=== xdmarb ===
File: config.mk
export PLATFORM = sky130hd
export DESIGN_NAME = xdmarb
export DESIGN_NICKNAME = d
export VERILOG_FILES = /design/src/rtl/xdmarb.sv
export SDC_FILE = /design/constraint.sdc
export NUM_CORES = 1
export LEC_CHECK = 0
export CAP_MARGIN = 20
export CORE_ASPECT_RATIO = 0.8
export CORE_MARGIN = 2
export CORE_UTILIZATION = 57
export CTS_BUF_LIST = sky130_fd_sc_hd__clkbuf_16
export CTS_CLUSTER_SIZE = 16
export DETAILED_ROUTE_END_ITERATION = 10
export GPL_ROUTABILITY_DRIVEN = 0
export GPL_TIMING_DRIVEN = 0
export HOLD_SLACK_MARGIN = 0.15
export PLACE_DENSITY_LB_ADDON = 0.3
export SLEW_MARGIN = 20
export SYNTH_ARGS = -nofsm -noshare
export SYNTH_HDL_FRONTEND = slang
export SYNTH_SLANG_ARGS = --single-unit
File: constraint.sdc
create_clock -name xdmarb_clk -period 9.8 [get_ports xdmarb_clk]
set_input_delay 1.96 -clock xdmarb_clk [delete_from_list [all_inputs] [get_ports xdmarb_clk]]
set_output_delay 1.96 -clock xdmarb_clk [all_outputs]
set_load 0.01 [all_outputs]
File: src/rtl/xdmarb.sv
// xdmarb: two-source DMA request arbiter.
// Per-source FIFOs feed one output register with round-robin grant.
module xdmarb #(
  parameter int FIFO_DEPTH = 2,
  parameter int CNT_W      = 16
) (
  input  logic             xdmarb_clk,
  input  logic             xdmarb_rst,
  input  logic [42:0]      s0_xdfil2dma_req_data,
  input  logic             s0_xdfil2dma_req_valid,
  output logic             s0_xdfil2dma_req_stall,
  input  logic [42:0]      s1_xdfil2dma_req_data,
  input  logic             s1_xdfil2dma_req_valid,
  output logic             s1_xdfil2dma_req_stall,
  output logic [43:0]      xdmarb2dma_req_data,
  output logic             xdmarb2dma_req_valid,
  input  logic             xdmarb2dma_req_stall,
  output logic [CNT_W-1:0] xdmarb_s0_cnt,
  output logic [CNT_W-1:0] xdmarb_s1_cnt,
  output logic             xdmarb_idle
);

  localparam int AW = (FIFO_DEPTH > 1) ? $clog2(FIFO_DEPTH) : 1;
  localparam int OW = AW + 1;
  localparam logic [OW-1:0] FULL = OW'(FIFO_DEPTH);

  logic [42:0]      mem [2][FIFO_DEPTH];
  logic [AW-1:0]    wp [2];
  logic [AW-1:0]    rp [2];
  logic [OW-1:0]    occ [2];
  logic [CNT_W-1:0] cnt [2];
  logic [42:0]      in_data [2];
  logic [42:0]      head [2];
  logic [1:0]       in_valid;
  logic [1:0]       full;
  logic [1:0]       empty;
  logic [1:0]       push;
  logic [1:0]       pop;
  logic             load;
  logic             any;
  logic             gid;
  logic             last;

  always_comb begin
    in_data[0] = s0_xdfil2dma_req_data;
    in_data[1] = s1_xdfil2dma_req_data;
    in_valid   = {s1_xdfil2dma_req_valid,
                  s0_xdfil2dma_req_valid};
    for (int i = 0; i < 2; i++) begin
      full[i]  = (occ[i] == FULL);
      empty[i] = (occ[i] == '0);
      head[i]  = mem[i][rp[i]];
      push[i]  = in_valid[i] & ~full[i]
               & ~xdmarb_rst;
    end
    load = ~xdmarb2dma_req_valid
         | ~xdmarb2dma_req_stall;
    any  = ~&empty;
    // On a tie the source not granted last wins.
    gid  = (~empty[0] & ~empty[1]) ? ~last
                                   : empty[0];
    pop[0] = load & any & ~gid;
    pop[1] = load & any & gid;
  end

  assign s0_xdfil2dma_req_stall = full[0] | xdmarb_rst;
  assign s1_xdfil2dma_req_stall = full[1] | xdmarb_rst;
  assign xdmarb_s0_cnt = cnt[0];
  assign xdmarb_s1_cnt = cnt[1];
  assign xdmarb_idle   = empty[0] & empty[1]
                       & ~xdmarb2dma_req_valid;

  always_ff @(posedge xdmarb_clk) begin
    for (int i = 0; i < 2; i++) begin
      if (push[i]) mem[i][wp[i]] <= in_data[i];
    end
  end

  always_ff @(posedge xdmarb_clk) begin
    if (xdmarb_rst) begin
      for (int i = 0; i < 2; i++) begin
        wp[i]  <= '0;
        rp[i]  <= '0;
        occ[i] <= '0;
        cnt[i] <= '0;
      end
      xdmarb2dma_req_valid <= 1'b0;
      xdmarb2dma_req_data  <= '0;
      last                 <= 1'b1;
    end else begin
      for (int i = 0; i < 2; i++) begin
        if (push[i]) wp[i] <= wp[i] + AW'(1);
        if (pop[i])  rp[i] <= rp[i] + AW'(1);
        occ[i] <= occ[i] + OW'(push[i])
                - OW'(pop[i]);
        if (push[i] && cnt[i] != '1)
          cnt[i] <= cnt[i] + CNT_W'(1);
      end
      if (load) begin
        xdmarb2dma_req_valid <= any;
        if (any) begin
          xdmarb2dma_req_data <= {gid, head[gid]};
          last                <= gid;
        end
      end
    end
  end

endmodule

=== vga_sync_gen ===
--- src/rtl/vga_sync_gen.sv ---
// VGA raster timing generator (default 640x480@60 Hz) with HS/VS, pixel coordinates and blanking.
// Sync and blank are decoded from next-state counters so they stay aligned with x/y.
module vga_sync_gen #(
   parameter int H_ACTIVE = 640,
   parameter int H_FP     = 16,
   parameter int H_SYNC   = 96,
   parameter int H_BP     = 48,
   parameter int V_ACTIVE = 480,
   parameter int V_FP     = 10,
   parameter int V_SYNC   = 2,
   parameter int V_BP     = 33,
   parameter bit HS_POL   = 1'b0,
   parameter bit VS_POL   = 1'b0
) (
   input  logic       CLK,
   input  logic       RST_N,
   output logic       HS,
   output logic       VS,
   output logic [9:0] x,
   output logic [9:0] y,
   output logic       blank
);

   localparam int H_TOTAL = H_ACTIVE + H_FP + H_SYNC + H_BP;
   localparam int V_TOTAL = V_ACTIVE + V_FP + V_SYNC + V_BP;

   generate
      if (H_TOTAL > 1024 || V_TOTAL > 1024) begin : g_bad_total
         $error("vga_sync_gen: line/frame total exceeds 10-bit counter range");
      end
   endgenerate

   localparam logic [9:0] H_LAST   = 10'(H_TOTAL - 1);
   localparam logic [9:0] V_LAST   = 10'(V_TOTAL - 1);
   localparam logic [9:0] H_VIS    = 10'(H_ACTIVE);
   localparam logic [9:0] V_VIS    = 10'(V_ACTIVE);
   localparam logic [9:0] HS_START = 10'(H_ACTIVE + H_FP);
   localparam logic [9:0] HS_END   = 10'(H_ACTIVE + H_FP + H_SYNC - 1);
   localparam logic [9:0] VS_START = 10'(V_ACTIVE + V_FP);
   localparam logic [9:0] VS_END   = 10'(V_ACTIVE + V_FP + V_SYNC - 1);

   logic [9:0] x_nxt;
   logic [9:0] y_nxt;
   logic       hs_nxt;
   logic       vs_nxt;
   logic       blank_nxt;

   always_comb begin
      x_nxt = x + 10'd1;
      y_nxt = y;
      if (x == H_LAST) begin
         x_nxt = 10'd0;
         y_nxt = (y == V_LAST) ? 10'd0 : y + 10'd1;
      end
      hs_nxt    = (x_nxt >= HS_START && x_nxt <= HS_END) ? HS_POL : ~HS_POL;
      vs_nxt    = (y_nxt >= VS_START && y_nxt <= VS_END) ? VS_POL : ~VS_POL;
      blank_nxt = (x_nxt >= H_VIS) || (y_nxt >= V_VIS);
   end

   always_ff @(posedge CLK or negedge RST_N) begin
      if (!RST_N) begin
         x     <= 10'd0;
         y     <= 10'd0;
         HS    <= ~HS_POL;
         VS    <= ~VS_POL;
         blank <= 1'b0;
      end else begin
         x     <= x_nxt;
         y     <= y_nxt;
         HS    <= hs_nxt;
         VS    <= vs_nxt;
         blank <= blank_nxt;
      end
   end

endmodule

--- config.mk ---
export PLATFORM = sky130hd
export DESIGN_NAME = vga_sync_gen
export DESIGN_NICKNAME = d
export VERILOG_FILES = /design/src/rtl/vga_sync_gen.sv
export SDC_FILE = /design/constraint.sdc
export NUM_CORES = 1
export LEC_CHECK = 0
export CAP_MARGIN = 20
export CORE_UTILIZATION = 51
export CTS_BUF_LIST = sky130_fd_sc_hd__clkbuf_4 sky130_fd_sc_hd__clkbuf_8 sky130_fd_sc_hd__clkbuf_16
export DETAILED_ROUTE_END_ITERATION = 12
export GPL_TIMING_DRIVEN = 1
export PLACE_DENSITY = 0.79
export RECOVER_POWER = 25
export SLEW_MARGIN = 15
export SYNTH_ARGS = -nofsm -noshare
export SYNTH_HDL_FRONTEND = slang
export SYNTH_SLANG_ARGS = --single-unit
--- constraint.sdc ---
create_clock -name CLK -period 2.95 [get_ports CLK]
set_clock_uncertainty 0.15 [all_clocks]
set_input_delay 0.59 -clock CLK [delete_from_list [all_inputs] [get_ports CLK]]
set_output_delay 0.59 -clock CLK [all_outputs]
set_load 0.02 [all_outputs]
=== pdm2pcm_clock_sequencer ===
<file path="src/rtl/pdm2pcm_clock_sequencer.sv">
// PDM2PCM front-end clock sequencer.
// Generates the PDM microphone clock from a programmable divisor and discards a
// fixed number of PDM periods after enable so the microphones can settle. It then
// samples the shared PDM data line once per clock phase. The end of the high phase
// carries LEFT data and the end of the low phase carries RIGHT data. Each bit is
// steered to its decimator path, gated by channel mode, buffer enables and
// buffer-full back-pressure.
//
// state  | meaning
// -------+-------------------------------------------------------------
// IDLE   | interface disabled, pdm_clk low, counter cleared
// WARMUP | pdm_clk running, toggle events counted, no samples issued
// RUN    | pdm_clk running, one capture per toggle event

module pdm2pcm_clock_sequencer #(
    parameter int DIV_WIDTH      = 7,
    parameter int SYNC_STAGES    = 2,
    parameter int WARMUP_PERIODS = 4
) (
    input  logic                 clk_i,
    input  logic                 rst_n_i,
    input  logic                 enable_i,
    input  logic [DIV_WIDTH-1:0] divisor_i,
    input  logic                 dual_channel_i,
    input  logic                 channel_i,
    input  logic [1:0]           buffer_en_i,
    input  logic [1:0]           buffer_full_i,
    input  logic                 pdm_data_i,
    output logic                 pdm_clk_o,
    output logic [1:0]           sample_valid_o,
    output logic                 sample_data_o,
    output logic                 overrun_o,
    output logic                 busy_o
);

    localparam int RISE_W = (WARMUP_PERIODS > 1) ? $clog2(WARMUP_PERIODS) : 1;
    localparam logic [RISE_W-1:0] RISE_LAST = RISE_W'(WARMUP_PERIODS - 1);

    typedef enum logic [1:0] {
        IDLE   = 2'd0,
        WARMUP = 2'd1,
        RUN    = 2'd2
    } state_t;

    state_t                 state, state_next;
    logic [DIV_WIDTH-1:0]   cnt, cnt_next;
    logic [DIV_WIDTH-1:0]   div_q, div_next;
    logic                   pclk, pclk_next;
    logic [RISE_W-1:0]      rise_cnt, rise_next;
    logic [1:0]             valid_next;
    logic                   data_next;
    logic                   overrun_next;
    logic [SYNC_STAGES-1:0] sync;
    logic                   toggle;
    logic                   slot;
    logic                   slot_active;

    // Half-period boundary: the counter has reached the latched divisor.
    assign toggle = (cnt == div_q);

    // Falling toggle closes the high phase (LEFT = 0); rising toggle closes the low phase (RIGHT = 1).
    assign slot = ~pclk;

    assign slot_active = dual_channel_i | (channel_i == slot);

    // Metastability synchronizer for the asynchronous PDM data line.
    always_ff @(posedge clk_i or negedge rst_n_i) begin
        if (!rst_n_i) begin
            sync <= '0;
        end else begin
            sync <= {sync[SYNC_STAGES-2:0], pdm_data_i};
        end
    end

    // Next-state, divider and capture decisions.
    always_comb begin
        state_next   = state;
        cnt_next     = cnt;
        div_next     = div_q;
        pclk_next    = pclk;
        rise_next    = rise_cnt;
        valid_next   = 2'b00;
        data_next    = sample_data_o;
        overrun_next = 1'b0;

        case (state)
            IDLE: begin
                cnt_next  = '0;
                pclk_next = 1'b0;
                if (enable_i) begin
                    state_next = WARMUP;
                    div_next   = divisor_i;
                    rise_next  = '0;
                end
            end

            WARMUP, RUN: begin
                if (!enable_i) begin
                    state_next = IDLE;
                    cnt_next   = '0;
                    pclk_next  = 1'b0;
                end else if (toggle) begin
                    pclk_next = ~pclk;
                    cnt_next  = '0;
                    // Divisor changes only take effect at a half-period boundary.
                    div_next  = divisor_i;
                    if (state == WARMUP) begin
                        if (!pclk) begin
                            rise_next = rise_cnt + 1'b1;
                            if (rise_cnt == RISE_LAST) begin
                                state_next = RUN;
                            end
                        end
                    end else begin
                        data_next = sync[SYNC_STAGES-1];
                        if (slot_active && buffer_en_i[slot]) begin
                            if (buffer_full_i[slot]) begin
                                overrun_next = 1'b1;
                            end else begin
                                valid_next[slot] = 1'b1;
                            end
                        end
                    end
                end else begin
                    cnt_next = cnt + 1'b1;
                end
            end

            default: begin
                state_next = IDLE;
                cnt_next   = '0;
                pclk_next  = 1'b0;
            end
        endcase
    end

    // State, divider and registered output updates.
    always_ff @(posedge clk_i or negedge rst_n_i) begin
        if (!rst_n_i) begin
            state          <= IDLE;
            cnt            <= '0;
            div_q          <= '0;
            pclk           <= 1'b0;
            rise_cnt       <= '0;
            sample_valid_o <= 2'b00;
            sample_data_o  <= 1'b0;
            overrun_o      <= 1'b0;
            busy_o         <= 1'b0;
        end else begin
            state          <= state_next;
            cnt            <= cnt_next;
            div_q          <= div_next;
            pclk           <= pclk_next;
            rise_cnt       <= rise_next;
            sample_valid_o <= valid_next;
            sample_data_o  <= data_next;
            overrun_o      <= overrun_next;
            busy_o         <= (state_next != IDLE);
        end
    end

    assign pdm_clk_o = pclk;

endmodule

</file>
<file path="config.mk">
export PLATFORM = sky130hd
export DESIGN_NAME = pdm2pcm_clock_sequencer
export DESIGN_NICKNAME = d
export VERILOG_FILES = /design/src/rtl/pdm2pcm_clock_sequencer.sv
export SDC_FILE = /design/constraint.sdc
export NUM_CORES = 1
export LEC_CHECK = 0
export CAP_MARGIN = 10
export CELL_PAD_IN_SITES_DETAIL_PLACEMENT = 1
export CELL_PAD_IN_SITES_GLOBAL_PLACEMENT = 2
export CORE_AREA = 3 3 65 67
export DETAILED_ROUTE_END_ITERATION = 16
export DIE_AREA = 0 0 68 70
export GPL_TIMING_DRIVEN = 0
export MAX_ROUTING_LAYER = met4
export PLACE_DENSITY = 0.79
export SLEW_MARGIN = 25
export SYNTH_ARGS = -nofsm -noshare
export SYNTH_HDL_FRONTEND = slang
export SYNTH_SLANG_ARGS = --single-unit
</file>
<file path="constraint.sdc">
create_clock -name clk_i -period 5.8 [get_ports clk_i]
set_clock_uncertainty 0.2 [all_clocks]
set_input_delay 1.74 -clock clk_i [delete_from_list [all_inputs] [get_ports clk_i]]
set_output_delay 1.74 -clock clk_i [all_outputs]
set_load 0.05 [all_outputs]
</file>
=== vedic_mul_pipe ===
$ cat src/rtl/vedic_mul_pipe.sv
// vedic_mul_pipe: three-stage unsigned WIDTH x WIDTH Urdhva Tiryakbhyam multiplier
// with valid/ready handshake on both sides and a combinational stall chain.
//   stage 1: four H x H quadrant products (LL, LH, HL, HH)
//   stage 2: LL, HH and MID = LH + HL (carry kept)
//   stage 3: p = LL + (MID << H) + (HH << WIDTH)
// Optional sideband tag travels with the data when VEDIC_MUL_TAG_EN is defined.
module vedic_mul_pipe #(
  parameter int WIDTH = 8,
  parameter int TAG_W = 4
) (
  input  logic                 clk,
  input  logic                 rst_n,
  input  logic                 in_valid,
  output logic                 in_ready,
  input  logic [WIDTH-1:0]     a,
  input  logic [WIDTH-1:0]     b,
  output logic                 out_valid,
  input  logic                 out_ready,
  output logic [2*WIDTH-1:0]   p,
  output logic                 busy
`ifdef VEDIC_MUL_TAG_EN
  ,
  input  logic [TAG_W-1:0]     tag_in,
  output logic [TAG_W-1:0]     tag_out
`endif
);

  localparam int H  = WIDTH / 2;
  localparam int PW = 2 * WIDTH;

  // Elaboration-time guard on the parameter set.
  if ((WIDTH % 2) != 0 || WIDTH < 4 || TAG_W < 1) begin : g_bad_param
    $error("vedic_mul_pipe: WIDTH must be even and >= 4, TAG_W >= 1");
  end

  // H x H unsigned quadrant product, zero-extended before multiplying so the
  // result keeps all 2H bits.
  function automatic logic [2*H-1:0] mul_half(input logic [H-1:0] x,
                                               input logic [H-1:0] y);
    logic [2*H-1:0] xe;
    logic [2*H-1:0] ye;
    xe = {{H{1'b0}}, x};
    ye = {{H{1'b0}}, y};
    return xe * ye;
  endfunction

  // Cross-term sum; the extra MSB holds the carry.
  function automatic logic [2*H:0] add_mid(input logic [2*H-1:0] lh,
                                           input logic [2*H-1:0] hl);
    return {1'b0, lh} + {1'b0, hl};
  endfunction

  // Final recombination. The true product fits in PW bits, so dropping any
  // carry out of the PW-bit sum loses nothing.
  function automatic logic [PW-1:0] assemble(input logic [2*H-1:0] ll,
                                             input logic [2*H:0]   mid,
                                             input logic [2*H-1:0] hh);
    logic [PW-1:0] ll_x;
    logic [PW-1:0] mid_x;
    logic [PW-1:0] hh_x;
    ll_x  = {{(PW-2*H){1'b0}}, ll};
    mid_x = {{(PW-2*H-1){1'b0}}, mid} << H;
    hh_x  = {hh, {(PW-2*H){1'b0}}};
    return ll_x + mid_x + hh_x;
  endfunction

  logic [H-1:0] a_hi, a_lo, b_hi, b_lo;
  assign a_hi = a[WIDTH-1:H];
  assign a_lo = a[H-1:0];
  assign b_hi = b[WIDTH-1:H];
  assign b_lo = b[H-1:0];

  // Stage registers.
  logic            vld_p1_q, vld_p1_d;
  logic [2*H-1:0]  ll_p1_q, ll_p1_d, lh_p1_q, lh_p1_d;
  logic [2*H-1:0]  hl_p1_q, hl_p1_d, hh_p1_q, hh_p1_d;
  logic            vld_p2_q, vld_p2_d;
  logic [2*H-1:0]  ll_p2_q, ll_p2_d, hh_p2_q, hh_p2_d;
  logic [2*H:0]    mid_p2_q, mid_p2_d;
  logic            vld_p3_q, vld_p3_d;
  logic [PW-1:0]   p_p3_q, p_p3_d;

  // Stall chain: a stage may load when it is empty or its consumer moves.
  logic rdy_p1, rdy_p2, rdy_p3;
  // Data enables additionally require valid upstream data, so operands
  // presented with in_valid low never reach the data registers.
  logic en_p1, en_p2, en_p3;

  assign rdy_p3 = ~vld_p3_q | out_ready;
  assign rdy_p2 = ~vld_p2_q | rdy_p3;
  assign rdy_p1 = ~vld_p1_q | rdy_p2;
  assign en_p1  = rdy_p1 & in_valid;
  assign en_p2  = rdy_p2 & vld_p1_q;
  assign en_p3  = rdy_p3 & vld_p2_q;

  assign in_ready  = rdy_p1;
  assign out_valid = vld_p3_q;
  assign p         = p_p3_q;
  assign busy      = vld_p1_q | vld_p2_q | vld_p3_q;

  // Next-state for all three stages; each stage holds when its enable is low.
  always_comb begin
    vld_p1_d = vld_p1_q;
    ll_p1_d  = ll_p1_q;
    lh_p1_d  = lh_p1_q;
    hl_p1_d  = hl_p1_q;
    hh_p1_d  = hh_p1_q;
    vld_p2_d = vld_p2_q;
    ll_p2_d  = ll_p2_q;
    hh_p2_d  = hh_p2_q;
    mid_p2_d = mid_p2_q;
    vld_p3_d = vld_p3_q;
    p_p3_d   = p_p3_q;

    // stage 1: quadrant products
    if (rdy_p1) vld_p1_d = in_valid;
    if (en_p1) begin
      ll_p1_d = mul_half(a_lo, b_lo);
      lh_p1_d = mul_half(a_lo, b_hi);
      hl_p1_d = mul_half(a_hi, b_lo);
      hh_p1_d = mul_half(a_hi, b_hi);
    end

    // stage 2: cross-term sum
    if (rdy_p2) vld_p2_d = vld_p1_q;
    if (en_p2) begin
      ll_p2_d  = ll_p1_q;
      hh_p2_d  = hh_p1_q;
      mid_p2_d = add_mid(lh_p1_q, hl_p1_q);
    end

    // stage 3: recombination
    if (rdy_p3) vld_p3_d = vld_p2_q;
    if (en_p3) p_p3_d = assemble(ll_p2_q, mid_p2_q, hh_p2_q);
  end

  // Pipeline state; reset clears valids and data so nothing stale survives.
  always_ff @(posedge clk or negedge rst_n) begin
    if (!rst_n) begin
      vld_p1_q <= 1'b0;
      ll_p1_q  <= '0;
      lh_p1_q  <= '0;
      hl_p1_q  <= '0;
      hh_p1_q  <= '0;
      vld_p2_q <= 1'b0;
      ll_p2_q  <= '0;
      hh_p2_q  <= '0;
      mid_p2_q <= '0;
      vld_p3_q <= 1'b0;
      p_p3_q   <= '0;
    end else begin
      vld_p1_q <= vld_p1_d;
      ll_p1_q  <= ll_p1_d;
      lh_p1_q  <= lh_p1_d;
      hl_p1_q  <= hl_p1_d;
      hh_p1_q  <= hh_p1_d;
      vld_p2_q <= vld_p2_d;
      ll_p2_q  <= ll_p2_d;
      hh_p2_q  <= hh_p2_d;
      mid_p2_q <= mid_p2_d;
      vld_p3_q <= vld_p3_d;
      p_p3_q   <= p_p3_d;
    end
  end

`ifdef VEDIC_MUL_TAG_EN
  logic [TAG_W-1:0] tag_p1_q, tag_p1_d;
  logic [TAG_W-1:0] tag_p2_q, tag_p2_d;
  logic [TAG_W-1:0] tag_p3_q, tag_p3_d;

  assign tag_out = tag_p3_q;

  // Tag follows the data through the same load enables.
  always_comb begin
    tag_p1_d = tag_p1_q;
    tag_p2_d = tag_p2_q;
    tag_p3_d = tag_p3_q;
    if (en_p1) tag_p1_d = tag_in;
    if (en_p2) tag_p2_d = tag_p1_q;
    if (en_p3) tag_p3_d = tag_p2_q;
  end

  // Tag registers, cleared with the rest of the pipe.
  always_ff @(posedge clk or negedge rst_n) begin
    if (!rst_n) begin
      tag_p1_q <= '0;
      tag_p2_q <= '0;
      tag_p3_q <= '0;
    end else begin
      tag_p1_q <= tag_p1_d;
      tag_p2_q <= tag_p2_d;
      tag_p3_q <= tag_p3_d;
    end
  end
`endif

endmodule

$ cat config.mk
export PLATFORM = sky130hd
export DESIGN_NAME = vedic_mul_pipe
export DESIGN_NICKNAME = d
export VERILOG_FILES = /design/src/rtl/vedic_mul_pipe.sv
export SDC_FILE = /design/constraint.sdc
export NUM_CORES = 1
export LEC_CHECK = 0
export CAP_MARGIN = 5
export CORE_UTILIZATION = 25
export CTS_CLUSTER_DIAMETER = 150
export DETAILED_ROUTE_END_ITERATION = 10
export PLACE_DENSITY = 0.48
export SETUP_SLACK_MARGIN = 0.4
export SLEW_MARGIN = 20
export SYNTH_ARGS = -nofsm -noshare
export SYNTH_HDL_FRONTEND = slang
export SYNTH_SLANG_ARGS = --single-unit
$ cat constraint.sdc
create_clock -name clk -period 4.48 [get_ports clk]
set_input_delay 0.672 -clock clk [delete_from_list [all_inputs] [get_ports clk]]
set_output_delay 0.672 -clock clk [all_outputs]
set_load 0.005 [all_outputs]

==> notes/layouts.md <==
Pictures saved along the way, in no particular order.

Wiring by layer.
panel A
The bar under the picture is 50 um long.
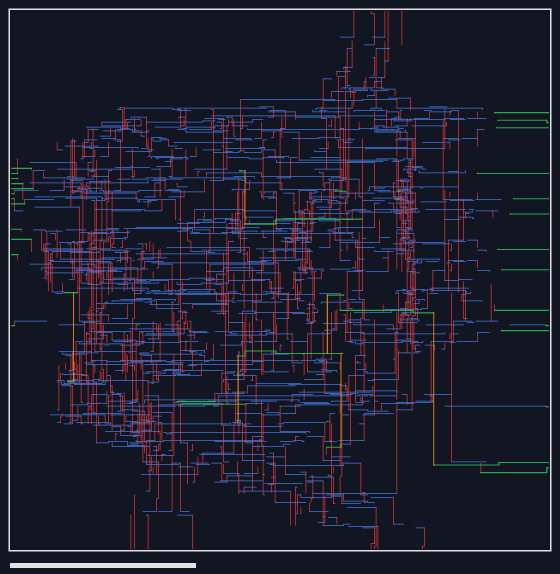
panel B
The bar under the picture is 20 um long.
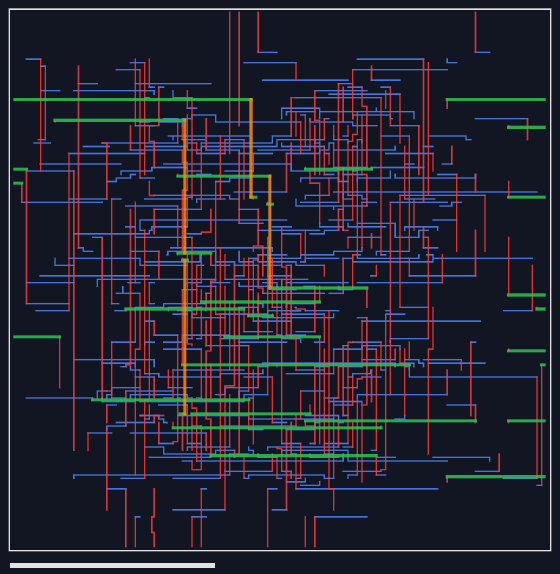
panel C
The bar under the picture is 50 um long.
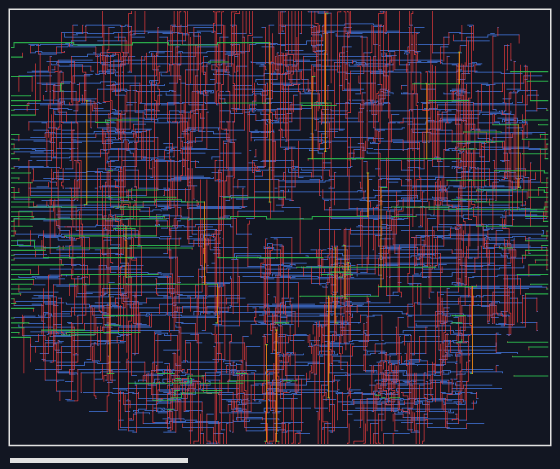
panel D
The bar under the picture is 20 um long.
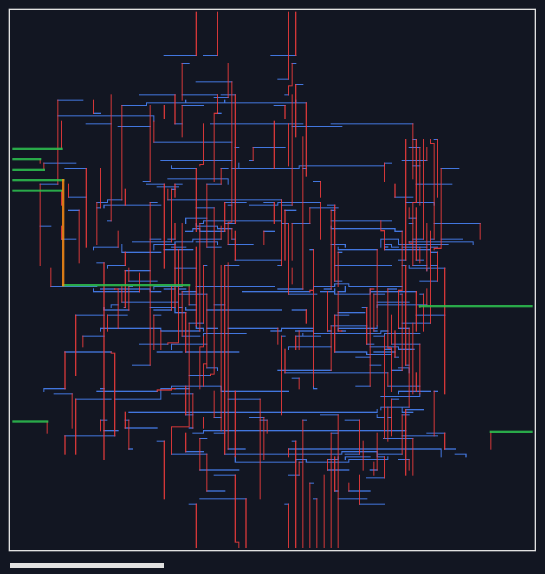
Of these, least wire: panel D
- vga_sync_gen = panel B
- xdmarb = panel C
- pdm2pcm_clock_sequencer = panel D
- vedic_mul_pipe = panel A

Key to panel C:
red -> met2  # wire length 11200 um
blue -> met1  # wire length 9490 um
orange -> met4  # wire length 447 um
green -> met3  # wire length 1480 um

**vedic_mul_pipe: placement by cell class**

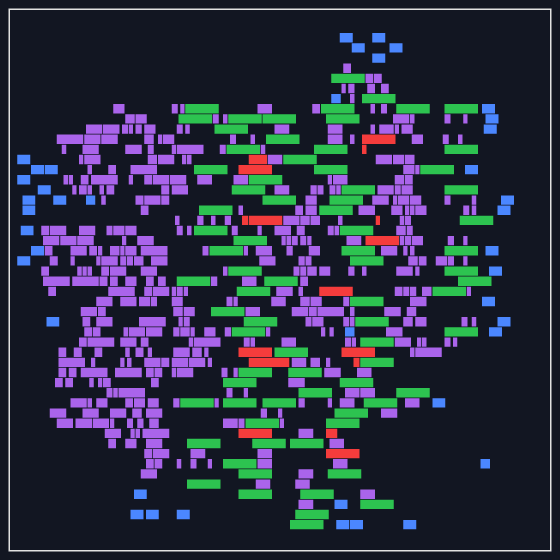
blue -> other buffers and delay cells  # cells 41, share of their area 7.0%
red -> clock drivers and dummy loads  # cells 16, share of their area 5.1%
purple -> all other logic  # cells 409, share of their area 55%
green -> flip-flops  # cells 76, share of their area 33%
Seq area share: 0.313
row count: 51
fin util: 0.308

==> changes_impl.md, vedic_mul_pipe <==
### Physical design

* Cell Area, Synth at 5100 um^2
* Synth unique cells at 36
* Initial antenna violation count at 0
* Syn-to-layout area delta at 19.3%
* Via density at 4.22
* Slew HR at 0.324
* DP Area at 5790 um^2
* Clock share of power at 0.255
* Gp weighted congestion at 0.773
* Buffers, non-clock at 41
* Outcome: complete, no violations
* Placed Cells at 791
* Starting Density at 0.259
* Hpwl dp at 7910 um
* Logic family by area: adder cells
* Top Layout Cells: 76 x dfrtp_1, 67 x nand2_1, 65 x ha_1, 46 x and2_1
* Hold-fix buffers at CTS at 0
* Comb pwr at 1060 uW
* Switching share of power at 0.330
* Area share, top type at 0.373
* Delay-heaviest family, CP: adder cells
* Crit path to: hl_p1_q[7]$_DFFE_PN0P_
* Worst-path fanout max at 8
* Synth warn at 0
* Combinational gates at 379
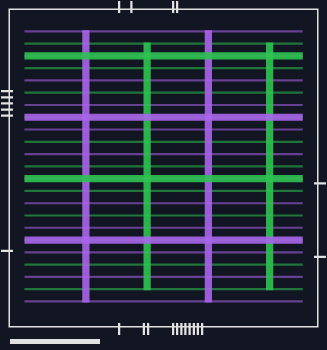
**Above:** pdm2pcm_clock_sequencer (supply network).
The bar under the picture is 20 um long. Pins as bars on the die edge.
purple -> VSS
green -> VDD
met4 straps = 4
rows = 22
die width: 68 um
Peak VDD IR: 0.000184 V
Core ar.: 3690 um^2
Die Y: 70 um

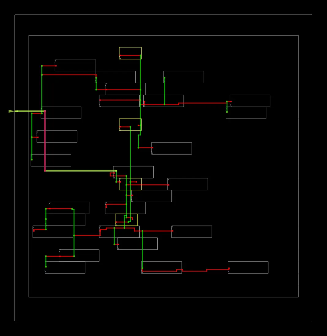
**Above:** pdm2pcm_clock_sequencer (clock routing).
clock sink count: 26
TritonCTS Buffers: 3
CLK BUF: 4
P_clk: 116 uW

==> changes_impl.md, pdm2pcm_clock_sequencer <==
### Physical design

* Vias in the first global route at 961
* CP endpoint kind: primary output
* YS chip area at 1270 um^2
* Avg Synthesized Cell Area at 11.3 um^2
* Area share, top type at 0.511
* Clock-pin slew on the worst setup and hold paths at 90 ps
* Fill cells at 420
* Worst R2R Setup Slack at 3310 ps
* Initial antenna violation count at 0
* Critical path type: reg2out
* Switch Pwr at 189 uW
* DR iter-0 viols at 29
* Worst Path Buf+Inv at 1
* Hold-fix buffers at CTS at 0
* Top Layout Cells: 26 x dfrtp_1, 21 x clkdlybuf4s50_1, 12 x nor2_1, 9 x xor2_1, 9 x nand3_1
* Logic area at 577 um^2
* Syn-to-layout area delta at 26.0%
* GRT met3 Usage at 0.0209
* Crit path to: pdm_clk_o
* Worst min path class: reg2reg
* Non-clk invs at 4
* Registers at 26
* Drt first pass iters at 4
* MUX share of area at 0.0787
* Slew HR at 0.615
* Antenna diodes at 0
* Highest Signal Layer: met4
* Met1 usage at 0.145
* Compound Share, Synth at 0.0541
* Setup TNS at 0 ps
* Hpwl dp at 2000 um
* Area leader, netlist: dfrtp_1
* Logic family by area: simple AND/OR/NAND/NOR gates
* Hold Slack at 168 ps
* Worst Max-Slew Pin Slew at 578 ps
* Sequential group power at 258 uW
* Cell Area, Synth at 1270 um^2
* Setup violations, final at 0
* Outcome: complete, no violations
* Largest area class, layout: flip-flops and latches
* DR WL met3 at 66 um
* Largest Pwr Group: registers
* Largest net degree at the start of global routing at 27
* Leakage at 0.000703 uW
* Gates resized, CTS repair at 0
* Longest Clk Path Bufs at 2
* Number of I/O port buffers at 22
* Top-level I/O count at 23
* Final clock-cell share at 0.0343
* Synth warn at 0
* Async S/R FF share, synth at 1.00
* Grt ovf at 0
* Clk latency of the worst-skew pair at 270 ps
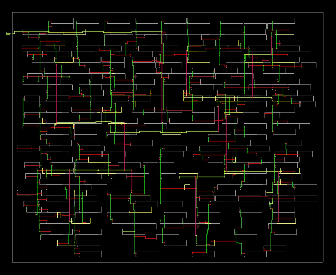
**Above:** xdmarb (clock routing).
CLK BUF: 25
P_clk: 1030 uW

==> changes_impl.md, xdmarb <==
### Physical design

* Critical path's most frequent cell: clkdlybuf4s50_1
* Final clock-cell share at 0.0688
* Sequential group power at 1500 uW
* Synth warn at 0
* CP endpoint kind: primary output
* Clock-pin slew on the worst setup and hold paths at 60 ps
* Dpl ws at 4380 ps
* Leakage at 0.00470 uW
* Worst-path fanout max at 10
* Initial antenna violation count at 0
* Comb power frac at 0.279
* Synth flops at 258
* Die area at 18600 um^2
* Basic Gates by Area at 0.0713
* Commonest Layout Cell: edfxtp_1
* Non-clk invs at 10
* Wire per inst at 20.8 um
* Worst min path class: reg2reg
* Top-level I/O count at 171
* Post-synth top cells: 208 x edfxtp_1, 65 x mux2i_1, 57 x nor2_1, 50 x dfxtp_1, 23 x a21o_1
* Worst Path Required at 7840 ps
* Top Layout Cells: 208 x edfxtp_1, 170 x clkdlybuf4s50_1, 65 x mux2i_1, 57 x nor2_1, 50 x dfxtp_1
* CP startpoint: xdmarb_rst
* RSZ-0062 raised after global routing: false
* Met2 global-route usage at 0.399
* Outcome: complete, no violations
* Post-Synth Adder-Cell Area at 0.00752
* Hold-fix buffers at CTS at 0
* Top cells by area: edfxtp_1 63%, dfxtp_1 10%, mux2i_1 6.5%
* Drt first pass iters at 5
* Switch Pwr at 994 uW
* Longest Clk Path Bufs at 3
* Switching share of power at 0.284
* Pwr Total at 3500 uW
* Area share, top type at 0.625
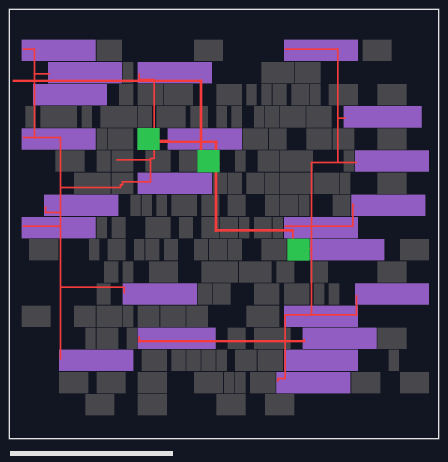
**Above:** vga_sync_gen (clock wires, drivers and flops).
The bar under the picture is 20 um long.
purple -> flip-flops  # count 23
red -> clock wires  # length 257 um
green -> cells driving clock nets  # count 3
routed clock nets = 4
P_clk: 154 uW
clock share of power: 0.323
clk latency of the worst-skew pair: 310 ps

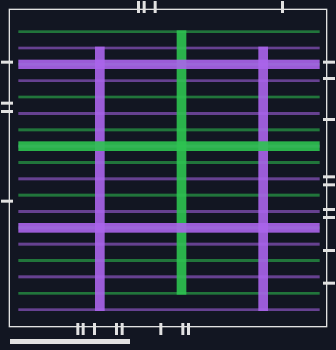
**Above:** vga_sync_gen (supply network).
The bar under the picture is 20 um long. Pins as bars on the die edge.
purple -> VSS
green -> VDD
met4 straps = 3
met5 straps = 3
rows = 17
die width: 52.6 um
Die Y: 52.6 um
Peak VDD IR: 0.000289 V
Core ar.: 2320 um^2

==> changes_impl.md, vga_sync_gen <==
### Physical design

* Top-level I/O count at 25
* Largest area class, layout: logic gates
* Root Buffer: clkbuf_4
* Cell area after layout at 1590 um^2
* Final Hold Violation Tally at 0
* Logic area at 666 um^2
* Largest net degree at the start of global routing at 24
* Vias in the first global route at 1034
* Worst R2R Setup Slack at 520 ps
* Outcome: complete, no violations
* Fin crit share at 0.822
* Grt ovf at 0
* Pwr Total at 477 uW
* CLK BUF at 4
* Cell Area, Synth at 1300 um^2
* CP startpoint: x[1]$_DFF_PN0_
* Nets at 169
* Total GRT Usage at 0.239
* Post-Syn Instances at 135
* Worst min path class: reg2reg
* Worst Hold Launch: x[0]$_DFF_PN0_
* GRT met3 Usage at 0.0725
* Via density at 5.98
* Non-clk invs at 9
* Commonest Layout Cell: clkdlybuf4s50_1
* Top cells by area: dfrtp_1 40%, xor2_1 4.7%, dfstp_2 4.0%
* WP depth at 6
* Max-slew violations at 0
* Clock sink count at 23
* DR iter-0 viols at 43
* Seq area share at 0.363
* Drt first pass iters at 4
* Final std cells w/o fill at 190
* Tool warning count at 29
* Initial antenna violation count at 0
* MUX share of area at 0.0163
* Final-layout non-clock buffer area share at 0.158
* Final worst slack at 525 ps
* First-pass GRT wire length at 4720 um
* Fill cells at 186
* Max-Cap Viols at 0
* Hpwl dp at 2160 um
* FF+latch area at 578 um^2
* Number of I/O port buffers at 24
* Top Layout Cells: 23 x clkdlybuf4s50_1, 21 x dfrtp_1, 14 x nand2_1, 9 x inv_1, 9 x nand3_1
* Synth unique cells at 41
* Hold Slack at 383 ps
* Biggest regs: x x10, y x10
* Dpl ws at 554 ps
* Antenna diodes at 0
* Area share, top type at 0.403
* RSZ-0062 raised after global routing: false
* Met1 usage at 0.323
* Basic Gates by Area at 0.280
* Synth warn at 0
* Slew HR at 0.158
* Switch Pwr at 98.2 uW
* Post-DRT Antenna Nets at 0
* Fmax achieved at 412 MHz
* Starting Density at 0.562
* Avg Synthesized Cell Area at 9.66 um^2
* DR WL met3 at 244 um
* Worst-path fanout max at 10

=== uart_rx_stage ===
**uart_rx_stage: clock wires, drivers and flops**

The bar under the picture is 20 um long.
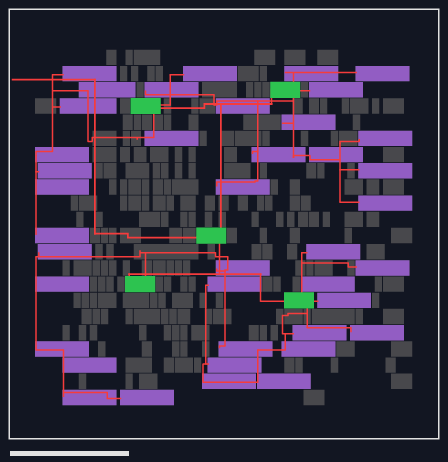

===== src/rtl/uart_pkg.sv =====
// Shared UART definitions: receiver state encoding, baud divisor helper and the
// three-sample majority vote used by the optional oversampling front end.
package uart_pkg;

  typedef enum logic [2:0] {
    IDLE  = 3'd0,
    START = 3'd1,
    DATA  = 3'd2,
    STOP  = 3'd3,
    BREAK = 3'd4
  } uart_rx_state_t;

  function automatic int unsigned clks_per_baud(input int unsigned clk_rate,
                                                input int unsigned baud);
    return clk_rate / baud;
  endfunction

  function automatic logic majority3(input logic [2:0] v);
    return (v[0] & v[1]) | (v[0] & v[2]) | (v[1] & v[2]);
  endfunction

endpackage


===== src/rtl/uart_baud_tick.sv =====
// Bit-period counter with synchronous clear; flags the in-bit sample point and
// the last clock of each bit period. Shared by the UART receiver and transmitter.
module uart_baud_tick #(
  parameter int unsigned CLKS_PER_BAUD = 1250,
  parameter int unsigned MID_POINT     = 624
) (
  input  logic clk,
  input  logic n_reset,
  input  logic i_clear,
  output logic o_mid_tick,
  output logic o_end_tick
);

  localparam int unsigned CW = (CLKS_PER_BAUD > 1) ? $clog2(CLKS_PER_BAUD) : 1;
  localparam logic [CW-1:0] LAST = CW'(CLKS_PER_BAUD - 1);
  localparam logic [CW-1:0] MID  = CW'(MID_POINT);

  logic [CW-1:0] r_count;

  // Free-running modulo-CLKS_PER_BAUD counter, restartable by i_clear.
  always_ff @(posedge clk or negedge n_reset) begin
    if (!n_reset) begin
      r_count <= '0;
    end else if (i_clear || (r_count == LAST)) begin
      r_count <= '0;
    end else begin
      r_count <= r_count + {{(CW-1){1'b0}}, 1'b1};
    end
  end

  assign o_mid_tick = (r_count == MID);
  assign o_end_tick = (r_count == LAST);

endmodule


===== src/rtl/uart_rx_stage.sv =====
// UART receiver: 2-flop synchroniser, frame FSM and valid/ready byte output.
// Define UART_RX_MAJORITY_EN to vote each bit over three consecutive rx_s samples.
module uart_rx_stage
  import uart_pkg::*;
#(
  parameter int unsigned DATA_WIDTH = 8,
  parameter int unsigned STOP_BITS  = 1,
  parameter int unsigned BAUD       = 9600,
  parameter int unsigned CLK_RATE   = 12_000_000
) (
  input  logic                  clk,
  input  logic                  n_reset,
  input  logic                  uart_rx_pin,
  output logic [DATA_WIDTH-1:0] m_data,
  output logic                  m_valid,
  input  logic                  m_ready,
  output logic                  framing_error,
  output logic                  overrun
);

  localparam int unsigned CPB  = clks_per_baud(CLK_RATE, BAUD);
  localparam int unsigned IDXW = (DATA_WIDTH > 1) ? $clog2(DATA_WIDTH) : 1;
  localparam logic [IDXW-1:0] LAST_IDX  = IDXW'(DATA_WIDTH - 1);
  localparam logic [1:0]      LAST_STOP = 2'(STOP_BITS - 1);
`ifdef UART_RX_MAJORITY_EN
  // The vote needs one sample past the mid-bit point, so the decision moves one clock later.
  localparam int unsigned MID_POINT = CPB / 2;
`else
  localparam int unsigned MID_POINT = CPB / 2 - 1;
`endif

  logic                  r_sync1;
  logic                  r_sync2;
  logic                  w_rx_s;
  logic                  w_sample;
  logic                  w_mid_tick;
  logic                  w_end_tick;
  logic                  w_clear;
  logic                  w_deliver;
  logic                  w_ferr;
  uart_rx_state_t        r_state;
  uart_rx_state_t        w_state_next;
  logic [IDXW-1:0]       r_idx;
  logic [IDXW-1:0]       w_idx_next;
  logic [1:0]            r_stop_cnt;
  logic [1:0]            w_stop_next;
  logic [DATA_WIDTH-1:0] r_shift;
  logic [DATA_WIDTH-1:0] w_shift_next;
  logic [DATA_WIDTH-1:0] r_data;
  logic                  r_valid;
  logic                  r_ferr;
  logic                  r_ovr;

  // Two-flop synchroniser for the asynchronous serial line (idles high).
  always_ff @(posedge clk or negedge n_reset) begin
    if (!n_reset) begin
      r_sync1 <= 1'b1;
      r_sync2 <= 1'b1;
    end else begin
      r_sync1 <= uart_rx_pin;
      r_sync2 <= r_sync1;
    end
  end

  assign w_rx_s = r_sync2;

`ifdef UART_RX_MAJORITY_EN
  logic [1:0] r_hist;

  // History of the two previous rx_s values for the three-sample vote.
  always_ff @(posedge clk or negedge n_reset) begin
    if (!n_reset) begin
      r_hist <= 2'b11;
    end else begin
      r_hist <= {r_hist[0], w_rx_s};
    end
  end

  assign w_sample = majority3({r_hist[1], r_hist[0], w_rx_s});
`else
  assign w_sample = w_rx_s;
`endif

  uart_baud_tick #(
    .CLKS_PER_BAUD (CPB),
    .MID_POINT     (MID_POINT)
  ) u_baud_tick (
    .clk        (clk),
    .n_reset    (n_reset),
    .i_clear    (w_clear),
    .o_mid_tick (w_mid_tick),
    .o_end_tick (w_end_tick)
  );

  // Frame FSM state, bit index, stop-bit count and shift register.
  always_ff @(posedge clk or negedge n_reset) begin
    if (!n_reset) begin
      r_state    <= IDLE;
      r_idx      <= '0;
      r_stop_cnt <= 2'd0;
      r_shift    <= '0;
    end else begin
      r_state    <= w_state_next;
      r_idx      <= w_idx_next;
      r_stop_cnt <= w_stop_next;
      r_shift    <= w_shift_next;
    end
  end

  // Next-state logic; after the start-bit re-centre, DATA/STOP sample once per bit period.
  always_comb begin
    w_state_next = r_state;
    w_idx_next   = r_idx;
    w_stop_next  = r_stop_cnt;
    w_shift_next = r_shift;
    w_clear      = 1'b0;
    w_deliver    = 1'b0;
    w_ferr       = 1'b0;
    case (r_state)
      IDLE: begin
        w_clear = 1'b1;
        if (!w_rx_s) begin
          w_state_next = START;
        end else begin
          w_state_next = IDLE;
        end
      end
      START: begin
        if (w_mid_tick) begin
          w_clear = 1'b1;
          if (!w_sample) begin
            w_state_next = DATA;
            w_idx_next   = '0;
          end else begin
            w_state_next = IDLE;
          end
        end else begin
          w_state_next = START;
        end
      end
      DATA: begin
        if (w_end_tick) begin
          w_shift_next[r_idx] = w_sample;
          if (r_idx == LAST_IDX) begin
            w_state_next = STOP;
            w_stop_next  = 2'd0;
          end else begin
            w_idx_next = r_idx + {{(IDXW-1){1'b0}}, 1'b1};
          end
        end else begin
          w_state_next = DATA;
        end
      end
      STOP: begin
        if (w_end_tick) begin
          if (!w_sample) begin
            w_ferr       = 1'b1;
            w_state_next = BREAK;
          end else if (r_stop_cnt == LAST_STOP) begin
            w_deliver    = 1'b1;
            w_state_next = IDLE;
          end else begin
            w_stop_next = r_stop_cnt + 2'd1;
          end
        end else begin
          w_state_next = STOP;
        end
      end
      BREAK: begin
        if (w_rx_s) begin
          w_state_next = IDLE;
        end else begin
          w_state_next = BREAK;
        end
      end
      default: begin
        w_state_next = IDLE;
      end
    endcase
  end

  // Output stream register: a completed byte is dropped with an overrun pulse if the held one is not taken.
  always_ff @(posedge clk or negedge n_reset) begin
    if (!n_reset) begin
      r_data  <= '0;
      r_valid <= 1'b0;
      r_ferr  <= 1'b0;
      r_ovr   <= 1'b0;
    end else begin
      r_ferr <= w_ferr;
      r_ovr  <= 1'b0;
      if (w_deliver) begin
        if (!r_valid || m_ready) begin
          r_data  <= r_shift;
          r_valid <= 1'b1;
        end else begin
          r_ovr <= 1'b1;
        end
      end else if (m_ready) begin
        r_valid <= 1'b0;
      end else begin
        r_valid <= r_valid;
      end
    end
  end

  assign m_data        = r_data;
  assign m_valid       = r_valid;
  assign framing_error = r_ferr;
  assign overrun       = r_ovr;

endmodule


===== config.mk =====
export PLATFORM = sky130hd
export DESIGN_NAME = uart_rx_stage
export DESIGN_NICKNAME = d
export VERILOG_FILES = /design/src/rtl/uart_pkg.sv /design/src/rtl/uart_baud_tick.sv /design/src/rtl/uart_rx_stage.sv
export SDC_FILE = /design/constraint.sdc
export NUM_CORES = 1
export LEC_CHECK = 0
export ABC_AREA = 1
export CAP_MARGIN = 5
export CORE_MARGIN = 4
export CORE_UTILIZATION = 50
export DETAILED_ROUTE_END_ITERATION = 8
export PLACE_DENSITY = 0.68
export REMOVE_ABC_BUFFERS = 1
export SLEW_MARGIN = 20
export SYNTH_ARGS = -nofsm -noshare
export SYNTH_HDL_FRONTEND = slang
export SYNTH_SLANG_ARGS = --single-unit

===== constraint.sdc =====
create_clock -name clk -period 2.1 [get_ports clk]
set_clock_uncertainty 0.2 [all_clocks]
set_input_delay 0.42 -clock clk [delete_from_list [all_inputs] [get_ports clk]]
set_output_delay 0.42 -clock clk [all_outputs]
set_load 0.02 [all_outputs]

=== interrupt_ctrl ===
$ cat config.mk
export PLATFORM = sky130hd
export DESIGN_NAME = interrupt_ctrl
export DESIGN_NICKNAME = d
export VERILOG_FILES = /design/src/rtl/interrupt_ctrl.sv
export SDC_FILE = /design/constraint.sdc
export NUM_CORES = 1
export LEC_CHECK = 0
export CORE_MARGIN = 2
export CORE_UTILIZATION = 36
export CTS_CLUSTER_SIZE = 12
export DETAILED_ROUTE_END_ITERATION = 8
export PLACE_DENSITY = 0.93
export SLEW_MARGIN = 20
export SYNTH_ARGS = -nofsm -noshare
export SYNTH_HDL_FRONTEND = slang
export SYNTH_SLANG_ARGS = --single-unit
$ cat constraint.sdc
create_clock -name clk -period 4.5 [get_ports clk]
set_input_delay 1.35 -clock clk [delete_from_list [all_inputs] [get_ports clk]]
set_output_delay 1.35 -clock clk [all_outputs]
set_load 0.005 [all_outputs]
$ cat src/rtl/interrupt_ctrl.sv
// interrupt_ctrl: machine-level interrupt controller.
// Latches platform interrupt edges into mip[25:16], tracks level MEI/MSI/MTI,
// arbitrates enabled pending sources by fixed priority and holds a single
// trap request towards the core until it is acknowledged.
// Optional build macro: INTC_IRQ_SYNC_EN adds a 2-flop input synchronizer
// on every interrupt source (all latencies grow by two cycles).
module interrupt_ctrl #(
   parameter int unsigned PLAT_IRQ_LO = 16,
   parameter int unsigned PLAT_IRQ_N  = 10
) (
   input  logic                  clk,
   input  logic                  rst,
   input  logic [PLAT_IRQ_N-1:0] irq_plat,
   input  logic                  irq_mei,
   input  logic                  irq_msi,
   input  logic                  irq_mti,
   input  logic [31:0]           mie,
   input  logic                  gie,
   input  logic                  mip_wr_en,
   input  logic [31:0]           mip_wr_data,
   output logic [31:0]           mip,
   output logic                  trap_req,
   output logic [4:0]            trap_code,
   input  logic                  trap_ack
);

   localparam int unsigned CODE_W = 5;
   localparam int unsigned SRC_W  = PLAT_IRQ_N + 3;
   localparam int unsigned MEI_B  = 11;
   localparam int unsigned MSI_B  = 3;
   localparam int unsigned MTI_B  = 7;

   typedef enum logic {
      IDLE = 1'b0,
      REQ  = 1'b1
   } state_t;

   state_t              state_q, state_d;
   logic                req_q, req_d;
   logic [CODE_W-1:0]   code_q, code_d;

   logic [SRC_W-1:0]      src_raw, src;
   logic [PLAT_IRQ_N-1:0] plat, prev, pend, rise, clr;
   logic                  mei_q, msi_q, mti_q;
   logic [31:0]           eligible;
   logic                  win_valid;
   logic [CODE_W-1:0]     win_code;
   logic                  unused_bits;

   assign src_raw = {irq_mti, irq_msi, irq_mei, irq_plat};

`ifdef INTC_IRQ_SYNC_EN
   logic [SRC_W-1:0] sync1, sync2;

   // Two-flop synchronizer for all asynchronous interrupt sources
   always_ff @(posedge clk) begin
      if (rst) begin
         sync1 <= '0;
         sync2 <= '0;
      end else begin
         sync1 <= src_raw;
         sync2 <= sync1;
      end
   end

   assign src = sync2;
`else
   assign src = src_raw;
`endif

   assign plat = src[PLAT_IRQ_N-1:0];
   assign rise = plat & ~prev;

   // Platform pending clears: software write of 0, or ack of the matching code
   always_comb begin
      clr = '0;
      if (mip_wr_en) begin
         clr = ~mip_wr_data[PLAT_IRQ_LO +: PLAT_IRQ_N];
      end
      if (state_q == REQ && trap_ack) begin
         for (int i = 0; i < int'(PLAT_IRQ_N); i++) begin
            if (code_q == CODE_W'(PLAT_IRQ_LO + 32'(i))) begin
               clr[i] = 1'b1;
            end
         end
      end
   end

   // Edge history, platform pending latch (set wins over clear), level capture
   always_ff @(posedge clk) begin
      if (rst) begin
         prev  <= '0;
         pend  <= '0;
         mei_q <= 1'b0;
         msi_q <= 1'b0;
         mti_q <= 1'b0;
      end else begin
         prev  <= plat;
         pend  <= (pend & ~clr) | rise;
         mei_q <= src[PLAT_IRQ_N];
         msi_q <= src[PLAT_IRQ_N + 1];
         mti_q <= src[PLAT_IRQ_N + 2];
      end
   end

   // mip view of the pending registers; reserved bits read 0
   always_comb begin
      mip                            = '0;
      mip[MEI_B]                     = mei_q;
      mip[MSI_B]                     = msi_q;
      mip[MTI_B]                     = mti_q;
      mip[PLAT_IRQ_LO +: PLAT_IRQ_N] = pend;
   end

   assign eligible = mip & mie & {32{gie}};

   // Fixed priority: MEI, MSI, MTI, then platform with lowest code first
   always_comb begin
      win_valid = 1'b0;
      win_code  = '0;
      for (int i = int'(PLAT_IRQ_N) - 1; i >= 0; i--) begin
         if (eligible[PLAT_IRQ_LO + 32'(i)]) begin
            win_valid = 1'b1;
            win_code  = CODE_W'(PLAT_IRQ_LO + 32'(i));
         end
      end
      if (eligible[MTI_B]) begin
         win_valid = 1'b1;
         win_code  = CODE_W'(MTI_B);
      end
      if (eligible[MSI_B]) begin
         win_valid = 1'b1;
         win_code  = CODE_W'(MSI_B);
      end
      if (eligible[MEI_B]) begin
         win_valid = 1'b1;
         win_code  = CODE_W'(MEI_B);
      end
   end

   // Request FSM state and registered outputs
   always_ff @(posedge clk) begin
      if (rst) begin
         state_q <= IDLE;
         req_q   <= 1'b0;
         code_q  <= '0;
      end else begin
         state_q <= state_d;
         req_q   <= req_d;
         code_q  <= code_d;
      end
   end

   // Next state: capture winner in IDLE, hold request frozen until ack
   always_comb begin
      state_d = state_q;
      req_d   = req_q;
      code_d  = code_q;
      case (state_q)
         IDLE: begin
            if (win_valid) begin
               state_d = REQ;
               req_d   = 1'b1;
               code_d  = win_code;
            end
         end
         REQ: begin
            if (trap_ack) begin
               state_d = IDLE;
               req_d   = 1'b0;
            end
         end
         default: begin
            state_d = IDLE;
            req_d   = 1'b0;
         end
      endcase
   end

   assign trap_req  = req_q;
   assign trap_code = code_q;

   // Write-data and eligible bits outside the implemented fields are don't-care
   assign unused_bits = ^{mip_wr_data, eligible};

endmodule
=== move_arbiter ===
[config.mk]
export PLATFORM = sky130hd
export DESIGN_NAME = move_arbiter
export DESIGN_NICKNAME = d
export VERILOG_FILES = /design/src/rtl/move_arbiter.sv
export SDC_FILE = /design/constraint.sdc
export NUM_CORES = 1
export LEC_CHECK = 0
export CAP_MARGIN = 30
export CORE_UTILIZATION = 51
export CTS_BUF_LIST = sky130_fd_sc_hd__clkbuf_8 sky130_fd_sc_hd__clkbuf_16
export CTS_CLUSTER_DIAMETER = 60
export DETAILED_ROUTE_END_ITERATION = 8
export GPL_TIMING_DRIVEN = 1
export PLACE_DENSITY = 0.75
export SLEW_MARGIN = 0
export SYNTH_ARGS = -nofsm -noshare
export SYNTH_HDL_FRONTEND = slang
export SYNTH_SLANG_ARGS = --single-unit
[constraint.sdc]
create_clock -name clk -period 2.55 [get_ports clk]
set_input_delay 0.51 -clock clk [delete_from_list [all_inputs] [get_ports clk]]
set_output_delay 0.51 -clock clk [all_outputs]
set_load 0.01 [all_outputs]
[src/rtl/move_arbiter.sv]
// Turns debounced button presses into one-at-a-time move commands for the board engine,
// with clear/abort handling, a move_done timeout, and a wait-for-release lockout.
module move_arbiter #(
   parameter int TIMEOUT_CYCLES = 1024
) (
   input  logic       clk,
   input  logic       rst,
   input  logic       btn_up,
   input  logic       btn_down,
   input  logic       btn_left,
   input  logic       btn_right,
   input  logic       btn_clr,
   output logic       move_valid,
   output logic [1:0] move_dir,
   input  logic       move_ready,
   input  logic       move_done,
   output logic       game_clear,
   output logic       busy,
   output logic       timeout_err
);

   localparam int CW = (TIMEOUT_CYCLES > 1) ? $clog2(TIMEOUT_CYCLES) : 1;
   localparam logic [CW-1:0] CNT_LAST = CW'(TIMEOUT_CYCLES - 1);

   localparam int B_UP    = 0;
   localparam int B_DOWN  = 1;
   localparam int B_LEFT  = 2;
   localparam int B_RIGHT = 3;
   localparam int B_CLR   = 4;

   typedef enum logic [1:0] {IDLE, ISSUE, WAIT_DONE, RELEASE} state_t;

   state_t          state, state_nxt;
   logic [4:0]      lvl, prev, edges;
   logic [CW-1:0]   cnt, cnt_nxt;
   logic            valid_nxt, clr_nxt, terr_nxt;
   logic [1:0]      dir_nxt, dir_pick;
   logic            any_dir;

   assign lvl   = {btn_clr, btn_right, btn_left, btn_down, btn_up};
   assign edges = lvl & ~prev;
   assign busy  = (state != IDLE);

   assign any_dir = |edges[B_RIGHT:B_UP];

   // Fixed priority: up > down > left > right; losers of a tie are dropped.
   always_comb begin
      dir_pick = 2'b11;
      if (edges[B_UP])        dir_pick = 2'b00;
      else if (edges[B_DOWN]) dir_pick = 2'b01;
      else if (edges[B_LEFT]) dir_pick = 2'b10;
   end

   always_comb begin
      state_nxt = state;
      valid_nxt = move_valid;
      dir_nxt   = move_dir;
      clr_nxt   = 1'b0;
      terr_nxt  = timeout_err;
      cnt_nxt   = cnt;
      case (state)
         IDLE: begin
            if (edges[B_CLR]) begin
               clr_nxt   = 1'b1;
               terr_nxt  = 1'b0;
               state_nxt = RELEASE;
            end else if (any_dir) begin
               dir_nxt   = dir_pick;
               valid_nxt = 1'b1;
               state_nxt = ISSUE;
            end
         end
         ISSUE: begin
            if (edges[B_CLR]) begin
               valid_nxt = 1'b0;
               clr_nxt   = 1'b1;
               terr_nxt  = 1'b0;
               state_nxt = RELEASE;
            end else if (move_ready) begin
               valid_nxt = 1'b0;
               cnt_nxt   = '0;
               state_nxt = WAIT_DONE;
            end
         end
         WAIT_DONE: begin
            // Counter saturates at CNT_LAST by leaving the state, so it never wraps.
            if (edges[B_CLR]) begin
               clr_nxt   = 1'b1;
               terr_nxt  = 1'b0;
               cnt_nxt   = '0;
               state_nxt = RELEASE;
            end else if (move_done) begin
               cnt_nxt   = '0;
               state_nxt = RELEASE;
            end else if (cnt == CNT_LAST) begin
               terr_nxt  = 1'b1;
               cnt_nxt   = '0;
               state_nxt = RELEASE;
            end else begin
               cnt_nxt   = cnt + CW'(1);
            end
         end
         RELEASE: begin
            if (lvl == 5'b0) state_nxt = IDLE;
         end
         default: state_nxt = IDLE;
      endcase
   end

   // prev loads all-ones in reset so buttons held across reset never look like a fresh press.
   always_ff @(posedge clk) begin
      if (rst) begin
         state       <= IDLE;
         prev        <= '1;
         move_valid  <= 1'b0;
         move_dir    <= 2'b00;
         game_clear  <= 1'b0;
         timeout_err <= 1'b0;
         cnt         <= '0;
      end else begin
         state       <= state_nxt;
         prev        <= lvl;
         move_valid  <= valid_nxt;
         move_dir    <= dir_nxt;
         game_clear  <= clr_nxt;
         timeout_err <= terr_nxt;
         cnt         <= cnt_nxt;
      end
   end

endmodule


==> gallery <==
Supply network.
(a)
The bar under the picture is 10 um long. Pins as bars on the die edge.
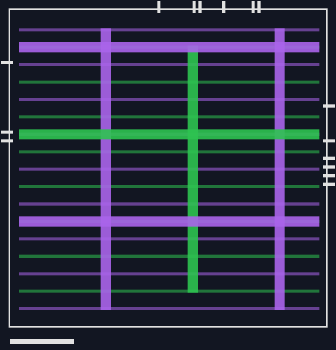
(b)
The bar under the picture is 20 um long. Pins as bars on the die edge.
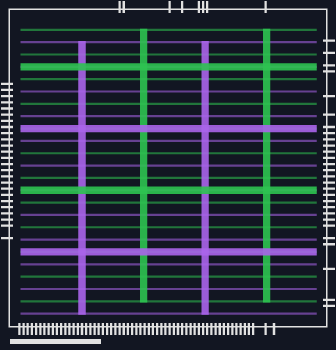
(c)
The bar under the picture is 20 um long. Pins as bars on the die edge.
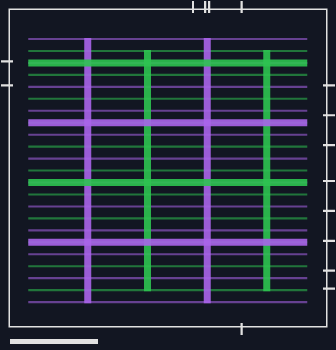
The one with the smallest die is (a).
The one with the most pins is (b).
| from | picture |
|---|---|
| interrupt_ctrl | (b) |
| move_arbiter | (a) |
| uart_rx_stage | (c) |

Key to (a):
green -> VDD
purple -> VSS
met1 rails = 17
met5 straps = 3

**interrupt_ctrl: clock routing**

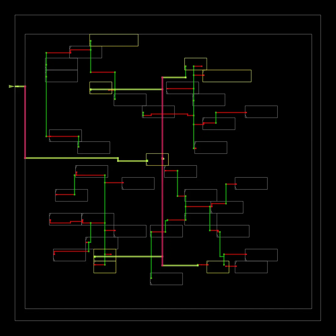
Post-Route Skew: 7.82 ps
clock sink count: 30

==> changes_impl.md, interrupt_ctrl <==
### Physical design

* Outcome: complete, no violations
* Routed wire length at 4000 um
* Registers at 30
* Fin util at 0.545
* WL met2 at 1860 um
* Setup violations, final at 0
* R2R depth at 5
* Worst Hold Launch: prev[1]$_SDFF_PP0_
* Setup TNS at 0 ps
* Number of I/O port buffers at 59
* Final clock-cell share at 0.0641
* FF+latch area at 601 um^2
* Worst path max stage delay at 780 ps
* Cell area after layout at 2230 um^2
* Drt first pass iters at 4
* Critical path type: in2reg
* Worst R2R Setup Slack at 2850 ps
* Number of H-tree levels at 2
* Initial antenna violation count at 0
* Syn-to-layout area delta at 43.5%
* Core ar. at 4090 um^2
* Largest area class, layout: logic gates
* Met2 global-route usage at 0.270
* Top cells by area: dfxtp_1 39%, buf_4 11%, nor2b_1 6.0%
* Die width at 69.7 um
* Sequential share of power at 0.385
* MUX share of area at 0
* P_clk at 341 uW
* Highest Signal Layer: met4
* DR WL met3 at 367 um
* Root Buffer: clkbuf_8
* Switching share of power at 0.238
* DR iter-0 viols at 69
* Starting Density at 0.380
* Share of cells above drive strength 1 at 0.0733
* Fraction of area in multi-input gates at 0.352
* Critical path's most frequent cell: nand3_1
* Worst min path class: reg2reg
* Basic Gates by Area at 0.182
* Yosys cell count at 174
* Grt ovf at 0
* Final std cells w/o fill at 282
* Top-level I/O count at 120
* Clock share of power at 0.420
* Fin crit period at 3070 ps
* Row count at 23
* Max-slew violations at 0
* Internal power at 619 uW
* Crit path to: trap_code[2]$_SDFFE_PP0P_
* Well tap count at 50
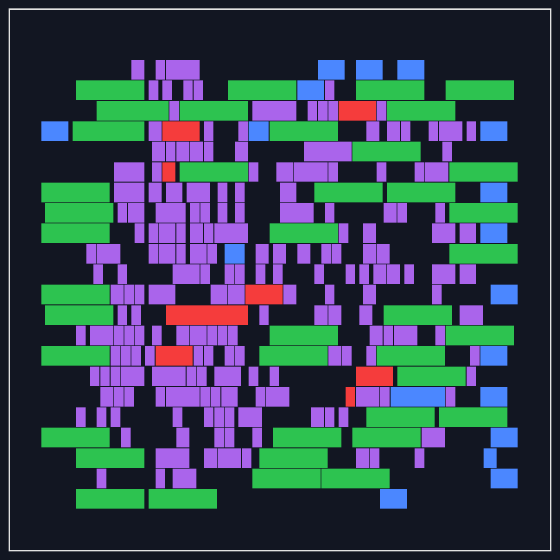
**Above:** uart_rx_stage (placement by cell class).
red -> clock drivers and dummy loads  # cells 8, share of their area 4.7%
green -> flip-flops  # cells 40, share of their area 44%
purple -> all other logic  # cells 195, share of their area 44%
blue -> other buffers and delay cells  # cells 18, share of their area 7.8%
fin util: 0.623
row count: 22

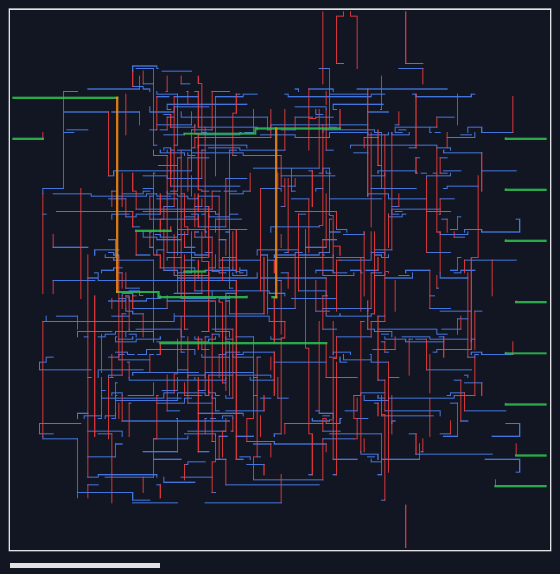
**Above:** uart_rx_stage (wiring by layer).
The bar under the picture is 20 um long.
blue -> met1  # wire length 1650 um
orange -> met4  # wire length 48.3 um
green -> met3  # wire length 128 um
red -> met2  # wire length 1620 um
Vias: 1515
Total GRT Usage: 0.160
routed wire length: 3450 um

About 'clock wires, drivers and flops' of uart_rx_stage:
green -> cells driving clock nets  # count 5
purple -> flip-flops  # count 40
red -> clock wires  # length 512 um
flops lie = all over the die
routed clock nets = 6
P_clk: 616 uW
clk latency of the worst-skew pair: 290 ps
clock share of power: 0.433

==> changes_impl.md, uart_rx_stage <==
### Physical design

* Hold Slack at 158 ps
* Outcome: complete, no violations
* Die width at 71.9 um
* Critical path type: reg2out
* Crit path to: m_data[7]
* Worst setup SP type: flip-flop
* Fraction of area in multi-input gates at 0.365
* CLK BUF at 6
* Switch Pwr at 285 uW
* EDFF count, synth at 0
* Nets at 270
* Synth Seq Share at 0.492
* Delay-heaviest family, CP: buffers and inverters
* Synth unique cells at 29
* Grt ovf at 0
* Die Y at 71.9 um
* Wire per inst at 11.2 um
* Sequential share of power at 0.545
* Remaining DRCs at 0
* GRT met3 Usage at 0.0505
* Pwr Total at 1420 uW
* Syn-to-layout area delta at 15.9%
* Top Layout Cells: 49 x nand2_1, 38 x dfrtp_1, 33 x inv_1, 29 x nor2_1, 18 x nand3_1
* Slowest cell on the critical path: clkdlybuf4s50_1
* Logic area at 865 um^2
* Met1 WL at 1650 um
* Well tap count at 48
* Buffers, non-clock at 18
* Async S/R FF share, synth at 1.00
* RR Startpoint: u_baud_tick.r_count[1]$_DFF_PN0_
* Non-clk invs at 40
* Worst path max stage delay at 610 ps
* Worst-path fanout max at 2
* CP startpoint: m_data[7]$_DFFE_PN0P_
* Max reg flops at 11
* Leakage at 0.00108 uW
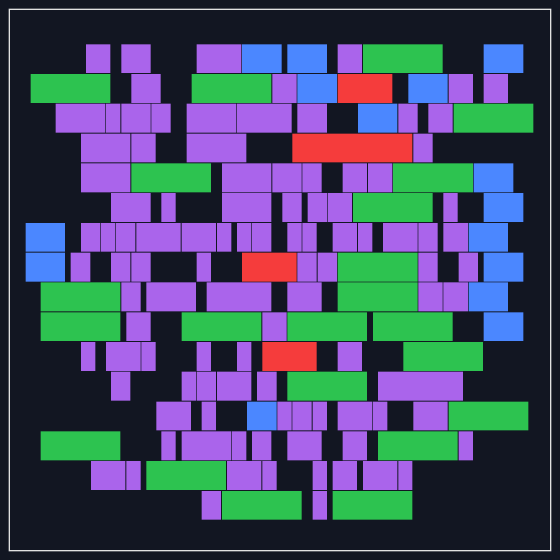
**Above:** move_arbiter (placement by cell class).
blue -> other buffers and delay cells  # cells 15, share of their area 11%
green -> flip-flops  # cells 22, share of their area 33%
purple -> all other logic  # cells 102, share of their area 51%
red -> clock drivers and dummy loads  # cells 4, share of their area 5.3%
fin util: 0.673
Seq area share: 0.320
Core ar.: 2040 um^2

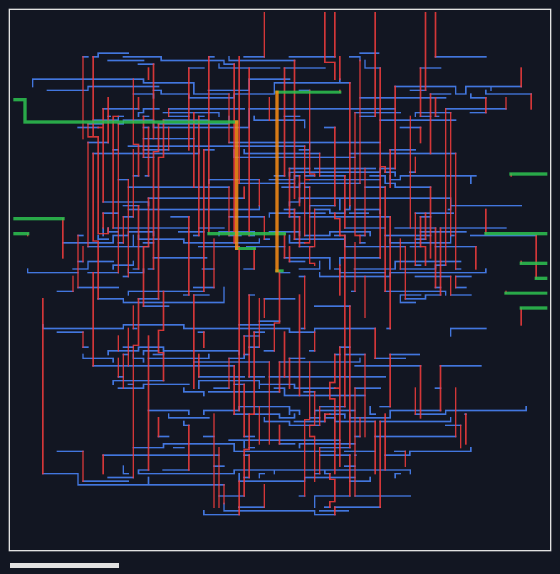
**Above:** move_arbiter (wiring by layer).
The bar under the picture is 10 um long.
blue -> met1  # wire length 1220 um
orange -> met4  # wire length 27.9 um
green -> met3  # wire length 59.8 um
red -> met2  # wire length 1040 um
Vias: 907
Total GRT Usage: 0.207

==> changes_impl.md, move_arbiter <==
### Physical design

* Die area at 2430 um^2
* Synth unique cells at 37
* Cell area after layout at 1380 um^2
* Top-level I/O count at 15
* Via density at 5.34
* Avg Synthesized Cell Area at 8.99 um^2
* Worst Path Required at 2040 ps
* Yosys cell count at 127
* Comb power frac at 0.332
* Setup violations, final at 0
* Post-DRT Antenna Nets at 0
* Drt first pass iters at 4
* Sequential group power at 416 uW
* CTS tree: done
* Fmax achieved at 436 MHz
* Delay-heaviest family, CP: buffers and inverters
* Non-clk invs at 6
* Final-layout non-clock buffer area share at 0.107
* Max-slew violations at 0
* Area share, top type at 0.386
* Outcome: complete, no violations
* MUX share of area at 0.00876
* Largest net degree at the start of global routing at 14
* Worst setup SP type: flip-flop
* Xor+xnor area frac at 0.0613
* Synth Seq Share at 0.386
* Setup TNS at 0 ps
* Final Hold Violation Tally at 0
* GRT met3 Usage at 0.0405
* CLK BUF at 3
* Initial antenna violation count at 0
* Fill cells at 180
* Crit-path cells: inv_1 > ha_1 > inv_1 > clkdlybuf4s50_1
* Fin crit share at 0.899

=== jedro_1_ifu ===
**jedro_1_ifu: wiring by layer**

The bar under the picture is 50 um long.
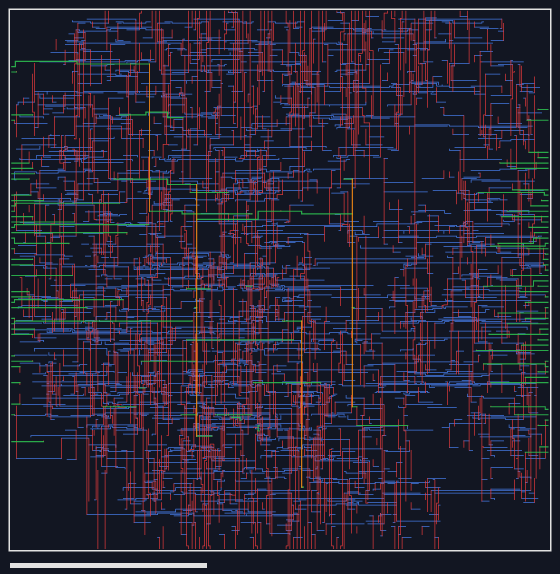

<file path="src/rtl/jedro_1_defines.sv">
// Shared constants and types for the jedro_1 instruction fetch path.
package jedro_1_defines;

    localparam int unsigned XLEN    = 32;
    localparam int unsigned ILEN    = 32;
    localparam int unsigned ENTRY_W = XLEN + ILEN;

    typedef enum logic [1:0] {
        StIdle,
        StReq,
        StWait,
        StFlush
    } ifu_state_e;

    function automatic logic [XLEN-1:0] word_align(input logic [XLEN-1:0] addr);
        return {addr[XLEN-1:2], 2'b00};
    endfunction

endpackage

</file>
<file path="src/rtl/jedro_1_fetch_fifo.sv">
// Prefetch buffer holding {pc, instruction} pairs; power-of-two depth, flush clears occupancy.
module jedro_1_fetch_fifo
    import jedro_1_defines::*;
#(
    parameter int unsigned DEPTH = 2,
    parameter int unsigned CNT_W = $clog2(DEPTH) + 1
) (
    input  logic               clk_i,
    input  logic               rstn_i,
    input  logic               push_i,
    input  logic [ENTRY_W-1:0] push_data_i,
    input  logic               pop_i,
    input  logic               flush_i,
    output logic [ENTRY_W-1:0] head_o,
    output logic               full_o,
    output logic               empty_o,
    output logic [CNT_W-1:0]   count_o
);

    localparam int unsigned PtrW = (DEPTH > 1) ? $clog2(DEPTH) : 1;

    logic [ENTRY_W-1:0] mem_q [DEPTH];
    logic [PtrW-1:0]    wptr_q, rptr_q;
    logic [CNT_W-1:0]   count_q;
    logic               push_ok, pop_ok;

    assign empty_o = (count_q == '0);
    assign full_o  = (count_q == CNT_W'(DEPTH));
    assign count_o = count_q;
    assign head_o  = mem_q[rptr_q];

    // A pop frees the slot a same-cycle push into a full buffer needs; no empty bypass.
    assign pop_ok  = pop_i & ~empty_o;
    assign push_ok = push_i & (~full_o | pop_ok);

    always_ff @(posedge clk_i or negedge rstn_i) begin
        if (!rstn_i) begin
            for (int i = 0; i < int'(DEPTH); i++) begin
                mem_q[i] <= '0;
            end
            wptr_q  <= '0;
            rptr_q  <= '0;
            count_q <= '0;
        end else if (flush_i) begin
            wptr_q  <= '0;
            rptr_q  <= '0;
            count_q <= '0;
        end else begin
            if (push_ok) begin
                mem_q[wptr_q] <= push_data_i;
                wptr_q        <= wptr_q + PtrW'(1);
            end
            if (pop_ok) begin
                rptr_q <= rptr_q + PtrW'(1);
            end
            count_q <= count_q + CNT_W'(push_ok) - CNT_W'(pop_ok);
        end
    end

endmodule

</file>
<file path="src/rtl/jedro_1_ifu.sv">
// Instruction fetch unit: single-outstanding bus master feeding a prefetch buffer,
// with redirect (jump) handling that discards in-flight responses.
module jedro_1_ifu
    import jedro_1_defines::*;
#(
    parameter logic [XLEN-1:0] BOOT_ADDR  = 32'h0000_0000,
    parameter int unsigned     FIFO_DEPTH = 2
) (
    input  logic            clk_i,
    input  logic            rstn_i,
    input  logic            en_i,
    input  logic            jmp_i,
    input  logic [XLEN-1:0] jmp_addr_i,
    output logic            instr_req_o,
    input  logic            instr_gnt_i,
    output logic [XLEN-1:0] instr_addr_o,
    input  logic            instr_rvalid_i,
    input  logic [ILEN-1:0] instr_rdata_i,
    output logic            dec_valid_o,
    input  logic            dec_ready_i,
    output logic [ILEN-1:0] dec_instr_o,
    output logic [XLEN-1:0] dec_pc_o
);

    localparam int unsigned CntW = $clog2(FIFO_DEPTH) + 1;

    ifu_state_e         state_q;
    logic [XLEN-1:0]    pc_q, addr_q, pc_nxt;
    logic               kill_q, started_q;
    logic               push, pop, room;
    logic               fifo_empty, unused_full;
    logic [CntW-1:0]    count, count_nxt;
    logic [ENTRY_W-1:0] head;

    assign pop  = ~fifo_empty & dec_ready_i;
    assign push = (state_q == StWait) & instr_rvalid_i & ~jmp_i;

    // Occupancy after this edge; a request may only issue if its response will fit.
    always_comb begin
        count_nxt = count;
        if (jmp_i) begin
            count_nxt = '0;
        end else begin
            count_nxt = count + CntW'(push) - CntW'(pop);
        end
    end

    assign room = (count_nxt < CntW'(FIFO_DEPTH));

    // kill_q means pc_q already holds a redirect target, so the grant must not bump it.
    always_comb begin
        pc_nxt = pc_q;
        if (jmp_i) begin
            pc_nxt = word_align(jmp_addr_i);
        end else if (state_q == StReq && instr_gnt_i && !kill_q) begin
            pc_nxt = pc_q + 32'd4;
        end
    end

    always_ff @(posedge clk_i or negedge rstn_i) begin
        if (!rstn_i) begin
            state_q   <= StIdle;
            pc_q      <= BOOT_ADDR;
            addr_q    <= BOOT_ADDR;
            kill_q    <= 1'b0;
            started_q <= 1'b0;
        end else begin
            started_q <= 1'b1;
            pc_q      <= pc_nxt;
            case (state_q)
                StIdle: begin
                    if (started_q && en_i && room) begin
                        state_q <= StReq;
                        addr_q  <= pc_nxt;
                    end
                end
                StReq: begin
                    if (instr_gnt_i) begin
                        state_q <= (jmp_i || kill_q) ? StFlush : StWait;
                        kill_q  <= 1'b0;
                    end else if (jmp_i) begin
                        kill_q <= 1'b1;
                    end
                end
                StWait, StFlush: begin
                    if (instr_rvalid_i) begin
                        if (en_i && room) begin
                            state_q <= StReq;
                            addr_q  <= pc_nxt;
                        end else begin
                            state_q <= StIdle;
                        end
                    end else if (jmp_i) begin
                        state_q <= StFlush;
                    end
                end
                default: state_q <= StIdle;
            endcase
        end
    end

    assign instr_req_o  = (state_q == StReq);
    assign instr_addr_o = addr_q;

    jedro_1_fetch_fifo #(
        .DEPTH (FIFO_DEPTH),
        .CNT_W (CntW)
    ) u_fifo (
        .clk_i       (clk_i),
        .rstn_i      (rstn_i),
        .push_i      (push),
        .push_data_i ({addr_q, instr_rdata_i}),
        .pop_i       (pop),
        .flush_i     (jmp_i),
        .head_o      (head),
        .full_o      (unused_full),
        .empty_o     (fifo_empty),
        .count_o     (count)
    );

    assign dec_valid_o = ~fifo_empty;
    assign dec_pc_o    = head[ENTRY_W-1:ILEN];
    assign dec_instr_o = head[ILEN-1:0];

endmodule

</file>
<file path="config.mk">
export PLATFORM = sky130hd
export DESIGN_NAME = jedro_1_ifu
export DESIGN_NICKNAME = d
export VERILOG_FILES = /design/src/rtl/jedro_1_defines.sv /design/src/rtl/jedro_1_fetch_fifo.sv /design/src/rtl/jedro_1_ifu.sv
export SDC_FILE = /design/constraint.sdc
export NUM_CORES = 1
export LEC_CHECK = 0
export CAP_MARGIN = 20
export CORE_UTILIZATION = 50
export DETAILED_ROUTE_END_ITERATION = 10
export PLACE_DENSITY = 0.79
export SYNTH_ARGS = -nofsm -noshare
export SYNTH_HDL_FRONTEND = slang
export SYNTH_SLANG_ARGS = --single-unit
</file>
<file path="constraint.sdc">
create_clock -name clk_i -period 5.4 [get_ports clk_i]
set_input_delay 1.08 -clock clk_i [delete_from_list [all_inputs] [get_ports clk_i]]
set_output_delay 1.08 -clock clk_i [all_outputs]
set_load 0.01 [all_outputs]
</file>
=== spi_reg_ctrl_flat ===
<file path="src/rtl/spi_reg_ctrl_if.sv">
// Byte-level link between spi_slave and the register controller.
// No flow control: rx_done is a level that spi_slave holds for a whole byte.
interface spi_reg_ctrl_if;
    logic       spi_cs_n;
    logic       rx_done;
    logic [7:0] rx_data;
    logic [7:0] tx_data;

    modport master (output spi_cs_n, output rx_done, output rx_data, input tx_data);
    modport slave  (input spi_cs_n, input rx_done, input rx_data, output tx_data);
endinterface

</file>
<file path="src/rtl/spi_reg_ctrl.sv">
// SPI byte stream to 8-byte register file, read data back on tx_data; events land 3 WF_CLK after the raw edge.
// Register write reaches the digit outputs 1 cycle after byte_ev; no backpressure, bytes are never stalled.
module spi_reg_ctrl #(
    parameter int          ADDR_W    = 3,
    parameter logic [15:0] RESET_DIG = 16'h0
) (
    input  logic         WF_CLK,
    input  logic         reset_n,
    spi_reg_ctrl_if.slave spi,
    output logic [3:0]   digit0,
    output logic [3:0]   digit1,
    output logic [3:0]   digit2,
    output logic [3:0]   digit3,
    output logic [1:0]   colon,
    output logic         busy,
    output logic [7:0]   err_cnt
);
    localparam int              DEPTH  = 1 << ADDR_W;
    localparam logic [ADDR_W-1:0] RO_IDX = ADDR_W'(7);

    // Encoding is visible to software through the reg7 status byte.
    typedef enum logic [2:0] {
        IDLE  = 3'd0,
        CMD   = 3'd1,
        WRITE = 3'd2,
        READ  = 3'd3,
        ERR   = 3'd4
    } state_t;

    state_t            state, state_n;
    logic [ADDR_W-1:0] addr, addr_n;
    logic [7:0]        tx_q, tx_n;
    logic [7:0]        regs [DEPTH];
    logic              wr_en, err_inc;

    logic cs_s1, cs_s2, cs_q;
    logic rd_s1, rd_s2, rd_q;
    logic byte_ev, cs_fall, cs_rise;

    always_ff @(posedge WF_CLK or negedge reset_n) begin
        if (!reset_n) begin
            cs_s1 <= 1'b1;
            cs_s2 <= 1'b1;
            cs_q  <= 1'b1;
            rd_s1 <= 1'b0;
            rd_s2 <= 1'b0;
            rd_q  <= 1'b0;
        end else begin
            cs_s1 <= spi.spi_cs_n;
            cs_s2 <= cs_s1;
            cs_q  <= cs_s2;
            rd_s1 <= spi.rx_done;
            rd_s2 <= rd_s1;
            rd_q  <= rd_s2;
        end
    end

    assign byte_ev = rd_s2 & ~rd_q;
    assign cs_fall = cs_q & ~cs_s2;
    assign cs_rise = ~cs_q & cs_s2;

    logic [ADDR_W-1:0] cmd_addr, rd_idx;
    logic [7:0]        rd_val;
    logic              cmd_bad;

    assign cmd_addr = spi.rx_data[ADDR_W-1:0];
    assign cmd_bad  = (spi.rx_data[6:0] >> ADDR_W) != 7'd0;
    assign rd_idx   = (state == CMD) ? cmd_addr : addr;
    assign rd_val   = (rd_idx == RO_IDX) ? {5'b0, state} : regs[rd_idx];

    always_comb begin
        state_n = state;
        addr_n  = addr;
        tx_n    = tx_q;
        wr_en   = 1'b0;
        err_inc = 1'b0;
        case (state)
            IDLE: begin
                if (byte_ev) err_inc = 1'b1;
                if (cs_fall) begin
                    state_n = CMD;
                    tx_n    = 8'hA5;
                end
            end
            CMD: begin
                if (byte_ev) begin
                    if (cmd_bad) begin
                        state_n = ERR;
                        err_inc = 1'b1;
                        tx_n    = 8'hEE;
                    end else if (spi.rx_data[7]) begin
                        state_n = READ;
                        tx_n    = rd_val;
                        addr_n  = cmd_addr + 1'b1;
                    end else begin
                        state_n = WRITE;
                        addr_n  = cmd_addr;
                    end
                end
            end
            WRITE: begin
                if (byte_ev) begin
                    wr_en  = (addr != RO_IDX);
                    addr_n = addr + 1'b1;
                end
            end
            READ: begin
                if (byte_ev) begin
                    tx_n   = rd_val;
                    addr_n = addr + 1'b1;
                end
            end
            ERR:     tx_n = 8'hEE;
            default: state_n = IDLE;
        endcase
        // A byte arriving with CS release has already been applied above.
        if (cs_rise) begin
            state_n = IDLE;
            tx_n    = 8'h00;
        end
    end

    always_ff @(posedge WF_CLK or negedge reset_n) begin
        if (!reset_n) begin
            state   <= IDLE;
            addr    <= '0;
            tx_q    <= 8'h00;
            err_cnt <= 8'h00;
        end else begin
            state <= state_n;
            addr  <= addr_n;
            tx_q  <= tx_n;
            if (err_inc && err_cnt != 8'hFF) err_cnt <= err_cnt + 8'd1;
        end
    end

    always_ff @(posedge WF_CLK or negedge reset_n) begin
        if (!reset_n) begin
            for (int i = 0; i < DEPTH; i++) regs[i] <= 8'h00;
            regs[0] <= RESET_DIG[7:0];
            regs[1] <= RESET_DIG[15:8];
            regs[2] <= 8'h03;
        end else if (wr_en) begin
            regs[addr] <= spi.rx_data;
        end
    end

    assign spi.tx_data = tx_q;
    assign digit0 = regs[0][3:0];
    assign digit1 = regs[0][7:4];
    assign digit2 = regs[1][3:0];
    assign digit3 = regs[1][7:4];
    assign colon  = regs[2][1:0];
    assign busy   = (state != IDLE);
endmodule

</file>
<file path="src/flat_wrapper.sv">
// flat-port wrapper written by rule: the top's interface ports become plain ports
module spi_reg_ctrl_flat 
#(
    parameter int          ADDR_W    = 3,
    parameter logic [15:0] RESET_DIG = 16'h0
)
  (WF_CLK, reset_n, digit0, digit1, digit2, digit3, colon, busy, err_cnt, spi_spi_cs_n, spi_rx_done, spi_rx_data, spi_tx_data);
  spi_reg_ctrl_if spi_i ();
  input  logic WF_CLK;
  input  logic reset_n;
  output logic [3:0] digit0;
  output logic [3:0] digit1;
  output logic [3:0] digit2;
  output logic [3:0] digit3;
  output logic [1:0] colon;
  output logic busy;
  output logic [7:0] err_cnt;
  input wire logic [$bits(spi_i.spi_cs_n)-1:0] spi_spi_cs_n;
  input wire logic [$bits(spi_i.rx_done)-1:0] spi_rx_done;
  input wire logic [$bits(spi_i.rx_data)-1:0] spi_rx_data;
  output wire logic [$bits(spi_i.tx_data)-1:0] spi_tx_data;
  assign spi_i.spi_cs_n = spi_spi_cs_n;
  assign spi_i.rx_done = spi_rx_done;
  assign spi_i.rx_data = spi_rx_data;
  assign spi_tx_data = spi_i.tx_data;
  spi_reg_ctrl #(.ADDR_W(ADDR_W), .RESET_DIG(RESET_DIG)) u_core (.WF_CLK(WF_CLK), .reset_n(reset_n), .spi(spi_i), .digit0(digit0), .digit1(digit1), .digit2(digit2), .digit3(digit3), .colon(colon), .busy(busy), .err_cnt(err_cnt));
endmodule
</file>
<file path="config.mk">
export PLATFORM = sky130hd
export DESIGN_NAME = spi_reg_ctrl_flat
export DESIGN_NICKNAME = d
export VERILOG_FILES = /design/src/rtl/spi_reg_ctrl_if.sv /design/src/rtl/spi_reg_ctrl.sv /design/src/flat_wrapper.sv
export SDC_FILE = /design/constraint.sdc
export NUM_CORES = 1
export LEC_CHECK = 0
export CORE_MARGIN = 4
export CORE_UTILIZATION = 60
export DETAILED_ROUTE_END_ITERATION = 8
export PLACE_DENSITY = 0.86
export SYNTH_ARGS = -nofsm -noshare
export SYNTH_HDL_FRONTEND = slang
export SYNTH_SLANG_ARGS = --single-unit
</file>
<file path="constraint.sdc">
create_clock -name WF_CLK -period 3.3 [get_ports WF_CLK]
set_clock_uncertainty 0.05 [all_clocks]
set_input_delay 0.33 -clock WF_CLK [delete_from_list [all_inputs] [get_ports WF_CLK]]
set_output_delay 0.33 -clock WF_CLK [all_outputs]
set_load 0.02 [all_outputs]
</file>
=== modcomb_seq ===
$ cat src/rtl/modcomb_seq.sv
// modcomb_seq: streams L operand pairs out of two banks, runs each pair
// through an external modular add/sub combiner, and writes sum/difference
// back in place (sum to bank A, difference to bank B).
//
// Ports:
//   clk, reset                clock, synchronous active-high reset
//   start, len, base_a,       launch request and run descriptor
//   base_b, q_i               (sampled only while idle)
//   busy, done                run in progress / one-cycle completion pulse
//   rd_en, rd_addr_a/b        bank read strobe and addresses (1-cycle data)
//   rd_data_a/b               bank read data
//   mc_sel, mc_in0/1, mc_q    combiner op (0=add, 1=sub), operands, modulus
//   mc_out                    combiner result (2-cycle latency)
//   wr_en, wr_addr, wr_data   bank write strobe, address, data (= mc_out)

`ifndef DATA_SIZE_ARB
`define DATA_SIZE_ARB 32
`endif

module modcomb_seq #(
    parameter int ADDR_W = 10,
    parameter int W      = `DATA_SIZE_ARB
) (
    input  logic              clk,
    input  logic              reset,
    input  logic              start,
    input  logic [ADDR_W:0]   len,
    input  logic [ADDR_W-1:0] base_a,
    input  logic [ADDR_W-1:0] base_b,
    input  logic [W-1:0]      q_i,
    output logic              busy,
    output logic              done,
    output logic              rd_en,
    output logic [ADDR_W-1:0] rd_addr_a,
    output logic [ADDR_W-1:0] rd_addr_b,
    input  logic [W-1:0]      rd_data_a,
    input  logic [W-1:0]      rd_data_b,
    output logic              mc_sel,
    output logic [W-1:0]      mc_in0,
    output logic [W-1:0]      mc_in1,
    output logic [W-1:0]      mc_q,
    input  logic [W-1:0]      mc_out,
    output logic              wr_en,
    output logic [ADDR_W-1:0] wr_addr,
    output logic [W-1:0]      wr_data
);

    typedef enum logic [1:0] {
        IDLE,
        RUN,
        DRAIN,
        DONE
    } state_t;

    state_t state;

    // Reads still to issue after the one currently on the bus.
    logic [ADDR_W:0] cnt;

    // Per-stage valid bits, one stage per cycle after the read strobe:
    //   v1: read data on the bus, captured into the operand registers
    //   v2: combiner sees the add request
    //   v3: combiner sees the sub request
    //   v4: sum is being written
    logic v1;
    logic v2;
    logic v3;
    logic v4;

    // Address tags travel with the valid bits so write addresses never
    // depend on the read counters.
    logic [ADDR_W-1:0] tag_a1;
    logic [ADDR_W-1:0] tag_a2;
    logic [ADDR_W-1:0] tag_a3;
    logic [ADDR_W-1:0] tag_b1;
    logic [ADDR_W-1:0] tag_b2;
    logic [ADDR_W-1:0] tag_b3;
    logic [ADDR_W-1:0] tag_b4;

    // High while the current write is the difference (bank B) write.
    logic wr_b;

    // The final difference write is on the bus and nothing is behind it.
    logic last_wr;

    assign last_wr = wr_en & wr_b & ~rd_en & ~v1 & ~v2 & ~v3 & ~v4;

    assign wr_data = mc_out;

    // ------------------------------------------------------------------
    // Datapath pipeline: valid bits, tags, operand and write registers.
    // ------------------------------------------------------------------
    always_ff @(posedge clk) begin
        if (reset) begin
            v1      <= 1'b0;
            v2      <= 1'b0;
            v3      <= 1'b0;
            v4      <= 1'b0;
            tag_a1  <= '0;
            tag_a2  <= '0;
            tag_a3  <= '0;
            tag_b1  <= '0;
            tag_b2  <= '0;
            tag_b3  <= '0;
            tag_b4  <= '0;
            mc_in0  <= '0;
            mc_in1  <= '0;
            mc_sel  <= 1'b0;
            wr_en   <= 1'b0;
            wr_b    <= 1'b0;
            wr_addr <= '0;
        end else begin
            v1     <= rd_en;
            v2     <= v1;
            v3     <= v2;
            v4     <= v3;
            tag_a1 <= rd_addr_a;
            tag_b1 <= rd_addr_b;
            tag_a2 <= tag_a1;
            tag_b2 <= tag_b1;
            tag_a3 <= tag_a2;
            tag_b3 <= tag_b2;
            tag_b4 <= tag_b3;

            // Operands stay put outside active cycles.
            if (v1) begin
                mc_in0 <= rd_data_a;
                mc_in1 <= rd_data_b;
            end

            // Add request in the v2 cycle (mc_sel=0), sub one cycle later.
            mc_sel <= v2;

            // Results come back two cycles after each request.
            wr_en <= v3 | v4;
            wr_b  <= v4;
            if (v3) begin
                wr_addr <= tag_a3;
            end else if (v4) begin
                wr_addr <= tag_b4;
            end
        end
    end

    // ------------------------------------------------------------------
    // Control FSM: read issue, completion and handshake outputs.
    // ------------------------------------------------------------------
    always_ff @(posedge clk) begin
        if (reset) begin
            state     <= IDLE;
            cnt       <= '0;
            busy      <= 1'b0;
            done      <= 1'b0;
            rd_en     <= 1'b0;
            rd_addr_a <= '0;
            rd_addr_b <= '0;
            mc_q      <= '0;
        end else begin
            done <= 1'b0;
            unique case (state)
                IDLE: begin
                    if (start) begin
                        busy      <= 1'b1;
                        mc_q      <= q_i;
                        rd_addr_a <= base_a;
                        rd_addr_b <= base_b;
                        if (len == '0) begin
                            state <= DONE;
                            done  <= 1'b1;
                        end else begin
                            state <= RUN;
                            rd_en <= 1'b1;
                            cnt   <= len - (ADDR_W+1)'(1);
                        end
                    end
                end
                RUN: begin
                    // Reads alternate with idle cycles so each pair's
                    // operands hold for both combiner requests.
                    if (rd_en) begin
                        rd_en <= 1'b0;
                        if (cnt == '0) begin
                            state <= DRAIN;
                        end
                    end else begin
                        rd_en     <= 1'b1;
                        cnt       <= cnt - (ADDR_W+1)'(1);
                        rd_addr_a <= rd_addr_a + ADDR_W'(1);
                        rd_addr_b <= rd_addr_b + ADDR_W'(1);
                    end
                end
                DRAIN: begin
                    if (last_wr) begin
                        state <= DONE;
                        done  <= 1'b1;
                    end
                end
                DONE: begin
                    state <= IDLE;
                    busy  <= 1'b0;
                end
                default: begin
                    state <= IDLE;
                end
            endcase
        end
    end

endmodule
$ cat config.mk
export PLATFORM = sky130hd
export DESIGN_NAME = modcomb_seq
export DESIGN_NICKNAME = d
export VERILOG_FILES = /design/src/rtl/modcomb_seq.sv
export SDC_FILE = /design/constraint.sdc
export NUM_CORES = 1
export LEC_CHECK = 0
export CAP_MARGIN = 20
export CORE_MARGIN = 5
export CORE_UTILIZATION = 40
export CTS_CLUSTER_SIZE = 25
export DETAILED_ROUTE_END_ITERATION = 12
export PLACE_DENSITY = 0.73
export SLEW_MARGIN = 10
export SYNTH_ARGS = -nofsm -noshare
export SYNTH_HDL_FRONTEND = slang
export SYNTH_SLANG_ARGS = --single-unit
$ cat constraint.sdc
create_clock -name clk -period 7.9 [get_ports clk]
set_clock_uncertainty 0.15 [all_clocks]
set_input_delay 2.37 -clock clk [delete_from_list [all_inputs] [get_ports clk]]
set_output_delay 2.37 -clock clk [all_outputs]
set_load 0.01 [all_outputs]
=== acc_arbiter ===
`src/rtl/acc_arbiter_pkg.sv`:
```
// Shared definitions for the accumulator responder: sizes, operation
// encoding, the bundled request struct and the accumulator update rule.
package acc_arbiter_pkg;

  localparam int N_CORE = 4;
  localparam int N_ACC  = 2;

  typedef enum logic {
    ACC_SET = 1'b0,
    ACC_ADD = 1'b1
  } acc_op_t;

  typedef struct packed {
    logic        valid;
    acc_op_t     op;
    logic [31:0] data;
  } acc_req_t;

  // ADD wraps modulo 2^32; no carry or overflow is reported.
  function automatic logic [31:0] acc_apply(acc_op_t op, logic [31:0] cur, logic [31:0] operand);
    if (op == ACC_ADD) begin
      return cur + operand;
    end
    return operand;
  endfunction

endpackage

```
`src/rtl/acc_arbiter_rr_arbiter.sv`:
```
// Round-robin arbiter: scans from the pointer upward (mod N), grants the
// first requester one-hot, and moves the pointer just past the winner.
module rr_arbiter #(
  parameter  int N = 4,
  localparam int W = (N > 1) ? $clog2(N) : 1
) (
  input  logic         clk,
  input  logic         reset,
  input  logic [N-1:0] req,
  output logic [N-1:0] grant,
  output logic [W-1:0] grant_idx,
  output logic         any
);

  logic [W-1:0] r_ptr;
  logic [N-1:0] w_grant;
  logic [W-1:0] w_idx;
  logic         w_any;
  logic [W-1:0] w_k;
  int unsigned  w_sum;

  // Pick the first requester at or after the pointer; nothing while in reset.
  always_comb begin
    w_grant = '0;
    w_idx   = '0;
    w_any   = 1'b0;
    w_sum   = 0;
    w_k     = '0;
    for (int i = 0; i < N; i++) begin
      w_sum = int'(r_ptr) + i;
      if (w_sum >= N) begin
        w_sum = w_sum - N;
      end
      w_k = w_sum[W-1:0];
      if (!w_any && req[w_k]) begin
        w_any        = 1'b1;
        w_grant[w_k] = 1'b1;
        w_idx        = w_k;
      end
    end
    if (reset) begin
      w_grant = '0;
      w_idx   = '0;
      w_any   = 1'b0;
    end
  end

  // Pointer advances to the core after the winner; holds when idle.
  always_ff @(posedge clk) begin
    if (reset) begin
      r_ptr <= '0;
    end else if (w_any) begin
      if (w_idx == W'(N - 1)) begin
        r_ptr <= '0;
      end else begin
        r_ptr <= w_idx + W'(1);
      end
    end
  end

  assign grant     = w_grant;
  assign grant_idx = w_idx;
  assign any       = w_any;

endmodule

```
`src/rtl/acc_arbiter.sv`:
```
// Shared accumulators: one round-robin arbiter and one 32-bit register per
// accumulator; every core sees the same registered value.
module acc_arbiter #(
  parameter int N_CORE = acc_arbiter_pkg::N_CORE,
  parameter int N_ACC  = acc_arbiter_pkg::N_ACC
) (
  input  logic        clk,
  input  logic        reset,
  input  logic        req_valid [N_CORE][N_ACC],
  input  logic        req_op    [N_CORE][N_ACC],
  input  logic [31:0] req_data  [N_CORE][N_ACC],
  output logic        req_ready [N_CORE][N_ACC],
  output logic [31:0] acc_data  [N_CORE][N_ACC]
);

  import acc_arbiter_pkg::*;

  localparam int CW = (N_CORE > 1) ? $clog2(N_CORE) : 1;

  for (genvar a = 0; a < N_ACC; a++) begin : g_acc
    logic [N_CORE-1:0] w_req;
    logic [N_CORE-1:0] w_grant;
    logic [CW-1:0]     w_idx;
    logic              w_any;
    logic [31:0]       r_acc;

    for (genvar c = 0; c < N_CORE; c++) begin : g_core
      assign w_req[c]        = req_valid[c][a];
      assign req_ready[c][a] = w_grant[c];
      assign acc_data[c][a]  = r_acc;
    end

    rr_arbiter #(.N(N_CORE)) u_rr (
      .clk       (clk),
      .reset     (reset),
      .req       (w_req),
      .grant     (w_grant),
      .grant_idx (w_idx),
      .any       (w_any)
    );

    // Apply the winning core's operation; hold when no core is granted.
    always_ff @(posedge clk) begin
      if (reset) begin
        r_acc <= '0;
      end else if (w_any) begin
        r_acc <= acc_apply(acc_op_t'(req_op[w_idx][a]), r_acc, req_data[w_idx][a]);
      end
    end
  end

endmodule

```
`config.mk`:
```
export PLATFORM = sky130hd
export DESIGN_NAME = acc_arbiter
export DESIGN_NICKNAME = d
export VERILOG_FILES = /design/src/rtl/acc_arbiter_pkg.sv /design/src/rtl/acc_arbiter_rr_arbiter.sv /design/src/rtl/acc_arbiter.sv
export SDC_FILE = /design/constraint.sdc
export NUM_CORES = 1
export LEC_CHECK = 0
export CAP_MARGIN = 20
export CORE_AREA = 10 10 201 203
export DETAILED_ROUTE_END_ITERATION = 10
export DIE_AREA = 0 0 211 213
export PLACE_DENSITY_LB_ADDON = 0.12
export SYNTH_ARGS = -nofsm -noshare
export SYNTH_HDL_FRONTEND = slang
export SYNTH_SLANG_ARGS = --single-unit
export TNS_END_PERCENT = 30
```
`constraint.sdc`:
```
create_clock -name clk -period 7.45 [get_ports clk]
set_clock_uncertainty 0.05 [all_clocks]
set_input_delay 1.1175 -clock clk [delete_from_list [all_inputs] [get_ports clk]]
set_output_delay 1.1175 -clock clk [all_outputs]
set_load 0.03 [all_outputs]
```

## Gallery

Clock wires, drivers and flops.
picture 1
The bar under the picture is 50 um long.
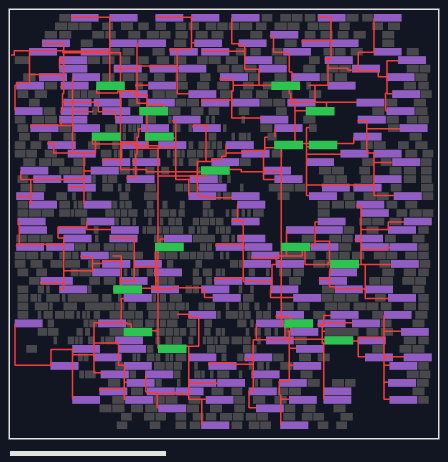
picture 2
The bar under the picture is 50 um long.
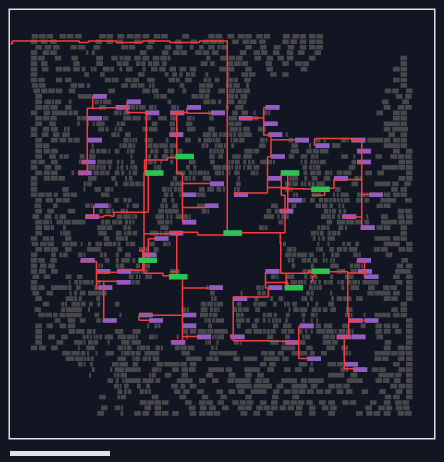
picture 3
The bar under the picture is 50 um long.
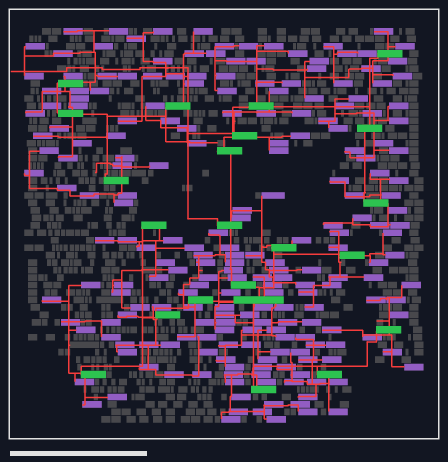
picture 4
The bar under the picture is 20 um long.
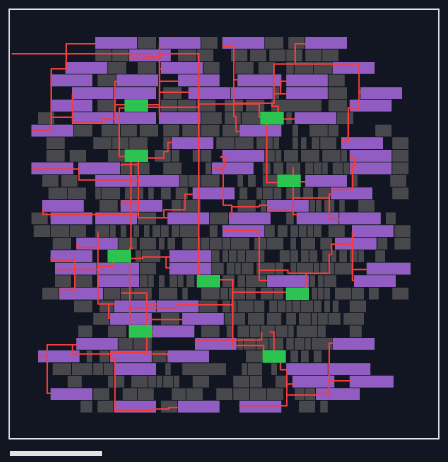
picture 4 -> spi_reg_ctrl_flat
picture 1 -> jedro_1_ifu
picture 3 -> modcomb_seq
picture 2 -> acc_arbiter

**modcomb_seq: placement by cell class**

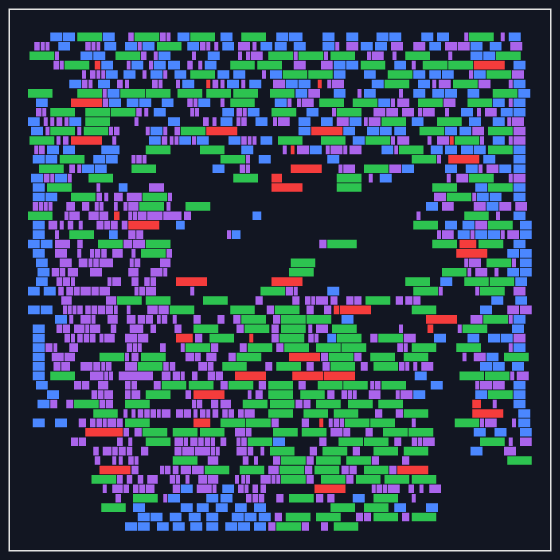
purple -> all other logic  # cells 617, share of their area 32%
blue -> other buffers and delay cells  # cells 267, share of their area 23%
green -> flip-flops  # cells 218, share of their area 38%
red -> clock drivers and dummy loads  # cells 39, share of their area 6.2%
fin util: 0.558
Core ar.: 21000 um^2
row count: 53

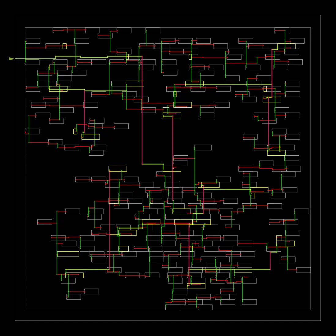
**Above:** modcomb_seq (clock routing).
TritonCTS Buffers: 23
registers: 218
CLK BUF: 32

==> changes_impl.md, modcomb_seq <==
### Physical design

* Worst-path fanout max at 1
* Remaining DRCs at 0
* Synth unique cells at 53
* Gp weighted congestion at 0.857
* Crit path DAT at 2370 ps
* Commonest Layout Cell: clkdlybuf4s50_1
* Wire per inst at 15.9 um
* Max-Cap Viols at 0
* Synth Seq Share at 0.512
* Fin crit share at 0.619
* Starting Density at 0.406
* Switching share of power at 0.313
* Max-slew violations at 0
* Worst min path class: reg2reg
* Routed wire length at 22500 um
* DR WL met3 at 1710 um
* P_clk at 1010 uW
* Syn-to-layout area delta at 37.6%
* Non-clk invs at 9
* Peak VDD IR at 0.000176 V
* Async S/R FF share, synth at 0
* Fmax achieved at 204 MHz
* Top-level I/O count at 325
* DP Area at 11000 um^2
* RR Startpoint: state[1]$_SDFFE_PP0P_
* Combinational gates at 608
* Cell Area, Synth at 8530 um^2
* Placed Cells at 1377
* Total GRT Usage at 0.173
* Comb power frac at 0.287
* Final std cells w/o fill at 1416
* Hpwl dp at 15700 um
* GRT met3 Usage at 0.0388
* Final worst slack at 3010 ps
* Critical path type: in2out
* Setup TNS at 0 ps
* Die Y at 156 um
* CP endpoint kind: primary output
* Worst R2R Setup Slack at 4240 ps
* Hold Slack at 282 ps
* Xor+xnor area frac at 0.00514
* Fraction of area in multi-input gates at 0.308
* Nets at Floorplan at 1096
* Number of H-tree levels at 1
* Grt ovf at 0
* Logic area at 3620 um^2
* Setup Buffers After CTS at 0
* Biggest regs: mc_in0 x32, mc_in1 x32, mc_q x32
* DR iter-0 viols at 397
* WP depth at 0
* MUX share of area at 0.0952
* Vias in the first global route at 6514
* Clk latency of the worst-skew pair at 500 ps
* Outcome: complete, no violations
* CP startpoint: mc_out[26]
* Leakage at 0.00427 uW
* Area share, top type at 0.512
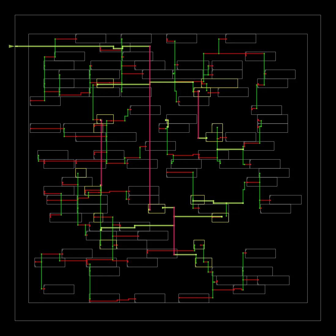
**Above:** spi_reg_ctrl_flat (clock routing).
clk latency of the worst-skew pair: 360 ps
TritonCTS Buffers: 9
registers: 84

==> changes_impl.md, spi_reg_ctrl_flat <==
### Physical design

* Outcome: complete, no violations
* Nets at Floorplan at 408
* Worst Path Required at 3520 ps
* Wire per inst at 19.3 um
* Clock sink count at 84
* Final std cells w/o fill at 520
* Met1 usage at 0.338
* Root Buffer: clkbuf_8
* Gp weighted congestion at 0.861
* Final Hold Violation Tally at 0
* Biggest register: u_core.regs
* Delay-heaviest family, CP: AND-OR/OR-AND gates
* Hold-fix buffers at CTS at 0
* Post-Syn Instances at 392
* WP depth at 8
* Initial antenna violation count at 0
* Comb pwr at 1410 uW
* Worst min path class: in2async
* Slowest cell on the critical path: dfrtp_1
* Worst-path fanout max at 11
* Highest Signal Layer: met4
* PD cells at 712 nW/um^2
* MUX share of area at 0.210
* Fin util at 0.716
* Slew HR at 0.227
* Largest area class, layout: flip-flops and latches
* Vias at 3181
* RSZ-0062 raised after global routing: false
* CTS tree: done
* Total GRT Usage at 0.248
* Gates resized, CTS repair at 0
* Clock share of power at 0.216
* Final clock-cell share at 0.0418
* Max-Cap Viols at 0
* Well tap count at 96
* R2R depth at 8
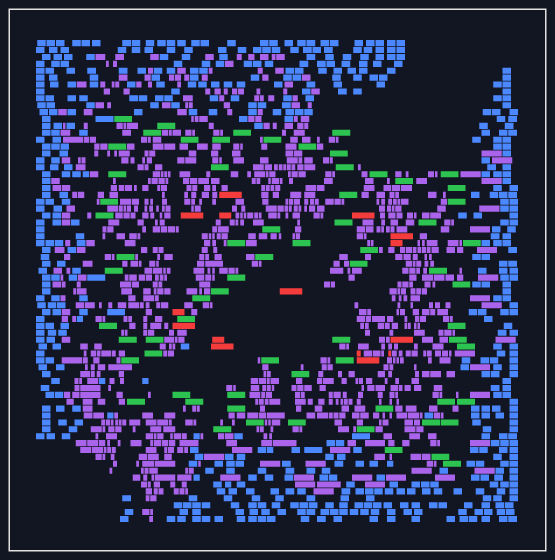
**Above:** acc_arbiter (placement by cell class).
red -> clock drivers and dummy loads  # cells 15, share of their area 2.0%
green -> flip-flops  # cells 68, share of their area 9.3%
purple -> all other logic  # cells 956, share of their area 51%
blue -> other buffers and delay cells  # cells 551, share of their area 38%
Core ar.: 36300 um^2
row count: 70

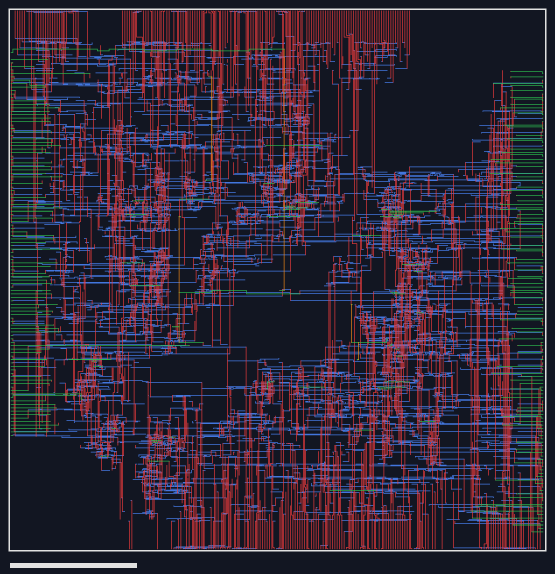
**Above:** acc_arbiter (wiring by layer).
The bar under the picture is 50 um long.
red -> met2  # wire length 22.5 mm
orange -> met4  # wire length 207 um
blue -> met1  # wire length 17300 um
green -> met3  # wire length 2950 um
wire per inst: 20.9 um
Vias: 10300

==> changes_impl.md, acc_arbiter <==
### Physical design

* P_clk at 433 uW
* WHS Path Cells at 2
* Via density at 5.01
* Synth flops at 68
* Combinational gates at 927
* Nets at 1946
* Final worst slack at 712 ps
* Setup TNS at 0 ps
* Top Layout Cells: 536 x clkdlybuf4s50_1, 116 x nor2_1, 97 x a21oi_1, 89 x mux2i_1, 84 x ha_1
* Max reg flops at 64
* Setup Buffers After CTS at 0
* Fin crit share at 0.904
* Drt first pass iters at 5
* Switch Pwr at 3620 uW
* Worst Max-Slew Pin Slew at 1080 ps
* Internal power at 3170 uW
* Tool warning count at 46
* Sequential group power at 872 uW
* Final-layout non-clock buffer area share at 0.365
* YS chip area at 10600 um^2
* Crit path to: g_acc[1].r_acc[31]$_SDFFE_PP0P_
* Synth unique cells at 71
* Async S/R FF share, synth at 0
* Avg Synthesized Cell Area at 8.24 um^2
* Vias in the first global route at 10500
* Logic family by area: AND-OR/OR-AND gates
* Crit-path cells: inv_1 > ha_1 > mux4_2 > nor2b_4 > nor3_1 > o211ai_4 > buf_12 > mux4_2 > ha_1 > a211oi_1 > o221ai_1 > a31oi_1 > o211ai_1 > a221oi_1 > o21ai_0 > a211oi_1 > mux2_2 > a31oi_1
* Fin crit period at 6740 ps
* Peak VDD IR at 0.000275 V
* Post-synth top cells: 193 x buf_4, 117 x nor2_1, 97 x a21oi_1, 89 x mux2i_1, 84 x ha_1
* Area leader, netlist: buf_4
* Hold Slack at 498 ps
* Outcome: complete, no violations
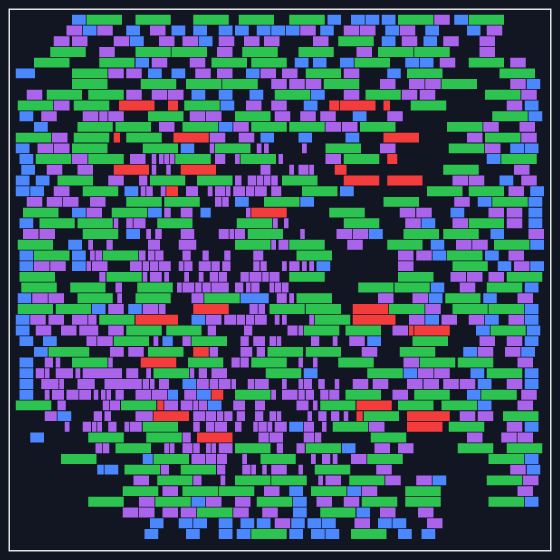
**Above:** jedro_1_ifu (placement by cell class).
green -> flip-flops  # cells 200, share of their area 45%
red -> clock drivers and dummy loads  # cells 32, share of their area 5.3%
blue -> other buffers and delay cells  # cells 171, share of their area 15%
purple -> all other logic  # cells 472, share of their area 35%
cell area after layout: 11500 um^2
row count: 49
fin util: 0.645
Core ar.: 17900 um^2
Seq area share: 0.434

Notes on 'wiring by layer' of jedro_1_ifu above:
orange -> met4  # wire length 201 um
red -> met2  # wire length 9180 um
green -> met3  # wire length 940 um
blue -> met1  # wire length 8750 um
Vias: 5984
Total GRT Usage: 0.208
wire per inst: 17.3 um
routed wire length: 19100 um

==> changes_impl.md, jedro_1_ifu <==
### Physical design

* DP Area at 10900 um^2
* Clk latency of the worst-skew pair at 430 ps
* Met1 usage at 0.281
* Worst R2R Setup Slack at 2210 ps
* Fmax achieved at 282 MHz
* Slowest cell on the critical path: dfrtp_4
* PD cells at 510 nW/um^2
* Initial antenna violation count at 0
* Drt first pass iters at 4
* Die Y at 137 um
* Worst-path fanout max at 65
* Internal power at 4120 uW
* EDFF count, synth at 0
* RSZ-0062 raised after global routing: false
* WP depth at 2
* Avg Synthesized Cell Area at 12.8 um^2
* Well tap count at 229
* Met2 global-route usage at 0.335
* CLK BUF at 18
* Worst Hold Launch: u_fifo.mem_q[3]$_DFFE_PN0P_
* Worst Max-Slew Pin Slew at 986 ps
* Syn-to-layout area delta at 26.4%
* Non-clk invs at 10
* WL met2 at 9180 um
* CP endpoint kind: primary output
* Registers at 200
* Comb power frac at 0.372
* Max reg flops at 128
* Final Hold Violation Tally at 0
* Die width at 137 um
* Dpl ws at 1450 ps
* Yosys cell count at 711
* Cell Area, Synth at 9130 um^2
* Fin crit share at 0.657
* Synth unique cells at 53
* Clock-pin slew on the worst setup and hold paths at 70 ps
* YS chip area at 9130 um^2
* Via density at 5.42
* First-pass GRT wire length at 30200 um
* Share of cells above drive strength 1 at 0.294
* Buffers, non-clock at 171
* Sequential group power at 2390 uW
* Max-slew violations at 0
* Starting Density at 0.510
* Outcome: complete, no violations
* Comb pwr at 2190 uW
* Fin crit period at 3550 ps
* Pwr Total at 5890 uW
* RR Startpoint: u_fifo.count_o[1]$_DFF_PN0_
* Xor+xnor area frac at 0.0144
* Final std cells w/o fill at 1104
* Logic area at 3900 um^2
* Antenna diodes at 0
* Worst Path Required at 4320 ps
* Longest Clk Path Bufs at 2
* MUX share of area at 0.258
* Root Buffer: clkbuf_16

=== commit_monitor ===
**commit_monitor: placement by cell class**

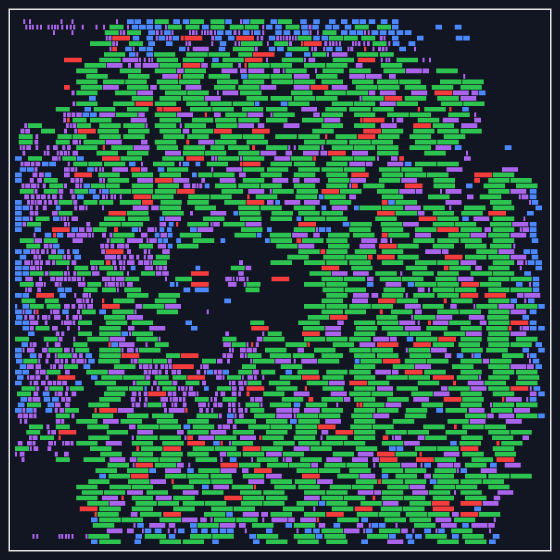

### src/rtl/commit_monitor.sv
// Retire-side trace FIFO, commit statistics and PC sanity flags for the write-back commit port.
// Optional redirect tracking is built when COMMIT_MON_REDIRECT_EN is defined.
module commit_monitor #(
  parameter int unsigned PC_WIDTH  = 32,
  parameter int unsigned DEPTH     = 8,
  parameter int unsigned CNT_WIDTH = 32
) (
  input  logic                     clk,
  input  logic                     rst,
  input  logic                     commit_i,
  input  logic [PC_WIDTH-1:0]      commit_pc_i,
  input  logic [PC_WIDTH-1:0]      commit_pre_pc_i,
  output logic                     trace_valid_o,
  input  logic                     trace_ready_i,
  output logic [PC_WIDTH-1:0]      trace_pc_o,
  output logic [PC_WIDTH-1:0]      trace_npc_o,
  output logic [CNT_WIDTH-1:0]     trace_seq_o,
  output logic                     trace_redirect_o,
  output logic [CNT_WIDTH-1:0]     retired_cnt_o,
  output logic [CNT_WIDTH-1:0]     cycle_cnt_o,
  output logic [CNT_WIDTH-1:0]     redirect_cnt_o,
  output logic [CNT_WIDTH-1:0]     drop_cnt_o,
  output logic                     overflow_o,
  output logic                     misalign_o,
  output logic [PC_WIDTH-1:0]      misalign_pc_o,
  output logic [$clog2(DEPTH):0]   level_o
);

  localparam int unsigned AW = $clog2(DEPTH);
  localparam int unsigned LW = AW + 1;

  typedef struct packed {
    logic [PC_WIDTH-1:0]  pc;
    logic [PC_WIDTH-1:0]  npc;
    logic [CNT_WIDTH-1:0] seq;
`ifdef COMMIT_MON_REDIRECT_EN
    logic                 redirect;
`endif
  } rec_t;

  rec_t          mem_q [DEPTH];
  rec_t          head_c;
  rec_t          wr_rec_c;
  logic [AW-1:0] wr_ptr_q;
  logic [AW-1:0] rd_ptr_q;
  logic [LW-1:0] level_q;
  logic          full_c;
  logic          pop_c;
  logic          push_c;
  logic          drop_c;
  logic          misalign_hit_c;

  assign full_c         = (level_q == LW'(DEPTH));
  assign pop_c          = trace_valid_o && trace_ready_i;
  assign push_c         = commit_i && (!full_c || pop_c);
  assign drop_c         = commit_i && full_c && !pop_c;
  assign misalign_hit_c = commit_i && (commit_pc_i[1:0] != 2'b00) && !misalign_o;

`ifdef COMMIT_MON_REDIRECT_EN
  typedef enum logic {FIRST, TRACK} state_t;

  state_t              state_q;
  state_t              state_d;
  logic [PC_WIDTH-1:0] exp_pc_q;
  logic [PC_WIDTH-1:0] exp_pc_d;
  logic                redirect_c;

  always_ff @(posedge clk) begin
    if (rst) begin
      state_q        <= FIRST;
      exp_pc_q       <= '0;
      redirect_cnt_o <= '0;
    end else begin
      state_q  <= state_d;
      exp_pc_q <= exp_pc_d;
      if (redirect_c) redirect_cnt_o <= redirect_cnt_o + CNT_WIDTH'(1);
    end
  end

  // The first commit after reset only seeds the expected PC; it cannot be a redirect.
  always_comb begin
    state_d    = state_q;
    exp_pc_d   = exp_pc_q;
    redirect_c = 1'b0;
    case (state_q)
      FIRST: if (commit_i) begin
        state_d  = TRACK;
        exp_pc_d = commit_pre_pc_i;
      end
      TRACK: if (commit_i) begin
        redirect_c = (commit_pc_i != exp_pc_q);
        exp_pc_d   = commit_pre_pc_i;
      end
    endcase
  end

  assign wr_rec_c         = '{pc: commit_pc_i, npc: commit_pre_pc_i, seq: retired_cnt_o, redirect: redirect_c};
  assign trace_redirect_o = trace_valid_o ? head_c.redirect : 1'b0;
`else
  assign wr_rec_c         = '{pc: commit_pc_i, npc: commit_pre_pc_i, seq: retired_cnt_o};
  assign trace_redirect_o = 1'b0;
  assign redirect_cnt_o   = '0;
`endif

  // Storage is not reset; the head fields are masked while the FIFO is empty.
  always_ff @(posedge clk) begin
    if (push_c) mem_q[wr_ptr_q] <= wr_rec_c;
  end

  assign head_c        = mem_q[rd_ptr_q];
  assign trace_valid_o = (level_q != '0);
  assign trace_pc_o    = trace_valid_o ? head_c.pc  : '0;
  assign trace_npc_o   = trace_valid_o ? head_c.npc : '0;
  assign trace_seq_o   = trace_valid_o ? head_c.seq : '0;
  assign level_o       = level_q;

  always_ff @(posedge clk) begin
    if (rst) begin
      wr_ptr_q <= '0;
      rd_ptr_q <= '0;
      level_q  <= '0;
    end else begin
      if (push_c) wr_ptr_q <= wr_ptr_q + AW'(1);
      if (pop_c)  rd_ptr_q <= rd_ptr_q + AW'(1);
      case ({push_c, pop_c})
        2'b10:   level_q <= level_q + LW'(1);
        2'b01:   level_q <= level_q - LW'(1);
        default: level_q <= level_q;
      endcase
    end
  end

  // Statistics and sticky flags update on the edge that samples the commit.
  always_ff @(posedge clk) begin
    if (rst) begin
      retired_cnt_o <= '0;
      cycle_cnt_o   <= '0;
      drop_cnt_o    <= '0;
      overflow_o    <= 1'b0;
      misalign_o    <= 1'b0;
      misalign_pc_o <= '0;
    end else begin
      cycle_cnt_o <= cycle_cnt_o + CNT_WIDTH'(1);
      if (commit_i) retired_cnt_o <= retired_cnt_o + CNT_WIDTH'(1);
      if (drop_c) begin
        drop_cnt_o <= drop_cnt_o + CNT_WIDTH'(1);
        overflow_o <= 1'b1;
      end
      if (misalign_hit_c) begin
        misalign_o    <= 1'b1;
        misalign_pc_o <= commit_pc_i;
      end
    end
  end

endmodule

### config.mk
export PLATFORM = sky130hd
export DESIGN_NAME = commit_monitor
export DESIGN_NICKNAME = d
export VERILOG_FILES = /design/src/rtl/commit_monitor.sv
export SDC_FILE = /design/constraint.sdc
export NUM_CORES = 1
export LEC_CHECK = 0
export ABC_CLOCK_PERIOD_IN_PS = 37700
export CAP_MARGIN = 20
export CORE_MARGIN = 2
export CORE_UTILIZATION = 51
export CTS_BUF_LIST = sky130_fd_sc_hd__clkbuf_8 sky130_fd_sc_hd__clkbuf_16
export DETAILED_ROUTE_END_ITERATION = 16
export MAX_ROUTING_LAYER = met4
export PLACE_DENSITY = 0.71
export RECOVER_POWER = 50
export SETUP_SLACK_MARGIN = 0.02
export SYNTH_ARGS = -nofsm -noshare
export SYNTH_HDL_FRONTEND = slang
export SYNTH_SLANG_ARGS = --single-unit
### constraint.sdc
create_clock -name clk -period 37.7 [get_ports clk]
set_clock_uncertainty 0.15 [all_clocks]
set_input_delay 11.31 -clock clk [delete_from_list [all_inputs] [get_ports clk]]
set_output_delay 11.31 -clock clk [all_outputs]
set_load 0.005 [all_outputs]
=== m_vmem_rect_fill ===
[config.mk]
export PLATFORM = sky130hd
export DESIGN_NAME = m_vmem_rect_fill
export DESIGN_NICKNAME = d
export VERILOG_FILES = /design/src/rtl/m_vmem_rect_fill.sv
export SDC_FILE = /design/constraint.sdc
export NUM_CORES = 1
export LEC_CHECK = 0
export ABC_CLOCK_PERIOD_IN_PS = 3850
export CAP_MARGIN = 20
export CORE_MARGIN = 2
export CORE_UTILIZATION = 63
export CTS_CLUSTER_DIAMETER = 60
export DETAILED_ROUTE_END_ITERATION = 16
export PLACE_DENSITY = 0.95
export SYNTH_ARGS = -nofsm -noshare
export SYNTH_HDL_FRONTEND = slang
export SYNTH_SLANG_ARGS = --single-unit
[constraint.sdc]
create_clock -name w_clk -period 3.85 [get_ports w_clk]
set_clock_uncertainty 0.05 [all_clocks]
set_input_delay 0.77 -clock w_clk [delete_from_list [all_inputs] [get_ports w_clk]]
set_output_delay 0.77 -clock w_clk [all_outputs]
set_load 0.005 [all_outputs]
[src/rtl/m_vmem_rect_fill.sv]
// Solid-colour rectangle fill engine for the 256x256 RGB565 video memory.
// Commands are queued in a small FIFO, normalised and clipped to the visible area, then written one pixel per clock.
module m_vmem_rect_fill #(
  parameter int unsigned SCREEN_W   = 240,
  parameter int unsigned SCREEN_H   = 240,
  parameter int unsigned FIFO_DEPTH = 4
) (
  input  logic        w_clk,
  input  logic        w_rst,
  input  logic        w_cmd_valid,
  output logic        w_cmd_ready,
  input  logic [7:0]  w_cmd_x0,
  input  logic [7:0]  w_cmd_y0,
  input  logic [7:0]  w_cmd_x1,
  input  logic [7:0]  w_cmd_y1,
  input  logic [15:0] w_cmd_color,
  output logic        w_st_we,
  output logic [15:0] w_st_wadr,
  output logic [15:0] w_st_wdata,
  output logic        w_busy,
  output logic        w_done
);

  localparam int unsigned PTR_W = (FIFO_DEPTH > 1) ? $clog2(FIFO_DEPTH) : 1;
  localparam int unsigned CNT_W = $clog2(FIFO_DEPTH + 1);
  localparam logic [7:0]  X_MAX = 8'(SCREEN_W - 1);
  localparam logic [7:0]  Y_MAX = 8'(SCREEN_H - 1);

  typedef struct packed {
    logic [7:0]  x0;
    logic [7:0]  y0;
    logic [7:0]  x1;
    logic [7:0]  y1;
    logic [15:0] color;
  } cmd_t;

  typedef enum logic [1:0] {S_IDLE, S_LOAD, S_FILL, S_DONE} state_t;

  cmd_t             r_mem [FIFO_DEPTH];
  logic [PTR_W-1:0] r_wptr;
  logic [PTR_W-1:0] r_rptr;
  logic [CNT_W-1:0] r_count;
  logic             r_ready;

  state_t      r_state;
  cmd_t        r_cmd;
  logic [7:0]  r_xl;
  logic [7:0]  r_xh;
  logic [7:0]  r_yh;
  logic [7:0]  r_cx;
  logic [7:0]  r_cy;
  logic        r_we;
  logic [15:0] r_wadr;
  logic [15:0] r_wdata;
  logic        r_done;
  logic        r_busy;

  cmd_t             w_cmd;
  logic             w_push;
  logic             w_pop;
  logic [CNT_W-1:0] w_count_nxt;
  logic [7:0]       w_xl;
  logic [7:0]       w_xh;
  logic [7:0]       w_yl;
  logic [7:0]       w_yh;
  logic [7:0]       w_xh_clip;
  logic [7:0]       w_yh_clip;
  logic             w_empty;

  assign w_cmd       = '{x0: w_cmd_x0, y0: w_cmd_y0, x1: w_cmd_x1, y1: w_cmd_y1, color: w_cmd_color};
  assign w_push      = w_cmd_valid && r_ready;
  assign w_pop       = (r_state == S_IDLE) && (r_count != '0);
  assign w_count_nxt = r_count + CNT_W'(w_push) - CNT_W'(w_pop);

  // Command FIFO storage; contents need no reset, occupancy is tracked by r_count.
  always_ff @(posedge w_clk) begin
    if (w_push) begin
      r_mem[r_wptr] <= w_cmd;
    end
  end

  // FIFO pointers, occupancy and ready (ready reflects the registered count only).
  always_ff @(posedge w_clk) begin
    if (w_rst) begin
      r_wptr  <= '0;
      r_rptr  <= '0;
      r_count <= '0;
      r_ready <= 1'b1;
    end else begin
      if (w_push) begin
        r_wptr <= r_wptr + PTR_W'(1);
      end
      if (w_pop) begin
        r_rptr <= r_rptr + PTR_W'(1);
      end
      r_count <= w_count_nxt;
      r_ready <= (w_count_nxt < CNT_W'(FIFO_DEPTH));
    end
  end

  // Normalise corners and clip to the visible area.
  assign w_xl      = (r_cmd.x0 < r_cmd.x1) ? r_cmd.x0 : r_cmd.x1;
  assign w_xh      = (r_cmd.x0 < r_cmd.x1) ? r_cmd.x1 : r_cmd.x0;
  assign w_yl      = (r_cmd.y0 < r_cmd.y1) ? r_cmd.y0 : r_cmd.y1;
  assign w_yh      = (r_cmd.y0 < r_cmd.y1) ? r_cmd.y1 : r_cmd.y0;
  assign w_xh_clip = (w_xh > X_MAX) ? X_MAX : w_xh;
  assign w_yh_clip = (w_yh > Y_MAX) ? Y_MAX : w_yh;
  assign w_empty   = ({1'b0, w_xl} >= 9'(SCREEN_W)) || ({1'b0, w_yl} >= 9'(SCREEN_H));

  // Control FSM with registered write-port and status outputs.
  always_ff @(posedge w_clk) begin
    if (w_rst) begin
      r_state <= S_IDLE;
      r_cmd   <= '0;
      r_xl    <= '0;
      r_xh    <= '0;
      r_yh    <= '0;
      r_cx    <= '0;
      r_cy    <= '0;
      r_we    <= 1'b0;
      r_wadr  <= '0;
      r_wdata <= '0;
      r_done  <= 1'b0;
      r_busy  <= 1'b0;
    end else begin
      r_we   <= 1'b0;
      r_done <= 1'b0;
      r_busy <= (r_count != '0) || (r_state != S_IDLE);
      case (r_state)
        S_IDLE: begin
          if (w_pop) begin
            r_cmd   <= r_mem[r_rptr];
            r_state <= S_LOAD;
          end
        end
        S_LOAD: begin
          r_xl    <= w_xl;
          r_xh    <= w_xh_clip;
          r_yh    <= w_yh_clip;
          r_cx    <= w_xl;
          r_cy    <= w_yl;
          r_state <= w_empty ? S_DONE : S_FILL;
        end
        S_FILL: begin
          r_we    <= 1'b1;
          r_wadr  <= {r_cy, r_cx};
          r_wdata <= r_cmd.color;
          if (r_cx == r_xh) begin
            r_cx <= r_xl;
            if (r_cy == r_yh) begin
              r_state <= S_DONE;
            end else begin
              r_cy <= r_cy + 8'd1;
            end
          end else begin
            r_cx <= r_cx + 8'd1;
          end
        end
        S_DONE: begin
          r_done  <= 1'b1;
          r_state <= S_IDLE;
        end
        default: r_state <= S_IDLE;
      endcase
    end
  end

  assign w_cmd_ready = r_ready;
  assign w_st_we     = r_we;
  assign w_st_wadr   = r_wadr;
  assign w_st_wdata  = r_wdata;
  assign w_busy      = r_busy;
  assign w_done      = r_done;

endmodule
=== registers_bank ===
## src/rtl/registers_bank.sv

```systemverilog
// registers_bank: DEPTH x DATA_W register file behind a byte-wide strobe-framed bus.
// An access starts on a rising read/write strobe with the address on data_in; a write
// keeps sampling data_in while write is held and commits the last byte on write fall.
// A read returns the addressed byte on data_out with a one-cycle valid pulse.
// Optional build macro: REGISTERS_WR_ECHO_EN echoes each committed write on data_out/valid.

module registers_bank #(
  parameter int unsigned DATA_W = 8,
  parameter int unsigned DEPTH  = 256
) (
  input  logic              clk,
  input  logic              nRst,
  input  logic [DATA_W-1:0] data_in,
  input  logic              read,
  input  logic              write,
  output logic [DATA_W-1:0] data_out,
  output logic              valid
);

  localparam logic [2:0] IDLE        = 3'd0;
  localparam logic [2:0] WR          = 3'd1;
  localparam logic [2:0] RD          = 3'd2;
  localparam logic [2:0] WAIT_RD_LOW = 3'd3;
  localparam logic [2:0] BLOCK       = 3'd4;

  // One extra bit so DEPTH == 2**DATA_W is representable.
  localparam logic [DATA_W:0] DEPTH_W = (DATA_W + 1)'(DEPTH);

  logic [2:0]        state_q, state_d;
  logic [DATA_W-1:0] addr_q, addr_d;
  logic [DATA_W-1:0] wdata_q, wdata_d;
  logic              rd_q, wr_q;
  logic [DATA_W-1:0] data_out_q, data_out_d;
  logic              valid_q, valid_d;
  logic              commit;

  logic [DATA_W-1:0] mem [DEPTH];

  logic              rd_rise, wr_rise;
  logic              addr_in_range;
  logic [DATA_W-1:0] rd_byte;

  assign rd_rise       = read & ~rd_q;
  assign wr_rise       = write & ~wr_q;
  assign addr_in_range = ({1'b0, addr_q} < DEPTH_W);

  // Read mux: out-of-range addresses read as zero.
  always_comb begin
    rd_byte = '0;
    if (addr_in_range) begin
      rd_byte = mem[addr_q];
    end
  end

  // Access sequencer: next state, captured address/data, commit and output updates.
  always_comb begin
    state_d    = state_q;
    addr_d     = addr_q;
    wdata_d    = wdata_q;
    data_out_d = data_out_q;
    valid_d    = 1'b0;
    commit     = 1'b0;

    case (state_q)
      IDLE: begin
        if (read && write) begin
          state_d = BLOCK;
        end else if (wr_rise && !read) begin
          addr_d  = data_in;
          // A write that falls in its first WR cycle commits the address byte.
          wdata_d = data_in;
          state_d = WR;
        end else if (rd_rise && !write) begin
          addr_d  = data_in;
          state_d = RD;
        end
      end

      WR: begin
        if (read) begin
          // Colliding read aborts the write; nothing is committed.
          state_d = BLOCK;
        end else if (write) begin
          wdata_d = data_in;
        end else begin
          commit  = addr_in_range;
          state_d = IDLE;
`ifdef REGISTERS_WR_ECHO_EN
          if (addr_in_range) begin
            data_out_d = wdata_q;
            valid_d    = 1'b1;
          end
`endif
        end
      end

      RD: begin
        data_out_d = rd_byte;
        valid_d    = 1'b1;
        state_d    = WAIT_RD_LOW;
      end

      WAIT_RD_LOW: begin
        // Holding read high never repeats the access.
        if (!read) begin
          state_d = IDLE;
        end
      end

      BLOCK: begin
        if (!read && !write) begin
          state_d = IDLE;
        end
      end

      default: begin
        state_d = IDLE;
      end
    endcase
  end

  // Control state, strobe history and captured address/data.
  always_ff @(posedge clk or negedge nRst) begin
    if (!nRst) begin
      state_q <= IDLE;
      addr_q  <= '0;
      wdata_q <= '0;
      rd_q    <= 1'b0;
      wr_q    <= 1'b0;
    end else begin
      state_q <= state_d;
      addr_q  <= addr_d;
      wdata_q <= wdata_d;
      rd_q    <= read;
      wr_q    <= write;
    end
  end

  // Output register: data_out holds the last result, valid is a single-cycle pulse.
  always_ff @(posedge clk or negedge nRst) begin
    if (!nRst) begin
      data_out_q <= '0;
      valid_q    <= 1'b0;
    end else begin
      data_out_q <= data_out_d;
      valid_q    <= valid_d;
    end
  end

  // Register array: cleared on reset, written only on a committed in-range write.
  always_ff @(posedge clk or negedge nRst) begin
    if (!nRst) begin
      for (int unsigned i = 0; i < DEPTH; i++) begin
        mem[i] <= '0;
      end
    end else if (commit) begin
      mem[addr_q] <= wdata_q;
    end
  end

  assign data_out = data_out_q;
  assign valid    = valid_q;

endmodule

```

## config.mk

```make
export PLATFORM = sky130hd
export DESIGN_NAME = registers_bank
export DESIGN_NICKNAME = d
export VERILOG_FILES = /design/src/rtl/registers_bank.sv
export SDC_FILE = /design/constraint.sdc
export NUM_CORES = 2
export LEC_CHECK = 0
export ABC_AREA = 1
export CORE_MARGIN = 4
export CORE_UTILIZATION = 35
export DETAILED_ROUTE_END_ITERATION = 6
export DONT_BUFFER_PORTS = 1
export RECOVER_POWER = 50
export SYNTH_ARGS = -nofsm -noshare
export SYNTH_HDL_FRONTEND = slang
export SYNTH_SLANG_ARGS = --single-unit
```

## constraint.sdc

```tcl
create_clock -name clk -period 2.1 [get_ports clk]
set_input_delay 0.42 -clock clk [delete_from_list [all_inputs] [get_ports clk]]
set_output_delay 0.42 -clock clk [all_outputs]
set_load 0.03 [all_outputs]
```

**m_vmem_rect_fill: placement by cell class**

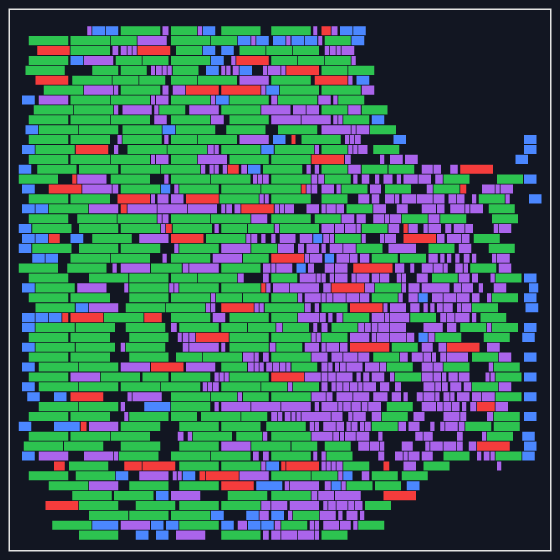
blue -> other buffers and delay cells  # cells 98, share of their area 6.7%
green -> flip-flops  # cells 325, share of their area 56%
purple -> all other logic  # cells 577, share of their area 30%
red -> clock drivers and dummy loads  # cells 56, share of their area 7.0%
Core ar.: 20400 um^2
Seq area share: 0.552
cell area after layout: 15300 um^2
row count: 52

==> changes_impl.md, m_vmem_rect_fill <==
### Physical design

* Outcome: complete, no violations
* CP endpoint kind: flip-flop
* P_clk at 3070 uW
* DP Area at 14200 um^2
* Critical path type: reg2reg
* Post-DRT Antenna Nets at 0
* Pwr Total at 11900 uW
* Final clock-cell share at 0.0686
* Die Y at 149 um
* Final-layout non-clock buffer area share at 0.0654
* Setup Buffers After CTS at 0
* Worst path max stage delay at 460 ps
* Switch Pwr at 4130 uW
* TritonCTS Buffers at 30
* Nets at 1110
* Slowest cell on the critical path: or3b_2
* Largest net degree at the start of global routing at 64
* Slew HR at 0.341
* Crit path to: r_cx[0]$_SDFFE_PP0P_
* Fin util at 0.750
* Initial antenna violation count at 0
* Main synth FF type: edfxtp_1
* Async S/R FF share, synth at 0
* Leakage at 0.00520 uW
* Worst min path class: reg2reg
* CTS tree: done
* Combinational gates at 552
* Vias in the first global route at 8443
* Gr busiest metal: met2
* Crit Reg-Reg Endpoint: r_cx[0]$_SDFFE_PP0P_
* Crit-path cells: inv_1 > ha_1 > a211oi_1 > o21ai_0 > a41oi_2 > buf_4 > mux2i_1 > or3b_2 > a31oi_1
* Via density at 6.35
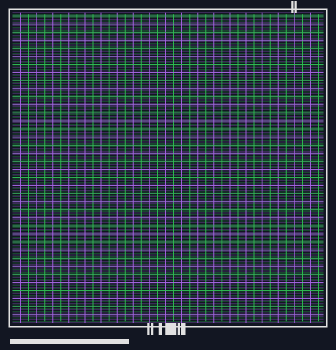
**Above:** registers_bank (supply network).
The bar under the picture is 200 um long. Pins as bars on the die edge.
green -> VDD
purple -> VSS
signal pins = 21
rows = 192
met4 straps = 38
Die Y: 532 um
die width: 532 um
Peak VDD IR: 0.00108 V
Core ar.: 274000 um^2

==> changes_impl.md, registers_bank <==
### Physical design

* Highest Signal Layer: met4
* Setup violations, final at 2863
* TritonCTS Buffers at 216
* Grt ovf at 0
* Top cells by area: dfrtp_1 54%, nand2_1 25%, o21ai_0 9.3%
* CP startpoint: addr_q[0]$_DFFE_PN0P_
* P_clk at 40800 uW
* Buffers, non-clock at 783
* Worst Max-Slew Pin Slew at 2210 ps
* Worst path max stage delay at 540 ps
* Slew HR at -0.472
* Final worst slack at -557 ps
* Biggest register: mem
* R2R depth at 17
* Area share, top type at 0.540
* Slowest cell on the critical path: dfrtp_4
* Worst Path Buf+Inv at 3
* Sequential share of power at 0.347
* CTS tree: done
* Clock sink count at 2078
* Number of I/O port buffers at 0
* Tool warning count at 73
* Non-clk invs at 46
* Routed wire length at 310000 um
* DP Area at 105000 um^2
* Crit path DAT at 3410 ps
* Async S/R FF share, synth at 1.00
* Xor+xnor area frac at 0
* Switching share of power at 0.371
* First-pass GRT wire length at 479000 um
* Max-Cap Viols at 2
* Post-Syn Instances at 12300
* Outcome: finished, violations left
* Via density at 5.04
* Failing checks: DRC, hold timing, capacitance limit, slew limit, setup timing
* Switch Pwr at 45700 uW
* Share of cells above drive strength 1 at 0.133
* Vias in the first global route at 77600
* Initial antenna violation count at 7
* Remaining DRCs at 2
* Final Hold Violation Tally at 241
* Max-slew violations at 342
* Avg Synthesized Cell Area at 7.80 um^2
* Logic family by area: simple AND/OR/NAND/NOR gates
* Crit path to: data_out[6]$_DFFE_PN0P_
* Comb pwr at 39600 uW
* Clock share of power at 0.332
* Delay-heaviest family, CP: simple AND/OR/NAND/NOR gates
* WP depth at 17
* PD cells at 1070 nW/um^2
* Total GRT Usage at 0.213
* Hold Slack at -720 ps
* Worst R2R Setup Slack at -560 ps
* Top-level I/O count at 21
* Largest net degree at the start of global routing at 225
* Wire per inst at 19.1 um
* Largest Pwr Group: registers
* Commonest Layout Cell: nand2_1
* Compound Share, Synth at 0.121
* RR Startpoint: addr_q[0]$_DFFE_PN0P_
* Post-synth top cells: 6323 x nand2_1, 2078 x dfrtp_1, 1792 x o21ai_0, 488 x clkbuf_1, 333 x nor2_1
* Leakage at 0.0559 uW
* Worst Path Required at 2850 ps
* Crit-path cells: buf_4 > buf_16 > nand2_1 > nand2_1 > nand2_1 > nand2_1 > nand2_1 > nand2_1 > nor2_2 > buf_4 > nor2_1 > nor2_2 > nand2_1 > nand2_1 > nand3_1 > nor2_1 > nor2_1
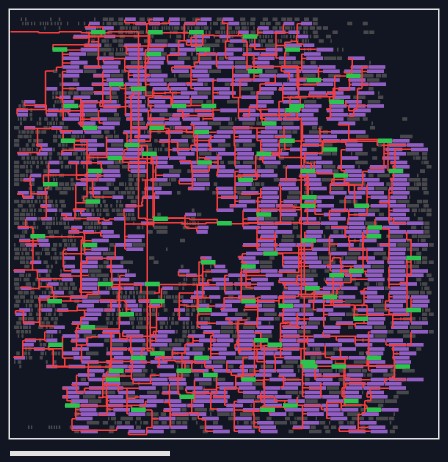
**Above:** commit_monitor (clock wires, drivers and flops).
The bar under the picture is 100 um long.
red -> clock wires  # length 9890 um
green -> cells driving clock nets  # count 92
purple -> flip-flops  # count 911
routed clock nets = 93
flops lie = all over the die
clk latency of the worst-skew pair: 630 ps
clock share of power: 0.375
P_clk: 883 uW

Notes on 'placement by cell class' of commit_monitor above:
green -> flip-flops  # cells 911, share of their area 63%
red -> clock drivers and dummy loads  # cells 171, share of their area 7.2%
purple -> all other logic  # cells 989, share of their area 22%
blue -> other buffers and delay cells  # cells 332, share of their area 7.8%
Seq area share: 0.611
Core ar.: 68800 um^2
row count: 96
cell area after layout: 42500 um^2

==> changes_impl.md, commit_monitor <==
### Physical design

* Cell Area, Synth at 35600 um^2
* Leakage at 0.0137 uW
* Biggest register: mem_q
* Compound Share, Synth at 0.0244
* Buffers, non-clock at 332
* Slowest cell on the critical path: clkbuf_1
* Switch Pwr at 562 uW
* YS chip area at 35600 um^2
* Setup violations, final at 0
* Routed wire length at 77800 um
* Synth Seq Share at 0.728
* Dpl ws at 21960 ps
* Async S/R FF share, synth at 0
* FF+latch area at 25900 um^2
* Number of H-tree levels at 3
* Well tap count at 931
* Number of I/O port buffers at 298
* Worst setup SP type: input port
* Vias at 19200
* Max-Cap Viols at 2
* Non-clk invs at 15
* R2R depth at 6
* Outcome: finished, violations left
* Max-slew violations at 159
* Placed Cells at 3163
* Initial antenna violation count at 6
* Failing checks: capacitance limit, slew limit
* Worst Max-Slew Pin Slew at 3980 ps
* Critical path's most frequent cell: clkbuf_1
* Die area at 72000 um^2
* Root Buffer: clkbuf_16
* PD cells at 55.5 nW/um^2
* Largest area class, layout: flip-flops and latches
* Antenna diodes at 5
* Starting Density at 0.517
* Area leader, netlist: edfxtp_1
* Pwr Total at 2360 uW
* Basic Gates by Area at 0.0625
* WL met2 at 39400 um
* Post-synth top cells: 768 x edfxtp_1, 192 x mux4_2, 153 x nor2_1, 143 x dfxtp_1, 101 x nand2_1
* Fraction of area in multi-input gates at 0.214
* Crit path to: drop_cnt_o[29]$_SDFFE_PP0P_
* Worst R2R Setup Slack at 33650 ps
* Logic area at 9100 um^2
* Logic family by area: multiplexers
* Remaining DRCs at 0
* GRT met3 Usage at 0.0406

==> screenshots <==
Clock routing.
image #1
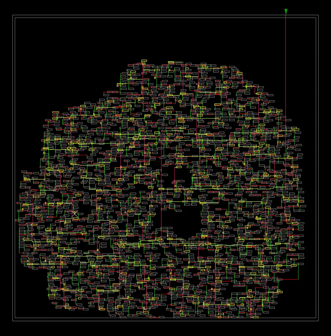
image #2
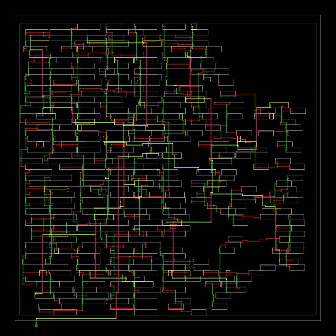
image #3
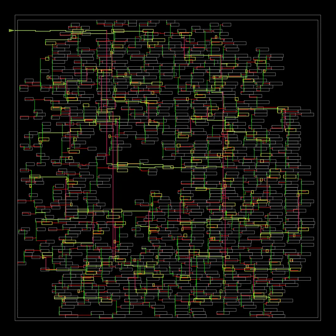
Image #1 is registers_bank.
Image #2 is m_vmem_rect_fill.
Image #3 is commit_monitor.


=== mig_init_sequencer ===
**mig_init_sequencer: clock routing**

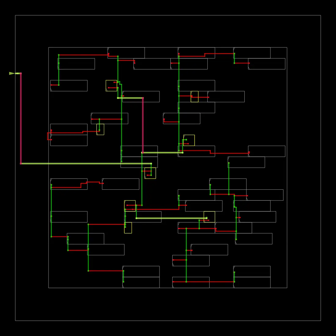

$ cat src/rtl/mig_init_sequencer.sv
// DDR bring-up sequencer: enables the MIG reset hold timer, waits for a stable
// calibration, releases the system reset, and retries a bounded number of times.
module mig_init_sequencer #(
  parameter int CALIB_TIMEOUT_CYCLES = 10_000_000,
  parameter int TIMEOUT_WIDTH        = 24,
  parameter int SETTLE_CYCLES        = 16,
  parameter int RETRY_LOW_CYCLES     = 8,
  parameter int MAX_RETRIES          = 3,
  parameter int RETRY_WIDTH          = 2
) (
  input  logic                   i_Clock,
  input  logic                   i_Reset_N,
  input  logic                   i_Mig_Reset,
  input  logic                   i_Calib_Complete,
  output logic                   o_Timer_Enable,
  output logic                   o_System_Reset_N,
  output logic                   o_Calib_Failed,
  output logic [RETRY_WIDTH-1:0] o_Retry_Count
);

  localparam int SETTLE_WIDTH = $clog2(SETTLE_CYCLES) + 1;
  localparam int LOW_WIDTH    = $clog2(RETRY_LOW_CYCLES) + 1;

  localparam logic [TIMEOUT_WIDTH-1:0] TIMEOUT_LAST = TIMEOUT_WIDTH'(CALIB_TIMEOUT_CYCLES - 1);
  localparam logic [SETTLE_WIDTH-1:0]  SETTLE_LAST  = SETTLE_WIDTH'(SETTLE_CYCLES - 1);
  localparam logic [LOW_WIDTH-1:0]     LOW_LAST     = LOW_WIDTH'(RETRY_LOW_CYCLES - 1);
  localparam logic [RETRY_WIDTH-1:0]   RETRY_MAX    = RETRY_WIDTH'(MAX_RETRIES);

  typedef enum logic [2:0] {
    S_IDLE, S_WAIT_HOLD, S_WAIT_CALIB, S_SETTLE, S_RUN, S_RETRY, S_FAIL
  } state_t;

  state_t                   r_state;
  state_t                   w_next_state;
  logic                     w_retry_decide;
  logic                     w_retry_inc;
  logic                     r_calib_meta;
  logic                     r_calib_s;
  logic [TIMEOUT_WIDTH-1:0] r_timeout_cnt;
  logic [SETTLE_WIDTH-1:0]  r_settle_cnt;
  logic [LOW_WIDTH-1:0]     r_low_cnt;
  logic [RETRY_WIDTH-1:0]   r_retry_cnt;
  logic                     r_timer_enable;
  logic                     r_system_reset_n;
  logic                     r_calib_failed;

  // NOTE: every signal written here gets a default first, so no latch can be inferred.
  always_comb begin
    w_next_state   = r_state;
    w_retry_decide = 1'b0;
    w_retry_inc    = 1'b0;
    unique case (r_state)
      S_IDLE:      w_next_state = S_WAIT_HOLD;
      S_WAIT_HOLD: if (i_Mig_Reset) w_next_state = S_WAIT_CALIB;
      S_WAIT_CALIB: begin
        if (!i_Mig_Reset)                     w_next_state   = S_WAIT_HOLD;
        else if (r_calib_s)                   w_next_state   = S_SETTLE;
        else if (r_timeout_cnt == TIMEOUT_LAST) w_retry_decide = 1'b1;
      end
      S_SETTLE: begin
        if (!i_Mig_Reset)                   w_next_state = S_WAIT_HOLD;
        else if (!r_calib_s)                w_next_state = S_WAIT_CALIB;
        else if (r_settle_cnt == SETTLE_LAST) w_next_state = S_RUN;
      end
      S_RUN:   if (!r_calib_s || !i_Mig_Reset) w_retry_decide = 1'b1;
      S_RETRY: if (r_low_cnt == LOW_LAST) w_next_state = S_WAIT_HOLD;
      S_FAIL:  w_next_state = S_FAIL;
      default: w_next_state = S_IDLE;
    endcase
    // A consumed retry restarts the whole hold/calibrate cycle; the last one latches FAIL.
    if (w_retry_decide) begin
      if (r_retry_cnt < RETRY_MAX) begin
        w_retry_inc  = 1'b1;
        w_next_state = S_RETRY;
      end else begin
        w_next_state = S_FAIL;
      end
    end
  end

  // NOTE: non-blocking assignments make every register update on an edge order-independent.
  always_ff @(posedge i_Clock or negedge i_Reset_N) begin
    if (!i_Reset_N) begin
      r_state          <= S_IDLE;
      r_calib_meta     <= 1'b0;
      r_calib_s        <= 1'b0;
      r_timeout_cnt    <= '0;
      r_settle_cnt     <= '0;
      r_low_cnt        <= '0;
      r_retry_cnt      <= '0;
      r_timer_enable   <= 1'b0;
      r_system_reset_n <= 1'b0;
      r_calib_failed   <= 1'b0;
    end else begin
      r_calib_meta <= i_Calib_Complete;
      r_calib_s    <= r_calib_meta;
      r_state      <= w_next_state;

      // The timeout is held (not cleared) while in SETTLE so a calib glitch resumes it.
      if (r_state == S_WAIT_CALIB)     r_timeout_cnt <= r_timeout_cnt + TIMEOUT_WIDTH'(1);
      else if (r_state == S_WAIT_HOLD) r_timeout_cnt <= '0;

      if (r_state == S_SETTLE && r_calib_s) r_settle_cnt <= r_settle_cnt + SETTLE_WIDTH'(1);
      else                                  r_settle_cnt <= '0;

      if (r_state == S_RETRY) r_low_cnt <= r_low_cnt + LOW_WIDTH'(1);
      else                    r_low_cnt <= '0;

      if (w_retry_inc) r_retry_cnt <= r_retry_cnt + RETRY_WIDTH'(1);

      r_timer_enable   <= w_next_state inside {S_WAIT_HOLD, S_WAIT_CALIB, S_SETTLE, S_RUN};
      r_system_reset_n <= (w_next_state == S_RUN);
      r_calib_failed   <= (w_next_state == S_FAIL);
    end
  end

  assign o_Timer_Enable   = r_timer_enable;
  assign o_System_Reset_N = r_system_reset_n;
  assign o_Calib_Failed   = r_calib_failed;
  assign o_Retry_Count    = r_retry_cnt;

endmodule

$ cat config.mk
export PLATFORM = sky130hd
export DESIGN_NAME = mig_init_sequencer
export DESIGN_NICKNAME = d
export VERILOG_FILES = /design/src/rtl/mig_init_sequencer.sv
export SDC_FILE = /design/constraint.sdc
export NUM_CORES = 1
export LEC_CHECK = 0
export ABC_AREA = 0
export ABC_CLOCK_PERIOD_IN_PS = 3700
export CORE_MARGIN = 8
export CORE_UTILIZATION = 62
export CTS_BUF_LIST = sky130_fd_sc_hd__clkbuf_2 sky130_fd_sc_hd__clkbuf_4 sky130_fd_sc_hd__clkbuf_8
export CTS_CLUSTER_DIAMETER = 60
export DETAILED_ROUTE_END_ITERATION = 8
export DONT_BUFFER_PORTS = 1
export PLACE_DENSITY_LB_ADDON = 0.08
export SYNTH_ARGS = -nofsm -noshare
export SYNTH_HDL_FRONTEND = slang
export SYNTH_SLANG_ARGS = --single-unit
$ cat constraint.sdc
create_clock -name i_Clock -period 3.7 [get_ports i_Clock]
set_input_delay 0.555 -clock i_Clock [delete_from_list [all_inputs] [get_ports i_Clock]]
set_output_delay 0.555 -clock i_Clock [all_outputs]
set_load 0.05 [all_outputs]
=== mem_access_stage_flat ===
[config.mk]
export PLATFORM = sky130hd
export DESIGN_NAME = mem_access_stage_flat
export DESIGN_NICKNAME = d
export VERILOG_FILES = /design/src/rtl/mem_access_stage_if.sv /design/src/rtl/mem_access_stage.sv /design/src/flat_wrapper.sv
export SDC_FILE = /design/constraint.sdc
export NUM_CORES = 1
export LEC_CHECK = 0
export ABC_AREA = 1
export ABC_CLOCK_PERIOD_IN_PS = 7200
export CAP_MARGIN = 20
export CORE_MARGIN = 2
export CORE_UTILIZATION = 53
export DETAILED_ROUTE_END_ITERATION = 8
export PLACE_DENSITY = 0.86
export SYNTH_ARGS = -nofsm -noshare
export SYNTH_HDL_FRONTEND = slang
export SYNTH_SLANG_ARGS = --single-unit
[constraint.sdc]
create_clock -name clk_in -period 7.2 [get_ports clk_in]
set_clock_uncertainty 0.05 [all_clocks]
set_input_delay 1.08 -clock clk_in [delete_from_list [all_inputs] [get_ports clk_in]]
set_output_delay 1.08 -clock clk_in [all_outputs]
set_load 0.03 [all_outputs]
[src/rtl/mem_access_stage_if.sv]
// Byte-wide RAM port shared between the MEM stage and the IF/MEM arbiter.
// The master side is the stage; the slave side is the arbiter plus RAM.
interface mem_access_stage_if #(
    parameter int unsigned ADDR_WIDTH = 32
);
    logic                  mem_req_out;
    logic [ADDR_WIDTH-1:0] mem_a_out;
    logic [7:0]            mem_dout_out;
    logic                  mem_wr_out;
    logic                  mem_grant_in;
    logic [7:0]            mem_din_in;

    modport master (
        output mem_req_out, mem_a_out, mem_dout_out, mem_wr_out,
        input  mem_grant_in, mem_din_in
    );

    modport slave (
        input  mem_req_out, mem_a_out, mem_dout_out, mem_wr_out,
        output mem_grant_in, mem_din_in
    );
endinterface

[src/rtl/mem_access_stage.sv]
// RV32I MEM stage: byte-serial loads/stores over an arbitrated 8-bit RAM port.
// Optional macro IO_FULL_STALL_EN holds IO-region stores while the UART buffer is full.
module mem_access_stage #(
    parameter int unsigned          ADDR_WIDTH   = 32,
    parameter logic [ADDR_WIDTH-1:0] IO_ADDR_BASE = ADDR_WIDTH'(32'h0003_0000)
) (
    input  logic                  clk_in,
    input  logic                  rst_in,
    input  logic [4:0]            rsd_addr_in,
    input  logic [31:0]           rsd_data_in,
    input  logic                  write_rsd_or_not_in,
    input  logic [ADDR_WIDTH-1:0] mem_addr_in,
    input  logic                  mem_read_or_not_in,
    input  logic                  mem_write_or_not_in,
    input  logic [2:0]            mem_op_in,
    input  logic [31:0]           store_data_in,
    input  logic                  io_buffer_full_in,
    mem_access_stage_if.master    mem,
    output logic                  stall_req_out,
    output logic [4:0]            rsd_addr_out,
    output logic [31:0]           rsd_data_out,
    output logic                  write_rsd_or_not_out
);

    typedef enum logic [1:0] {
        IDLE       = 2'd0,
        WAIT_GRANT = 2'd1,
        ACCESS     = 2'd2,
        WAIT_LAST  = 2'd3
    } state_t;

    state_t                state_q, state_d;
    logic [1:0]            k_q, k_d;
    logic [ADDR_WIDTH-1:0] addr_q, addr_d;
    logic [2:0]            op_q, op_d;
    logic [31:0]           store_q, store_d;
    logic [4:0]            rd_q, rd_d;
    logic                  wen_q, wen_d;
    logic                  load_q, load_d;
    logic [31:0]           buf_q, buf_d;
    logic [4:0]            rsd_addr_d;
    logic [31:0]           rsd_data_d;
    logic                  wen_out_d;

    logic                  req_c;
    logic [ADDR_WIDTH-1:0] a_c;
    logic [7:0]            dout_c;
    logic                  wr_c;
    logic [1:0]            last_k_c;
    logic                  io_block_c;
    logic [31:0]           load_val_c;

    // Only stores into the IO region are throttled by the UART buffer.
`ifdef IO_FULL_STALL_EN
    assign io_block_c = !load_q && (addr_q >= IO_ADDR_BASE) && io_buffer_full_in;
`else
    logic io_unused;
    assign io_block_c = 1'b0;
    assign io_unused  = io_buffer_full_in & (addr_q >= IO_ADDR_BASE);
`endif

    assign last_k_c = (op_q[1:0] == 2'b00) ? 2'd0 :
                      (op_q[1:0] == 2'b01) ? 2'd1 : 2'd3;

    // Sign/zero extension of the assembled load word.
    always_comb begin
        load_val_c = buf_d;
        case (op_q)
            3'b000:  load_val_c = {{24{buf_d[7]}},  buf_d[7:0]};
            3'b001:  load_val_c = {{16{buf_d[15]}}, buf_d[15:0]};
            3'b100:  load_val_c = {24'h0, buf_d[7:0]};
            3'b101:  load_val_c = {16'h0, buf_d[15:0]};
            default: load_val_c = buf_d;
        endcase
    end

    always_comb begin
        state_d       = state_q;
        k_d           = k_q;
        addr_d        = addr_q;
        op_d          = op_q;
        store_d       = store_q;
        rd_d          = rd_q;
        wen_d         = wen_q;
        load_d        = load_q;
        buf_d         = buf_q;
        rsd_addr_d    = rsd_addr_out;
        rsd_data_d    = rsd_data_out;
        wen_out_d     = write_rsd_or_not_out;
        stall_req_out = 1'b0;
        req_c         = 1'b0;
        a_c           = '0;
        dout_c        = 8'h00;
        wr_c          = 1'b0;

        case (state_q)
            IDLE: begin
                if (mem_read_or_not_in || mem_write_or_not_in) begin
                    stall_req_out = 1'b1;
                    addr_d        = mem_addr_in;
                    op_d          = mem_op_in;
                    store_d       = store_data_in;
                    rd_d          = rsd_addr_in;
                    wen_d         = write_rsd_or_not_in;
                    load_d        = mem_read_or_not_in;
                    wen_out_d     = 1'b0;
                    state_d       = WAIT_GRANT;
                end else begin
                    rsd_addr_d = rsd_addr_in;
                    rsd_data_d = rsd_data_in;
                    wen_out_d  = write_rsd_or_not_in;
                end
            end

            WAIT_GRANT: begin
                stall_req_out = 1'b1;
                req_c         = !io_block_c;
                if (mem.mem_grant_in && !io_block_c) begin
                    state_d = ACCESS;
                    k_d     = 2'd0;
                end
            end

            ACCESS: begin
                req_c = 1'b1;
                a_c   = addr_q + ADDR_WIDTH'(k_q);
                k_d   = k_q + 2'd1;
                if (load_q) begin
                    stall_req_out = 1'b1;
                    // RAM returns a byte one cycle after its address.
                    if (k_q != 2'd0)
                        buf_d[{k_q - 2'd1, 3'b000} +: 8] = mem.mem_din_in;
                    if (k_q == last_k_c)
                        state_d = WAIT_LAST;
                end else begin
                    wr_c   = 1'b1;
                    dout_c = store_q[{k_q, 3'b000} +: 8];
                    if (k_q == last_k_c) begin
                        rsd_addr_d = rd_q;
                        rsd_data_d = 32'h0;
                        wen_out_d  = 1'b0;
                        k_d        = 2'd0;
                        state_d    = IDLE;
                    end else begin
                        stall_req_out = 1'b1;
                    end
                end
            end

            WAIT_LAST: begin
                req_c = 1'b1;
                buf_d[{last_k_c, 3'b000} +: 8] = mem.mem_din_in;
                rsd_addr_d = rd_q;
                rsd_data_d = load_val_c;
                wen_out_d  = wen_q;
                k_d        = 2'd0;
                state_d    = IDLE;
            end

            default: state_d = IDLE;
        endcase
    end

    assign mem.mem_req_out  = req_c;
    assign mem.mem_a_out    = a_c;
    assign mem.mem_dout_out = dout_c;
    assign mem.mem_wr_out   = wr_c;

    always_ff @(posedge clk_in) begin
        if (rst_in) begin
            state_q              <= IDLE;
            k_q                  <= 2'd0;
            addr_q               <= '0;
            op_q                 <= 3'd0;
            store_q              <= 32'h0;
            rd_q                 <= 5'd0;
            wen_q                <= 1'b0;
            load_q               <= 1'b0;
            buf_q                <= 32'h0;
            rsd_addr_out         <= 5'd0;
            rsd_data_out         <= 32'h0;
            write_rsd_or_not_out <= 1'b0;
        end else begin
            state_q              <= state_d;
            k_q                  <= k_d;
            addr_q               <= addr_d;
            op_q                 <= op_d;
            store_q              <= store_d;
            rd_q                 <= rd_d;
            wen_q                <= wen_d;
            load_q               <= load_d;
            buf_q                <= buf_d;
            rsd_addr_out         <= rsd_addr_d;
            rsd_data_out         <= rsd_data_d;
            write_rsd_or_not_out <= wen_out_d;
        end
    end

endmodule

[src/flat_wrapper.sv]
// flat-port wrapper written by rule: the top's interface ports become plain ports
module mem_access_stage_flat 
#(
    parameter int unsigned          ADDR_WIDTH   = 32,
    parameter logic [ADDR_WIDTH-1:0] IO_ADDR_BASE = ADDR_WIDTH'(32'h0003_0000)
)
  (clk_in, rst_in, rsd_addr_in, rsd_data_in, write_rsd_or_not_in, mem_addr_in, mem_read_or_not_in, mem_write_or_not_in, mem_op_in, store_data_in, io_buffer_full_in, stall_req_out, rsd_addr_out, rsd_data_out, write_rsd_or_not_out, mem_mem_req_out, mem_mem_a_out, mem_mem_dout_out, mem_mem_wr_out, mem_mem_grant_in, mem_mem_din_in);
  mem_access_stage_if #(.ADDR_WIDTH(ADDR_WIDTH)) mem_i ();
  input  logic clk_in;
  input  logic rst_in;
  input  logic [4:0] rsd_addr_in;
  input  logic [31:0] rsd_data_in;
  input  logic write_rsd_or_not_in;
  input  logic [ADDR_WIDTH-1:0] mem_addr_in;
  input  logic mem_read_or_not_in;
  input  logic mem_write_or_not_in;
  input  logic [2:0] mem_op_in;
  input  logic [31:0] store_data_in;
  input  logic io_buffer_full_in;
  output logic stall_req_out;
  output logic [4:0] rsd_addr_out;
  output logic [31:0] rsd_data_out;
  output logic write_rsd_or_not_out;
  output wire logic [$bits(mem_i.mem_req_out)-1:0] mem_mem_req_out;
  output wire logic [$bits(mem_i.mem_a_out)-1:0] mem_mem_a_out;
  output wire logic [$bits(mem_i.mem_dout_out)-1:0] mem_mem_dout_out;
  output wire logic [$bits(mem_i.mem_wr_out)-1:0] mem_mem_wr_out;
  input wire logic [$bits(mem_i.mem_grant_in)-1:0] mem_mem_grant_in;
  input wire logic [$bits(mem_i.mem_din_in)-1:0] mem_mem_din_in;
  assign mem_mem_req_out = mem_i.mem_req_out;
  assign mem_mem_a_out = mem_i.mem_a_out;
  assign mem_mem_dout_out = mem_i.mem_dout_out;
  assign mem_mem_wr_out = mem_i.mem_wr_out;
  assign mem_i.mem_grant_in = mem_mem_grant_in;
  assign mem_i.mem_din_in = mem_mem_din_in;
  mem_access_stage #(.ADDR_WIDTH(ADDR_WIDTH), .IO_ADDR_BASE(IO_ADDR_BASE)) u_core (.clk_in(clk_in), .rst_in(rst_in), .rsd_addr_in(rsd_addr_in), .rsd_data_in(rsd_data_in), .write_rsd_or_not_in(write_rsd_or_not_in), .mem_addr_in(mem_addr_in), .mem_read_or_not_in(mem_read_or_not_in), .mem_write_or_not_in(mem_write_or_not_in), .mem_op_in(mem_op_in), .store_data_in(store_data_in), .io_buffer_full_in(io_buffer_full_in), .mem(mem_i), .stall_req_out(stall_req_out), .rsd_addr_out(rsd_addr_out), .rsd_data_out(rsd_data_out), .write_rsd_or_not_out(write_rsd_or_not_out));
endmodule
=== xfer_sequencer_flat ===
### config.mk
export PLATFORM = sky130hd
export DESIGN_NAME = xfer_sequencer_flat
export DESIGN_NICKNAME = d
export VERILOG_FILES = /design/src/rtl/xfer_seq_if.sv /design/src/rtl/xfer_sequencer.sv /design/src/flat_wrapper.sv
export SDC_FILE = /design/constraint.sdc
export NUM_CORES = 1
export LEC_CHECK = 0
export CELL_PAD_IN_SITES_DETAIL_PLACEMENT = 0
export CELL_PAD_IN_SITES_GLOBAL_PLACEMENT = 1
export CORE_ASPECT_RATIO = 1.75
export CORE_MARGIN = 2
export CORE_UTILIZATION = 35
export CTS_BUF_LIST = sky130_fd_sc_hd__clkbuf_16
export CTS_CLUSTER_SIZE = 28
export DETAILED_ROUTE_END_ITERATION = 7
export MAX_ROUTING_LAYER = met4
export PLACE_DENSITY_LB_ADDON = 0.3
export SLEW_MARGIN = 20
export SYNTH_ARGS = -nofsm -noshare
export SYNTH_HDL_FRONTEND = slang
export SYNTH_SLANG_ARGS = --single-unit
### constraint.sdc
create_clock -name CLK -period 1.8 [get_ports CLK]
set_clock_uncertainty 0.05 [all_clocks]
set_input_delay 0.18 -clock CLK [delete_from_list [all_inputs] [get_ports CLK]]
set_output_delay 0.18 -clock CLK [all_outputs]
set_load 0.03 [all_outputs]
### src/rtl/xfer_seq_if.sv
// Handshake bundle between the transaction sequencer and its CMD/DAT/ADMA/host neighbours.
// master = the sequencer, slave = the engines and host register block around it.
interface xfer_seq_if;
  logic        start_flag;
  logic [5:0]  cmd_index_in;
  logic        data_present;
  logic        multiple_blk;
  logic [15:0] block_count;
  logic        cmd_complete;
  logic        cmd_timeout;
  logic        blk_done;
  logic        dat_error;
  logic        abort_req;

  logic        new_cmd;
  logic [5:0]  cmd_index_out;
  logic        dat_start;
  logic        dma_start;
  logic        busy;
  logic [15:0] blocks_left;
  logic        xfer_complete;
  logic        err_pulse;
  logic [2:0]  err_code;
  logic        start_rejected;

  modport master (
    input  start_flag, cmd_index_in, data_present, multiple_blk, block_count,
           cmd_complete, cmd_timeout, blk_done, dat_error, abort_req,
    output new_cmd, cmd_index_out, dat_start, dma_start, busy, blocks_left,
           xfer_complete, err_pulse, err_code, start_rejected
  );

  modport slave (
    output start_flag, cmd_index_in, data_present, multiple_blk, block_count,
           cmd_complete, cmd_timeout, blk_done, dat_error, abort_req,
    input  new_cmd, cmd_index_out, dat_start, dma_start, busy, blocks_left,
           xfer_complete, err_pulse, err_code, start_rejected
  );
endinterface

### src/rtl/xfer_sequencer.sv
// Sequences one SD transaction: command, data phase with watchdog, optional CMD12 stop.
// Define XFER_SEQ_AUTO_CMD12_EN to issue CMD12 automatically after multi-block data and on abort.
module xfer_sequencer #(
  parameter int unsigned       WDOG_W     = 16,
  parameter logic [WDOG_W-1:0] WDOG_LIMIT = 16'hFFFF
) (
  input logic        CLK,
  input logic        rst_L,
  xfer_seq_if.master bus
);

  typedef enum logic [2:0] {
    IDLE, ISSUE_CMD, WAIT_RSP, DATA, ISSUE_STOP, WAIT_STOP, DONE, ERROR
  } state_e;

  typedef enum logic [2:0] {
    ERR_NONE    = 3'd0,
    ERR_CMD_TO  = 3'd1,
    ERR_DAT     = 3'd2,
    ERR_WDOG    = 3'd3,
    ERR_ZERO    = 3'd4,
    ERR_ABORT   = 3'd5,
    ERR_STOP_TO = 3'd6
  } err_e;

  localparam logic [5:0] STOP_CMD_IDX = 6'd12;

  // Reset asserts asynchronously but is released on a clock edge.
  logic rst_meta_n, rst_sync_n;

  // NOTE: sequential state uses non-blocking assignments so every flop samples pre-edge values.
  always_ff @(posedge CLK or negedge rst_L) begin
    if (!rst_L) {rst_sync_n, rst_meta_n} <= 2'b00;
    else        {rst_sync_n, rst_meta_n} <= {rst_meta_n, 1'b1};
  end

  state_e              state_q, state_d;
  err_e                err_q, err_d;
  logic [5:0]          idx_q, idx_d;
  logic                data_q, data_d;
  logic                multi_q, multi_d;
  logic                abort_q, abort_d;
  logic [15:0]         blocks_q, blocks_d;
  logic [WDOG_W-1:0]   wdog_q, wdog_d;

  logic                new_cmd_q, dat_start_q, busy_q, cplt_q, err_pulse_q, rej_q;
  logic [5:0]          cmd_idx_out_q;

  // NOTE: every variable gets a default first so no path through the case infers a latch.
  always_comb begin
    state_d  = state_q;
    err_d    = err_q;
    idx_d    = idx_q;
    data_d   = data_q;
    multi_d  = multi_q;
    abort_d  = abort_q;
    blocks_d = blocks_q;
    wdog_d   = wdog_q;

    case (state_q)
      IDLE: begin
        if (bus.start_flag) begin
          err_d    = ERR_NONE;
          idx_d    = bus.cmd_index_in;
          data_d   = bus.data_present;
          multi_d  = bus.multiple_blk;
          abort_d  = 1'b0;
          blocks_d = bus.multiple_blk ? bus.block_count : 16'd1;
          if (bus.data_present && bus.multiple_blk && (bus.block_count == 16'd0)) begin
            state_d = ERROR;
            err_d   = ERR_ZERO;
          end else begin
            state_d = ISSUE_CMD;
          end
        end
      end
      ISSUE_CMD: state_d = WAIT_RSP;
      WAIT_RSP: begin
        if (bus.cmd_timeout) begin
          state_d = ERROR;
          err_d   = ERR_CMD_TO;
        end else if (bus.cmd_complete) begin
          state_d = data_q ? DATA : DONE;
          wdog_d  = '0;
        end
      end
      DATA: begin
        if (bus.dat_error) begin
          state_d = ERROR;
          err_d   = ERR_DAT;
        end else if (wdog_q == WDOG_LIMIT) begin
          state_d = ERROR;
          err_d   = ERR_WDOG;
        end else if (bus.abort_req) begin
`ifdef XFER_SEQ_AUTO_CMD12_EN
          state_d = ISSUE_STOP;
          abort_d = 1'b1;
`else
          state_d = ERROR;
          err_d   = ERR_ABORT;
`endif
        end else if (bus.blk_done) begin
          wdog_d = '0;
          if (blocks_q != 16'd0) begin
            blocks_d = blocks_q - 16'd1;
            if (blocks_q == 16'd1) begin
`ifdef XFER_SEQ_AUTO_CMD12_EN
              state_d = multi_q ? ISSUE_STOP : DONE;
`else
              state_d = DONE;
`endif
            end
          end
        end else begin
          wdog_d = wdog_q + WDOG_W'(1);
        end
      end
      ISSUE_STOP: state_d = WAIT_STOP;
      WAIT_STOP: begin
        if (bus.cmd_timeout) begin
          state_d = ERROR;
          err_d   = ERR_STOP_TO;
        end else if (bus.cmd_complete) begin
          state_d = abort_q ? ERROR : DONE;
          if (abort_q) err_d = ERR_ABORT;
        end
      end
      DONE:    state_d = IDLE;
      ERROR:   state_d = IDLE;
      default: state_d = IDLE;
    endcase
  end

  // Outputs are registered from the next-state decision so they line up with the state they describe.
  always_ff @(posedge CLK or negedge rst_sync_n) begin
    if (!rst_sync_n) begin
      state_q       <= IDLE;
      err_q         <= ERR_NONE;
      idx_q         <= '0;
      data_q        <= 1'b0;
      multi_q       <= 1'b0;
      abort_q       <= 1'b0;
      blocks_q      <= '0;
      wdog_q        <= '0;
      new_cmd_q     <= 1'b0;
      cmd_idx_out_q <= '0;
      dat_start_q   <= 1'b0;
      busy_q        <= 1'b0;
      cplt_q        <= 1'b0;
      err_pulse_q   <= 1'b0;
      rej_q         <= 1'b0;
    end else begin
      state_q       <= state_d;
      err_q         <= err_d;
      idx_q         <= idx_d;
      data_q        <= data_d;
      multi_q       <= multi_d;
      abort_q       <= abort_d;
      blocks_q      <= blocks_d;
      wdog_q        <= wdog_d;
      new_cmd_q     <= (state_d == ISSUE_CMD) || (state_d == ISSUE_STOP);
      cmd_idx_out_q <= (state_d == ISSUE_CMD)  ? idx_d :
                       (state_d == ISSUE_STOP) ? STOP_CMD_IDX : 6'd0;
      dat_start_q   <= (state_q == WAIT_RSP) && (state_d == DATA);
      busy_q        <= (state_d != IDLE);
      cplt_q        <= (state_d == DONE);
      err_pulse_q   <= (state_d == ERROR);
      rej_q         <= bus.start_flag && (state_q != IDLE);
    end
  end

  assign bus.new_cmd        = new_cmd_q;
  assign bus.cmd_index_out  = cmd_idx_out_q;
  assign bus.dat_start      = dat_start_q;
  assign bus.dma_start      = dat_start_q;
  assign bus.busy           = busy_q;
  assign bus.blocks_left    = blocks_q;
  assign bus.xfer_complete  = cplt_q;
  assign bus.err_pulse      = err_pulse_q;
  assign bus.err_code       = err_q;
  assign bus.start_rejected = rej_q;

endmodule

### src/flat_wrapper.sv
// flat-port wrapper written by rule: the top's interface ports become plain ports
module xfer_sequencer_flat 
#(
  parameter int unsigned       WDOG_W     = 16,
  parameter logic [WDOG_W-1:0] WDOG_LIMIT = 16'hFFFF
)
  (CLK, rst_L, bus_start_flag, bus_cmd_index_in, bus_data_present, bus_multiple_blk, bus_block_count, bus_cmd_complete, bus_cmd_timeout, bus_blk_done, bus_dat_error, bus_abort_req, bus_new_cmd, bus_cmd_index_out, bus_dat_start, bus_dma_start, bus_busy, bus_blocks_left, bus_xfer_complete, bus_err_pulse, bus_err_code, bus_start_rejected);
  xfer_seq_if bus_i ();
  input logic CLK;
  input logic rst_L;
  input wire logic [$bits(bus_i.start_flag)-1:0] bus_start_flag;
  input wire logic [$bits(bus_i.cmd_index_in)-1:0] bus_cmd_index_in;
  input wire logic [$bits(bus_i.data_present)-1:0] bus_data_present;
  input wire logic [$bits(bus_i.multiple_blk)-1:0] bus_multiple_blk;
  input wire logic [$bits(bus_i.block_count)-1:0] bus_block_count;
  input wire logic [$bits(bus_i.cmd_complete)-1:0] bus_cmd_complete;
  input wire logic [$bits(bus_i.cmd_timeout)-1:0] bus_cmd_timeout;
  input wire logic [$bits(bus_i.blk_done)-1:0] bus_blk_done;
  input wire logic [$bits(bus_i.dat_error)-1:0] bus_dat_error;
  input wire logic [$bits(bus_i.abort_req)-1:0] bus_abort_req;
  output wire logic [$bits(bus_i.new_cmd)-1:0] bus_new_cmd;
  output wire logic [$bits(bus_i.cmd_index_out)-1:0] bus_cmd_index_out;
  output wire logic [$bits(bus_i.dat_start)-1:0] bus_dat_start;
  output wire logic [$bits(bus_i.dma_start)-1:0] bus_dma_start;
  output wire logic [$bits(bus_i.busy)-1:0] bus_busy;
  output wire logic [$bits(bus_i.blocks_left)-1:0] bus_blocks_left;
  output wire logic [$bits(bus_i.xfer_complete)-1:0] bus_xfer_complete;
  output wire logic [$bits(bus_i.err_pulse)-1:0] bus_err_pulse;
  output wire logic [$bits(bus_i.err_code)-1:0] bus_err_code;
  output wire logic [$bits(bus_i.start_rejected)-1:0] bus_start_rejected;
  assign bus_i.start_flag = bus_start_flag;
  assign bus_i.cmd_index_in = bus_cmd_index_in;
  assign bus_i.data_present = bus_data_present;
  assign bus_i.multiple_blk = bus_multiple_blk;
  assign bus_i.block_count = bus_block_count;
  assign bus_i.cmd_complete = bus_cmd_complete;
  assign bus_i.cmd_timeout = bus_cmd_timeout;
  assign bus_i.blk_done = bus_blk_done;
  assign bus_i.dat_error = bus_dat_error;
  assign bus_i.abort_req = bus_abort_req;
  assign bus_new_cmd = bus_i.new_cmd;
  assign bus_cmd_index_out = bus_i.cmd_index_out;
  assign bus_dat_start = bus_i.dat_start;
  assign bus_dma_start = bus_i.dma_start;
  assign bus_busy = bus_i.busy;
  assign bus_blocks_left = bus_i.blocks_left;
  assign bus_xfer_complete = bus_i.xfer_complete;
  assign bus_err_pulse = bus_i.err_pulse;
  assign bus_err_code = bus_i.err_code;
  assign bus_start_rejected = bus_i.start_rejected;
  xfer_sequencer #(.WDOG_W(WDOG_W), .WDOG_LIMIT(WDOG_LIMIT)) u_core (.CLK(CLK), .rst_L(rst_L), .bus(bus_i));
endmodule
**xfer_sequencer_flat: clock wires, drivers and flops**

The bar under the picture is 20 um long.
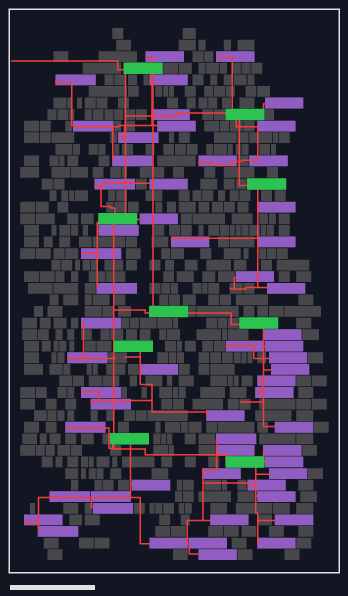
purple -> flip-flops  # count 59
green -> cells driving clock nets  # count 9
red -> clock wires  # length 843 um
routed clock nets = 10
clk latency of the worst-skew pair: 340 ps
clock share of power: 0.169
P_clk: 1620 uW

==> changes_impl.md, xfer_sequencer_flat <==
### Physical design

* Outcome: finished, violations left
* Failing checks: setup timing
* Gates resized, CTS repair at 77
* Setup violations, final at 48
* Number of H-tree levels at 3
* Fmax achieved at 493 MHz
* PD cells at 1650 nW/um^2
* Total GRT Usage at 0.235
* Worst setup SP type: flip-flop
* DP Area at 5000 um^2
* Logic area at 2120 um^2
* Remaining DRCs at 0
* Crit path DAT at 2200 ps
* Met2 global-route usage at 0.427
* EDFF count, synth at 0
* Final-layout non-clock buffer area share at 0.297
* WP depth at 6
* Setup Buffers After CTS at 13
* Internal power at 5510 uW
* Largest Pwr Group: combinational logic
* Crit Reg-Reg Endpoint: u_core.wdog_q[0]$_DFFE_PN0P_
* Nets at Floorplan at 392
* Async S/R FF share, synth at 1.00
* Critical path type: reg2reg
* Post-Synth Adder-Cell Area at 0.0153
* Max-Cap Viols at 0
* Final Hold Violation Tally at 0
* Leakage at 0.00250 uW
* Slowest cell on the critical path: or4_4
* Crit path to: u_core.wdog_q[0]$_DFFE_PN0P_
* Clock-pin slew on the worst setup and hold paths at 60 ps
* Non-clk invs at 12
* Longest Clk Path Bufs at 2
* Final worst slack at -230 ps
* Post-DRT Antenna Nets at 0
* Comb power frac at 0.606
* Met1 usage at 0.234
* Initial antenna violation count at 0
* Synth flops at 59
* Comb pwr at 5830 uW
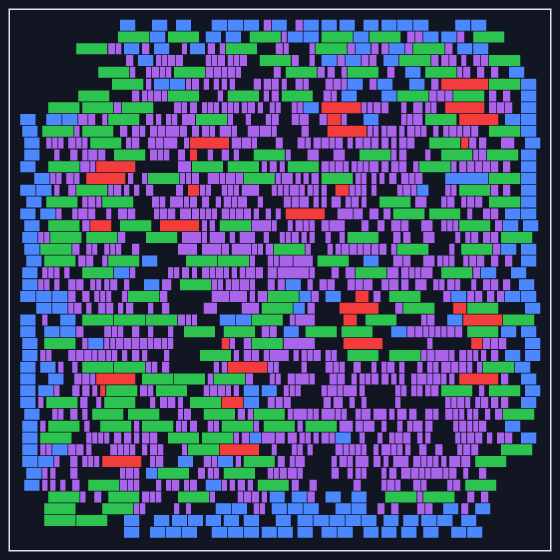
**Above:** mem_access_stage_flat (placement by cell class).
purple -> all other logic  # cells 954, share of their area 44%
red -> clock drivers and dummy loads  # cells 31, share of their area 5.6%
blue -> other buffers and delay cells  # cells 204, share of their area 20%
green -> flip-flops  # cells 148, share of their area 30%
Core ar.: 14400 um^2
row count: 44
cell area after layout: 10300 um^2
fin util: 0.714
Seq area share: 0.289

==> changes_impl.md, mem_access_stage_flat <==
### Physical design

* Outcome: complete, no violations
* Top-level I/O count at 200
* Routed wire length at 23700 um
* Max-slew violations at 0
* Crit Reg-Reg Endpoint: u_core.rsd_data_out[30]$_SDFFE_PP0P_
* Gp weighted congestion at 0.927
* Via density at 5.59
* Hold-fix buffers at CTS at 0
* Comb pwr at 909 uW
* First-pass GRT wire length at 38200 um
* PD cells at 276 nW/um^2
* Async S/R FF share, synth at 0
* Registers at 148
* Die Y at 125 um
* Total GRT Usage at 0.298
* Die area at 15500 um^2
* Buffers, non-clock at 204
* Non-clk invs at 90
* Highest Signal Layer: met4
* Nets at Floorplan at 1294
* Nets at 1452
* Sequential group power at 1070 uW
* Clock-pin slew on the worst setup and hold paths at 60 ps
* Initial antenna violation count at 0
* YS chip area at 7700 um^2
* Top cells by area: dfxtp_1 38%, nor2_1 12%, o21ai_0 11%
* Final Hold Violation Tally at 0
* Clock sink count at 148
* Worst path max stage delay at 710 ps
* Setup violations, final at 0
* Longest Clk Path Bufs at 2
* Critical path type: reg2out
* WP depth at 10
* Setup TNS at 0 ps
* CLK BUF at 20
* Hold Slack at 422 ps
* Fin crit share at 0.760
* Compound Share, Synth at 0.235
* Main synth FF type: dfxtp_1
* Number of I/O port buffers at 198
* Worst Path Buf+Inv at 5
* Delay-heaviest family, CP: buffers and inverters
* Share of cells above drive strength 1 at 0.0494
* Largest area class, layout: logic gates
* Worst setup SP type: flip-flop
* Starting Density at 0.536
* Top Layout Cells: 247 x nor2_1, 198 x clkdlybuf4s50_1, 169 x o21ai_0, 158 x nand2_1, 148 x dfxtp_1
* Hpwl dp at 16500 um
* Crit-path cells: inv_2 > nand2_4 > inv_2 > nand2_4 > nand2_1 > inv_2 > nand2_2 > nor2_4 > inv_2 > clkdlybuf4s50_1
* Avg Synthesized Cell Area at 6.60 um^2
* Worst Max-Slew Pin Slew at 1090 ps
* Synth Seq Share at 0.385
* EDFF count, synth at 0
* Vias at 8508
* Synth warn at 0
* Worst Path Required at 6070 ps
* Peak VDD IR at 0.000209 V
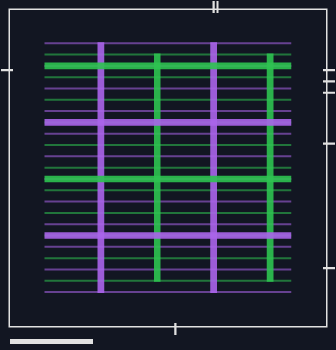
**Above:** mig_init_sequencer (supply network).
The bar under the picture is 20 um long. Pins as bars on the die edge.
purple -> VSS
green -> VDD
met1 rails = 23
met4 straps = 4
signal pins = 9
rows = 22
Core ar.: 3550 um^2
Die Y: 76 um

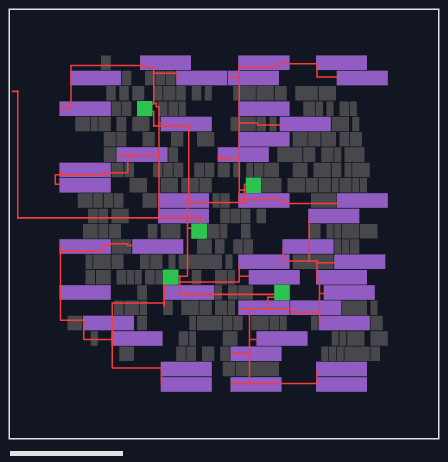
**Above:** mig_init_sequencer (clock wires, drivers and flops).
The bar under the picture is 20 um long.
green -> cells driving clock nets  # count 5
purple -> flip-flops  # count 43
red -> clock wires  # length 485 um
routed clock nets = 6
clk latency of the worst-skew pair: 350 ps
clock share of power: 0.279
Post-Route Skew: 7.72 ps

About 'clock routing' of mig_init_sequencer:
TritonCTS Buffers: 5
registers: 43
clock sink count: 43
P_clk: 217 uW

==> changes_impl.md, mig_init_sequencer <==
### Physical design

* Vias at 1752
* Worst path max stage delay at 480 ps
* WP depth at 6
* Tool warning count at 26
* Wire per inst at 15.7 um
* Synth flops at 43
* Placed Cells at 271
* Post-Synth Adder-Cell Area at 0.0280
* PD cells at 336 nW/um^2
* Met1 usage at 0.193
* Cell area after layout at 2310 um^2
* Outcome: complete, no violations
* RR Startpoint: r_timeout_cnt[0]$_DFFE_PN0P_
* Number of I/O port buffers at 0
* Crit Reg-Reg Endpoint: o_Retry_Count[1]$_DFFE_PN0P_
* Area leader, netlist: dfrtp_1
* Worst Path Required at 3940 ps
* Longest Clk Path Bufs at 2
* Yosys cell count at 233
* Sequential share of power at 0.633
* Synth Seq Share at 0.482
* Non-clk invs at 4
* Post-DRT Antenna Nets at 0
* Die width at 76 um
* Max-slew violations at 0
* Share of cells above drive strength 1 at 0.0862
* Synth unique cells at 42
* Biggest register: r_timeout_cnt
* Setup violations, final at 0
* Clock-pin slew on the worst setup and hold paths at 120 ps
* EDFF count, synth at 0
* CP startpoint: r_timeout_cnt[0]$_DFFE_PN0P_
* Crit-path cells: ha_1 > inv_1 > nor2_1 > nand4_1 > a21oi_1 > mux2_2
* Final-layout non-clock buffer area share at 0.0151

=== seq_detect_param ===
**seq_detect_param: placement by cell class**

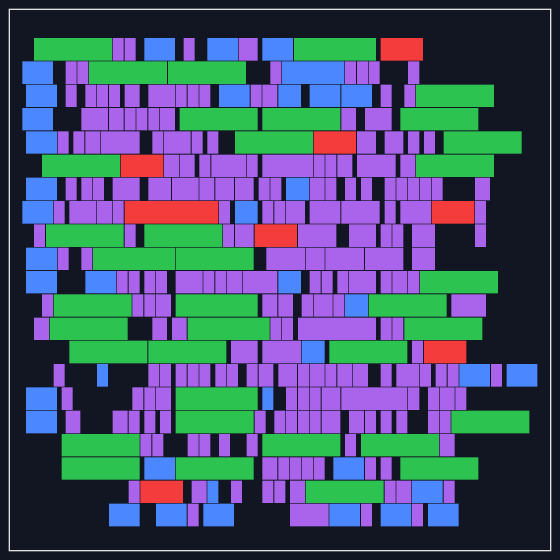

$ cat config.mk
export PLATFORM = sky130hd
export DESIGN_NAME = seq_detect_param
export DESIGN_NICKNAME = d
export VERILOG_FILES = /design/src/rtl/seq_detect_param.sv
export SDC_FILE = /design/constraint.sdc
export NUM_CORES = 1
export LEC_CHECK = 0
export ABC_AREA = 1
export CAP_MARGIN = 0
export CORE_UTILIZATION = 54
export CTS_CLUSTER_DIAMETER = 80
export CTS_CLUSTER_SIZE = 14
export DETAILED_ROUTE_END_ITERATION = 10
export PLACE_DENSITY = 0.88
export RECOVER_POWER = 50
export REMOVE_ABC_BUFFERS = 1
export SLEW_MARGIN = 25
export SYNTH_ARGS = -nofsm -noshare
export SYNTH_HDL_FRONTEND = slang
export SYNTH_SLANG_ARGS = --single-unit
$ cat constraint.sdc
create_clock -name clk -period 3.3 [get_ports clk]
set_input_delay 0.66 -clock clk [delete_from_list [all_inputs] [get_ports clk]]
set_output_delay 0.66 -clock clk [all_outputs]
set_load 0.05 [all_outputs]
$ cat src/rtl/seq_detect_param.sv
// ---------------------------------------------------------------------------
// seq_detect_param
//
// Runtime-configurable serial bit-pattern detector. It watches a serial bit
// stream qualified by in_valid and pulses `out` whenever the most recent
// `len` consumed bits equal the configured pattern. Detection may be
// overlapping or non-overlapping, and the pulse may be Mealy (same cycle as
// the completing bit) or Moore (one cycle later). A saturating counter
// tallies matches.
//
// Parameters
//   MAX_LEN  maximum pattern length in bits (2..16)
//   LEN_W    width of cfg_len, must be able to hold MAX_LEN
//   CNT_W    width of match_cnt
//
// Ports
//   clk          rising-edge clock
//   rst          asynchronous, active-high reset
//   in_valid     qualifies `in`; a bit is consumed only when high
//   in           serial data bit
//   cfg_load     one-cycle strobe capturing all cfg_* inputs
//   cfg_pattern  pattern; cfg_pattern[len-1] is the first bit received
//   cfg_len      pattern length (0 loads 1, values above MAX_LEN load MAX_LEN)
//   cfg_overlap  1 = overlapping detection, 0 = non-overlapping
//   cfg_moore    1 = registered (Moore) output, 0 = combinational (Mealy)
//   clr_cnt      synchronous clear of match_cnt, wins over an increment
//   out          match pulse
//   match_cnt    saturating number of matches
// ---------------------------------------------------------------------------
module seq_detect_param #(
  parameter int MAX_LEN = 8,
  parameter int LEN_W   = 5,
  parameter int CNT_W   = 8
) (
  input  logic               clk,
  input  logic               rst,
  input  logic               in_valid,
  input  logic               in,
  input  logic               cfg_load,
  input  logic [MAX_LEN-1:0] cfg_pattern,
  input  logic [LEN_W-1:0]   cfg_len,
  input  logic               cfg_overlap,
  input  logic               cfg_moore,
  input  logic               clr_cnt,
  output logic               out,
  output logic [CNT_W-1:0]   match_cnt
);

  // History holds one bit fewer than the longest pattern; the live `in` bit
  // supplies the final position of the comparison window.
  localparam int HIST_W = MAX_LEN - 1;

  // Power-up configuration is the classic 101 overlapping Mealy detector.
  // The length is limited to MAX_LEN so tiny instances stay self-consistent.
  localparam int                 DEF_LEN_I = (MAX_LEN < 3) ? MAX_LEN : 3;
  localparam logic [MAX_LEN-1:0] DEF_PAT   = MAX_LEN'(32'd5);
  localparam logic [LEN_W-1:0]   DEF_LEN   = LEN_W'(DEF_LEN_I);
  localparam logic [LEN_W-1:0]   LEN_MAX_V = LEN_W'(MAX_LEN);
  localparam logic [LEN_W-1:0]   HCNT_MAX  = LEN_W'(MAX_LEN - 1);
  localparam logic [CNT_W-1:0]   CNT_MAX   = {CNT_W{1'b1}};

  // Configuration registers
  logic [MAX_LEN-1:0] pat_q,  pat_d;
  logic [LEN_W-1:0]   len_q,  len_d;
  logic               ovl_q,  ovl_d;
  logic               moore_q, moore_d;

  // Detection state
  logic [HIST_W-1:0]  hist_q, hist_d;
  logic [LEN_W-1:0]   hcnt_q, hcnt_d;
  logic               out_r_q, out_r_d;
  logic [CNT_W-1:0]   cnt_q,  cnt_d;

  // Combinational helpers
  logic [MAX_LEN-1:0] window;
  logic [MAX_LEN-1:0] len_mask;
  logic [LEN_W-1:0]   len_load;
  logic               consume;
  logic               history_ok;
  logic               pattern_eq;
  logic               match;

  // A configuration strobe steals the cycle: the data bit that arrives with
  // it is thrown away so the new settings apply to a clean stream.
  assign consume = in_valid & ~cfg_load;

  // Comparison window, newest bit at position 0, so pattern bit 0 lines up
  // with the bit arriving now.
  assign window = {hist_q, in};

  // Only the low `len` bits of the window take part in the compare.
  always_comb begin
    len_mask = '0;
    for (int i = 0; i < MAX_LEN; i++) begin
      len_mask[i] = (i < int'(len_q));
    end
  end

  // len_q is never zero, so len_q-1 cannot wrap.
  assign history_ok = (hcnt_q >= (len_q - LEN_W'(1)));
  assign pattern_eq = (((window ^ pat_q) & len_mask) == '0);
  assign match      = consume & history_ok & pattern_eq;

  // Out-of-range lengths are folded into 1..MAX_LEN at load time so the
  // rest of the datapath never sees an illegal length.
  always_comb begin
    if (cfg_len == '0) begin
      len_load = LEN_W'(1);
    end else if (cfg_len > LEN_MAX_V) begin
      len_load = LEN_MAX_V;
    end else begin
      len_load = cfg_len;
    end
  end

  // -------------------------------------------------------------------------
  // Next-state logic
  // -------------------------------------------------------------------------
  always_comb begin
    pat_d   = pat_q;
    len_d   = len_q;
    ovl_d   = ovl_q;
    moore_d = moore_q;
    hist_d  = hist_q;
    hcnt_d  = hcnt_q;

    if (cfg_load) begin
      pat_d   = cfg_pattern;
      len_d   = len_load;
      ovl_d   = cfg_overlap;
      moore_d = cfg_moore;
      hcnt_d  = '0;
    end else if (in_valid) begin
      hist_d = window[HIST_W-1:0];
      // In non-overlapping mode a match consumes its bits, so the next
      // match must be built entirely from fresh input.
      if (match && !ovl_q) begin
        hcnt_d = '0;
      end else if (hcnt_q < HCNT_MAX) begin
        hcnt_d = hcnt_q + LEN_W'(1);
      end
    end
  end

  // The registered copy of match is always tracked, regardless of mode, so
  // flipping between Mealy and Moore never leaves a stale pulse behind.
  // match is already low during cfg_load, which clears the pending pulse.
  assign out_r_d = match;

  always_comb begin
    cnt_d = cnt_q;
    if (clr_cnt) begin
      cnt_d = '0;
    end else if (match && (cnt_q != CNT_MAX)) begin
      cnt_d = cnt_q + CNT_W'(1);
    end
  end

  // -------------------------------------------------------------------------
  // State registers
  // -------------------------------------------------------------------------
  always_ff @(posedge clk or posedge rst) begin
    if (rst) begin
      pat_q   <= DEF_PAT;
      len_q   <= DEF_LEN;
      ovl_q   <= 1'b1;
      moore_q <= 1'b0;
      hist_q  <= '0;
      hcnt_q  <= '0;
      out_r_q <= 1'b0;
      cnt_q   <= '0;
    end else begin
      pat_q   <= pat_d;
      len_q   <= len_d;
      ovl_q   <= ovl_d;
      moore_q <= moore_d;
      hist_q  <= hist_d;
      hcnt_q  <= hcnt_d;
      out_r_q <= out_r_d;
      cnt_q   <= cnt_d;
    end
  end

  // -------------------------------------------------------------------------
  // Outputs
  // -------------------------------------------------------------------------
  always_comb begin
    out       = moore_q ? out_r_q : match;
    match_cnt = cnt_q;
  end

endmodule

=== multicycle_control ===
$ cat config.mk
export PLATFORM = sky130hd
export DESIGN_NAME = multicycle_control
export DESIGN_NICKNAME = d
export VERILOG_FILES = /design/src/rtl/mips_ctrl_pkg.sv /design/src/rtl/mc_opcode_class.sv /design/src/rtl/multicycle_control.sv
export SDC_FILE = /design/constraint.sdc
export NUM_CORES = 1
export LEC_CHECK = 0
export CAP_MARGIN = 20
export CORE_MARGIN = 1.5
export CORE_UTILIZATION = 44
export DETAILED_ROUTE_END_ITERATION = 7
export PLACE_DENSITY = 0.73
export SYNTH_ARGS = -nofsm -noshare
export SYNTH_HDL_FRONTEND = slang
export SYNTH_SLANG_ARGS = --single-unit
$ cat constraint.sdc
create_clock -name clk -period 2.6 [get_ports clk]
set_input_delay 0.52 -clock clk [delete_from_list [all_inputs] [get_ports clk]]
set_output_delay 0.52 -clock clk [all_outputs]
set_load 0.01 [all_outputs]
$ cat src/rtl/mips_ctrl_pkg.sv
// Shared encodings for the multi-cycle MIPS control unit: opcodes, ALU
// operation codes, datapath mux selects, instruction classes and FSM states.
// Optional feature macro: MULTICYCLE_JUMP_EN (adds the JUMP state for J/JAL).
package mips_ctrl_pkg;

  // Opcode field values (6-bit MIPS encoding)
  localparam logic [5:0] OP_RTYPE = 6'h00;
  localparam logic [5:0] OP_J     = 6'h02;
  localparam logic [5:0] OP_JAL   = 6'h03;
  localparam logic [5:0] OP_BEQ   = 6'h04;
  localparam logic [5:0] OP_BNE   = 6'h05;
  localparam logic [5:0] OP_ADDI  = 6'h08;
  localparam logic [5:0] OP_ANDI  = 6'h0C;
  localparam logic [5:0] OP_ORI   = 6'h0D;
  localparam logic [5:0] OP_LUI   = 6'h0F;
  localparam logic [5:0] OP_LW    = 6'h23;
  localparam logic [5:0] OP_SW    = 6'h2B;

  // ALU operation codes
  localparam logic [2:0] ALU_LUI   = 3'b000;
  localparam logic [2:0] ALU_OR    = 3'b001;
  localparam logic [2:0] ALU_AND   = 3'b010;
  localparam logic [2:0] ALU_SUB   = 3'b011;
  localparam logic [2:0] ALU_ADD   = 3'b100;
  localparam logic [2:0] ALU_RTYPE = 3'b111;

  // Datapath mux selects
  localparam logic [1:0] PC_SRC_ALU    = 2'b00;
  localparam logic [1:0] PC_SRC_ALUOUT = 2'b01;
  localparam logic [1:0] PC_SRC_JUMP   = 2'b10;
  localparam logic       SRC_A_PC      = 1'b0;
  localparam logic       SRC_A_REG     = 1'b1;
  localparam logic [1:0] SRC_B_REG     = 2'b00;
  localparam logic [1:0] SRC_B_FOUR    = 2'b01;
  localparam logic [1:0] SRC_B_IMM     = 2'b10;
  localparam logic [1:0] SRC_B_IMM_SH2 = 2'b11;

  typedef enum logic [2:0] {
    CLS_R, CLS_ALU_I, CLS_LOAD, CLS_STORE, CLS_BRANCH, CLS_JUMP, CLS_ILLEGAL
  } instr_class_t;

  // FSM state encoding
  localparam int STATE_W = 4;
  localparam logic [3:0] S_IDLE     = 4'd0;
  localparam logic [3:0] S_FETCH    = 4'd1;
  localparam logic [3:0] S_DECODE   = 4'd2;
  localparam logic [3:0] S_EXEC_R   = 4'd3;
  localparam logic [3:0] S_EXEC_I   = 4'd4;
  localparam logic [3:0] S_MEM_ADDR = 4'd5;
  localparam logic [3:0] S_MEM_RD   = 4'd6;
  localparam logic [3:0] S_MEM_WR   = 4'd7;
  localparam logic [3:0] S_WB_MEM   = 4'd8;
  localparam logic [3:0] S_WB_ALU   = 4'd9;
  localparam logic [3:0] S_BRANCH   = 4'd10;
`ifdef MULTICYCLE_JUMP_EN
  localparam logic [3:0] S_JUMP     = 4'd11;
`endif
  localparam logic [3:0] S_HALT     = 4'd12;

endpackage

$ cat src/rtl/mc_opcode_class.sv
// Combinational opcode classifier: maps an opcode to its instruction class
// and, for immediate ALU instructions, the ALU operation to use.
// Optional feature macro: MULTICYCLE_JUMP_EN (J/JAL classified as CLS_JUMP,
// otherwise they fall out as CLS_ILLEGAL).
module mc_opcode_class import mips_ctrl_pkg::*; #(
  parameter int OPCODE_W = 6,
  parameter int ALU_OP_W = 3
) (
  input  logic [OPCODE_W-1:0] opcode,
  output instr_class_t        cls,
  output logic [ALU_OP_W-1:0] alu_op
);

  // Classify opcode; unknown opcodes default to illegal
  always_comb begin
    cls    = CLS_ILLEGAL;
    alu_op = ALU_OP_W'(ALU_ADD);
    case (opcode)
      OPCODE_W'(OP_RTYPE): cls = CLS_R;
      OPCODE_W'(OP_ADDI):  begin cls = CLS_ALU_I; alu_op = ALU_OP_W'(ALU_ADD); end
      OPCODE_W'(OP_ORI):   begin cls = CLS_ALU_I; alu_op = ALU_OP_W'(ALU_OR);  end
      OPCODE_W'(OP_ANDI):  begin cls = CLS_ALU_I; alu_op = ALU_OP_W'(ALU_AND); end
      OPCODE_W'(OP_LUI):   begin cls = CLS_ALU_I; alu_op = ALU_OP_W'(ALU_LUI); end
      OPCODE_W'(OP_LW):    cls = CLS_LOAD;
      OPCODE_W'(OP_SW):    cls = CLS_STORE;
      OPCODE_W'(OP_BEQ),
      OPCODE_W'(OP_BNE):   cls = CLS_BRANCH;
`ifdef MULTICYCLE_JUMP_EN
      OPCODE_W'(OP_J),
      OPCODE_W'(OP_JAL):   cls = CLS_JUMP;
`endif
      default: ;
    endcase
  end

endmodule

$ cat src/rtl/multicycle_control.sv
// Multi-cycle MIPS control unit. Moore FSM that walks one instruction at a
// time through FETCH/DECODE/EXEC/MEM/WB and drives the datapath controls.
// Optional feature macro: MULTICYCLE_JUMP_EN (J/JAL via a JUMP state).
//
// Memory handshake: mem_read_o / mem_write_o request an access and stay high
// while the FSM waits; the access completes in the cycle mem_ready_i is high,
// and only then do ir_write/pc_write (FETCH) or the state advance. If
// MEM_TIMEOUT waiting cycles pass without mem_ready_i the FSM parks in HALT
// with bus_error_o set until reset. state_o exposes the FSM state for debug.
module multicycle_control import mips_ctrl_pkg::*; #(
  parameter int OPCODE_W    = 6,
  parameter int ALU_OP_W    = 3,
  parameter int MEM_TIMEOUT = 15
) (
  input  logic                clk,
  input  logic                reset,
  input  logic [OPCODE_W-1:0] opcode_i,
  input  logic                mem_ready_i,
  output logic                pc_write_o,
  output logic                pc_write_beq_o,
  output logic                pc_write_bne_o,
  output logic [1:0]          pc_src_o,
  output logic                ir_write_o,
  output logic                i_or_d_o,
  output logic                mem_read_o,
  output logic                mem_write_o,
  output logic                mem_to_reg_o,
  output logic                reg_dst_o,
  output logic                reg_write_o,
  output logic                alu_src_a_o,
  output logic [1:0]          alu_src_b_o,
  output logic [ALU_OP_W-1:0] alu_op_o,
  output logic                instr_done_o,
  output logic                illegal_op_o,
  output logic                bus_error_o,
  output logic [STATE_W-1:0]  state_o
);

  localparam int CNT_W = $clog2(MEM_TIMEOUT + 1);

  logic [STATE_W-1:0]  state, state_next;
  logic [OPCODE_W-1:0] opcode_q;
  logic [OPCODE_W-1:0] cls_opcode;
  logic [CNT_W-1:0]    wait_cnt;
  logic [ALU_OP_W-1:0] imm_alu_op;
  instr_class_t        cls;
  logic                mem_wait;
  logic                timed_out;

  // DECODE classifies the live opcode; later states use the latched copy
  assign cls_opcode = (state == S_DECODE) ? opcode_i : opcode_q;

  mc_opcode_class #(.OPCODE_W(OPCODE_W), .ALU_OP_W(ALU_OP_W)) u_class (
    .opcode (cls_opcode),
    .cls    (cls),
    .alu_op (imm_alu_op)
  );

  assign mem_wait  = ((state == S_FETCH) || (state == S_MEM_RD) || (state == S_MEM_WR))
                     && !mem_ready_i;
  // Ready in the last allowed cycle is not a timeout: mem_wait already excludes it
  assign timed_out = mem_wait && (wait_cnt == CNT_W'(MEM_TIMEOUT - 1));
  assign state_o   = state;

  // Next-state sequencing
  always_comb begin
    state_next = state;
    case (state)
      S_IDLE:     state_next = S_FETCH;
      S_FETCH:    if (mem_ready_i) state_next = S_DECODE;
                  else if (timed_out) state_next = S_HALT;
      S_DECODE: begin
        case (cls)
          CLS_R:                state_next = S_EXEC_R;
          CLS_ALU_I:            state_next = S_EXEC_I;
          CLS_LOAD, CLS_STORE:  state_next = S_MEM_ADDR;
          CLS_BRANCH:           state_next = S_BRANCH;
`ifdef MULTICYCLE_JUMP_EN
          CLS_JUMP:             state_next = S_JUMP;
`endif
          default:              state_next = S_FETCH;
        endcase
      end
      S_EXEC_R, S_EXEC_I: state_next = S_WB_ALU;
      S_MEM_ADDR: state_next = (cls == CLS_LOAD) ? S_MEM_RD : S_MEM_WR;
      S_MEM_RD:   if (mem_ready_i) state_next = S_WB_MEM;
                  else if (timed_out) state_next = S_HALT;
      S_MEM_WR:   if (mem_ready_i) state_next = S_FETCH;
                  else if (timed_out) state_next = S_HALT;
      S_WB_MEM, S_WB_ALU, S_BRANCH: state_next = S_FETCH;
`ifdef MULTICYCLE_JUMP_EN
      S_JUMP:     state_next = S_FETCH;
`endif
      S_HALT:     state_next = S_HALT;
      default:    state_next = S_IDLE;
    endcase
  end

  // State, opcode latch and memory wait counter
  always_ff @(posedge clk or negedge reset) begin
    if (!reset) begin
      state    <= S_IDLE;
      opcode_q <= '0;
      wait_cnt <= '0;
    end else begin
      state <= state_next;
      if (state == S_DECODE) opcode_q <= opcode_i;
      if ((state_next != state) || mem_ready_i) wait_cnt <= '0;
      else if (mem_wait) wait_cnt <= wait_cnt + 1'b1;
    end
  end

  // Moore outputs decoded from state (FETCH/MEM_WR enables gated by ready)
  always_comb begin
    pc_write_o     = 1'b0;
    pc_write_beq_o = 1'b0;
    pc_write_bne_o = 1'b0;
    pc_src_o       = PC_SRC_ALU;
    ir_write_o     = 1'b0;
    i_or_d_o       = 1'b0;
    mem_read_o     = 1'b0;
    mem_write_o    = 1'b0;
    mem_to_reg_o   = 1'b0;
    reg_dst_o      = 1'b0;
    reg_write_o    = 1'b0;
    alu_src_a_o    = SRC_A_PC;
    alu_src_b_o    = SRC_B_REG;
    alu_op_o       = '0;
    instr_done_o   = 1'b0;
    illegal_op_o   = 1'b0;
    bus_error_o    = 1'b0;
    case (state)
      S_FETCH: begin
        mem_read_o  = 1'b1;
        alu_src_b_o = SRC_B_FOUR;
        alu_op_o    = ALU_OP_W'(ALU_ADD);
        ir_write_o  = mem_ready_i;
        pc_write_o  = mem_ready_i;
      end
      S_DECODE: begin
        alu_src_b_o  = SRC_B_IMM_SH2;
        alu_op_o     = ALU_OP_W'(ALU_ADD);
        illegal_op_o = (cls == CLS_ILLEGAL);
      end
      S_EXEC_R: begin
        alu_src_a_o = SRC_A_REG;
        alu_src_b_o = SRC_B_REG;
        alu_op_o    = ALU_OP_W'(ALU_RTYPE);
      end
      S_EXEC_I: begin
        alu_src_a_o = SRC_A_REG;
        alu_src_b_o = SRC_B_IMM;
        alu_op_o    = imm_alu_op;
      end
      S_MEM_ADDR: begin
        alu_src_a_o = SRC_A_REG;
        alu_src_b_o = SRC_B_IMM;
        alu_op_o    = ALU_OP_W'(ALU_ADD);
      end
      S_MEM_RD: begin
        i_or_d_o   = 1'b1;
        mem_read_o = 1'b1;
      end
      S_MEM_WR: begin
        i_or_d_o     = 1'b1;
        mem_write_o  = 1'b1;
        instr_done_o = mem_ready_i;
      end
      S_WB_MEM: begin
        reg_write_o  = 1'b1;
        mem_to_reg_o = 1'b1;
        instr_done_o = 1'b1;
      end
      S_WB_ALU: begin
        reg_write_o  = 1'b1;
        reg_dst_o    = (cls == CLS_R);
        instr_done_o = 1'b1;
      end
      S_BRANCH: begin
        alu_src_a_o    = SRC_A_REG;
        alu_src_b_o    = SRC_B_REG;
        alu_op_o       = ALU_OP_W'(ALU_SUB);
        pc_src_o       = PC_SRC_ALUOUT;
        pc_write_beq_o = (opcode_q == OPCODE_W'(OP_BEQ));
        pc_write_bne_o = (opcode_q == OPCODE_W'(OP_BNE));
        instr_done_o   = 1'b1;
      end
`ifdef MULTICYCLE_JUMP_EN
      S_JUMP: begin
        pc_write_o   = 1'b1;
        pc_src_o     = PC_SRC_JUMP;
        reg_write_o  = (opcode_q == OPCODE_W'(OP_JAL));
        instr_done_o = 1'b1;
      end
`endif
      S_HALT: bus_error_o = 1'b1;
      default: ;
    endcase
  end

endmodule

**seq_detect_param: clock wires, drivers and flops**

The bar under the picture is 20 um long.
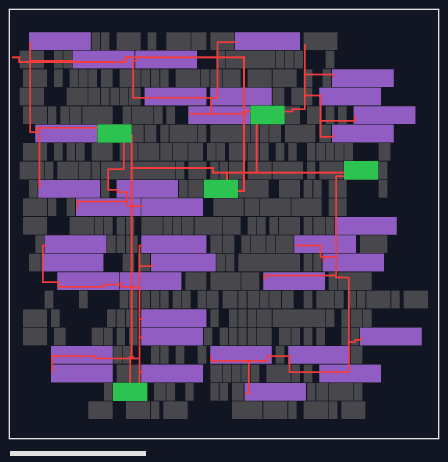
red -> clock wires  # length 455 um
green -> cells driving clock nets  # count 5
purple -> flip-flops  # count 36
routed clock nets = 6
Post-Route Skew: 6.84 ps
P_clk: 425 uW
clock share of power: 0.365
clk latency of the worst-skew pair: 290 ps

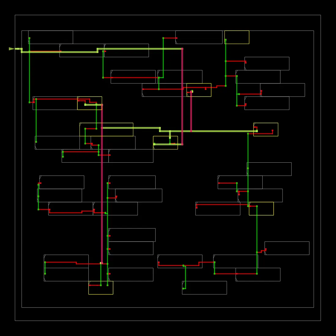
**Above:** seq_detect_param (clock routing).
TritonCTS Buffers: 5
clock sink count: 36
registers: 36

## Picture notes: 'placement by cell class' of seq_detect_param
red -> clock drivers and dummy loads  # cells 8, share of their area 5.0%
green -> flip-flops  # cells 36, share of their area 36%
blue -> other buffers and delay cells  # cells 38, share of their area 14%
purple -> all other logic  # cells 223, share of their area 45%
cell area after layout: 2590 um^2
Seq area share: 0.350
fin util: 0.754

==> changes_impl.md, seq_detect_param <==
### Physical design

* Main synth FF type: dfrtp_1
* Synth unique cells at 27
* Worst path max stage delay at 570 ps
* Gp weighted congestion at 0.807
* Grt ovf at 0
* Post-DRT Antenna Nets at 0
* Die width at 63.1 um
* Final std cells w/o fill at 351
* Wire per inst at 13.0 um
* Met2 global-route usage at 0.397
* Crit path to: out
* Worst setup SP type: flip-flop
* Synth warn at 0
* Outcome: complete, no violations
* Synth flops at 36
* Buffers, non-clock at 38
* Fmax achieved at 312 MHz
* Worst Path Required at 2640 ps
* Post-Syn Instances at 262
* Worst min path class: reg2reg
* Initial antenna violation count at 0
* Worst Hold Launch: pat_q[2]$_DFFE_PP1P_
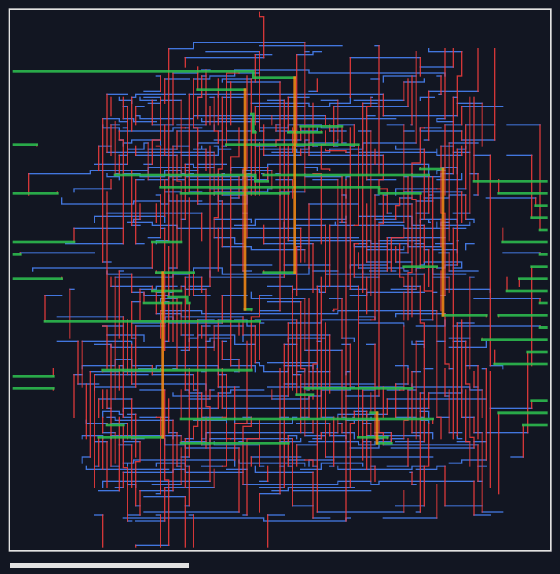
**Above:** multicycle_control (wiring by layer).
The bar under the picture is 20 um long.
green -> met3  # wire length 374 um
red -> met2  # wire length 2320 um
blue -> met1  # wire length 2060 um
orange -> met4  # wire length 84.3 um
wire per inst: 16.0 um
Vias: 1740
routed wire length: 4840 um
Total GRT Usage: 0.266

==> changes_impl.md, multicycle_control <==
### Physical design

* Top Layout Cells: 43 x buf_4, 26 x nand2_1, 19 x clkdlybuf4s50_1, 12 x nand3_1, 12 x dfrtp_1
* Biggest register: opcode_q
* Non-clk invs at 7
* Area leader, netlist: dfrtp_1
* Clock sink count at 14
* Nets at 270
* RR Startpoint: state_o[0]$_DFF_PN0_
* CP startpoint: state_o[2]$_DFF_PN0_
* Longest Clk Path Bufs at 2
* Cell Area, Synth at 1440 um^2
* Final-layout non-clock buffer area share at 0.309
* Hpwl dp at 3410 um
* CP endpoint kind: primary output
* Final worst slack at -119 ps
* Logic family by area: simple AND/OR/NAND/NOR gates
* Worst-path fanout max at 4
* Setup violations, final at 5
* Buffers, non-clock at 82
* Die width at 60.2 um
* Core ar. at 3080 um^2
* Largest area class, layout: logic gates
* TritonCTS Buffers at 3
* Fraction of area in multi-input gates at 0.482
* Worst R2R Setup Slack at 290 ps
* Switch Pwr at 901 uW
* Met1 usage at 0.343
* Fill cells at 230
* Initial antenna violation count at 0
* FF+latch area at 353 um^2
* EDFF count, synth at 0
* Clock-pin slew on the worst setup and hold paths at 100 ps
* Worst Path Buf+Inv at 4
* First-pass GRT wire length at 7090 um
* Top-level I/O count at 34
* DP Area at 2010 um^2
* R2R depth at 7
* Failing checks: setup timing
* CLK BUF at 4
* Slew HR at 0.533
* Comb pwr at 1460 uW
* Crit-path cells: buf_6 > nor4b_4 > buf_4 > buf_6 > nor3_4 > a41oi_2 > o21bai_1 > a31oi_1 > buf_2
* Post-Route Skew at 8.70 ps
* RSZ-0062 raised after global routing: true
* Outcome: finished, violations left
* Avg Synthesized Cell Area at 7.63 um^2
* Highest Signal Layer: met4
* Critical path's most frequent cell: buf_6
* Number of H-tree levels at 1
* Grt ovf at 0
* Post-Synth Adder-Cell Area at 0.0174
* Post-Syn Instances at 189

==> notes/layouts.md <==
Pictures saved along the way, in no particular order.

Supply network.
The bar under the picture is 20 um long. Pins as bars on the die edge.
Plate I
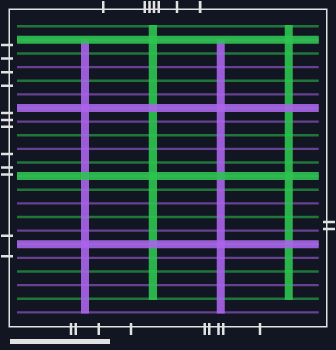
Plate II
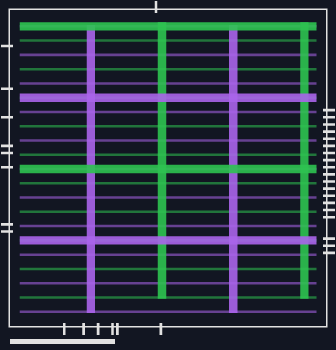
Plate I comes from seq_detect_param.
Plate II comes from multicycle_control.

Key to Plate II:
green -> VDD
purple -> VSS
met4 straps = 4
rows = 20


=== avst2axis_bridge ===
**avst2axis_bridge: clock routing**

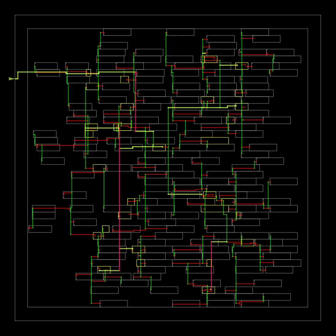

## config.mk

```make
export PLATFORM = sky130hd
export DESIGN_NAME = avst2axis_bridge
export DESIGN_NICKNAME = d
export VERILOG_FILES = /design/src/rtl/avst2axis_bridge.sv
export SDC_FILE = /design/constraint.sdc
export NUM_CORES = 1
export LEC_CHECK = 0
export CORE_MARGIN = 5
export CORE_UTILIZATION = 55
export CTS_BUF_LIST = sky130_fd_sc_hd__clkbuf_8
export DETAILED_ROUTE_END_ITERATION = 10
export PLACE_DENSITY = 0.8
export SLEW_MARGIN = 15
export SYNTH_ARGS = -nofsm -noshare
export SYNTH_HDL_FRONTEND = slang
export SYNTH_SLANG_ARGS = --single-unit
export TNS_END_PERCENT = 1
```

## constraint.sdc

```tcl
create_clock -name clk -period 3.2 [get_ports clk]
set_clock_uncertainty 0.05 [all_clocks]
set_input_delay 0.64 -clock clk [delete_from_list [all_inputs] [get_ports clk]]
set_output_delay 0.64 -clock clk [all_outputs]
set_load 0.01 [all_outputs]
```

## src/rtl/avst2axis_bridge.sv

```systemverilog
// avst2axis_bridge
//   Avalon-ST sink to AXI4-Stream source bridge. Accepts multi-symbol
//   Avalon beats under a configurable ready latency, buffers them in a
//   credit-protected skid FIFO and presents them as AXI-Stream beats.
//   Framing is checked: beats outside a packet are dropped and counted,
//   and truncated packets or an out-of-range empty raise proto_err.
//
// Ports
//   clk        in   clock, rising edge
//   rst_n      in   asynchronous active-low reset
//   av_sop     in   start of packet (qualified by av_dval)
//   av_eop     in   end of packet (qualified by av_dval)
//   av_data    in   beat data, first symbol in MSBs
//   av_empty   in   unused LS symbols on the eop beat
//   av_err     in   packet error, sampled on the eop beat
//   av_dval    in   beat valid
//   av_rdy     out  sink ready (combinational credit check)
//   axi_data   out  stream data, same symbol order as av_data
//   axi_keep   out  byte enables, MSB = first symbol
//   axi_user   out  error flag, meaningful with axi_last
//   axi_last   out  last beat of packet
//   axi_valid  out  beat valid
//   axi_rdy    in   downstream ready
//   proto_err  out  one-cycle pulse on framing violation
//   drop_cnt   out  saturating count of dropped beats

module avst2axis_bridge #(
    parameter int unsigned SYMBOLS       = 4,
    parameter int unsigned EMPTYWIDTH    = 2,
    parameter int unsigned READY_LATENCY = 2,
    parameter int unsigned FIFO_DEPTH    = 4,
    parameter int unsigned FIFO_IDX_LEN  = 2
) (
    input  logic                    clk,
    input  logic                    rst_n,
    input  logic                    av_sop,
    input  logic                    av_eop,
    input  logic [8*SYMBOLS-1:0]    av_data,
    input  logic [EMPTYWIDTH-1:0]   av_empty,
    input  logic                    av_err,
    input  logic                    av_dval,
    output logic                    av_rdy,
    output logic [8*SYMBOLS-1:0]    axi_data,
    output logic [SYMBOLS-1:0]      axi_keep,
    output logic                    axi_user,
    output logic                    axi_last,
    output logic                    axi_valid,
    input  logic                    axi_rdy,
    output logic                    proto_err,
    output logic [15:0]             drop_cnt
);

    localparam int unsigned DW = 8 * SYMBOLS;
    localparam logic [SYMBOLS-1:0]      KEEP_ALL = '1;
    localparam logic [FIFO_IDX_LEN:0]   PTR_ONE  = 1;

    typedef enum logic {
        IDLE,
        PKT
    } state_t;

    state_t                     state_q, state_d;
    logic [FIFO_IDX_LEN:0]      head_q, head_d;
    logic [FIFO_IDX_LEN:0]      tail_q, tail_d;
    logic [READY_LATENCY-1:0]   rdy_hist_q, rdy_hist_d;
    logic [15:0]                drop_cnt_q, drop_cnt_d;
    logic                       proto_err_q, proto_err_d;

    logic [DW-1:0]              mem_data_q [FIFO_DEPTH];
    logic [SYMBOLS-1:0]         mem_keep_q [FIFO_DEPTH];
    logic                       mem_last_q [FIFO_DEPTH];
    logic                       mem_user_q [FIFO_DEPTH];

    logic [FIFO_IDX_LEN:0]      count;
    logic [FIFO_IDX_LEN-1:0]    head_idx;
    logic [FIFO_IDX_LEN-1:0]    tail_idx;
    logic [31:0]                inflight;
    logic [SYMBOLS-1:0]         keep_w;
    logic                       empty_ovf;
    logic                       push;
    logic                       pop;
    logic                       drop;
    logic                       frame_err;

    assign count    = tail_q - head_q;
    assign head_idx = head_q[FIFO_IDX_LEN-1:0];
    assign tail_idx = tail_q[FIFO_IDX_LEN-1:0];

    // Credit check: beats already granted but not yet arrived are counted
    // against the free space; pops are ignored, so this is conservative.
    always_comb begin
        inflight = '0;
        for (int unsigned i = 0; i + 1 < READY_LATENCY; i++) begin
            inflight = inflight + 32'(rdy_hist_q[i]);
        end
        av_rdy = (32'(count) + 32'(av_dval) + inflight) < 32'(FIFO_DEPTH);
    end

    always_comb begin
        rdy_hist_d    = rdy_hist_q << 1;
        rdy_hist_d[0] = av_rdy;
    end

    // Byte enables from av_empty; an empty count that covers the whole beat
    // is reported as a framing error and yields no valid bytes.
    always_comb begin
        keep_w    = KEEP_ALL;
        empty_ovf = 1'b0;
        if (av_eop) begin
            if (32'(av_empty) >= 32'(SYMBOLS)) begin
                keep_w    = '0;
                empty_ovf = av_dval;
            end else begin
                keep_w = KEEP_ALL << av_empty;
            end
        end
    end

    // Framing FSM
    always_comb begin
        state_d   = state_q;
        push      = 1'b0;
        drop      = 1'b0;
        frame_err = 1'b0;
        if (av_dval) begin
            unique case (state_q)
                IDLE: begin
                    if (av_sop) begin
                        push = 1'b1;
                        if (!av_eop) begin
                            state_d = PKT;
                        end
                    end else begin
                        drop      = 1'b1;
                        frame_err = 1'b1;
                    end
                end
                PKT: begin
                    push = 1'b1;
                    // sop inside a packet truncates the previous one; the
                    // beat is kept as the start of the next packet.
                    if (av_sop) begin
                        frame_err = 1'b1;
                    end
                    if (av_eop) begin
                        state_d = IDLE;
                    end
                end
            endcase
        end
    end

    assign pop = axi_valid && axi_rdy;

    always_comb begin
        head_d      = pop  ? head_q + PTR_ONE : head_q;
        tail_d      = push ? tail_q + PTR_ONE : tail_q;
        proto_err_d = frame_err | empty_ovf;
        drop_cnt_d  = drop_cnt_q;
        if (drop && (drop_cnt_q != 16'hFFFF)) begin
            drop_cnt_d = drop_cnt_q + 16'd1;
        end
    end

    always_ff @(posedge clk or negedge rst_n) begin
        if (!rst_n) begin
            state_q     <= IDLE;
            head_q      <= '0;
            tail_q      <= '0;
            rdy_hist_q  <= '0;
            drop_cnt_q  <= '0;
            proto_err_q <= 1'b0;
        end else begin
            state_q     <= state_d;
            head_q      <= head_d;
            tail_q      <= tail_d;
            rdy_hist_q  <= rdy_hist_d;
            drop_cnt_q  <= drop_cnt_d;
            proto_err_q <= proto_err_d;
        end
    end

    // Storage needs no reset: entries are only visible while count != 0.
    always_ff @(posedge clk) begin
        if (push) begin
            mem_data_q[tail_idx] <= av_data;
            mem_keep_q[tail_idx] <= keep_w;
            mem_last_q[tail_idx] <= av_eop;
            mem_user_q[tail_idx] <= av_err && av_eop;
        end
    end

    // Head entry is gated by valid so every output reads zero when empty.
    always_comb begin
        axi_valid = (count != '0);
        axi_data  = '0;
        axi_keep  = '0;
        axi_last  = 1'b0;
        axi_user  = 1'b0;
        if (axi_valid) begin
            axi_data = mem_data_q[head_idx];
            axi_keep = mem_keep_q[head_idx];
            axi_last = mem_last_q[head_idx];
            axi_user = mem_user_q[head_idx];
        end
    end

    assign proto_err = proto_err_q;
    assign drop_cnt  = drop_cnt_q;

    src_ready_latency_a: assert property (@(posedge clk) disable iff (!rst_n)
        av_dval |-> rdy_hist_q[READY_LATENCY-1]);

    fifo_no_overflow_a: assert property (@(posedge clk) disable iff (!rst_n)
        push |-> (32'(count) < 32'(FIFO_DEPTH)));

endmodule

```

=== pkt_fifo_sync ===
===== src/rtl/pkt_fifo_sync.sv =====
// rtl/pkt_fifo_sync.sv - store-and-forward packet FIFO with commit/rewind and drop
// Optional: define PKT_FIFO_STATS_EN to add the saturating drop_cnt output.
module pkt_fifo_sync #(
  parameter int DATA_W    = 32,
  parameter int DEPTH     = 64,
  parameter int AF_THRESH = DEPTH - 4
) (
  input  logic                       clk,
  input  logic                       rst_n,
  input  logic                       s_tvalid,
  output logic                       s_tready,
  input  logic [DATA_W-1:0]          s_tdata,
  input  logic                       s_tlast,
  input  logic                       s_tuser,
  output logic                       m_tvalid,
  input  logic                       m_tready,
  output logic [DATA_W-1:0]          m_tdata,
  output logic                       m_tlast,
  output logic [$clog2(DEPTH+1)-1:0] level,
  output logic [$clog2(DEPTH+1)-1:0] pkt_count,
  output logic                       almost_full,
  output logic                       drop_pulse
`ifdef PKT_FIFO_STATS_EN
  ,
  output logic [15:0]                drop_cnt
`endif
);

  localparam int PTR_W = $clog2(DEPTH);
  localparam int CNT_W = $clog2(DEPTH + 1);
  localparam logic [PTR_W-1:0] PTR_ONE  = PTR_W'(1);
  localparam logic [CNT_W-1:0] CNT_ONE  = CNT_W'(1);
  localparam logic [CNT_W-1:0] CNT_FULL = CNT_W'(DEPTH);

  typedef enum logic {PASS, DROP} state_t;

  state_t             state, state_n;
  logic [PTR_W-1:0]   wr_ptr, wr_ptr_n, cm_ptr, cm_ptr_n, rd_ptr;
  logic [CNT_W-1:0]   cm_cnt, un_cnt, un_cnt_n, cm_add, pkt_count_r;
  logic               accept, pop, commit, wr_en, drop_n;
  logic [DATA_W:0]    mem [DEPTH];
  logic [DATA_W:0]    rd_word;

  assign level       = cm_cnt + un_cnt;
  assign pkt_count   = pkt_count_r;
  assign almost_full = (level >= CNT_W'(AF_THRESH));
  assign m_tvalid    = (cm_cnt != '0);
  assign rd_word     = mem[rd_ptr];
  assign m_tdata     = rd_word[DATA_W-1:0];
  assign m_tlast     = rd_word[DATA_W];
  assign pop         = m_tvalid && m_tready;
  assign accept      = s_tvalid && s_tready;

  always_comb begin
    state_n  = state;
    wr_ptr_n = wr_ptr;
    cm_ptr_n = cm_ptr;
    un_cnt_n = un_cnt;
    cm_add   = '0;
    commit   = 1'b0;
    wr_en    = 1'b0;
    drop_n   = 1'b0;
    s_tready = (state == DROP) ? 1'b1 : (level < CNT_FULL);
    case (state)
      PASS: begin
        // A packet that has filled the whole store can never complete: rewind and drop the rest.
        if (un_cnt == CNT_FULL) begin
          state_n  = DROP;
          wr_ptr_n = cm_ptr;
          un_cnt_n = '0;
          drop_n   = 1'b1;
        end else if (accept) begin
          wr_en = 1'b1;
          if (s_tlast && s_tuser) begin
            wr_ptr_n = cm_ptr;
            un_cnt_n = '0;
            drop_n   = 1'b1;
          end else if (s_tlast) begin
            commit   = 1'b1;
            wr_ptr_n = wr_ptr + PTR_ONE;
            cm_ptr_n = wr_ptr + PTR_ONE;
            cm_add   = un_cnt + CNT_ONE;
            un_cnt_n = '0;
          end else begin
            wr_ptr_n = wr_ptr + PTR_ONE;
            un_cnt_n = un_cnt + CNT_ONE;
          end
        end
      end
      DROP: begin
        if (accept && s_tlast) state_n = PASS;
      end
      default: state_n = PASS;
    endcase
  end

  always_ff @(posedge clk or negedge rst_n) begin
    if (!rst_n) begin
      state       <= PASS;
      wr_ptr      <= '0;
      cm_ptr      <= '0;
      rd_ptr      <= '0;
      cm_cnt      <= '0;
      un_cnt      <= '0;
      pkt_count_r <= '0;
      drop_pulse  <= 1'b0;
    end else begin
      state       <= state_n;
      wr_ptr      <= wr_ptr_n;
      cm_ptr      <= cm_ptr_n;
      un_cnt      <= un_cnt_n;
      drop_pulse  <= drop_n;
      cm_cnt      <= cm_cnt + cm_add - CNT_W'(pop);
      pkt_count_r <= pkt_count_r + CNT_W'(commit) - CNT_W'(pop && m_tlast);
      if (pop) rd_ptr <= rd_ptr + PTR_ONE;
    end
  end

  always_ff @(posedge clk) begin
    if (wr_en) mem[wr_ptr] <= {s_tlast, s_tdata};
  end

`ifdef PKT_FIFO_STATS_EN
  always_ff @(posedge clk or negedge rst_n) begin
    if (!rst_n)                                drop_cnt <= '0;
    else if (drop_pulse && drop_cnt != 16'hFFFF) drop_cnt <= drop_cnt + 16'd1;
  end
`endif

endmodule


===== config.mk =====
export PLATFORM = sky130hd
export DESIGN_NAME = pkt_fifo_sync
export DESIGN_NICKNAME = d
export VERILOG_FILES = /design/src/rtl/pkt_fifo_sync.sv
export SDC_FILE = /design/constraint.sdc
export NUM_CORES = 2
export LEC_CHECK = 0
export ABC_AREA = 1
export CAP_MARGIN = 20
export CORE_UTILIZATION = 45
export DETAILED_ROUTE_END_ITERATION = 6
export GPL_ROUTABILITY_DRIVEN = 0
export PLACE_DENSITY_LB_ADDON = 0.3
export SYNTH_ARGS = -nofsm -noshare
export SYNTH_HDL_FRONTEND = slang
export SYNTH_SLANG_ARGS = --single-unit

===== constraint.sdc =====
create_clock -name clk -period 6.9 [get_ports clk]
set_clock_uncertainty 0.2 [all_clocks]
set_input_delay 0.69 -clock clk [delete_from_list [all_inputs] [get_ports clk]]
set_output_delay 0.69 -clock clk [all_outputs]
set_load 0.01 [all_outputs]

=== timeset_ctrl ===
--- src/rtl/timeset_pkg.sv ---
// Shared types and constants for the time-set controller.
// State encoding, counter width and the default fast-set threshold live here.
package timeset_pkg;

    typedef enum logic [1:0] {
        ST_IDLE        = 2'd0,
        ST_SET_HOURS   = 2'd1,
        ST_SET_MINUTES = 2'd2
    } state_t;

    localparam int CNT_W              = 4;
    localparam int FAST_AFTER_DEFAULT = 4;

endpackage

--- src/rtl/btn_sync.sv ---
// Two-flop synchronizer for one button level (used only when TIMESET_SYNC_EN is defined).
// Flops reset to RESET_VAL so a button held through reset never looks like a fresh press.
module btn_sync #(
    parameter logic RESET_VAL = 1'b1
) (
    input  logic i_clk,
    input  logic i_reset_n,
    input  logic i_btn,
    output logic o_btn
);

    logic meta_q;
    logic sync_q;

    // NOTE: sequential state uses non-blocking assignments so every flop samples pre-edge values.
    always_ff @(posedge i_clk) begin
        if (!i_reset_n) begin
            meta_q <= RESET_VAL;
            sync_q <= RESET_VAL;
        end else begin
            meta_q <= i_btn;
            sync_q <= meta_q;
        end
    end

    assign o_btn = sync_q;

endmodule

--- src/rtl/timeset_ctrl.sv ---
// Clock time-set controller: button-driven hours/minutes increment with slow/fast auto-repeat.
// Define TIMESET_SYNC_EN to put a two-flop synchronizer (btn_sync) on each button input.
module timeset_ctrl
    import timeset_pkg::*;
#(
    parameter int FAST_AFTER = FAST_AFTER_DEFAULT
) (
    input  logic i_clk,
    input  logic i_reset_n,
    input  logic i_btn_hours,
    input  logic i_btn_minutes,
    input  logic i_timeset_stb,
    output logic o_divider_en,
    output logic o_fast_set,
    output logic o_inc_hours,
    output logic o_inc_minutes
);

    localparam logic [CNT_W-1:0] FAST_LIMIT = CNT_W'(FAST_AFTER);

    logic btn_hours_s;
    logic btn_minutes_s;

`ifdef TIMESET_SYNC_EN
    btn_sync #(.RESET_VAL(1'b1)) u_sync_hours (
        .i_clk     (i_clk),
        .i_reset_n (i_reset_n),
        .i_btn     (i_btn_hours),
        .o_btn     (btn_hours_s)
    );

    btn_sync #(.RESET_VAL(1'b1)) u_sync_minutes (
        .i_clk     (i_clk),
        .i_reset_n (i_reset_n),
        .i_btn     (i_btn_minutes),
        .o_btn     (btn_minutes_s)
    );
`else
    assign btn_hours_s   = i_btn_hours;
    assign btn_minutes_s = i_btn_minutes;
`endif

    logic             btn_hours_q;
    logic             btn_minutes_q;
    logic             rise_hours;
    logic             rise_minutes;
    state_t           state_q;
    state_t           state_d;
    logic [CNT_W-1:0] cnt_q;
    logic [CNT_W-1:0] cnt_d;
    logic             inc_hours_q;
    logic             inc_hours_d;
    logic             inc_minutes_q;
    logic             inc_minutes_d;

    // Edge registers reset to "pressed" so a held button needs release and re-press.
    always_ff @(posedge i_clk) begin
        if (!i_reset_n) begin
            btn_hours_q   <= 1'b1;
            btn_minutes_q <= 1'b1;
        end else begin
            btn_hours_q   <= btn_hours_s;
            btn_minutes_q <= btn_minutes_s;
        end
    end

    assign rise_hours   = btn_hours_s & ~btn_hours_q;
    assign rise_minutes = btn_minutes_s & ~btn_minutes_q;

    always_ff @(posedge i_clk) begin
        if (!i_reset_n) begin
            state_q       <= ST_IDLE;
            cnt_q         <= '0;
            inc_hours_q   <= 1'b0;
            inc_minutes_q <= 1'b0;
        end else begin
            state_q       <= state_d;
            cnt_q         <= cnt_d;
            inc_hours_q   <= inc_hours_d;
            inc_minutes_q <= inc_minutes_d;
        end
    end

    // NOTE: every variable gets a default before the case so no latch is inferred.
    always_comb begin
        state_d       = state_q;
        cnt_d         = cnt_q;
        inc_hours_d   = 1'b0;
        inc_minutes_d = 1'b0;

        unique case (state_q)
            ST_IDLE: begin
                // Hours wins when both buttons rise together; strobes are ignored here.
                if (rise_hours) begin
                    state_d     = ST_SET_HOURS;
                    cnt_d       = '0;
                    inc_hours_d = 1'b1;
                end else if (rise_minutes) begin
                    state_d       = ST_SET_MINUTES;
                    cnt_d         = '0;
                    inc_minutes_d = 1'b1;
                end
            end

            ST_SET_HOURS: begin
                if (!btn_hours_s) begin
                    state_d = ST_IDLE;
                end else if (i_timeset_stb) begin
                    inc_hours_d = 1'b1;
                    if (cnt_q < FAST_LIMIT) cnt_d = cnt_q + 1'b1;
                end
            end

            ST_SET_MINUTES: begin
                if (!btn_minutes_s) begin
                    state_d = ST_IDLE;
                end else if (i_timeset_stb) begin
                    inc_minutes_d = 1'b1;
                    if (cnt_q < FAST_LIMIT) cnt_d = cnt_q + 1'b1;
                end
            end

            default: state_d = ST_IDLE;
        endcase
    end

    assign o_divider_en  = (state_q != ST_IDLE);
    assign o_fast_set    = (state_q != ST_IDLE) && (cnt_q == FAST_LIMIT);
    assign o_inc_hours   = inc_hours_q;
    assign o_inc_minutes = inc_minutes_q;

endmodule

--- config.mk ---
export PLATFORM = sky130hd
export DESIGN_NAME = timeset_ctrl
export DESIGN_NICKNAME = d
export VERILOG_FILES = /design/src/rtl/timeset_pkg.sv /design/src/rtl/btn_sync.sv /design/src/rtl/timeset_ctrl.sv
export SDC_FILE = /design/constraint.sdc
export NUM_CORES = 1
export LEC_CHECK = 0
export CORE_AREA = 2 2 39 41
export DETAILED_ROUTE_END_ITERATION = 8
export DIE_AREA = 0 0 41 43
export GPL_TIMING_DRIVEN = 0
export HOLD_SLACK_MARGIN = 0.06
export PLACE_DENSITY = 0.68
export SKIP_CTS_REPAIR_TIMING = 1
export SYNTH_ARGS = -nofsm -noshare
export SYNTH_HDL_FRONTEND = slang
export SYNTH_SLANG_ARGS = --single-unit
--- constraint.sdc ---
create_clock -name i_clk -period 2.3 [get_ports i_clk]
set_clock_uncertainty 0.15 [all_clocks]
set_input_delay 0.575 -clock i_clk [delete_from_list [all_inputs] [get_ports i_clk]]
set_output_delay 0.575 -clock i_clk [all_outputs]
set_load 0.01 [all_outputs]
**timeset_ctrl: supply network**

The bar under the picture is 10 um long. Pins as bars on the die edge.
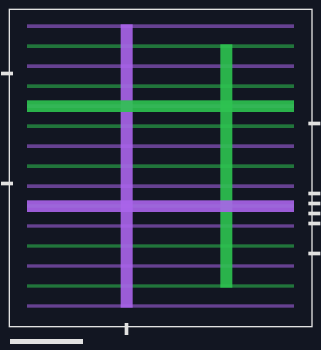
purple -> VSS
green -> VDD
rows = 14
met4 straps = 2
met1 rails = 15
signal pins = 9
die width: 41 um
Peak VDD IR: 0.000284 V

==> changes_impl.md, timeset_ctrl <==
### Physical design

* Outcome: complete, no violations
* Remaining DRCs at 0
* Biggest regs: cnt_q x4, state_q x2
* Fin util at 0.532
* Setup TNS at 0 ps
* Antenna diodes at 0
* Largest area class, layout: logic gates
* Fmax achieved at 480 MHz
* FF+latch area at 203 um^2
* Seq area share at 0.276
* Combinational gates at 45
* Logic area at 362 um^2
* Fin crit period at 2080 ps
* Buffers, non-clock at 9
* Clock sink count at 10
* Sequential share of power at 0.442
* Nets at 88
* Drt first pass iters at 4
* Worst Max-Slew Pin Slew at 397 ps
* Worst min path class: reg2reg
* Final clock-cell share at 0.0493
* Total GRT Usage at 0.158
* Met2 global-route usage at 0.259
* TritonCTS Buffers at 3
* Internal power at 309 uW
* Post-Synth Adder-Cell Area at 0.149
* Synth unique cells at 28
* Hpwl dp at 828 um
* Registers at 10
* Final std cells w/o fill at 91
* Main synth FF type: dfxtp_1
* Fill cells at 130
* CP endpoint kind: primary output
* Post-synth top cells: 10 x dfxtp_1, 7 x ha_1, 7 x inv_1, 7 x nand2_1, 3 x nand3_1
* Wire per inst at 11.9 um
* YS chip area at 589 um^2
* Yosys cell count at 63
* Pwr Total at 412 uW
* Logic family by area: simple AND/OR/NAND/NOR gates
* Biggest register: cnt_q
* Core ar. at 1380 um^2
* Met1 WL at 477 um
* MUX share of area at 0.0340
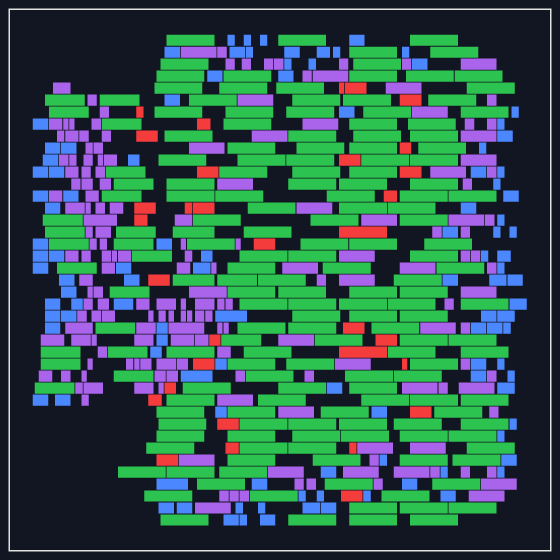
**Above:** avst2axis_bridge (placement by cell class).
red -> clock drivers and dummy loads  # cells 32, share of their area 4.7%
green -> flip-flops  # cells 173, share of their area 62%
blue -> other buffers and delay cells  # cells 109, share of their area 12%
purple -> all other logic  # cells 173, share of their area 22%
Core ar.: 12500 um^2
Seq area share: 0.602

Notes on 'clock routing' of avst2axis_bridge above:
TritonCTS Buffers: 17
CLK BUF: 17
clock sink count: 173

==> changes_impl.md, avst2axis_bridge <==
### Physical design

* Outcome: complete, no violations
* Hold-fix buffers at CTS at 0
* Synth Seq Share at 0.729
* Sequential share of power at 0.398
* Worst Hold Launch: drop_cnt[11]$_DFFE_PN0P_
* Yosys cell count at 359
* Via density at 5.42
* Basic Gates by Area at 0.0757
* Crit path DAT at 2500 ps
* Leakage at 0.00298 uW
* Largest area class, layout: flip-flops and latches
* First-pass GRT wire length at 20300 um
* DP Area at 8190 um^2
* DR iter-0 viols at 316
* Met1 usage at 0.239
* Longest Clk Path Bufs at 2
* Wire per inst at 18.8 um
* Xor+xnor area frac at 0.0223
* Top-level I/O count at 98
* Peak VDD IR at 0.000474 V
* Hpwl dp at 7860 um
* Crit Reg-Reg Endpoint: head_q[1]$_DFFE_PN0P_
* Worst Hold End: drop_cnt[11]$_DFFE_PN0P_
* Setup TNS at 0 ps
* Delay-heaviest family, CP: adder cells
* Root Buffer: clkbuf_8
* Final std cells w/o fill at 659
* Non-clk invs at 6
* Gates resized, CTS repair at 92
* WL met2 at 6330 um
* Compound Share, Synth at 0.0137
* Setup violations, final at 0
* Starting Density at 0.556
* Max reg flops at 128
* Gp weighted congestion at 0.830
* Crit path to: axi_keep[0]
* Gr busiest metal: met2
* Met2 global-route usage at 0.294
* Cell Area, Synth at 6960 um^2
* Comb pwr at 3040 uW
* Main synth FF type: edfxtp_1
* Number of H-tree levels at 4
* Count leader, synth: edfxtp_1
* Max-Cap Viols at 0
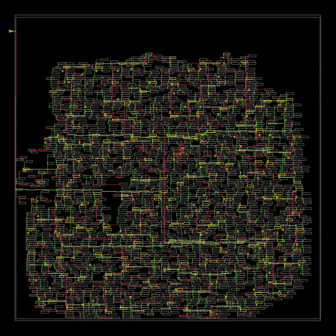
**Above:** pkt_fifo_sync (clock routing).
registers: 2153
clk latency of the worst-skew pair: 830 ps
P_clk: 10800 uW

==> changes_impl.md, pkt_fifo_sync <==
### Physical design

* Outcome: finished, violations left
* Failing checks: DRC
* RR Startpoint: un_cnt[0]$_DFFE_PN0P_
* Slew HR at 0.215
* Cell Area, Synth at 86800 um^2
* Largest area class, layout: flip-flops and latches
* Antenna diodes at 5
* Avg Synthesized Cell Area at 12.4 um^2
* Die width at 441 um
* Combinational gates at 4272
* Clock share of power at 0.270
* Fin crit period at 5780 ps
* Vias in the first global route at 53900
* Compound Share, Synth at 0.0950
* CP endpoint kind: primary output
* Gates resized, CTS repair at 0
* Remaining DRCs at 2
* Clock-pin slew on the worst setup and hold paths at 70 ps
* Peak VDD IR at 0.000489 V
* Post-synth top cells: 2112 x edfxtp_1, 1573 x nor2_1, 971 x o21ai_0, 709 x nand2_1, 401 x nand3_1
* Met1 WL at 104000 um
* Synth warn at 0
* Number of I/O port buffers at 88
* Hold Slack at 52.3 ps
* Hold-fix buffers at CTS at 1
* Largest net degree at the start of global routing at 234
* Critical path type: reg2out
* Post-Syn Instances at 6996
* Grt ovf at 0
* Nets at 7102
* Worst-path fanout max at 233
* Area share, top type at 0.731
* Crit Reg-Reg Endpoint: mem[7][22]$_DFFE_PP_
* Delay-heaviest family, CP: buffers and inverters
* CLK BUF at 260
* Switching share of power at 0.382
* Post-DRT Antenna Nets at 0
* WL met2 at 113000 um
* Max reg flops at 2112
* First-pass GRT wire length at 366000 um
* Max-slew violations at 0
* Gr busiest metal: met2
* Largest Pwr Group: registers
* Die area at 195000 um^2
* Setup TNS at 0 ps
* PD cells at 411 nW/um^2
* Vias at 56800
* Final worst slack at 1120 ps
* Worst path max stage delay at 730 ps
* Logic area at 20200 um^2
* Area leader, netlist: edfxtp_1
* Commonest Layout Cell: edfxtp_1
* Critical path's most frequent cell: nor2_1
* DR WL met3 at 24700 um
* Logic family by area: simple AND/OR/NAND/NOR gates
* Sequential group power at 15000 uW
* Starting Density at 0.455
* Die Y at 441 um
* Nets at Floorplan at 7066
* Biggest register: mem

## Gallery

Clock wires, drivers and flops.
shot_01.png
The bar under the picture is 10 um long.
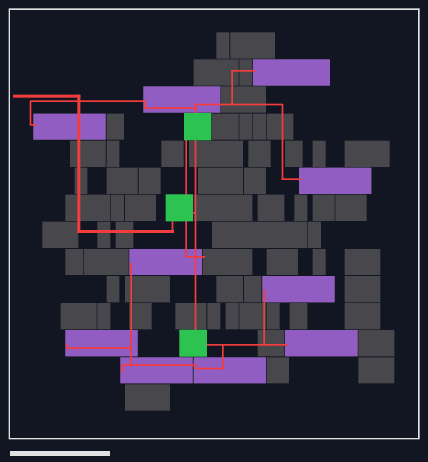
shot_02.png
The bar under the picture is 100 um long.
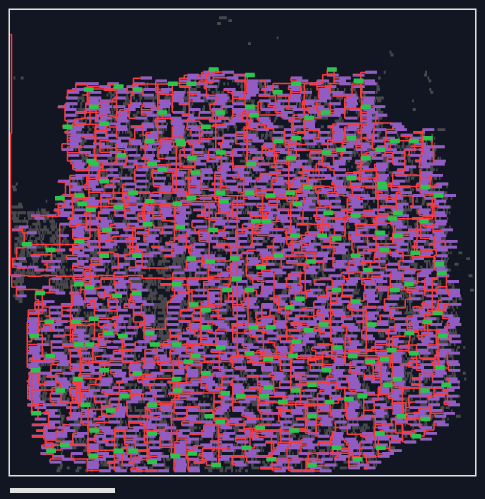
shot_03.png
The bar under the picture is 20 um long.
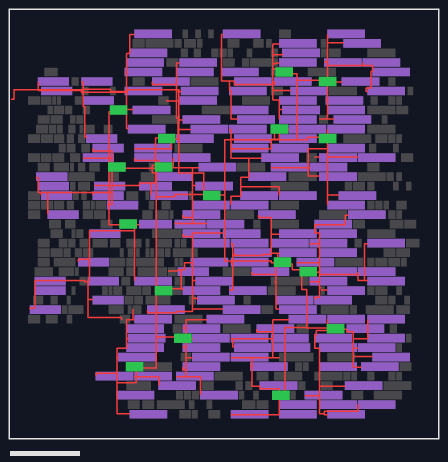
pkt_fifo_sync is shot_02.png.
timeset_ctrl is shot_01.png.
avst2axis_bridge is shot_03.png.
The one with the smallest die is shot_01.png.
The one with the largest die is shot_02.png.


=== nrisc_fetch ===
**nrisc_fetch: clock wires, drivers and flops**

The bar under the picture is 20 um long.
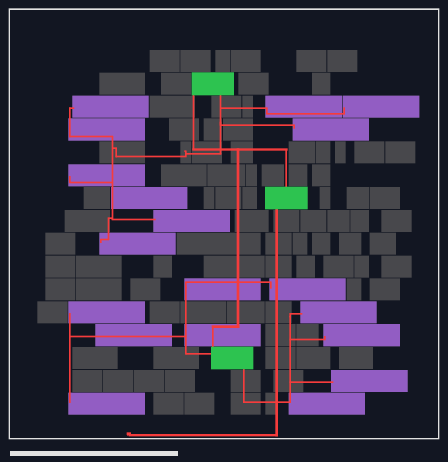

===== src/rtl/nrisc_pkg.sv =====
// Shared NRISC widths, the halt opcode and the fetch-stage state encoding.
package nrisc_pkg;

   localparam int ADDR_W = 4;
   localparam int DATA_W = 8;
   localparam logic [DATA_W-1:0] HALT_OP = 8'hFF;

   typedef enum logic [1:0] {
      FETCH = 2'd0,
      VALID = 2'd1,
      HALT  = 2'd2
   } fetch_state_t;

endpackage


===== src/rtl/nrisc_pc.sv =====
// Program counter register: load has priority over increment, and increment
// wraps modulo 2^ADDR_W.
module nrisc_pc
   import nrisc_pkg::*;
#(
   parameter logic [ADDR_W-1:0] RESET_PC = '0
) (
   input  logic              clock,
   input  logic              reset,
   input  logic              load,
   input  logic              inc,
   input  logic [ADDR_W-1:0] target,
   output logic [ADDR_W-1:0] pc
);

   // NOTE: sequential state uses non-blocking assignments so every register
   // samples pre-edge values regardless of process ordering.
   always_ff @(posedge clock or posedge reset) begin
      if (reset)     pc <= RESET_PC;
      else if (load) pc <= target;
      else if (inc)  pc <= pc + 1'b1;
   end

endmodule


===== src/rtl/nrisc_fetch.sv =====
// NRISC instruction fetch stage: drives the instruction memory address, captures
// the returned byte and hands it to decode over a valid/ready handshake.
module nrisc_fetch
   import nrisc_pkg::*;
#(
   parameter logic [ADDR_W-1:0] RESET_PC = '0
) (
   input  logic              clock,
   input  logic              reset,
   output logic [ADDR_W-1:0] imem_addr,
   input  logic [DATA_W-1:0] imem_data,
   input  logic              branch_taken,
   input  logic [ADDR_W-1:0] branch_target,
   input  logic              decode_ready,
   output logic [DATA_W-1:0] instr,
   output logic [ADDR_W-1:0] instr_pc,
   output logic              instr_valid,
   output logic              halted
);

   fetch_state_t      state, state_next;
   logic              capture, pc_load, pc_inc, valid_next;
   logic [ADDR_W-1:0] pc;

   nrisc_pc #(.RESET_PC(RESET_PC)) u_pc (
      .clock  (clock),
      .reset  (reset),
      .load   (pc_load),
      .inc    (pc_inc),
      .target (branch_target),
      .pc     (pc)
   );

   // The memory is addressed straight from the PC register, so the address
   // stays registered and can never disagree with pc.
   assign imem_addr = pc;
   assign halted    = (state == HALT);

   always_ff @(posedge clock or posedge reset) begin
      if (reset) state <= FETCH;
      else       state <= state_next;
   end

   always_comb begin
      // NOTE: every output of this block gets a default first, so no path
      // leaves a signal unassigned and no latch is inferred.
      state_next = state;
      capture    = 1'b0;
      pc_load    = 1'b0;
      pc_inc     = 1'b0;
      valid_next = instr_valid;

      if (branch_taken) begin
         // Redirect squashes whatever is in the instruction register.
         pc_load    = 1'b1;
         valid_next = 1'b0;
         state_next = FETCH;
      end else begin
         unique case (state)
            FETCH: begin
               capture    = 1'b1;
               pc_inc     = 1'b1;
               valid_next = 1'b1;
               state_next = VALID;
            end
            VALID: begin
               if (decode_ready) begin
                  if (instr == HALT_OP) begin
                     valid_next = 1'b0;
                     state_next = HALT;
                  end else begin
                     capture    = 1'b1;
                     pc_inc     = 1'b1;
                     valid_next = 1'b1;
                  end
               end
            end
            HALT: valid_next = 1'b0;
            default: begin
               valid_next = 1'b0;
               state_next = FETCH;
            end
         endcase
      end
   end

   always_ff @(posedge clock or posedge reset) begin
      if (reset) begin
         instr       <= '0;
         instr_pc    <= '0;
         instr_valid <= 1'b0;
      end else begin
         instr_valid <= valid_next;
         if (capture) begin
            instr    <= imem_data;
            instr_pc <= pc;
         end
      end
   end

endmodule

===== config.mk =====
export PLATFORM = sky130hd
export DESIGN_NAME = nrisc_fetch
export DESIGN_NICKNAME = d
export VERILOG_FILES = /design/src/rtl/nrisc_pkg.sv /design/src/rtl/nrisc_pc.sv /design/src/rtl/nrisc_fetch.sv
export SDC_FILE = /design/constraint.sdc
export NUM_CORES = 1
export LEC_CHECK = 0
export CORE_MARGIN = 2
export CORE_UTILIZATION = 44
export CTS_BUF_LIST = sky130_fd_sc_hd__clkbuf_8 sky130_fd_sc_hd__clkbuf_16
export DETAILED_ROUTE_END_ITERATION = 8
export GPL_ROUTABILITY_DRIVEN = 0
export PLACE_DENSITY = 0.8
export SLEW_MARGIN = 20
export SYNTH_ARGS = -nofsm -noshare
export SYNTH_HDL_FRONTEND = slang
export SYNTH_SLANG_ARGS = --single-unit

===== constraint.sdc =====
create_clock -name clock -period 2 [get_ports clock]
set_clock_uncertainty 0.1 [all_clocks]
set_input_delay 0.3 -clock clock [delete_from_list [all_inputs] [get_ports clock]]
set_output_delay 0.3 -clock clock [all_outputs]
set_load 0.005 [all_outputs]

=== parity_frame_tx ===
**src/rtl/parity_frame_tx.sv**
```systemverilog
// Serial transmitter for 9-bit even-parity words {data[7:0], parity}.
// Sends 11-bit frames (start, data LSB first, parity, stop) and flags bad parity on accept.
module parity_frame_tx #(
  parameter int CLKS_PER_BIT = 4,
  parameter int BAUD_W       = 16
) (
  input  logic       clk,
  input  logic       rst_n,
  input  logic       din_valid,
  input  logic [8:0] din,
  output logic       din_ready,
  output logic       tx_out,
  output logic       busy,
  output logic       parity_err,
  output logic       frame_done
);

  typedef enum logic [2:0] {IDLE, START, DATA, PARITY, STOP} state_t;

  localparam logic [BAUD_W-1:0] BAUD_LAST = BAUD_W'(CLKS_PER_BIT - 1);

  state_t            state;
  state_t            next_state;
  logic              buf_full;
  logic [8:0]        buf_word;
  logic [7:0]        shift_reg;
  logic              par_bit;
  logic [BAUD_W-1:0] baud_cnt;
  logic [2:0]        bit_cnt;
  logic              bit_end;
  logic              accept;
  logic              load;

  assign bit_end   = (baud_cnt == BAUD_LAST);
  assign din_ready = rst_n && !buf_full;
  assign accept    = din_valid && din_ready;
  // Buffer drains into the shifter from IDLE, or straight out of the last stop cycle.
  assign load      = buf_full && ((state == IDLE) || ((state == STOP) && bit_end));
  assign busy      = (state != IDLE) || buf_full;

  always_ff @(posedge clk) begin
    if (!rst_n) begin
      state <= IDLE;
    end else begin
      state <= next_state;
    end
  end

  always_comb begin
    next_state = state;
    tx_out     = 1'b1;
    frame_done = 1'b0;
    case (state)
      IDLE: begin
        if (buf_full) next_state = START;
      end
      START: begin
        tx_out = 1'b0;
        if (bit_end) next_state = DATA;
      end
      DATA: begin
        tx_out = shift_reg[0];
        if (bit_end && (bit_cnt == 3'd7)) next_state = PARITY;
      end
      PARITY: begin
        tx_out = par_bit;
        if (bit_end) next_state = STOP;
      end
      STOP: begin
        frame_done = bit_end;
        if (bit_end) next_state = buf_full ? START : IDLE;
      end
      default: begin
        next_state = IDLE;
      end
    endcase
  end

  always_ff @(posedge clk) begin
    if (!rst_n) begin
      buf_full   <= 1'b0;
      buf_word   <= '0;
      shift_reg  <= '0;
      par_bit    <= 1'b0;
      baud_cnt   <= '0;
      bit_cnt    <= '0;
      parity_err <= 1'b0;
    end else begin
      parity_err <= accept && (din[0] != ^din[8:1]);
      if (accept) begin
        buf_full <= 1'b1;
        buf_word <= din;
      end else if (load) begin
        buf_full <= 1'b0;
      end
      if (load) begin
        shift_reg <= buf_word[8:1];
        par_bit   <= buf_word[0];
        baud_cnt  <= '0;
        bit_cnt   <= '0;
      end else if (state != IDLE) begin
        if (bit_end) begin
          baud_cnt <= '0;
          if (state == DATA) begin
            shift_reg <= {1'b0, shift_reg[7:1]};
            bit_cnt   <= bit_cnt + 3'd1;
          end
        end else begin
          baud_cnt <= baud_cnt + BAUD_W'(1);
        end
      end
    end
  end

endmodule

```
**config.mk**
```make
export PLATFORM = sky130hd
export DESIGN_NAME = parity_frame_tx
export DESIGN_NICKNAME = d
export VERILOG_FILES = /design/src/rtl/parity_frame_tx.sv
export SDC_FILE = /design/constraint.sdc
export NUM_CORES = 1
export LEC_CHECK = 0
export CAP_MARGIN = 5
export CORE_MARGIN = 3
export CORE_UTILIZATION = 30
export CTS_BUF_LIST = sky130_fd_sc_hd__clkbuf_8
export DETAILED_ROUTE_END_ITERATION = 16
export SLEW_MARGIN = 10
export SYNTH_ARGS = -nofsm -noshare
export SYNTH_HDL_FRONTEND = slang
export SYNTH_SLANG_ARGS = --single-unit
```
**constraint.sdc**
```tcl
create_clock -name clk -period 1.9 [get_ports clk]
set_clock_uncertainty 0.2 [all_clocks]
set_input_delay 0.38 -clock clk [delete_from_list [all_inputs] [get_ports clk]]
set_output_delay 0.38 -clock clk [all_outputs]
set_load 0.03 [all_outputs]
```
=== flick_conditioner_flat ===
<file path="src/rtl/flick_if.sv">
// Flick button conditioner signal bundle: raw button in, debounced level, strobes and status out.
// dbg_state encoding: 0=LOW, 1=CHK_HI, 2=HIGH, 3=CHK_LO.
interface flick_if;
   logic       flick_raw;
   logic       flick;
   logic       flick_rise;
   logic       flick_fall;
   logic       busy;
   logic [1:0] dbg_state;

   // Handshake: level-only, no valid/ready; flick_rise/flick_fall are single-cycle
   // strobes that always coincide with the matching change of flick.
   modport master (
      output flick_raw,
      input  flick, flick_rise, flick_fall, busy, dbg_state
   );

   modport slave (
      input  flick_raw,
      output flick, flick_rise, flick_fall, busy, dbg_state
   );
endinterface

</file>
<file path="src/rtl/flick_conditioner.sv">
// Synchronises and debounces the raw flick button; a new level is accepted only after
// STABLE_CYCLES consecutive synchronised samples agree, with 1-cycle edge strobes.
module flick_conditioner #(
   parameter int STABLE_CYCLES = 4,
   parameter int CNT_W         = 3
) (
   input  logic   clk,
   input  logic   rst,
   flick_if.slave fc
);

   typedef enum logic [1:0] {
      ST_LOW    = 2'd0,
      ST_CHK_HI = 2'd1,
      ST_HIGH   = 2'd2,
      ST_CHK_LO = 2'd3
   } state_t;

   localparam logic [CNT_W-1:0] CNT_LAST = CNT_W'(STABLE_CYCLES - 1);
   localparam logic [CNT_W-1:0] CNT_ONE  = CNT_W'(1);

   state_t           state_q;
   logic [CNT_W-1:0] cnt_q;
   logic             sync1_q;
   logic             sync_q;
   logic             flick_q;
   logic             rise_q;
   logic             fall_q;
   logic             busy_q;

   always_ff @(posedge clk) begin
      if (rst) begin
         sync1_q <= 1'b0;
         sync_q  <= 1'b0;
         state_q <= ST_LOW;
         cnt_q   <= '0;
         flick_q <= 1'b0;
         rise_q  <= 1'b0;
         fall_q  <= 1'b0;
         busy_q  <= 1'b0;
      end else begin
         sync1_q <= fc.flick_raw;
         sync_q  <= sync1_q;
         rise_q  <= 1'b0;
         fall_q  <= 1'b0;
         case (state_q)
            ST_LOW: begin
               if (sync_q) begin
                  state_q <= ST_CHK_HI;
                  cnt_q   <= CNT_ONE;
                  busy_q  <= 1'b1;
               end
            end
            ST_CHK_HI: begin
               if (!sync_q) begin
                  state_q <= ST_LOW;
                  cnt_q   <= '0;
                  busy_q  <= 1'b0;
               end else if (cnt_q == CNT_LAST) begin
                  state_q <= ST_HIGH;
                  cnt_q   <= '0;
                  flick_q <= 1'b1;
                  rise_q  <= 1'b1;
                  busy_q  <= 1'b0;
               end else begin
                  cnt_q <= cnt_q + CNT_ONE;
               end
            end
            ST_HIGH: begin
               if (!sync_q) begin
                  state_q <= ST_CHK_LO;
                  cnt_q   <= CNT_ONE;
                  busy_q  <= 1'b1;
               end
            end
            ST_CHK_LO: begin
               // A bounce back to 1 returns to HIGH without ever touching flick.
               if (sync_q) begin
                  state_q <= ST_HIGH;
                  cnt_q   <= '0;
                  busy_q  <= 1'b0;
               end else if (cnt_q == CNT_LAST) begin
                  state_q <= ST_LOW;
                  cnt_q   <= '0;
                  flick_q <= 1'b0;
                  fall_q  <= 1'b1;
                  busy_q  <= 1'b0;
               end else begin
                  cnt_q <= cnt_q + CNT_ONE;
               end
            end
            default: begin
               state_q <= ST_LOW;
               cnt_q   <= '0;
               flick_q <= 1'b0;
               busy_q  <= 1'b0;
            end
         endcase
      end
   end

   assign fc.flick      = flick_q;
   assign fc.flick_rise = rise_q;
   assign fc.flick_fall = fall_q;
   assign fc.busy       = busy_q;
   assign fc.dbg_state  = state_q;

endmodule

</file>
<file path="src/flat_wrapper.sv">
// flat-port wrapper written by rule: the top's interface ports become plain ports
module flick_conditioner_flat 
#(
   parameter int STABLE_CYCLES = 4,
   parameter int CNT_W         = 3
)
  (clk, rst, fc_flick_raw, fc_flick, fc_flick_rise, fc_flick_fall, fc_busy, fc_dbg_state);
  flick_if fc_i ();
  input  logic clk;
  input  logic rst;
  input wire logic [$bits(fc_i.flick_raw)-1:0] fc_flick_raw;
  output wire logic [$bits(fc_i.flick)-1:0] fc_flick;
  output wire logic [$bits(fc_i.flick_rise)-1:0] fc_flick_rise;
  output wire logic [$bits(fc_i.flick_fall)-1:0] fc_flick_fall;
  output wire logic [$bits(fc_i.busy)-1:0] fc_busy;
  output wire logic [$bits(fc_i.dbg_state)-1:0] fc_dbg_state;
  assign fc_i.flick_raw = fc_flick_raw;
  assign fc_flick = fc_i.flick;
  assign fc_flick_rise = fc_i.flick_rise;
  assign fc_flick_fall = fc_i.flick_fall;
  assign fc_busy = fc_i.busy;
  assign fc_dbg_state = fc_i.dbg_state;
  flick_conditioner #(.STABLE_CYCLES(STABLE_CYCLES), .CNT_W(CNT_W)) u_core (.clk(clk), .rst(rst), .fc(fc_i));
endmodule
</file>
<file path="config.mk">
export PLATFORM = sky130hd
export DESIGN_NAME = flick_conditioner_flat
export DESIGN_NICKNAME = d
export VERILOG_FILES = /design/src/rtl/flick_if.sv /design/src/rtl/flick_conditioner.sv /design/src/flat_wrapper.sv
export SDC_FILE = /design/constraint.sdc
export NUM_CORES = 1
export LEC_CHECK = 0
export CAP_MARGIN = 10
export CORE_AREA = 2 2 39 41
export DETAILED_ROUTE_END_ITERATION = 12
export DIE_AREA = 0 0 41 43
export PLACE_DENSITY = 0.63
export SLEW_MARGIN = 5
export SYNTH_ARGS = -nofsm -noshare
export SYNTH_HDL_FRONTEND = slang
export SYNTH_SLANG_ARGS = --single-unit
</file>
<file path="constraint.sdc">
create_clock -name clk -period 3.5 [get_ports clk]
set_clock_uncertainty 0.2 [all_clocks]
set_input_delay 0.7 -clock clk [delete_from_list [all_inputs] [get_ports clk]]
set_output_delay 0.7 -clock clk [all_outputs]
set_load 0.03 [all_outputs]
</file>
**parity_frame_tx: clock wires, drivers and flops**

The bar under the picture is 20 um long.
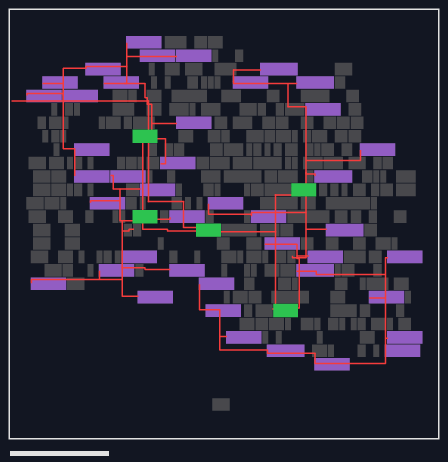
red -> clock wires  # length 561 um
green -> cells driving clock nets  # count 5
purple -> flip-flops  # count 42
flops lie = all over the die
routed clock nets = 6
clk latency of the worst-skew pair: 290 ps
clock share of power: 0.285
P_clk: 551 uW

==> changes_impl.md, parity_frame_tx <==
### Physical design

* Outcome: finished, violations left
* Failing checks: setup timing
* Gates resized, CTS repair at 26
* Worst Hold Launch: shift_reg[1]$_SDFFE_PN0P_
* Post-DRT Antenna Nets at 0
* GRT met3 Usage at 0.0314
* Synth flops at 42
* Root Buffer: clkbuf_8
* Largest area class, layout: logic gates
* Post-Syn Instances at 231
* Final worst slack at -191 ps
* Count leader, synth: nand2_1
* Top-level I/O count at 17
* CP startpoint: baud_cnt[1]$_SDFFE_PP0P_
* WL met2 at 2190 um
* Worst Path Required at 1320 ps
* Fin crit period at 2090 ps
* Commonest Layout Cell: nand2_1
* Setup violations, final at 25
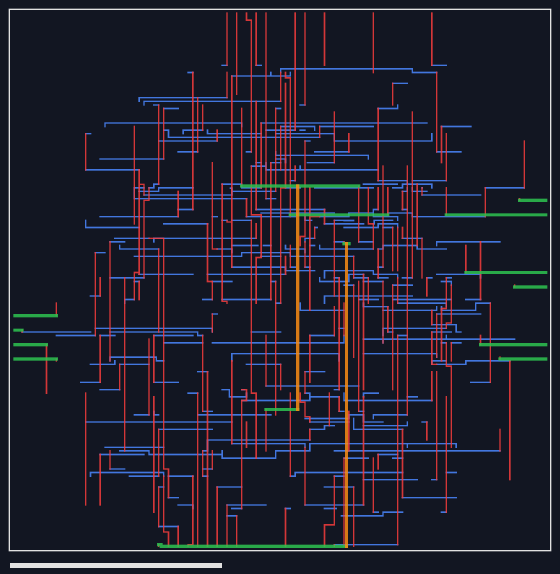
**Above:** nrisc_fetch (wiring by layer).
The bar under the picture is 20 um long.
red -> met2  # wire length 1020 um
green -> met3  # wire length 85.6 um
orange -> met4  # wire length 49.6 um
blue -> met1  # wire length 910 um
Total GRT Usage: 0.183
wire per inst: 15.0 um
routed wire length: 2060 um
Vias: 716

Notes on 'clock wires, drivers and flops' of nrisc_fetch above:
purple -> flip-flops  # count 19
green -> cells driving clock nets  # count 3
red -> clock wires  # length 267 um
routed clock nets = 4
P_clk: 265 uW
clock share of power: 0.257
clk latency of the worst-skew pair: 260 ps

==> changes_impl.md, nrisc_fetch <==
### Physical design

* Outcome: complete, no violations
* Hpwl dp at 1530 um
* Met1 WL at 909 um
* Async S/R FF share, synth at 1.00
* Critical path type: reg2out
* Seq area share at 0.343
* Worst Path Buf+Inv at 1
* Top cells by area: dfrtp_1 49%, mux2_4 15%, a2111oi_4 2.8%
* Max-slew violations at 0
* Main synth FF type: dfrtp_1
* Worst-path fanout max at 7
* Leakage at 0.000592 uW
* FF+latch area at 475 um^2
* Initial antenna violation count at 0
* CP endpoint kind: primary output
* Worst min path class: in2async
* MUX share of area at 0.178
* Dpl ws at 127 ps
* Fin util at 0.686
* EDFF count, synth at 0
* Xor+xnor area frac at 0
* Post-Syn Instances at 73
* Count leader, synth: dfrtp_1
* Combinational gates at 47
* Longest Clk Path Bufs at 2
* Row count at 16
* Tool warning count at 26
* Worst setup SP type: flip-flop
* RR Startpoint: instr[0]$_DFFE_PP0P_
* Crit-path cells: nor2b_1 > clkdlybuf4s50_1
* CP startpoint: state[0]$_DFFE_PP0P_
* Top-level I/O count at 34
* Die area at 2600 um^2
* Root Buffer: clkbuf_8
* Number of I/O port buffers at 33
* Crit Reg-Reg Endpoint: instr[5]$_DFFE_PP0P_
* Antenna diodes at 0
* Gr busiest metal: met2
* YS chip area at 970 um^2
* Share of cells above drive strength 1 at 0.209
* Worst Max-Slew Pin Slew at 317 ps
* Nets at Floorplan at 90
* Worst path max stage delay at 510 ps
* R2R depth at 5
* Commonest Layout Cell: clkdlybuf4s50_1
* Final worst slack at 213 ps
* Cell area after layout at 1390 um^2
* CLK BUF at 3
* Fmax achieved at 560 MHz
* Fin crit period at 1790 ps
* Pwr Total at 1030 uW
* Non-clk invs at 4
* Die Y at 50.9 um
* Synth warn at 0
* Final Hold Violation Tally at 0
* DP Area at 1340 um^2
* Remaining DRCs at 0
* Post-DRT Antenna Nets at 0
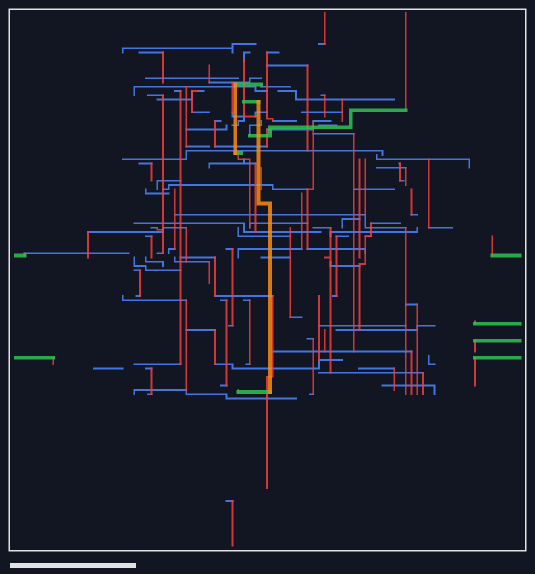
**Above:** flick_conditioner_flat (wiring by layer).
The bar under the picture is 10 um long.
green -> met3  # wire length 37.0 um
orange -> met4  # wire length 29.5 um
blue -> met1  # wire length 352 um
red -> met2  # wire length 298 um
Total GRT Usage: 0.109
routed wire length: 716 um
Vias: 314
wire per inst: 11.0 um

==> changes_impl.md, flick_conditioner_flat <==
### Physical design

* Outcome: complete, no violations
* Hold-fix buffers at CTS at 0
* Basic Gates by Area at 0.238
* CP endpoint kind: primary output
* Setup violations, final at 0
* Leakage at 0.000214 uW
* Fraction of area in multi-input gates at 0.361
* Fin util at 0.393
* GRT met3 Usage at 0.0314
* Number of H-tree levels at 1
* Peak VDD IR at 0.000164 V
* Sequential group power at 132 uW
* Starting Density at 0.304
* Setup Buffers After CTS at 0
* Clock-pin slew on the worst setup and hold paths at 70 ps
* Die Y at 43 um
* Top-level I/O count at 9
* Cell Area, Synth at 420 um^2
* Crit-path cells: clkdlybuf4s50_1
* Post-synth top cells: 11 x dfxtp_1, 3 x a21oi_1, 3 x nor2_1
* R2R depth at 3
* Worst Path Buf+Inv at 1
* Worst setup SP type: flip-flop
* Longest Clk Path Bufs at 2
* Grt ovf at 0
* Final std cells w/o fill at 65
* Crit Reg-Reg Endpoint: u_core.cnt_q[2]$_SDFFE_PP0P_
* Sequential share of power at 0.554
* Met2 global-route usage at 0.134
* Crit path DAT at 1460 ps
* Nets at 54
* Top cells by area: dfxtp_1 52%, nor4b_1 4.2%, xor2_2 3.9%
* Avg Synthesized Cell Area at 11.1 um^2
* Biggest register: u_core.cnt_q
* Dpl ws at 1430 ps
* Highest Signal Layer: met4
* Crit path to: fc_dbg_state[0]
* RSZ-0062 raised after global routing: false
* Antenna diodes at 0
* Drt first pass iters at 4
* Initial antenna violation count at 0
* Largest Pwr Group: registers
* Root Buffer: clkbuf_4
* Top Layout Cells: 11 x dfxtp_1, 8 x clkdlybuf4s50_1, 3 x a21oi_1, 3 x nor2_1, 3 x clkbuf_4


==> screenshots <==
Wiring by layer.
shot_01.png
The bar under the picture is 20 um long.
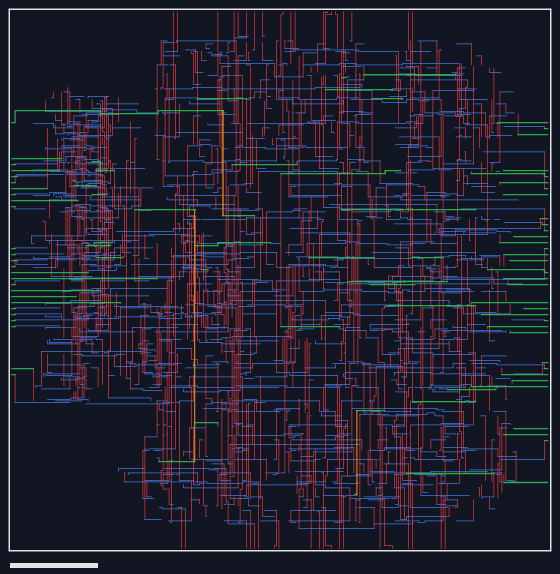
shot_02.png
The bar under the picture is 100 um long.
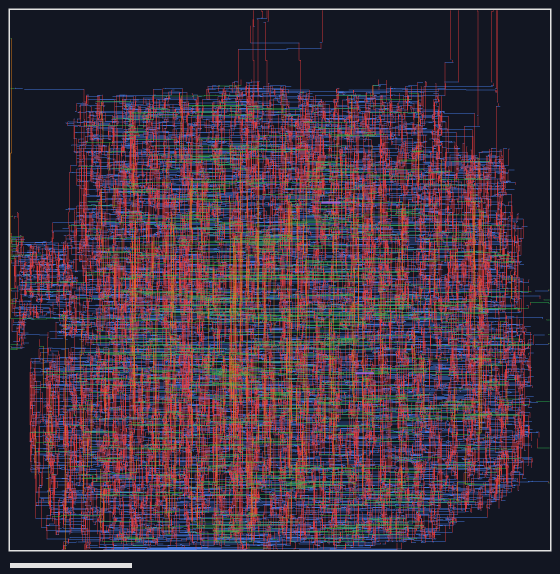
shot_03.png
The bar under the picture is 20 um long.
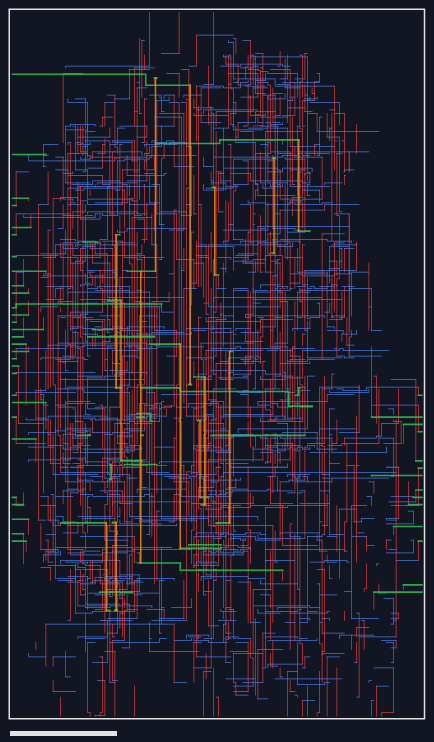
shot_04.png
The bar under the picture is 20 um long.
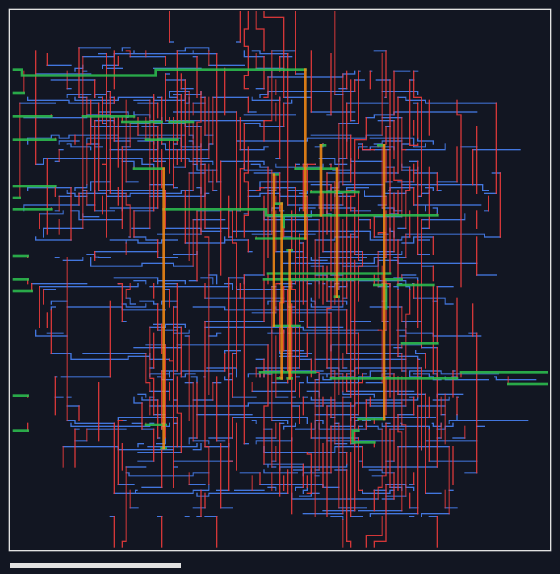
shot_05.png
The bar under the picture is 20 um long.
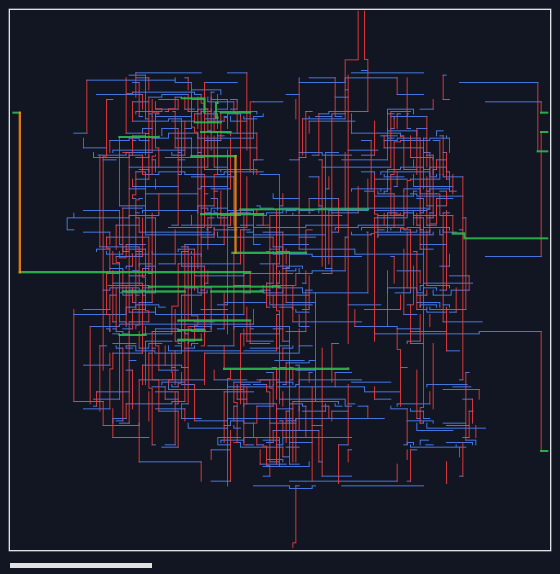
shot_06.png
The bar under the picture is 20 um long.
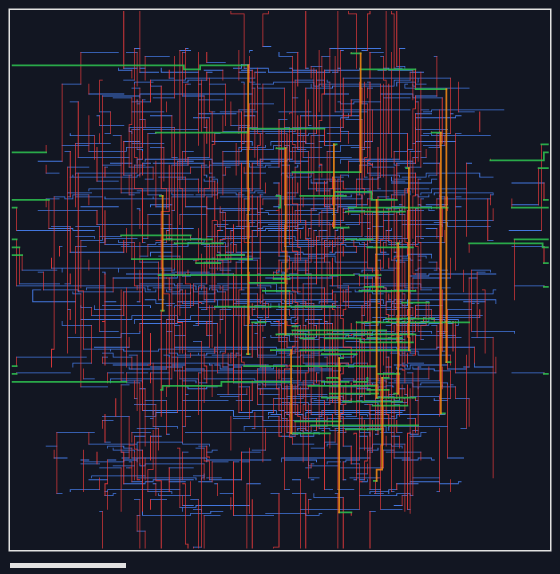
- avst2axis_bridge = shot_01.png
- spi_reg_ctrl_flat = shot_06.png
- pkt_fifo_sync = shot_02.png
- seq_detect_param = shot_04.png
- mig_init_sequencer = shot_05.png
- xfer_sequencer_flat = shot_03.png
Of these, largest die: shot_02.png
Of these, most wire: shot_02.png

Key to shot_05.png:
green -> met3  # wire length 192 um
orange -> met4  # wire length 36.0 um
red -> met2  # wire length 2170 um
blue -> met1  # wire length 1990 um


## Gallery

Clock routing.
image #1
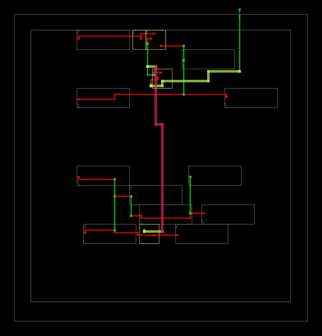
image #2
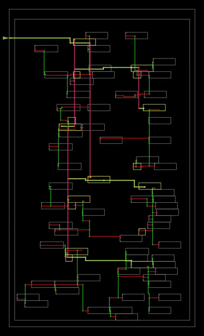
image #3
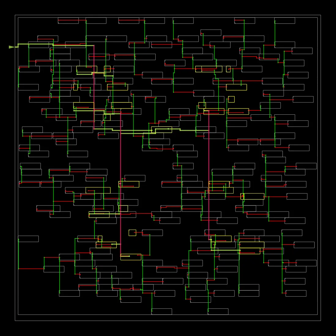
image #4
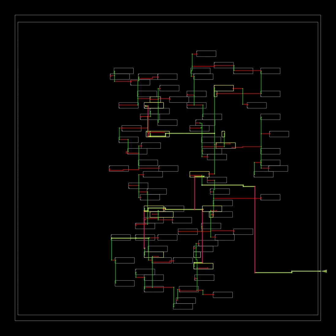
image #5
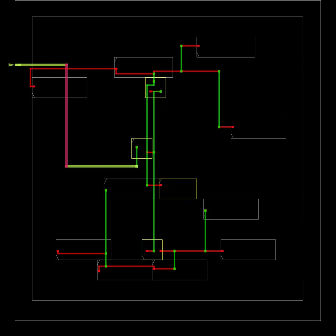
image #6
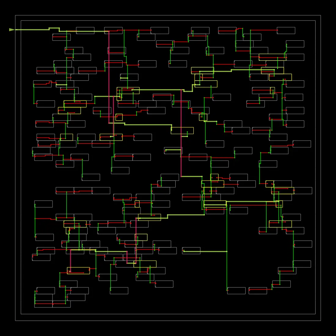
mem_access_stage_flat: image #6
jedro_1_ifu: image #3
flick_conditioner_flat: image #1
xfer_sequencer_flat: image #2
vedic_mul_pipe: image #4
timeset_ctrl: image #5
Of these, most sequential cells: image #3

Power is estimated from default activity; no workload was simulated.
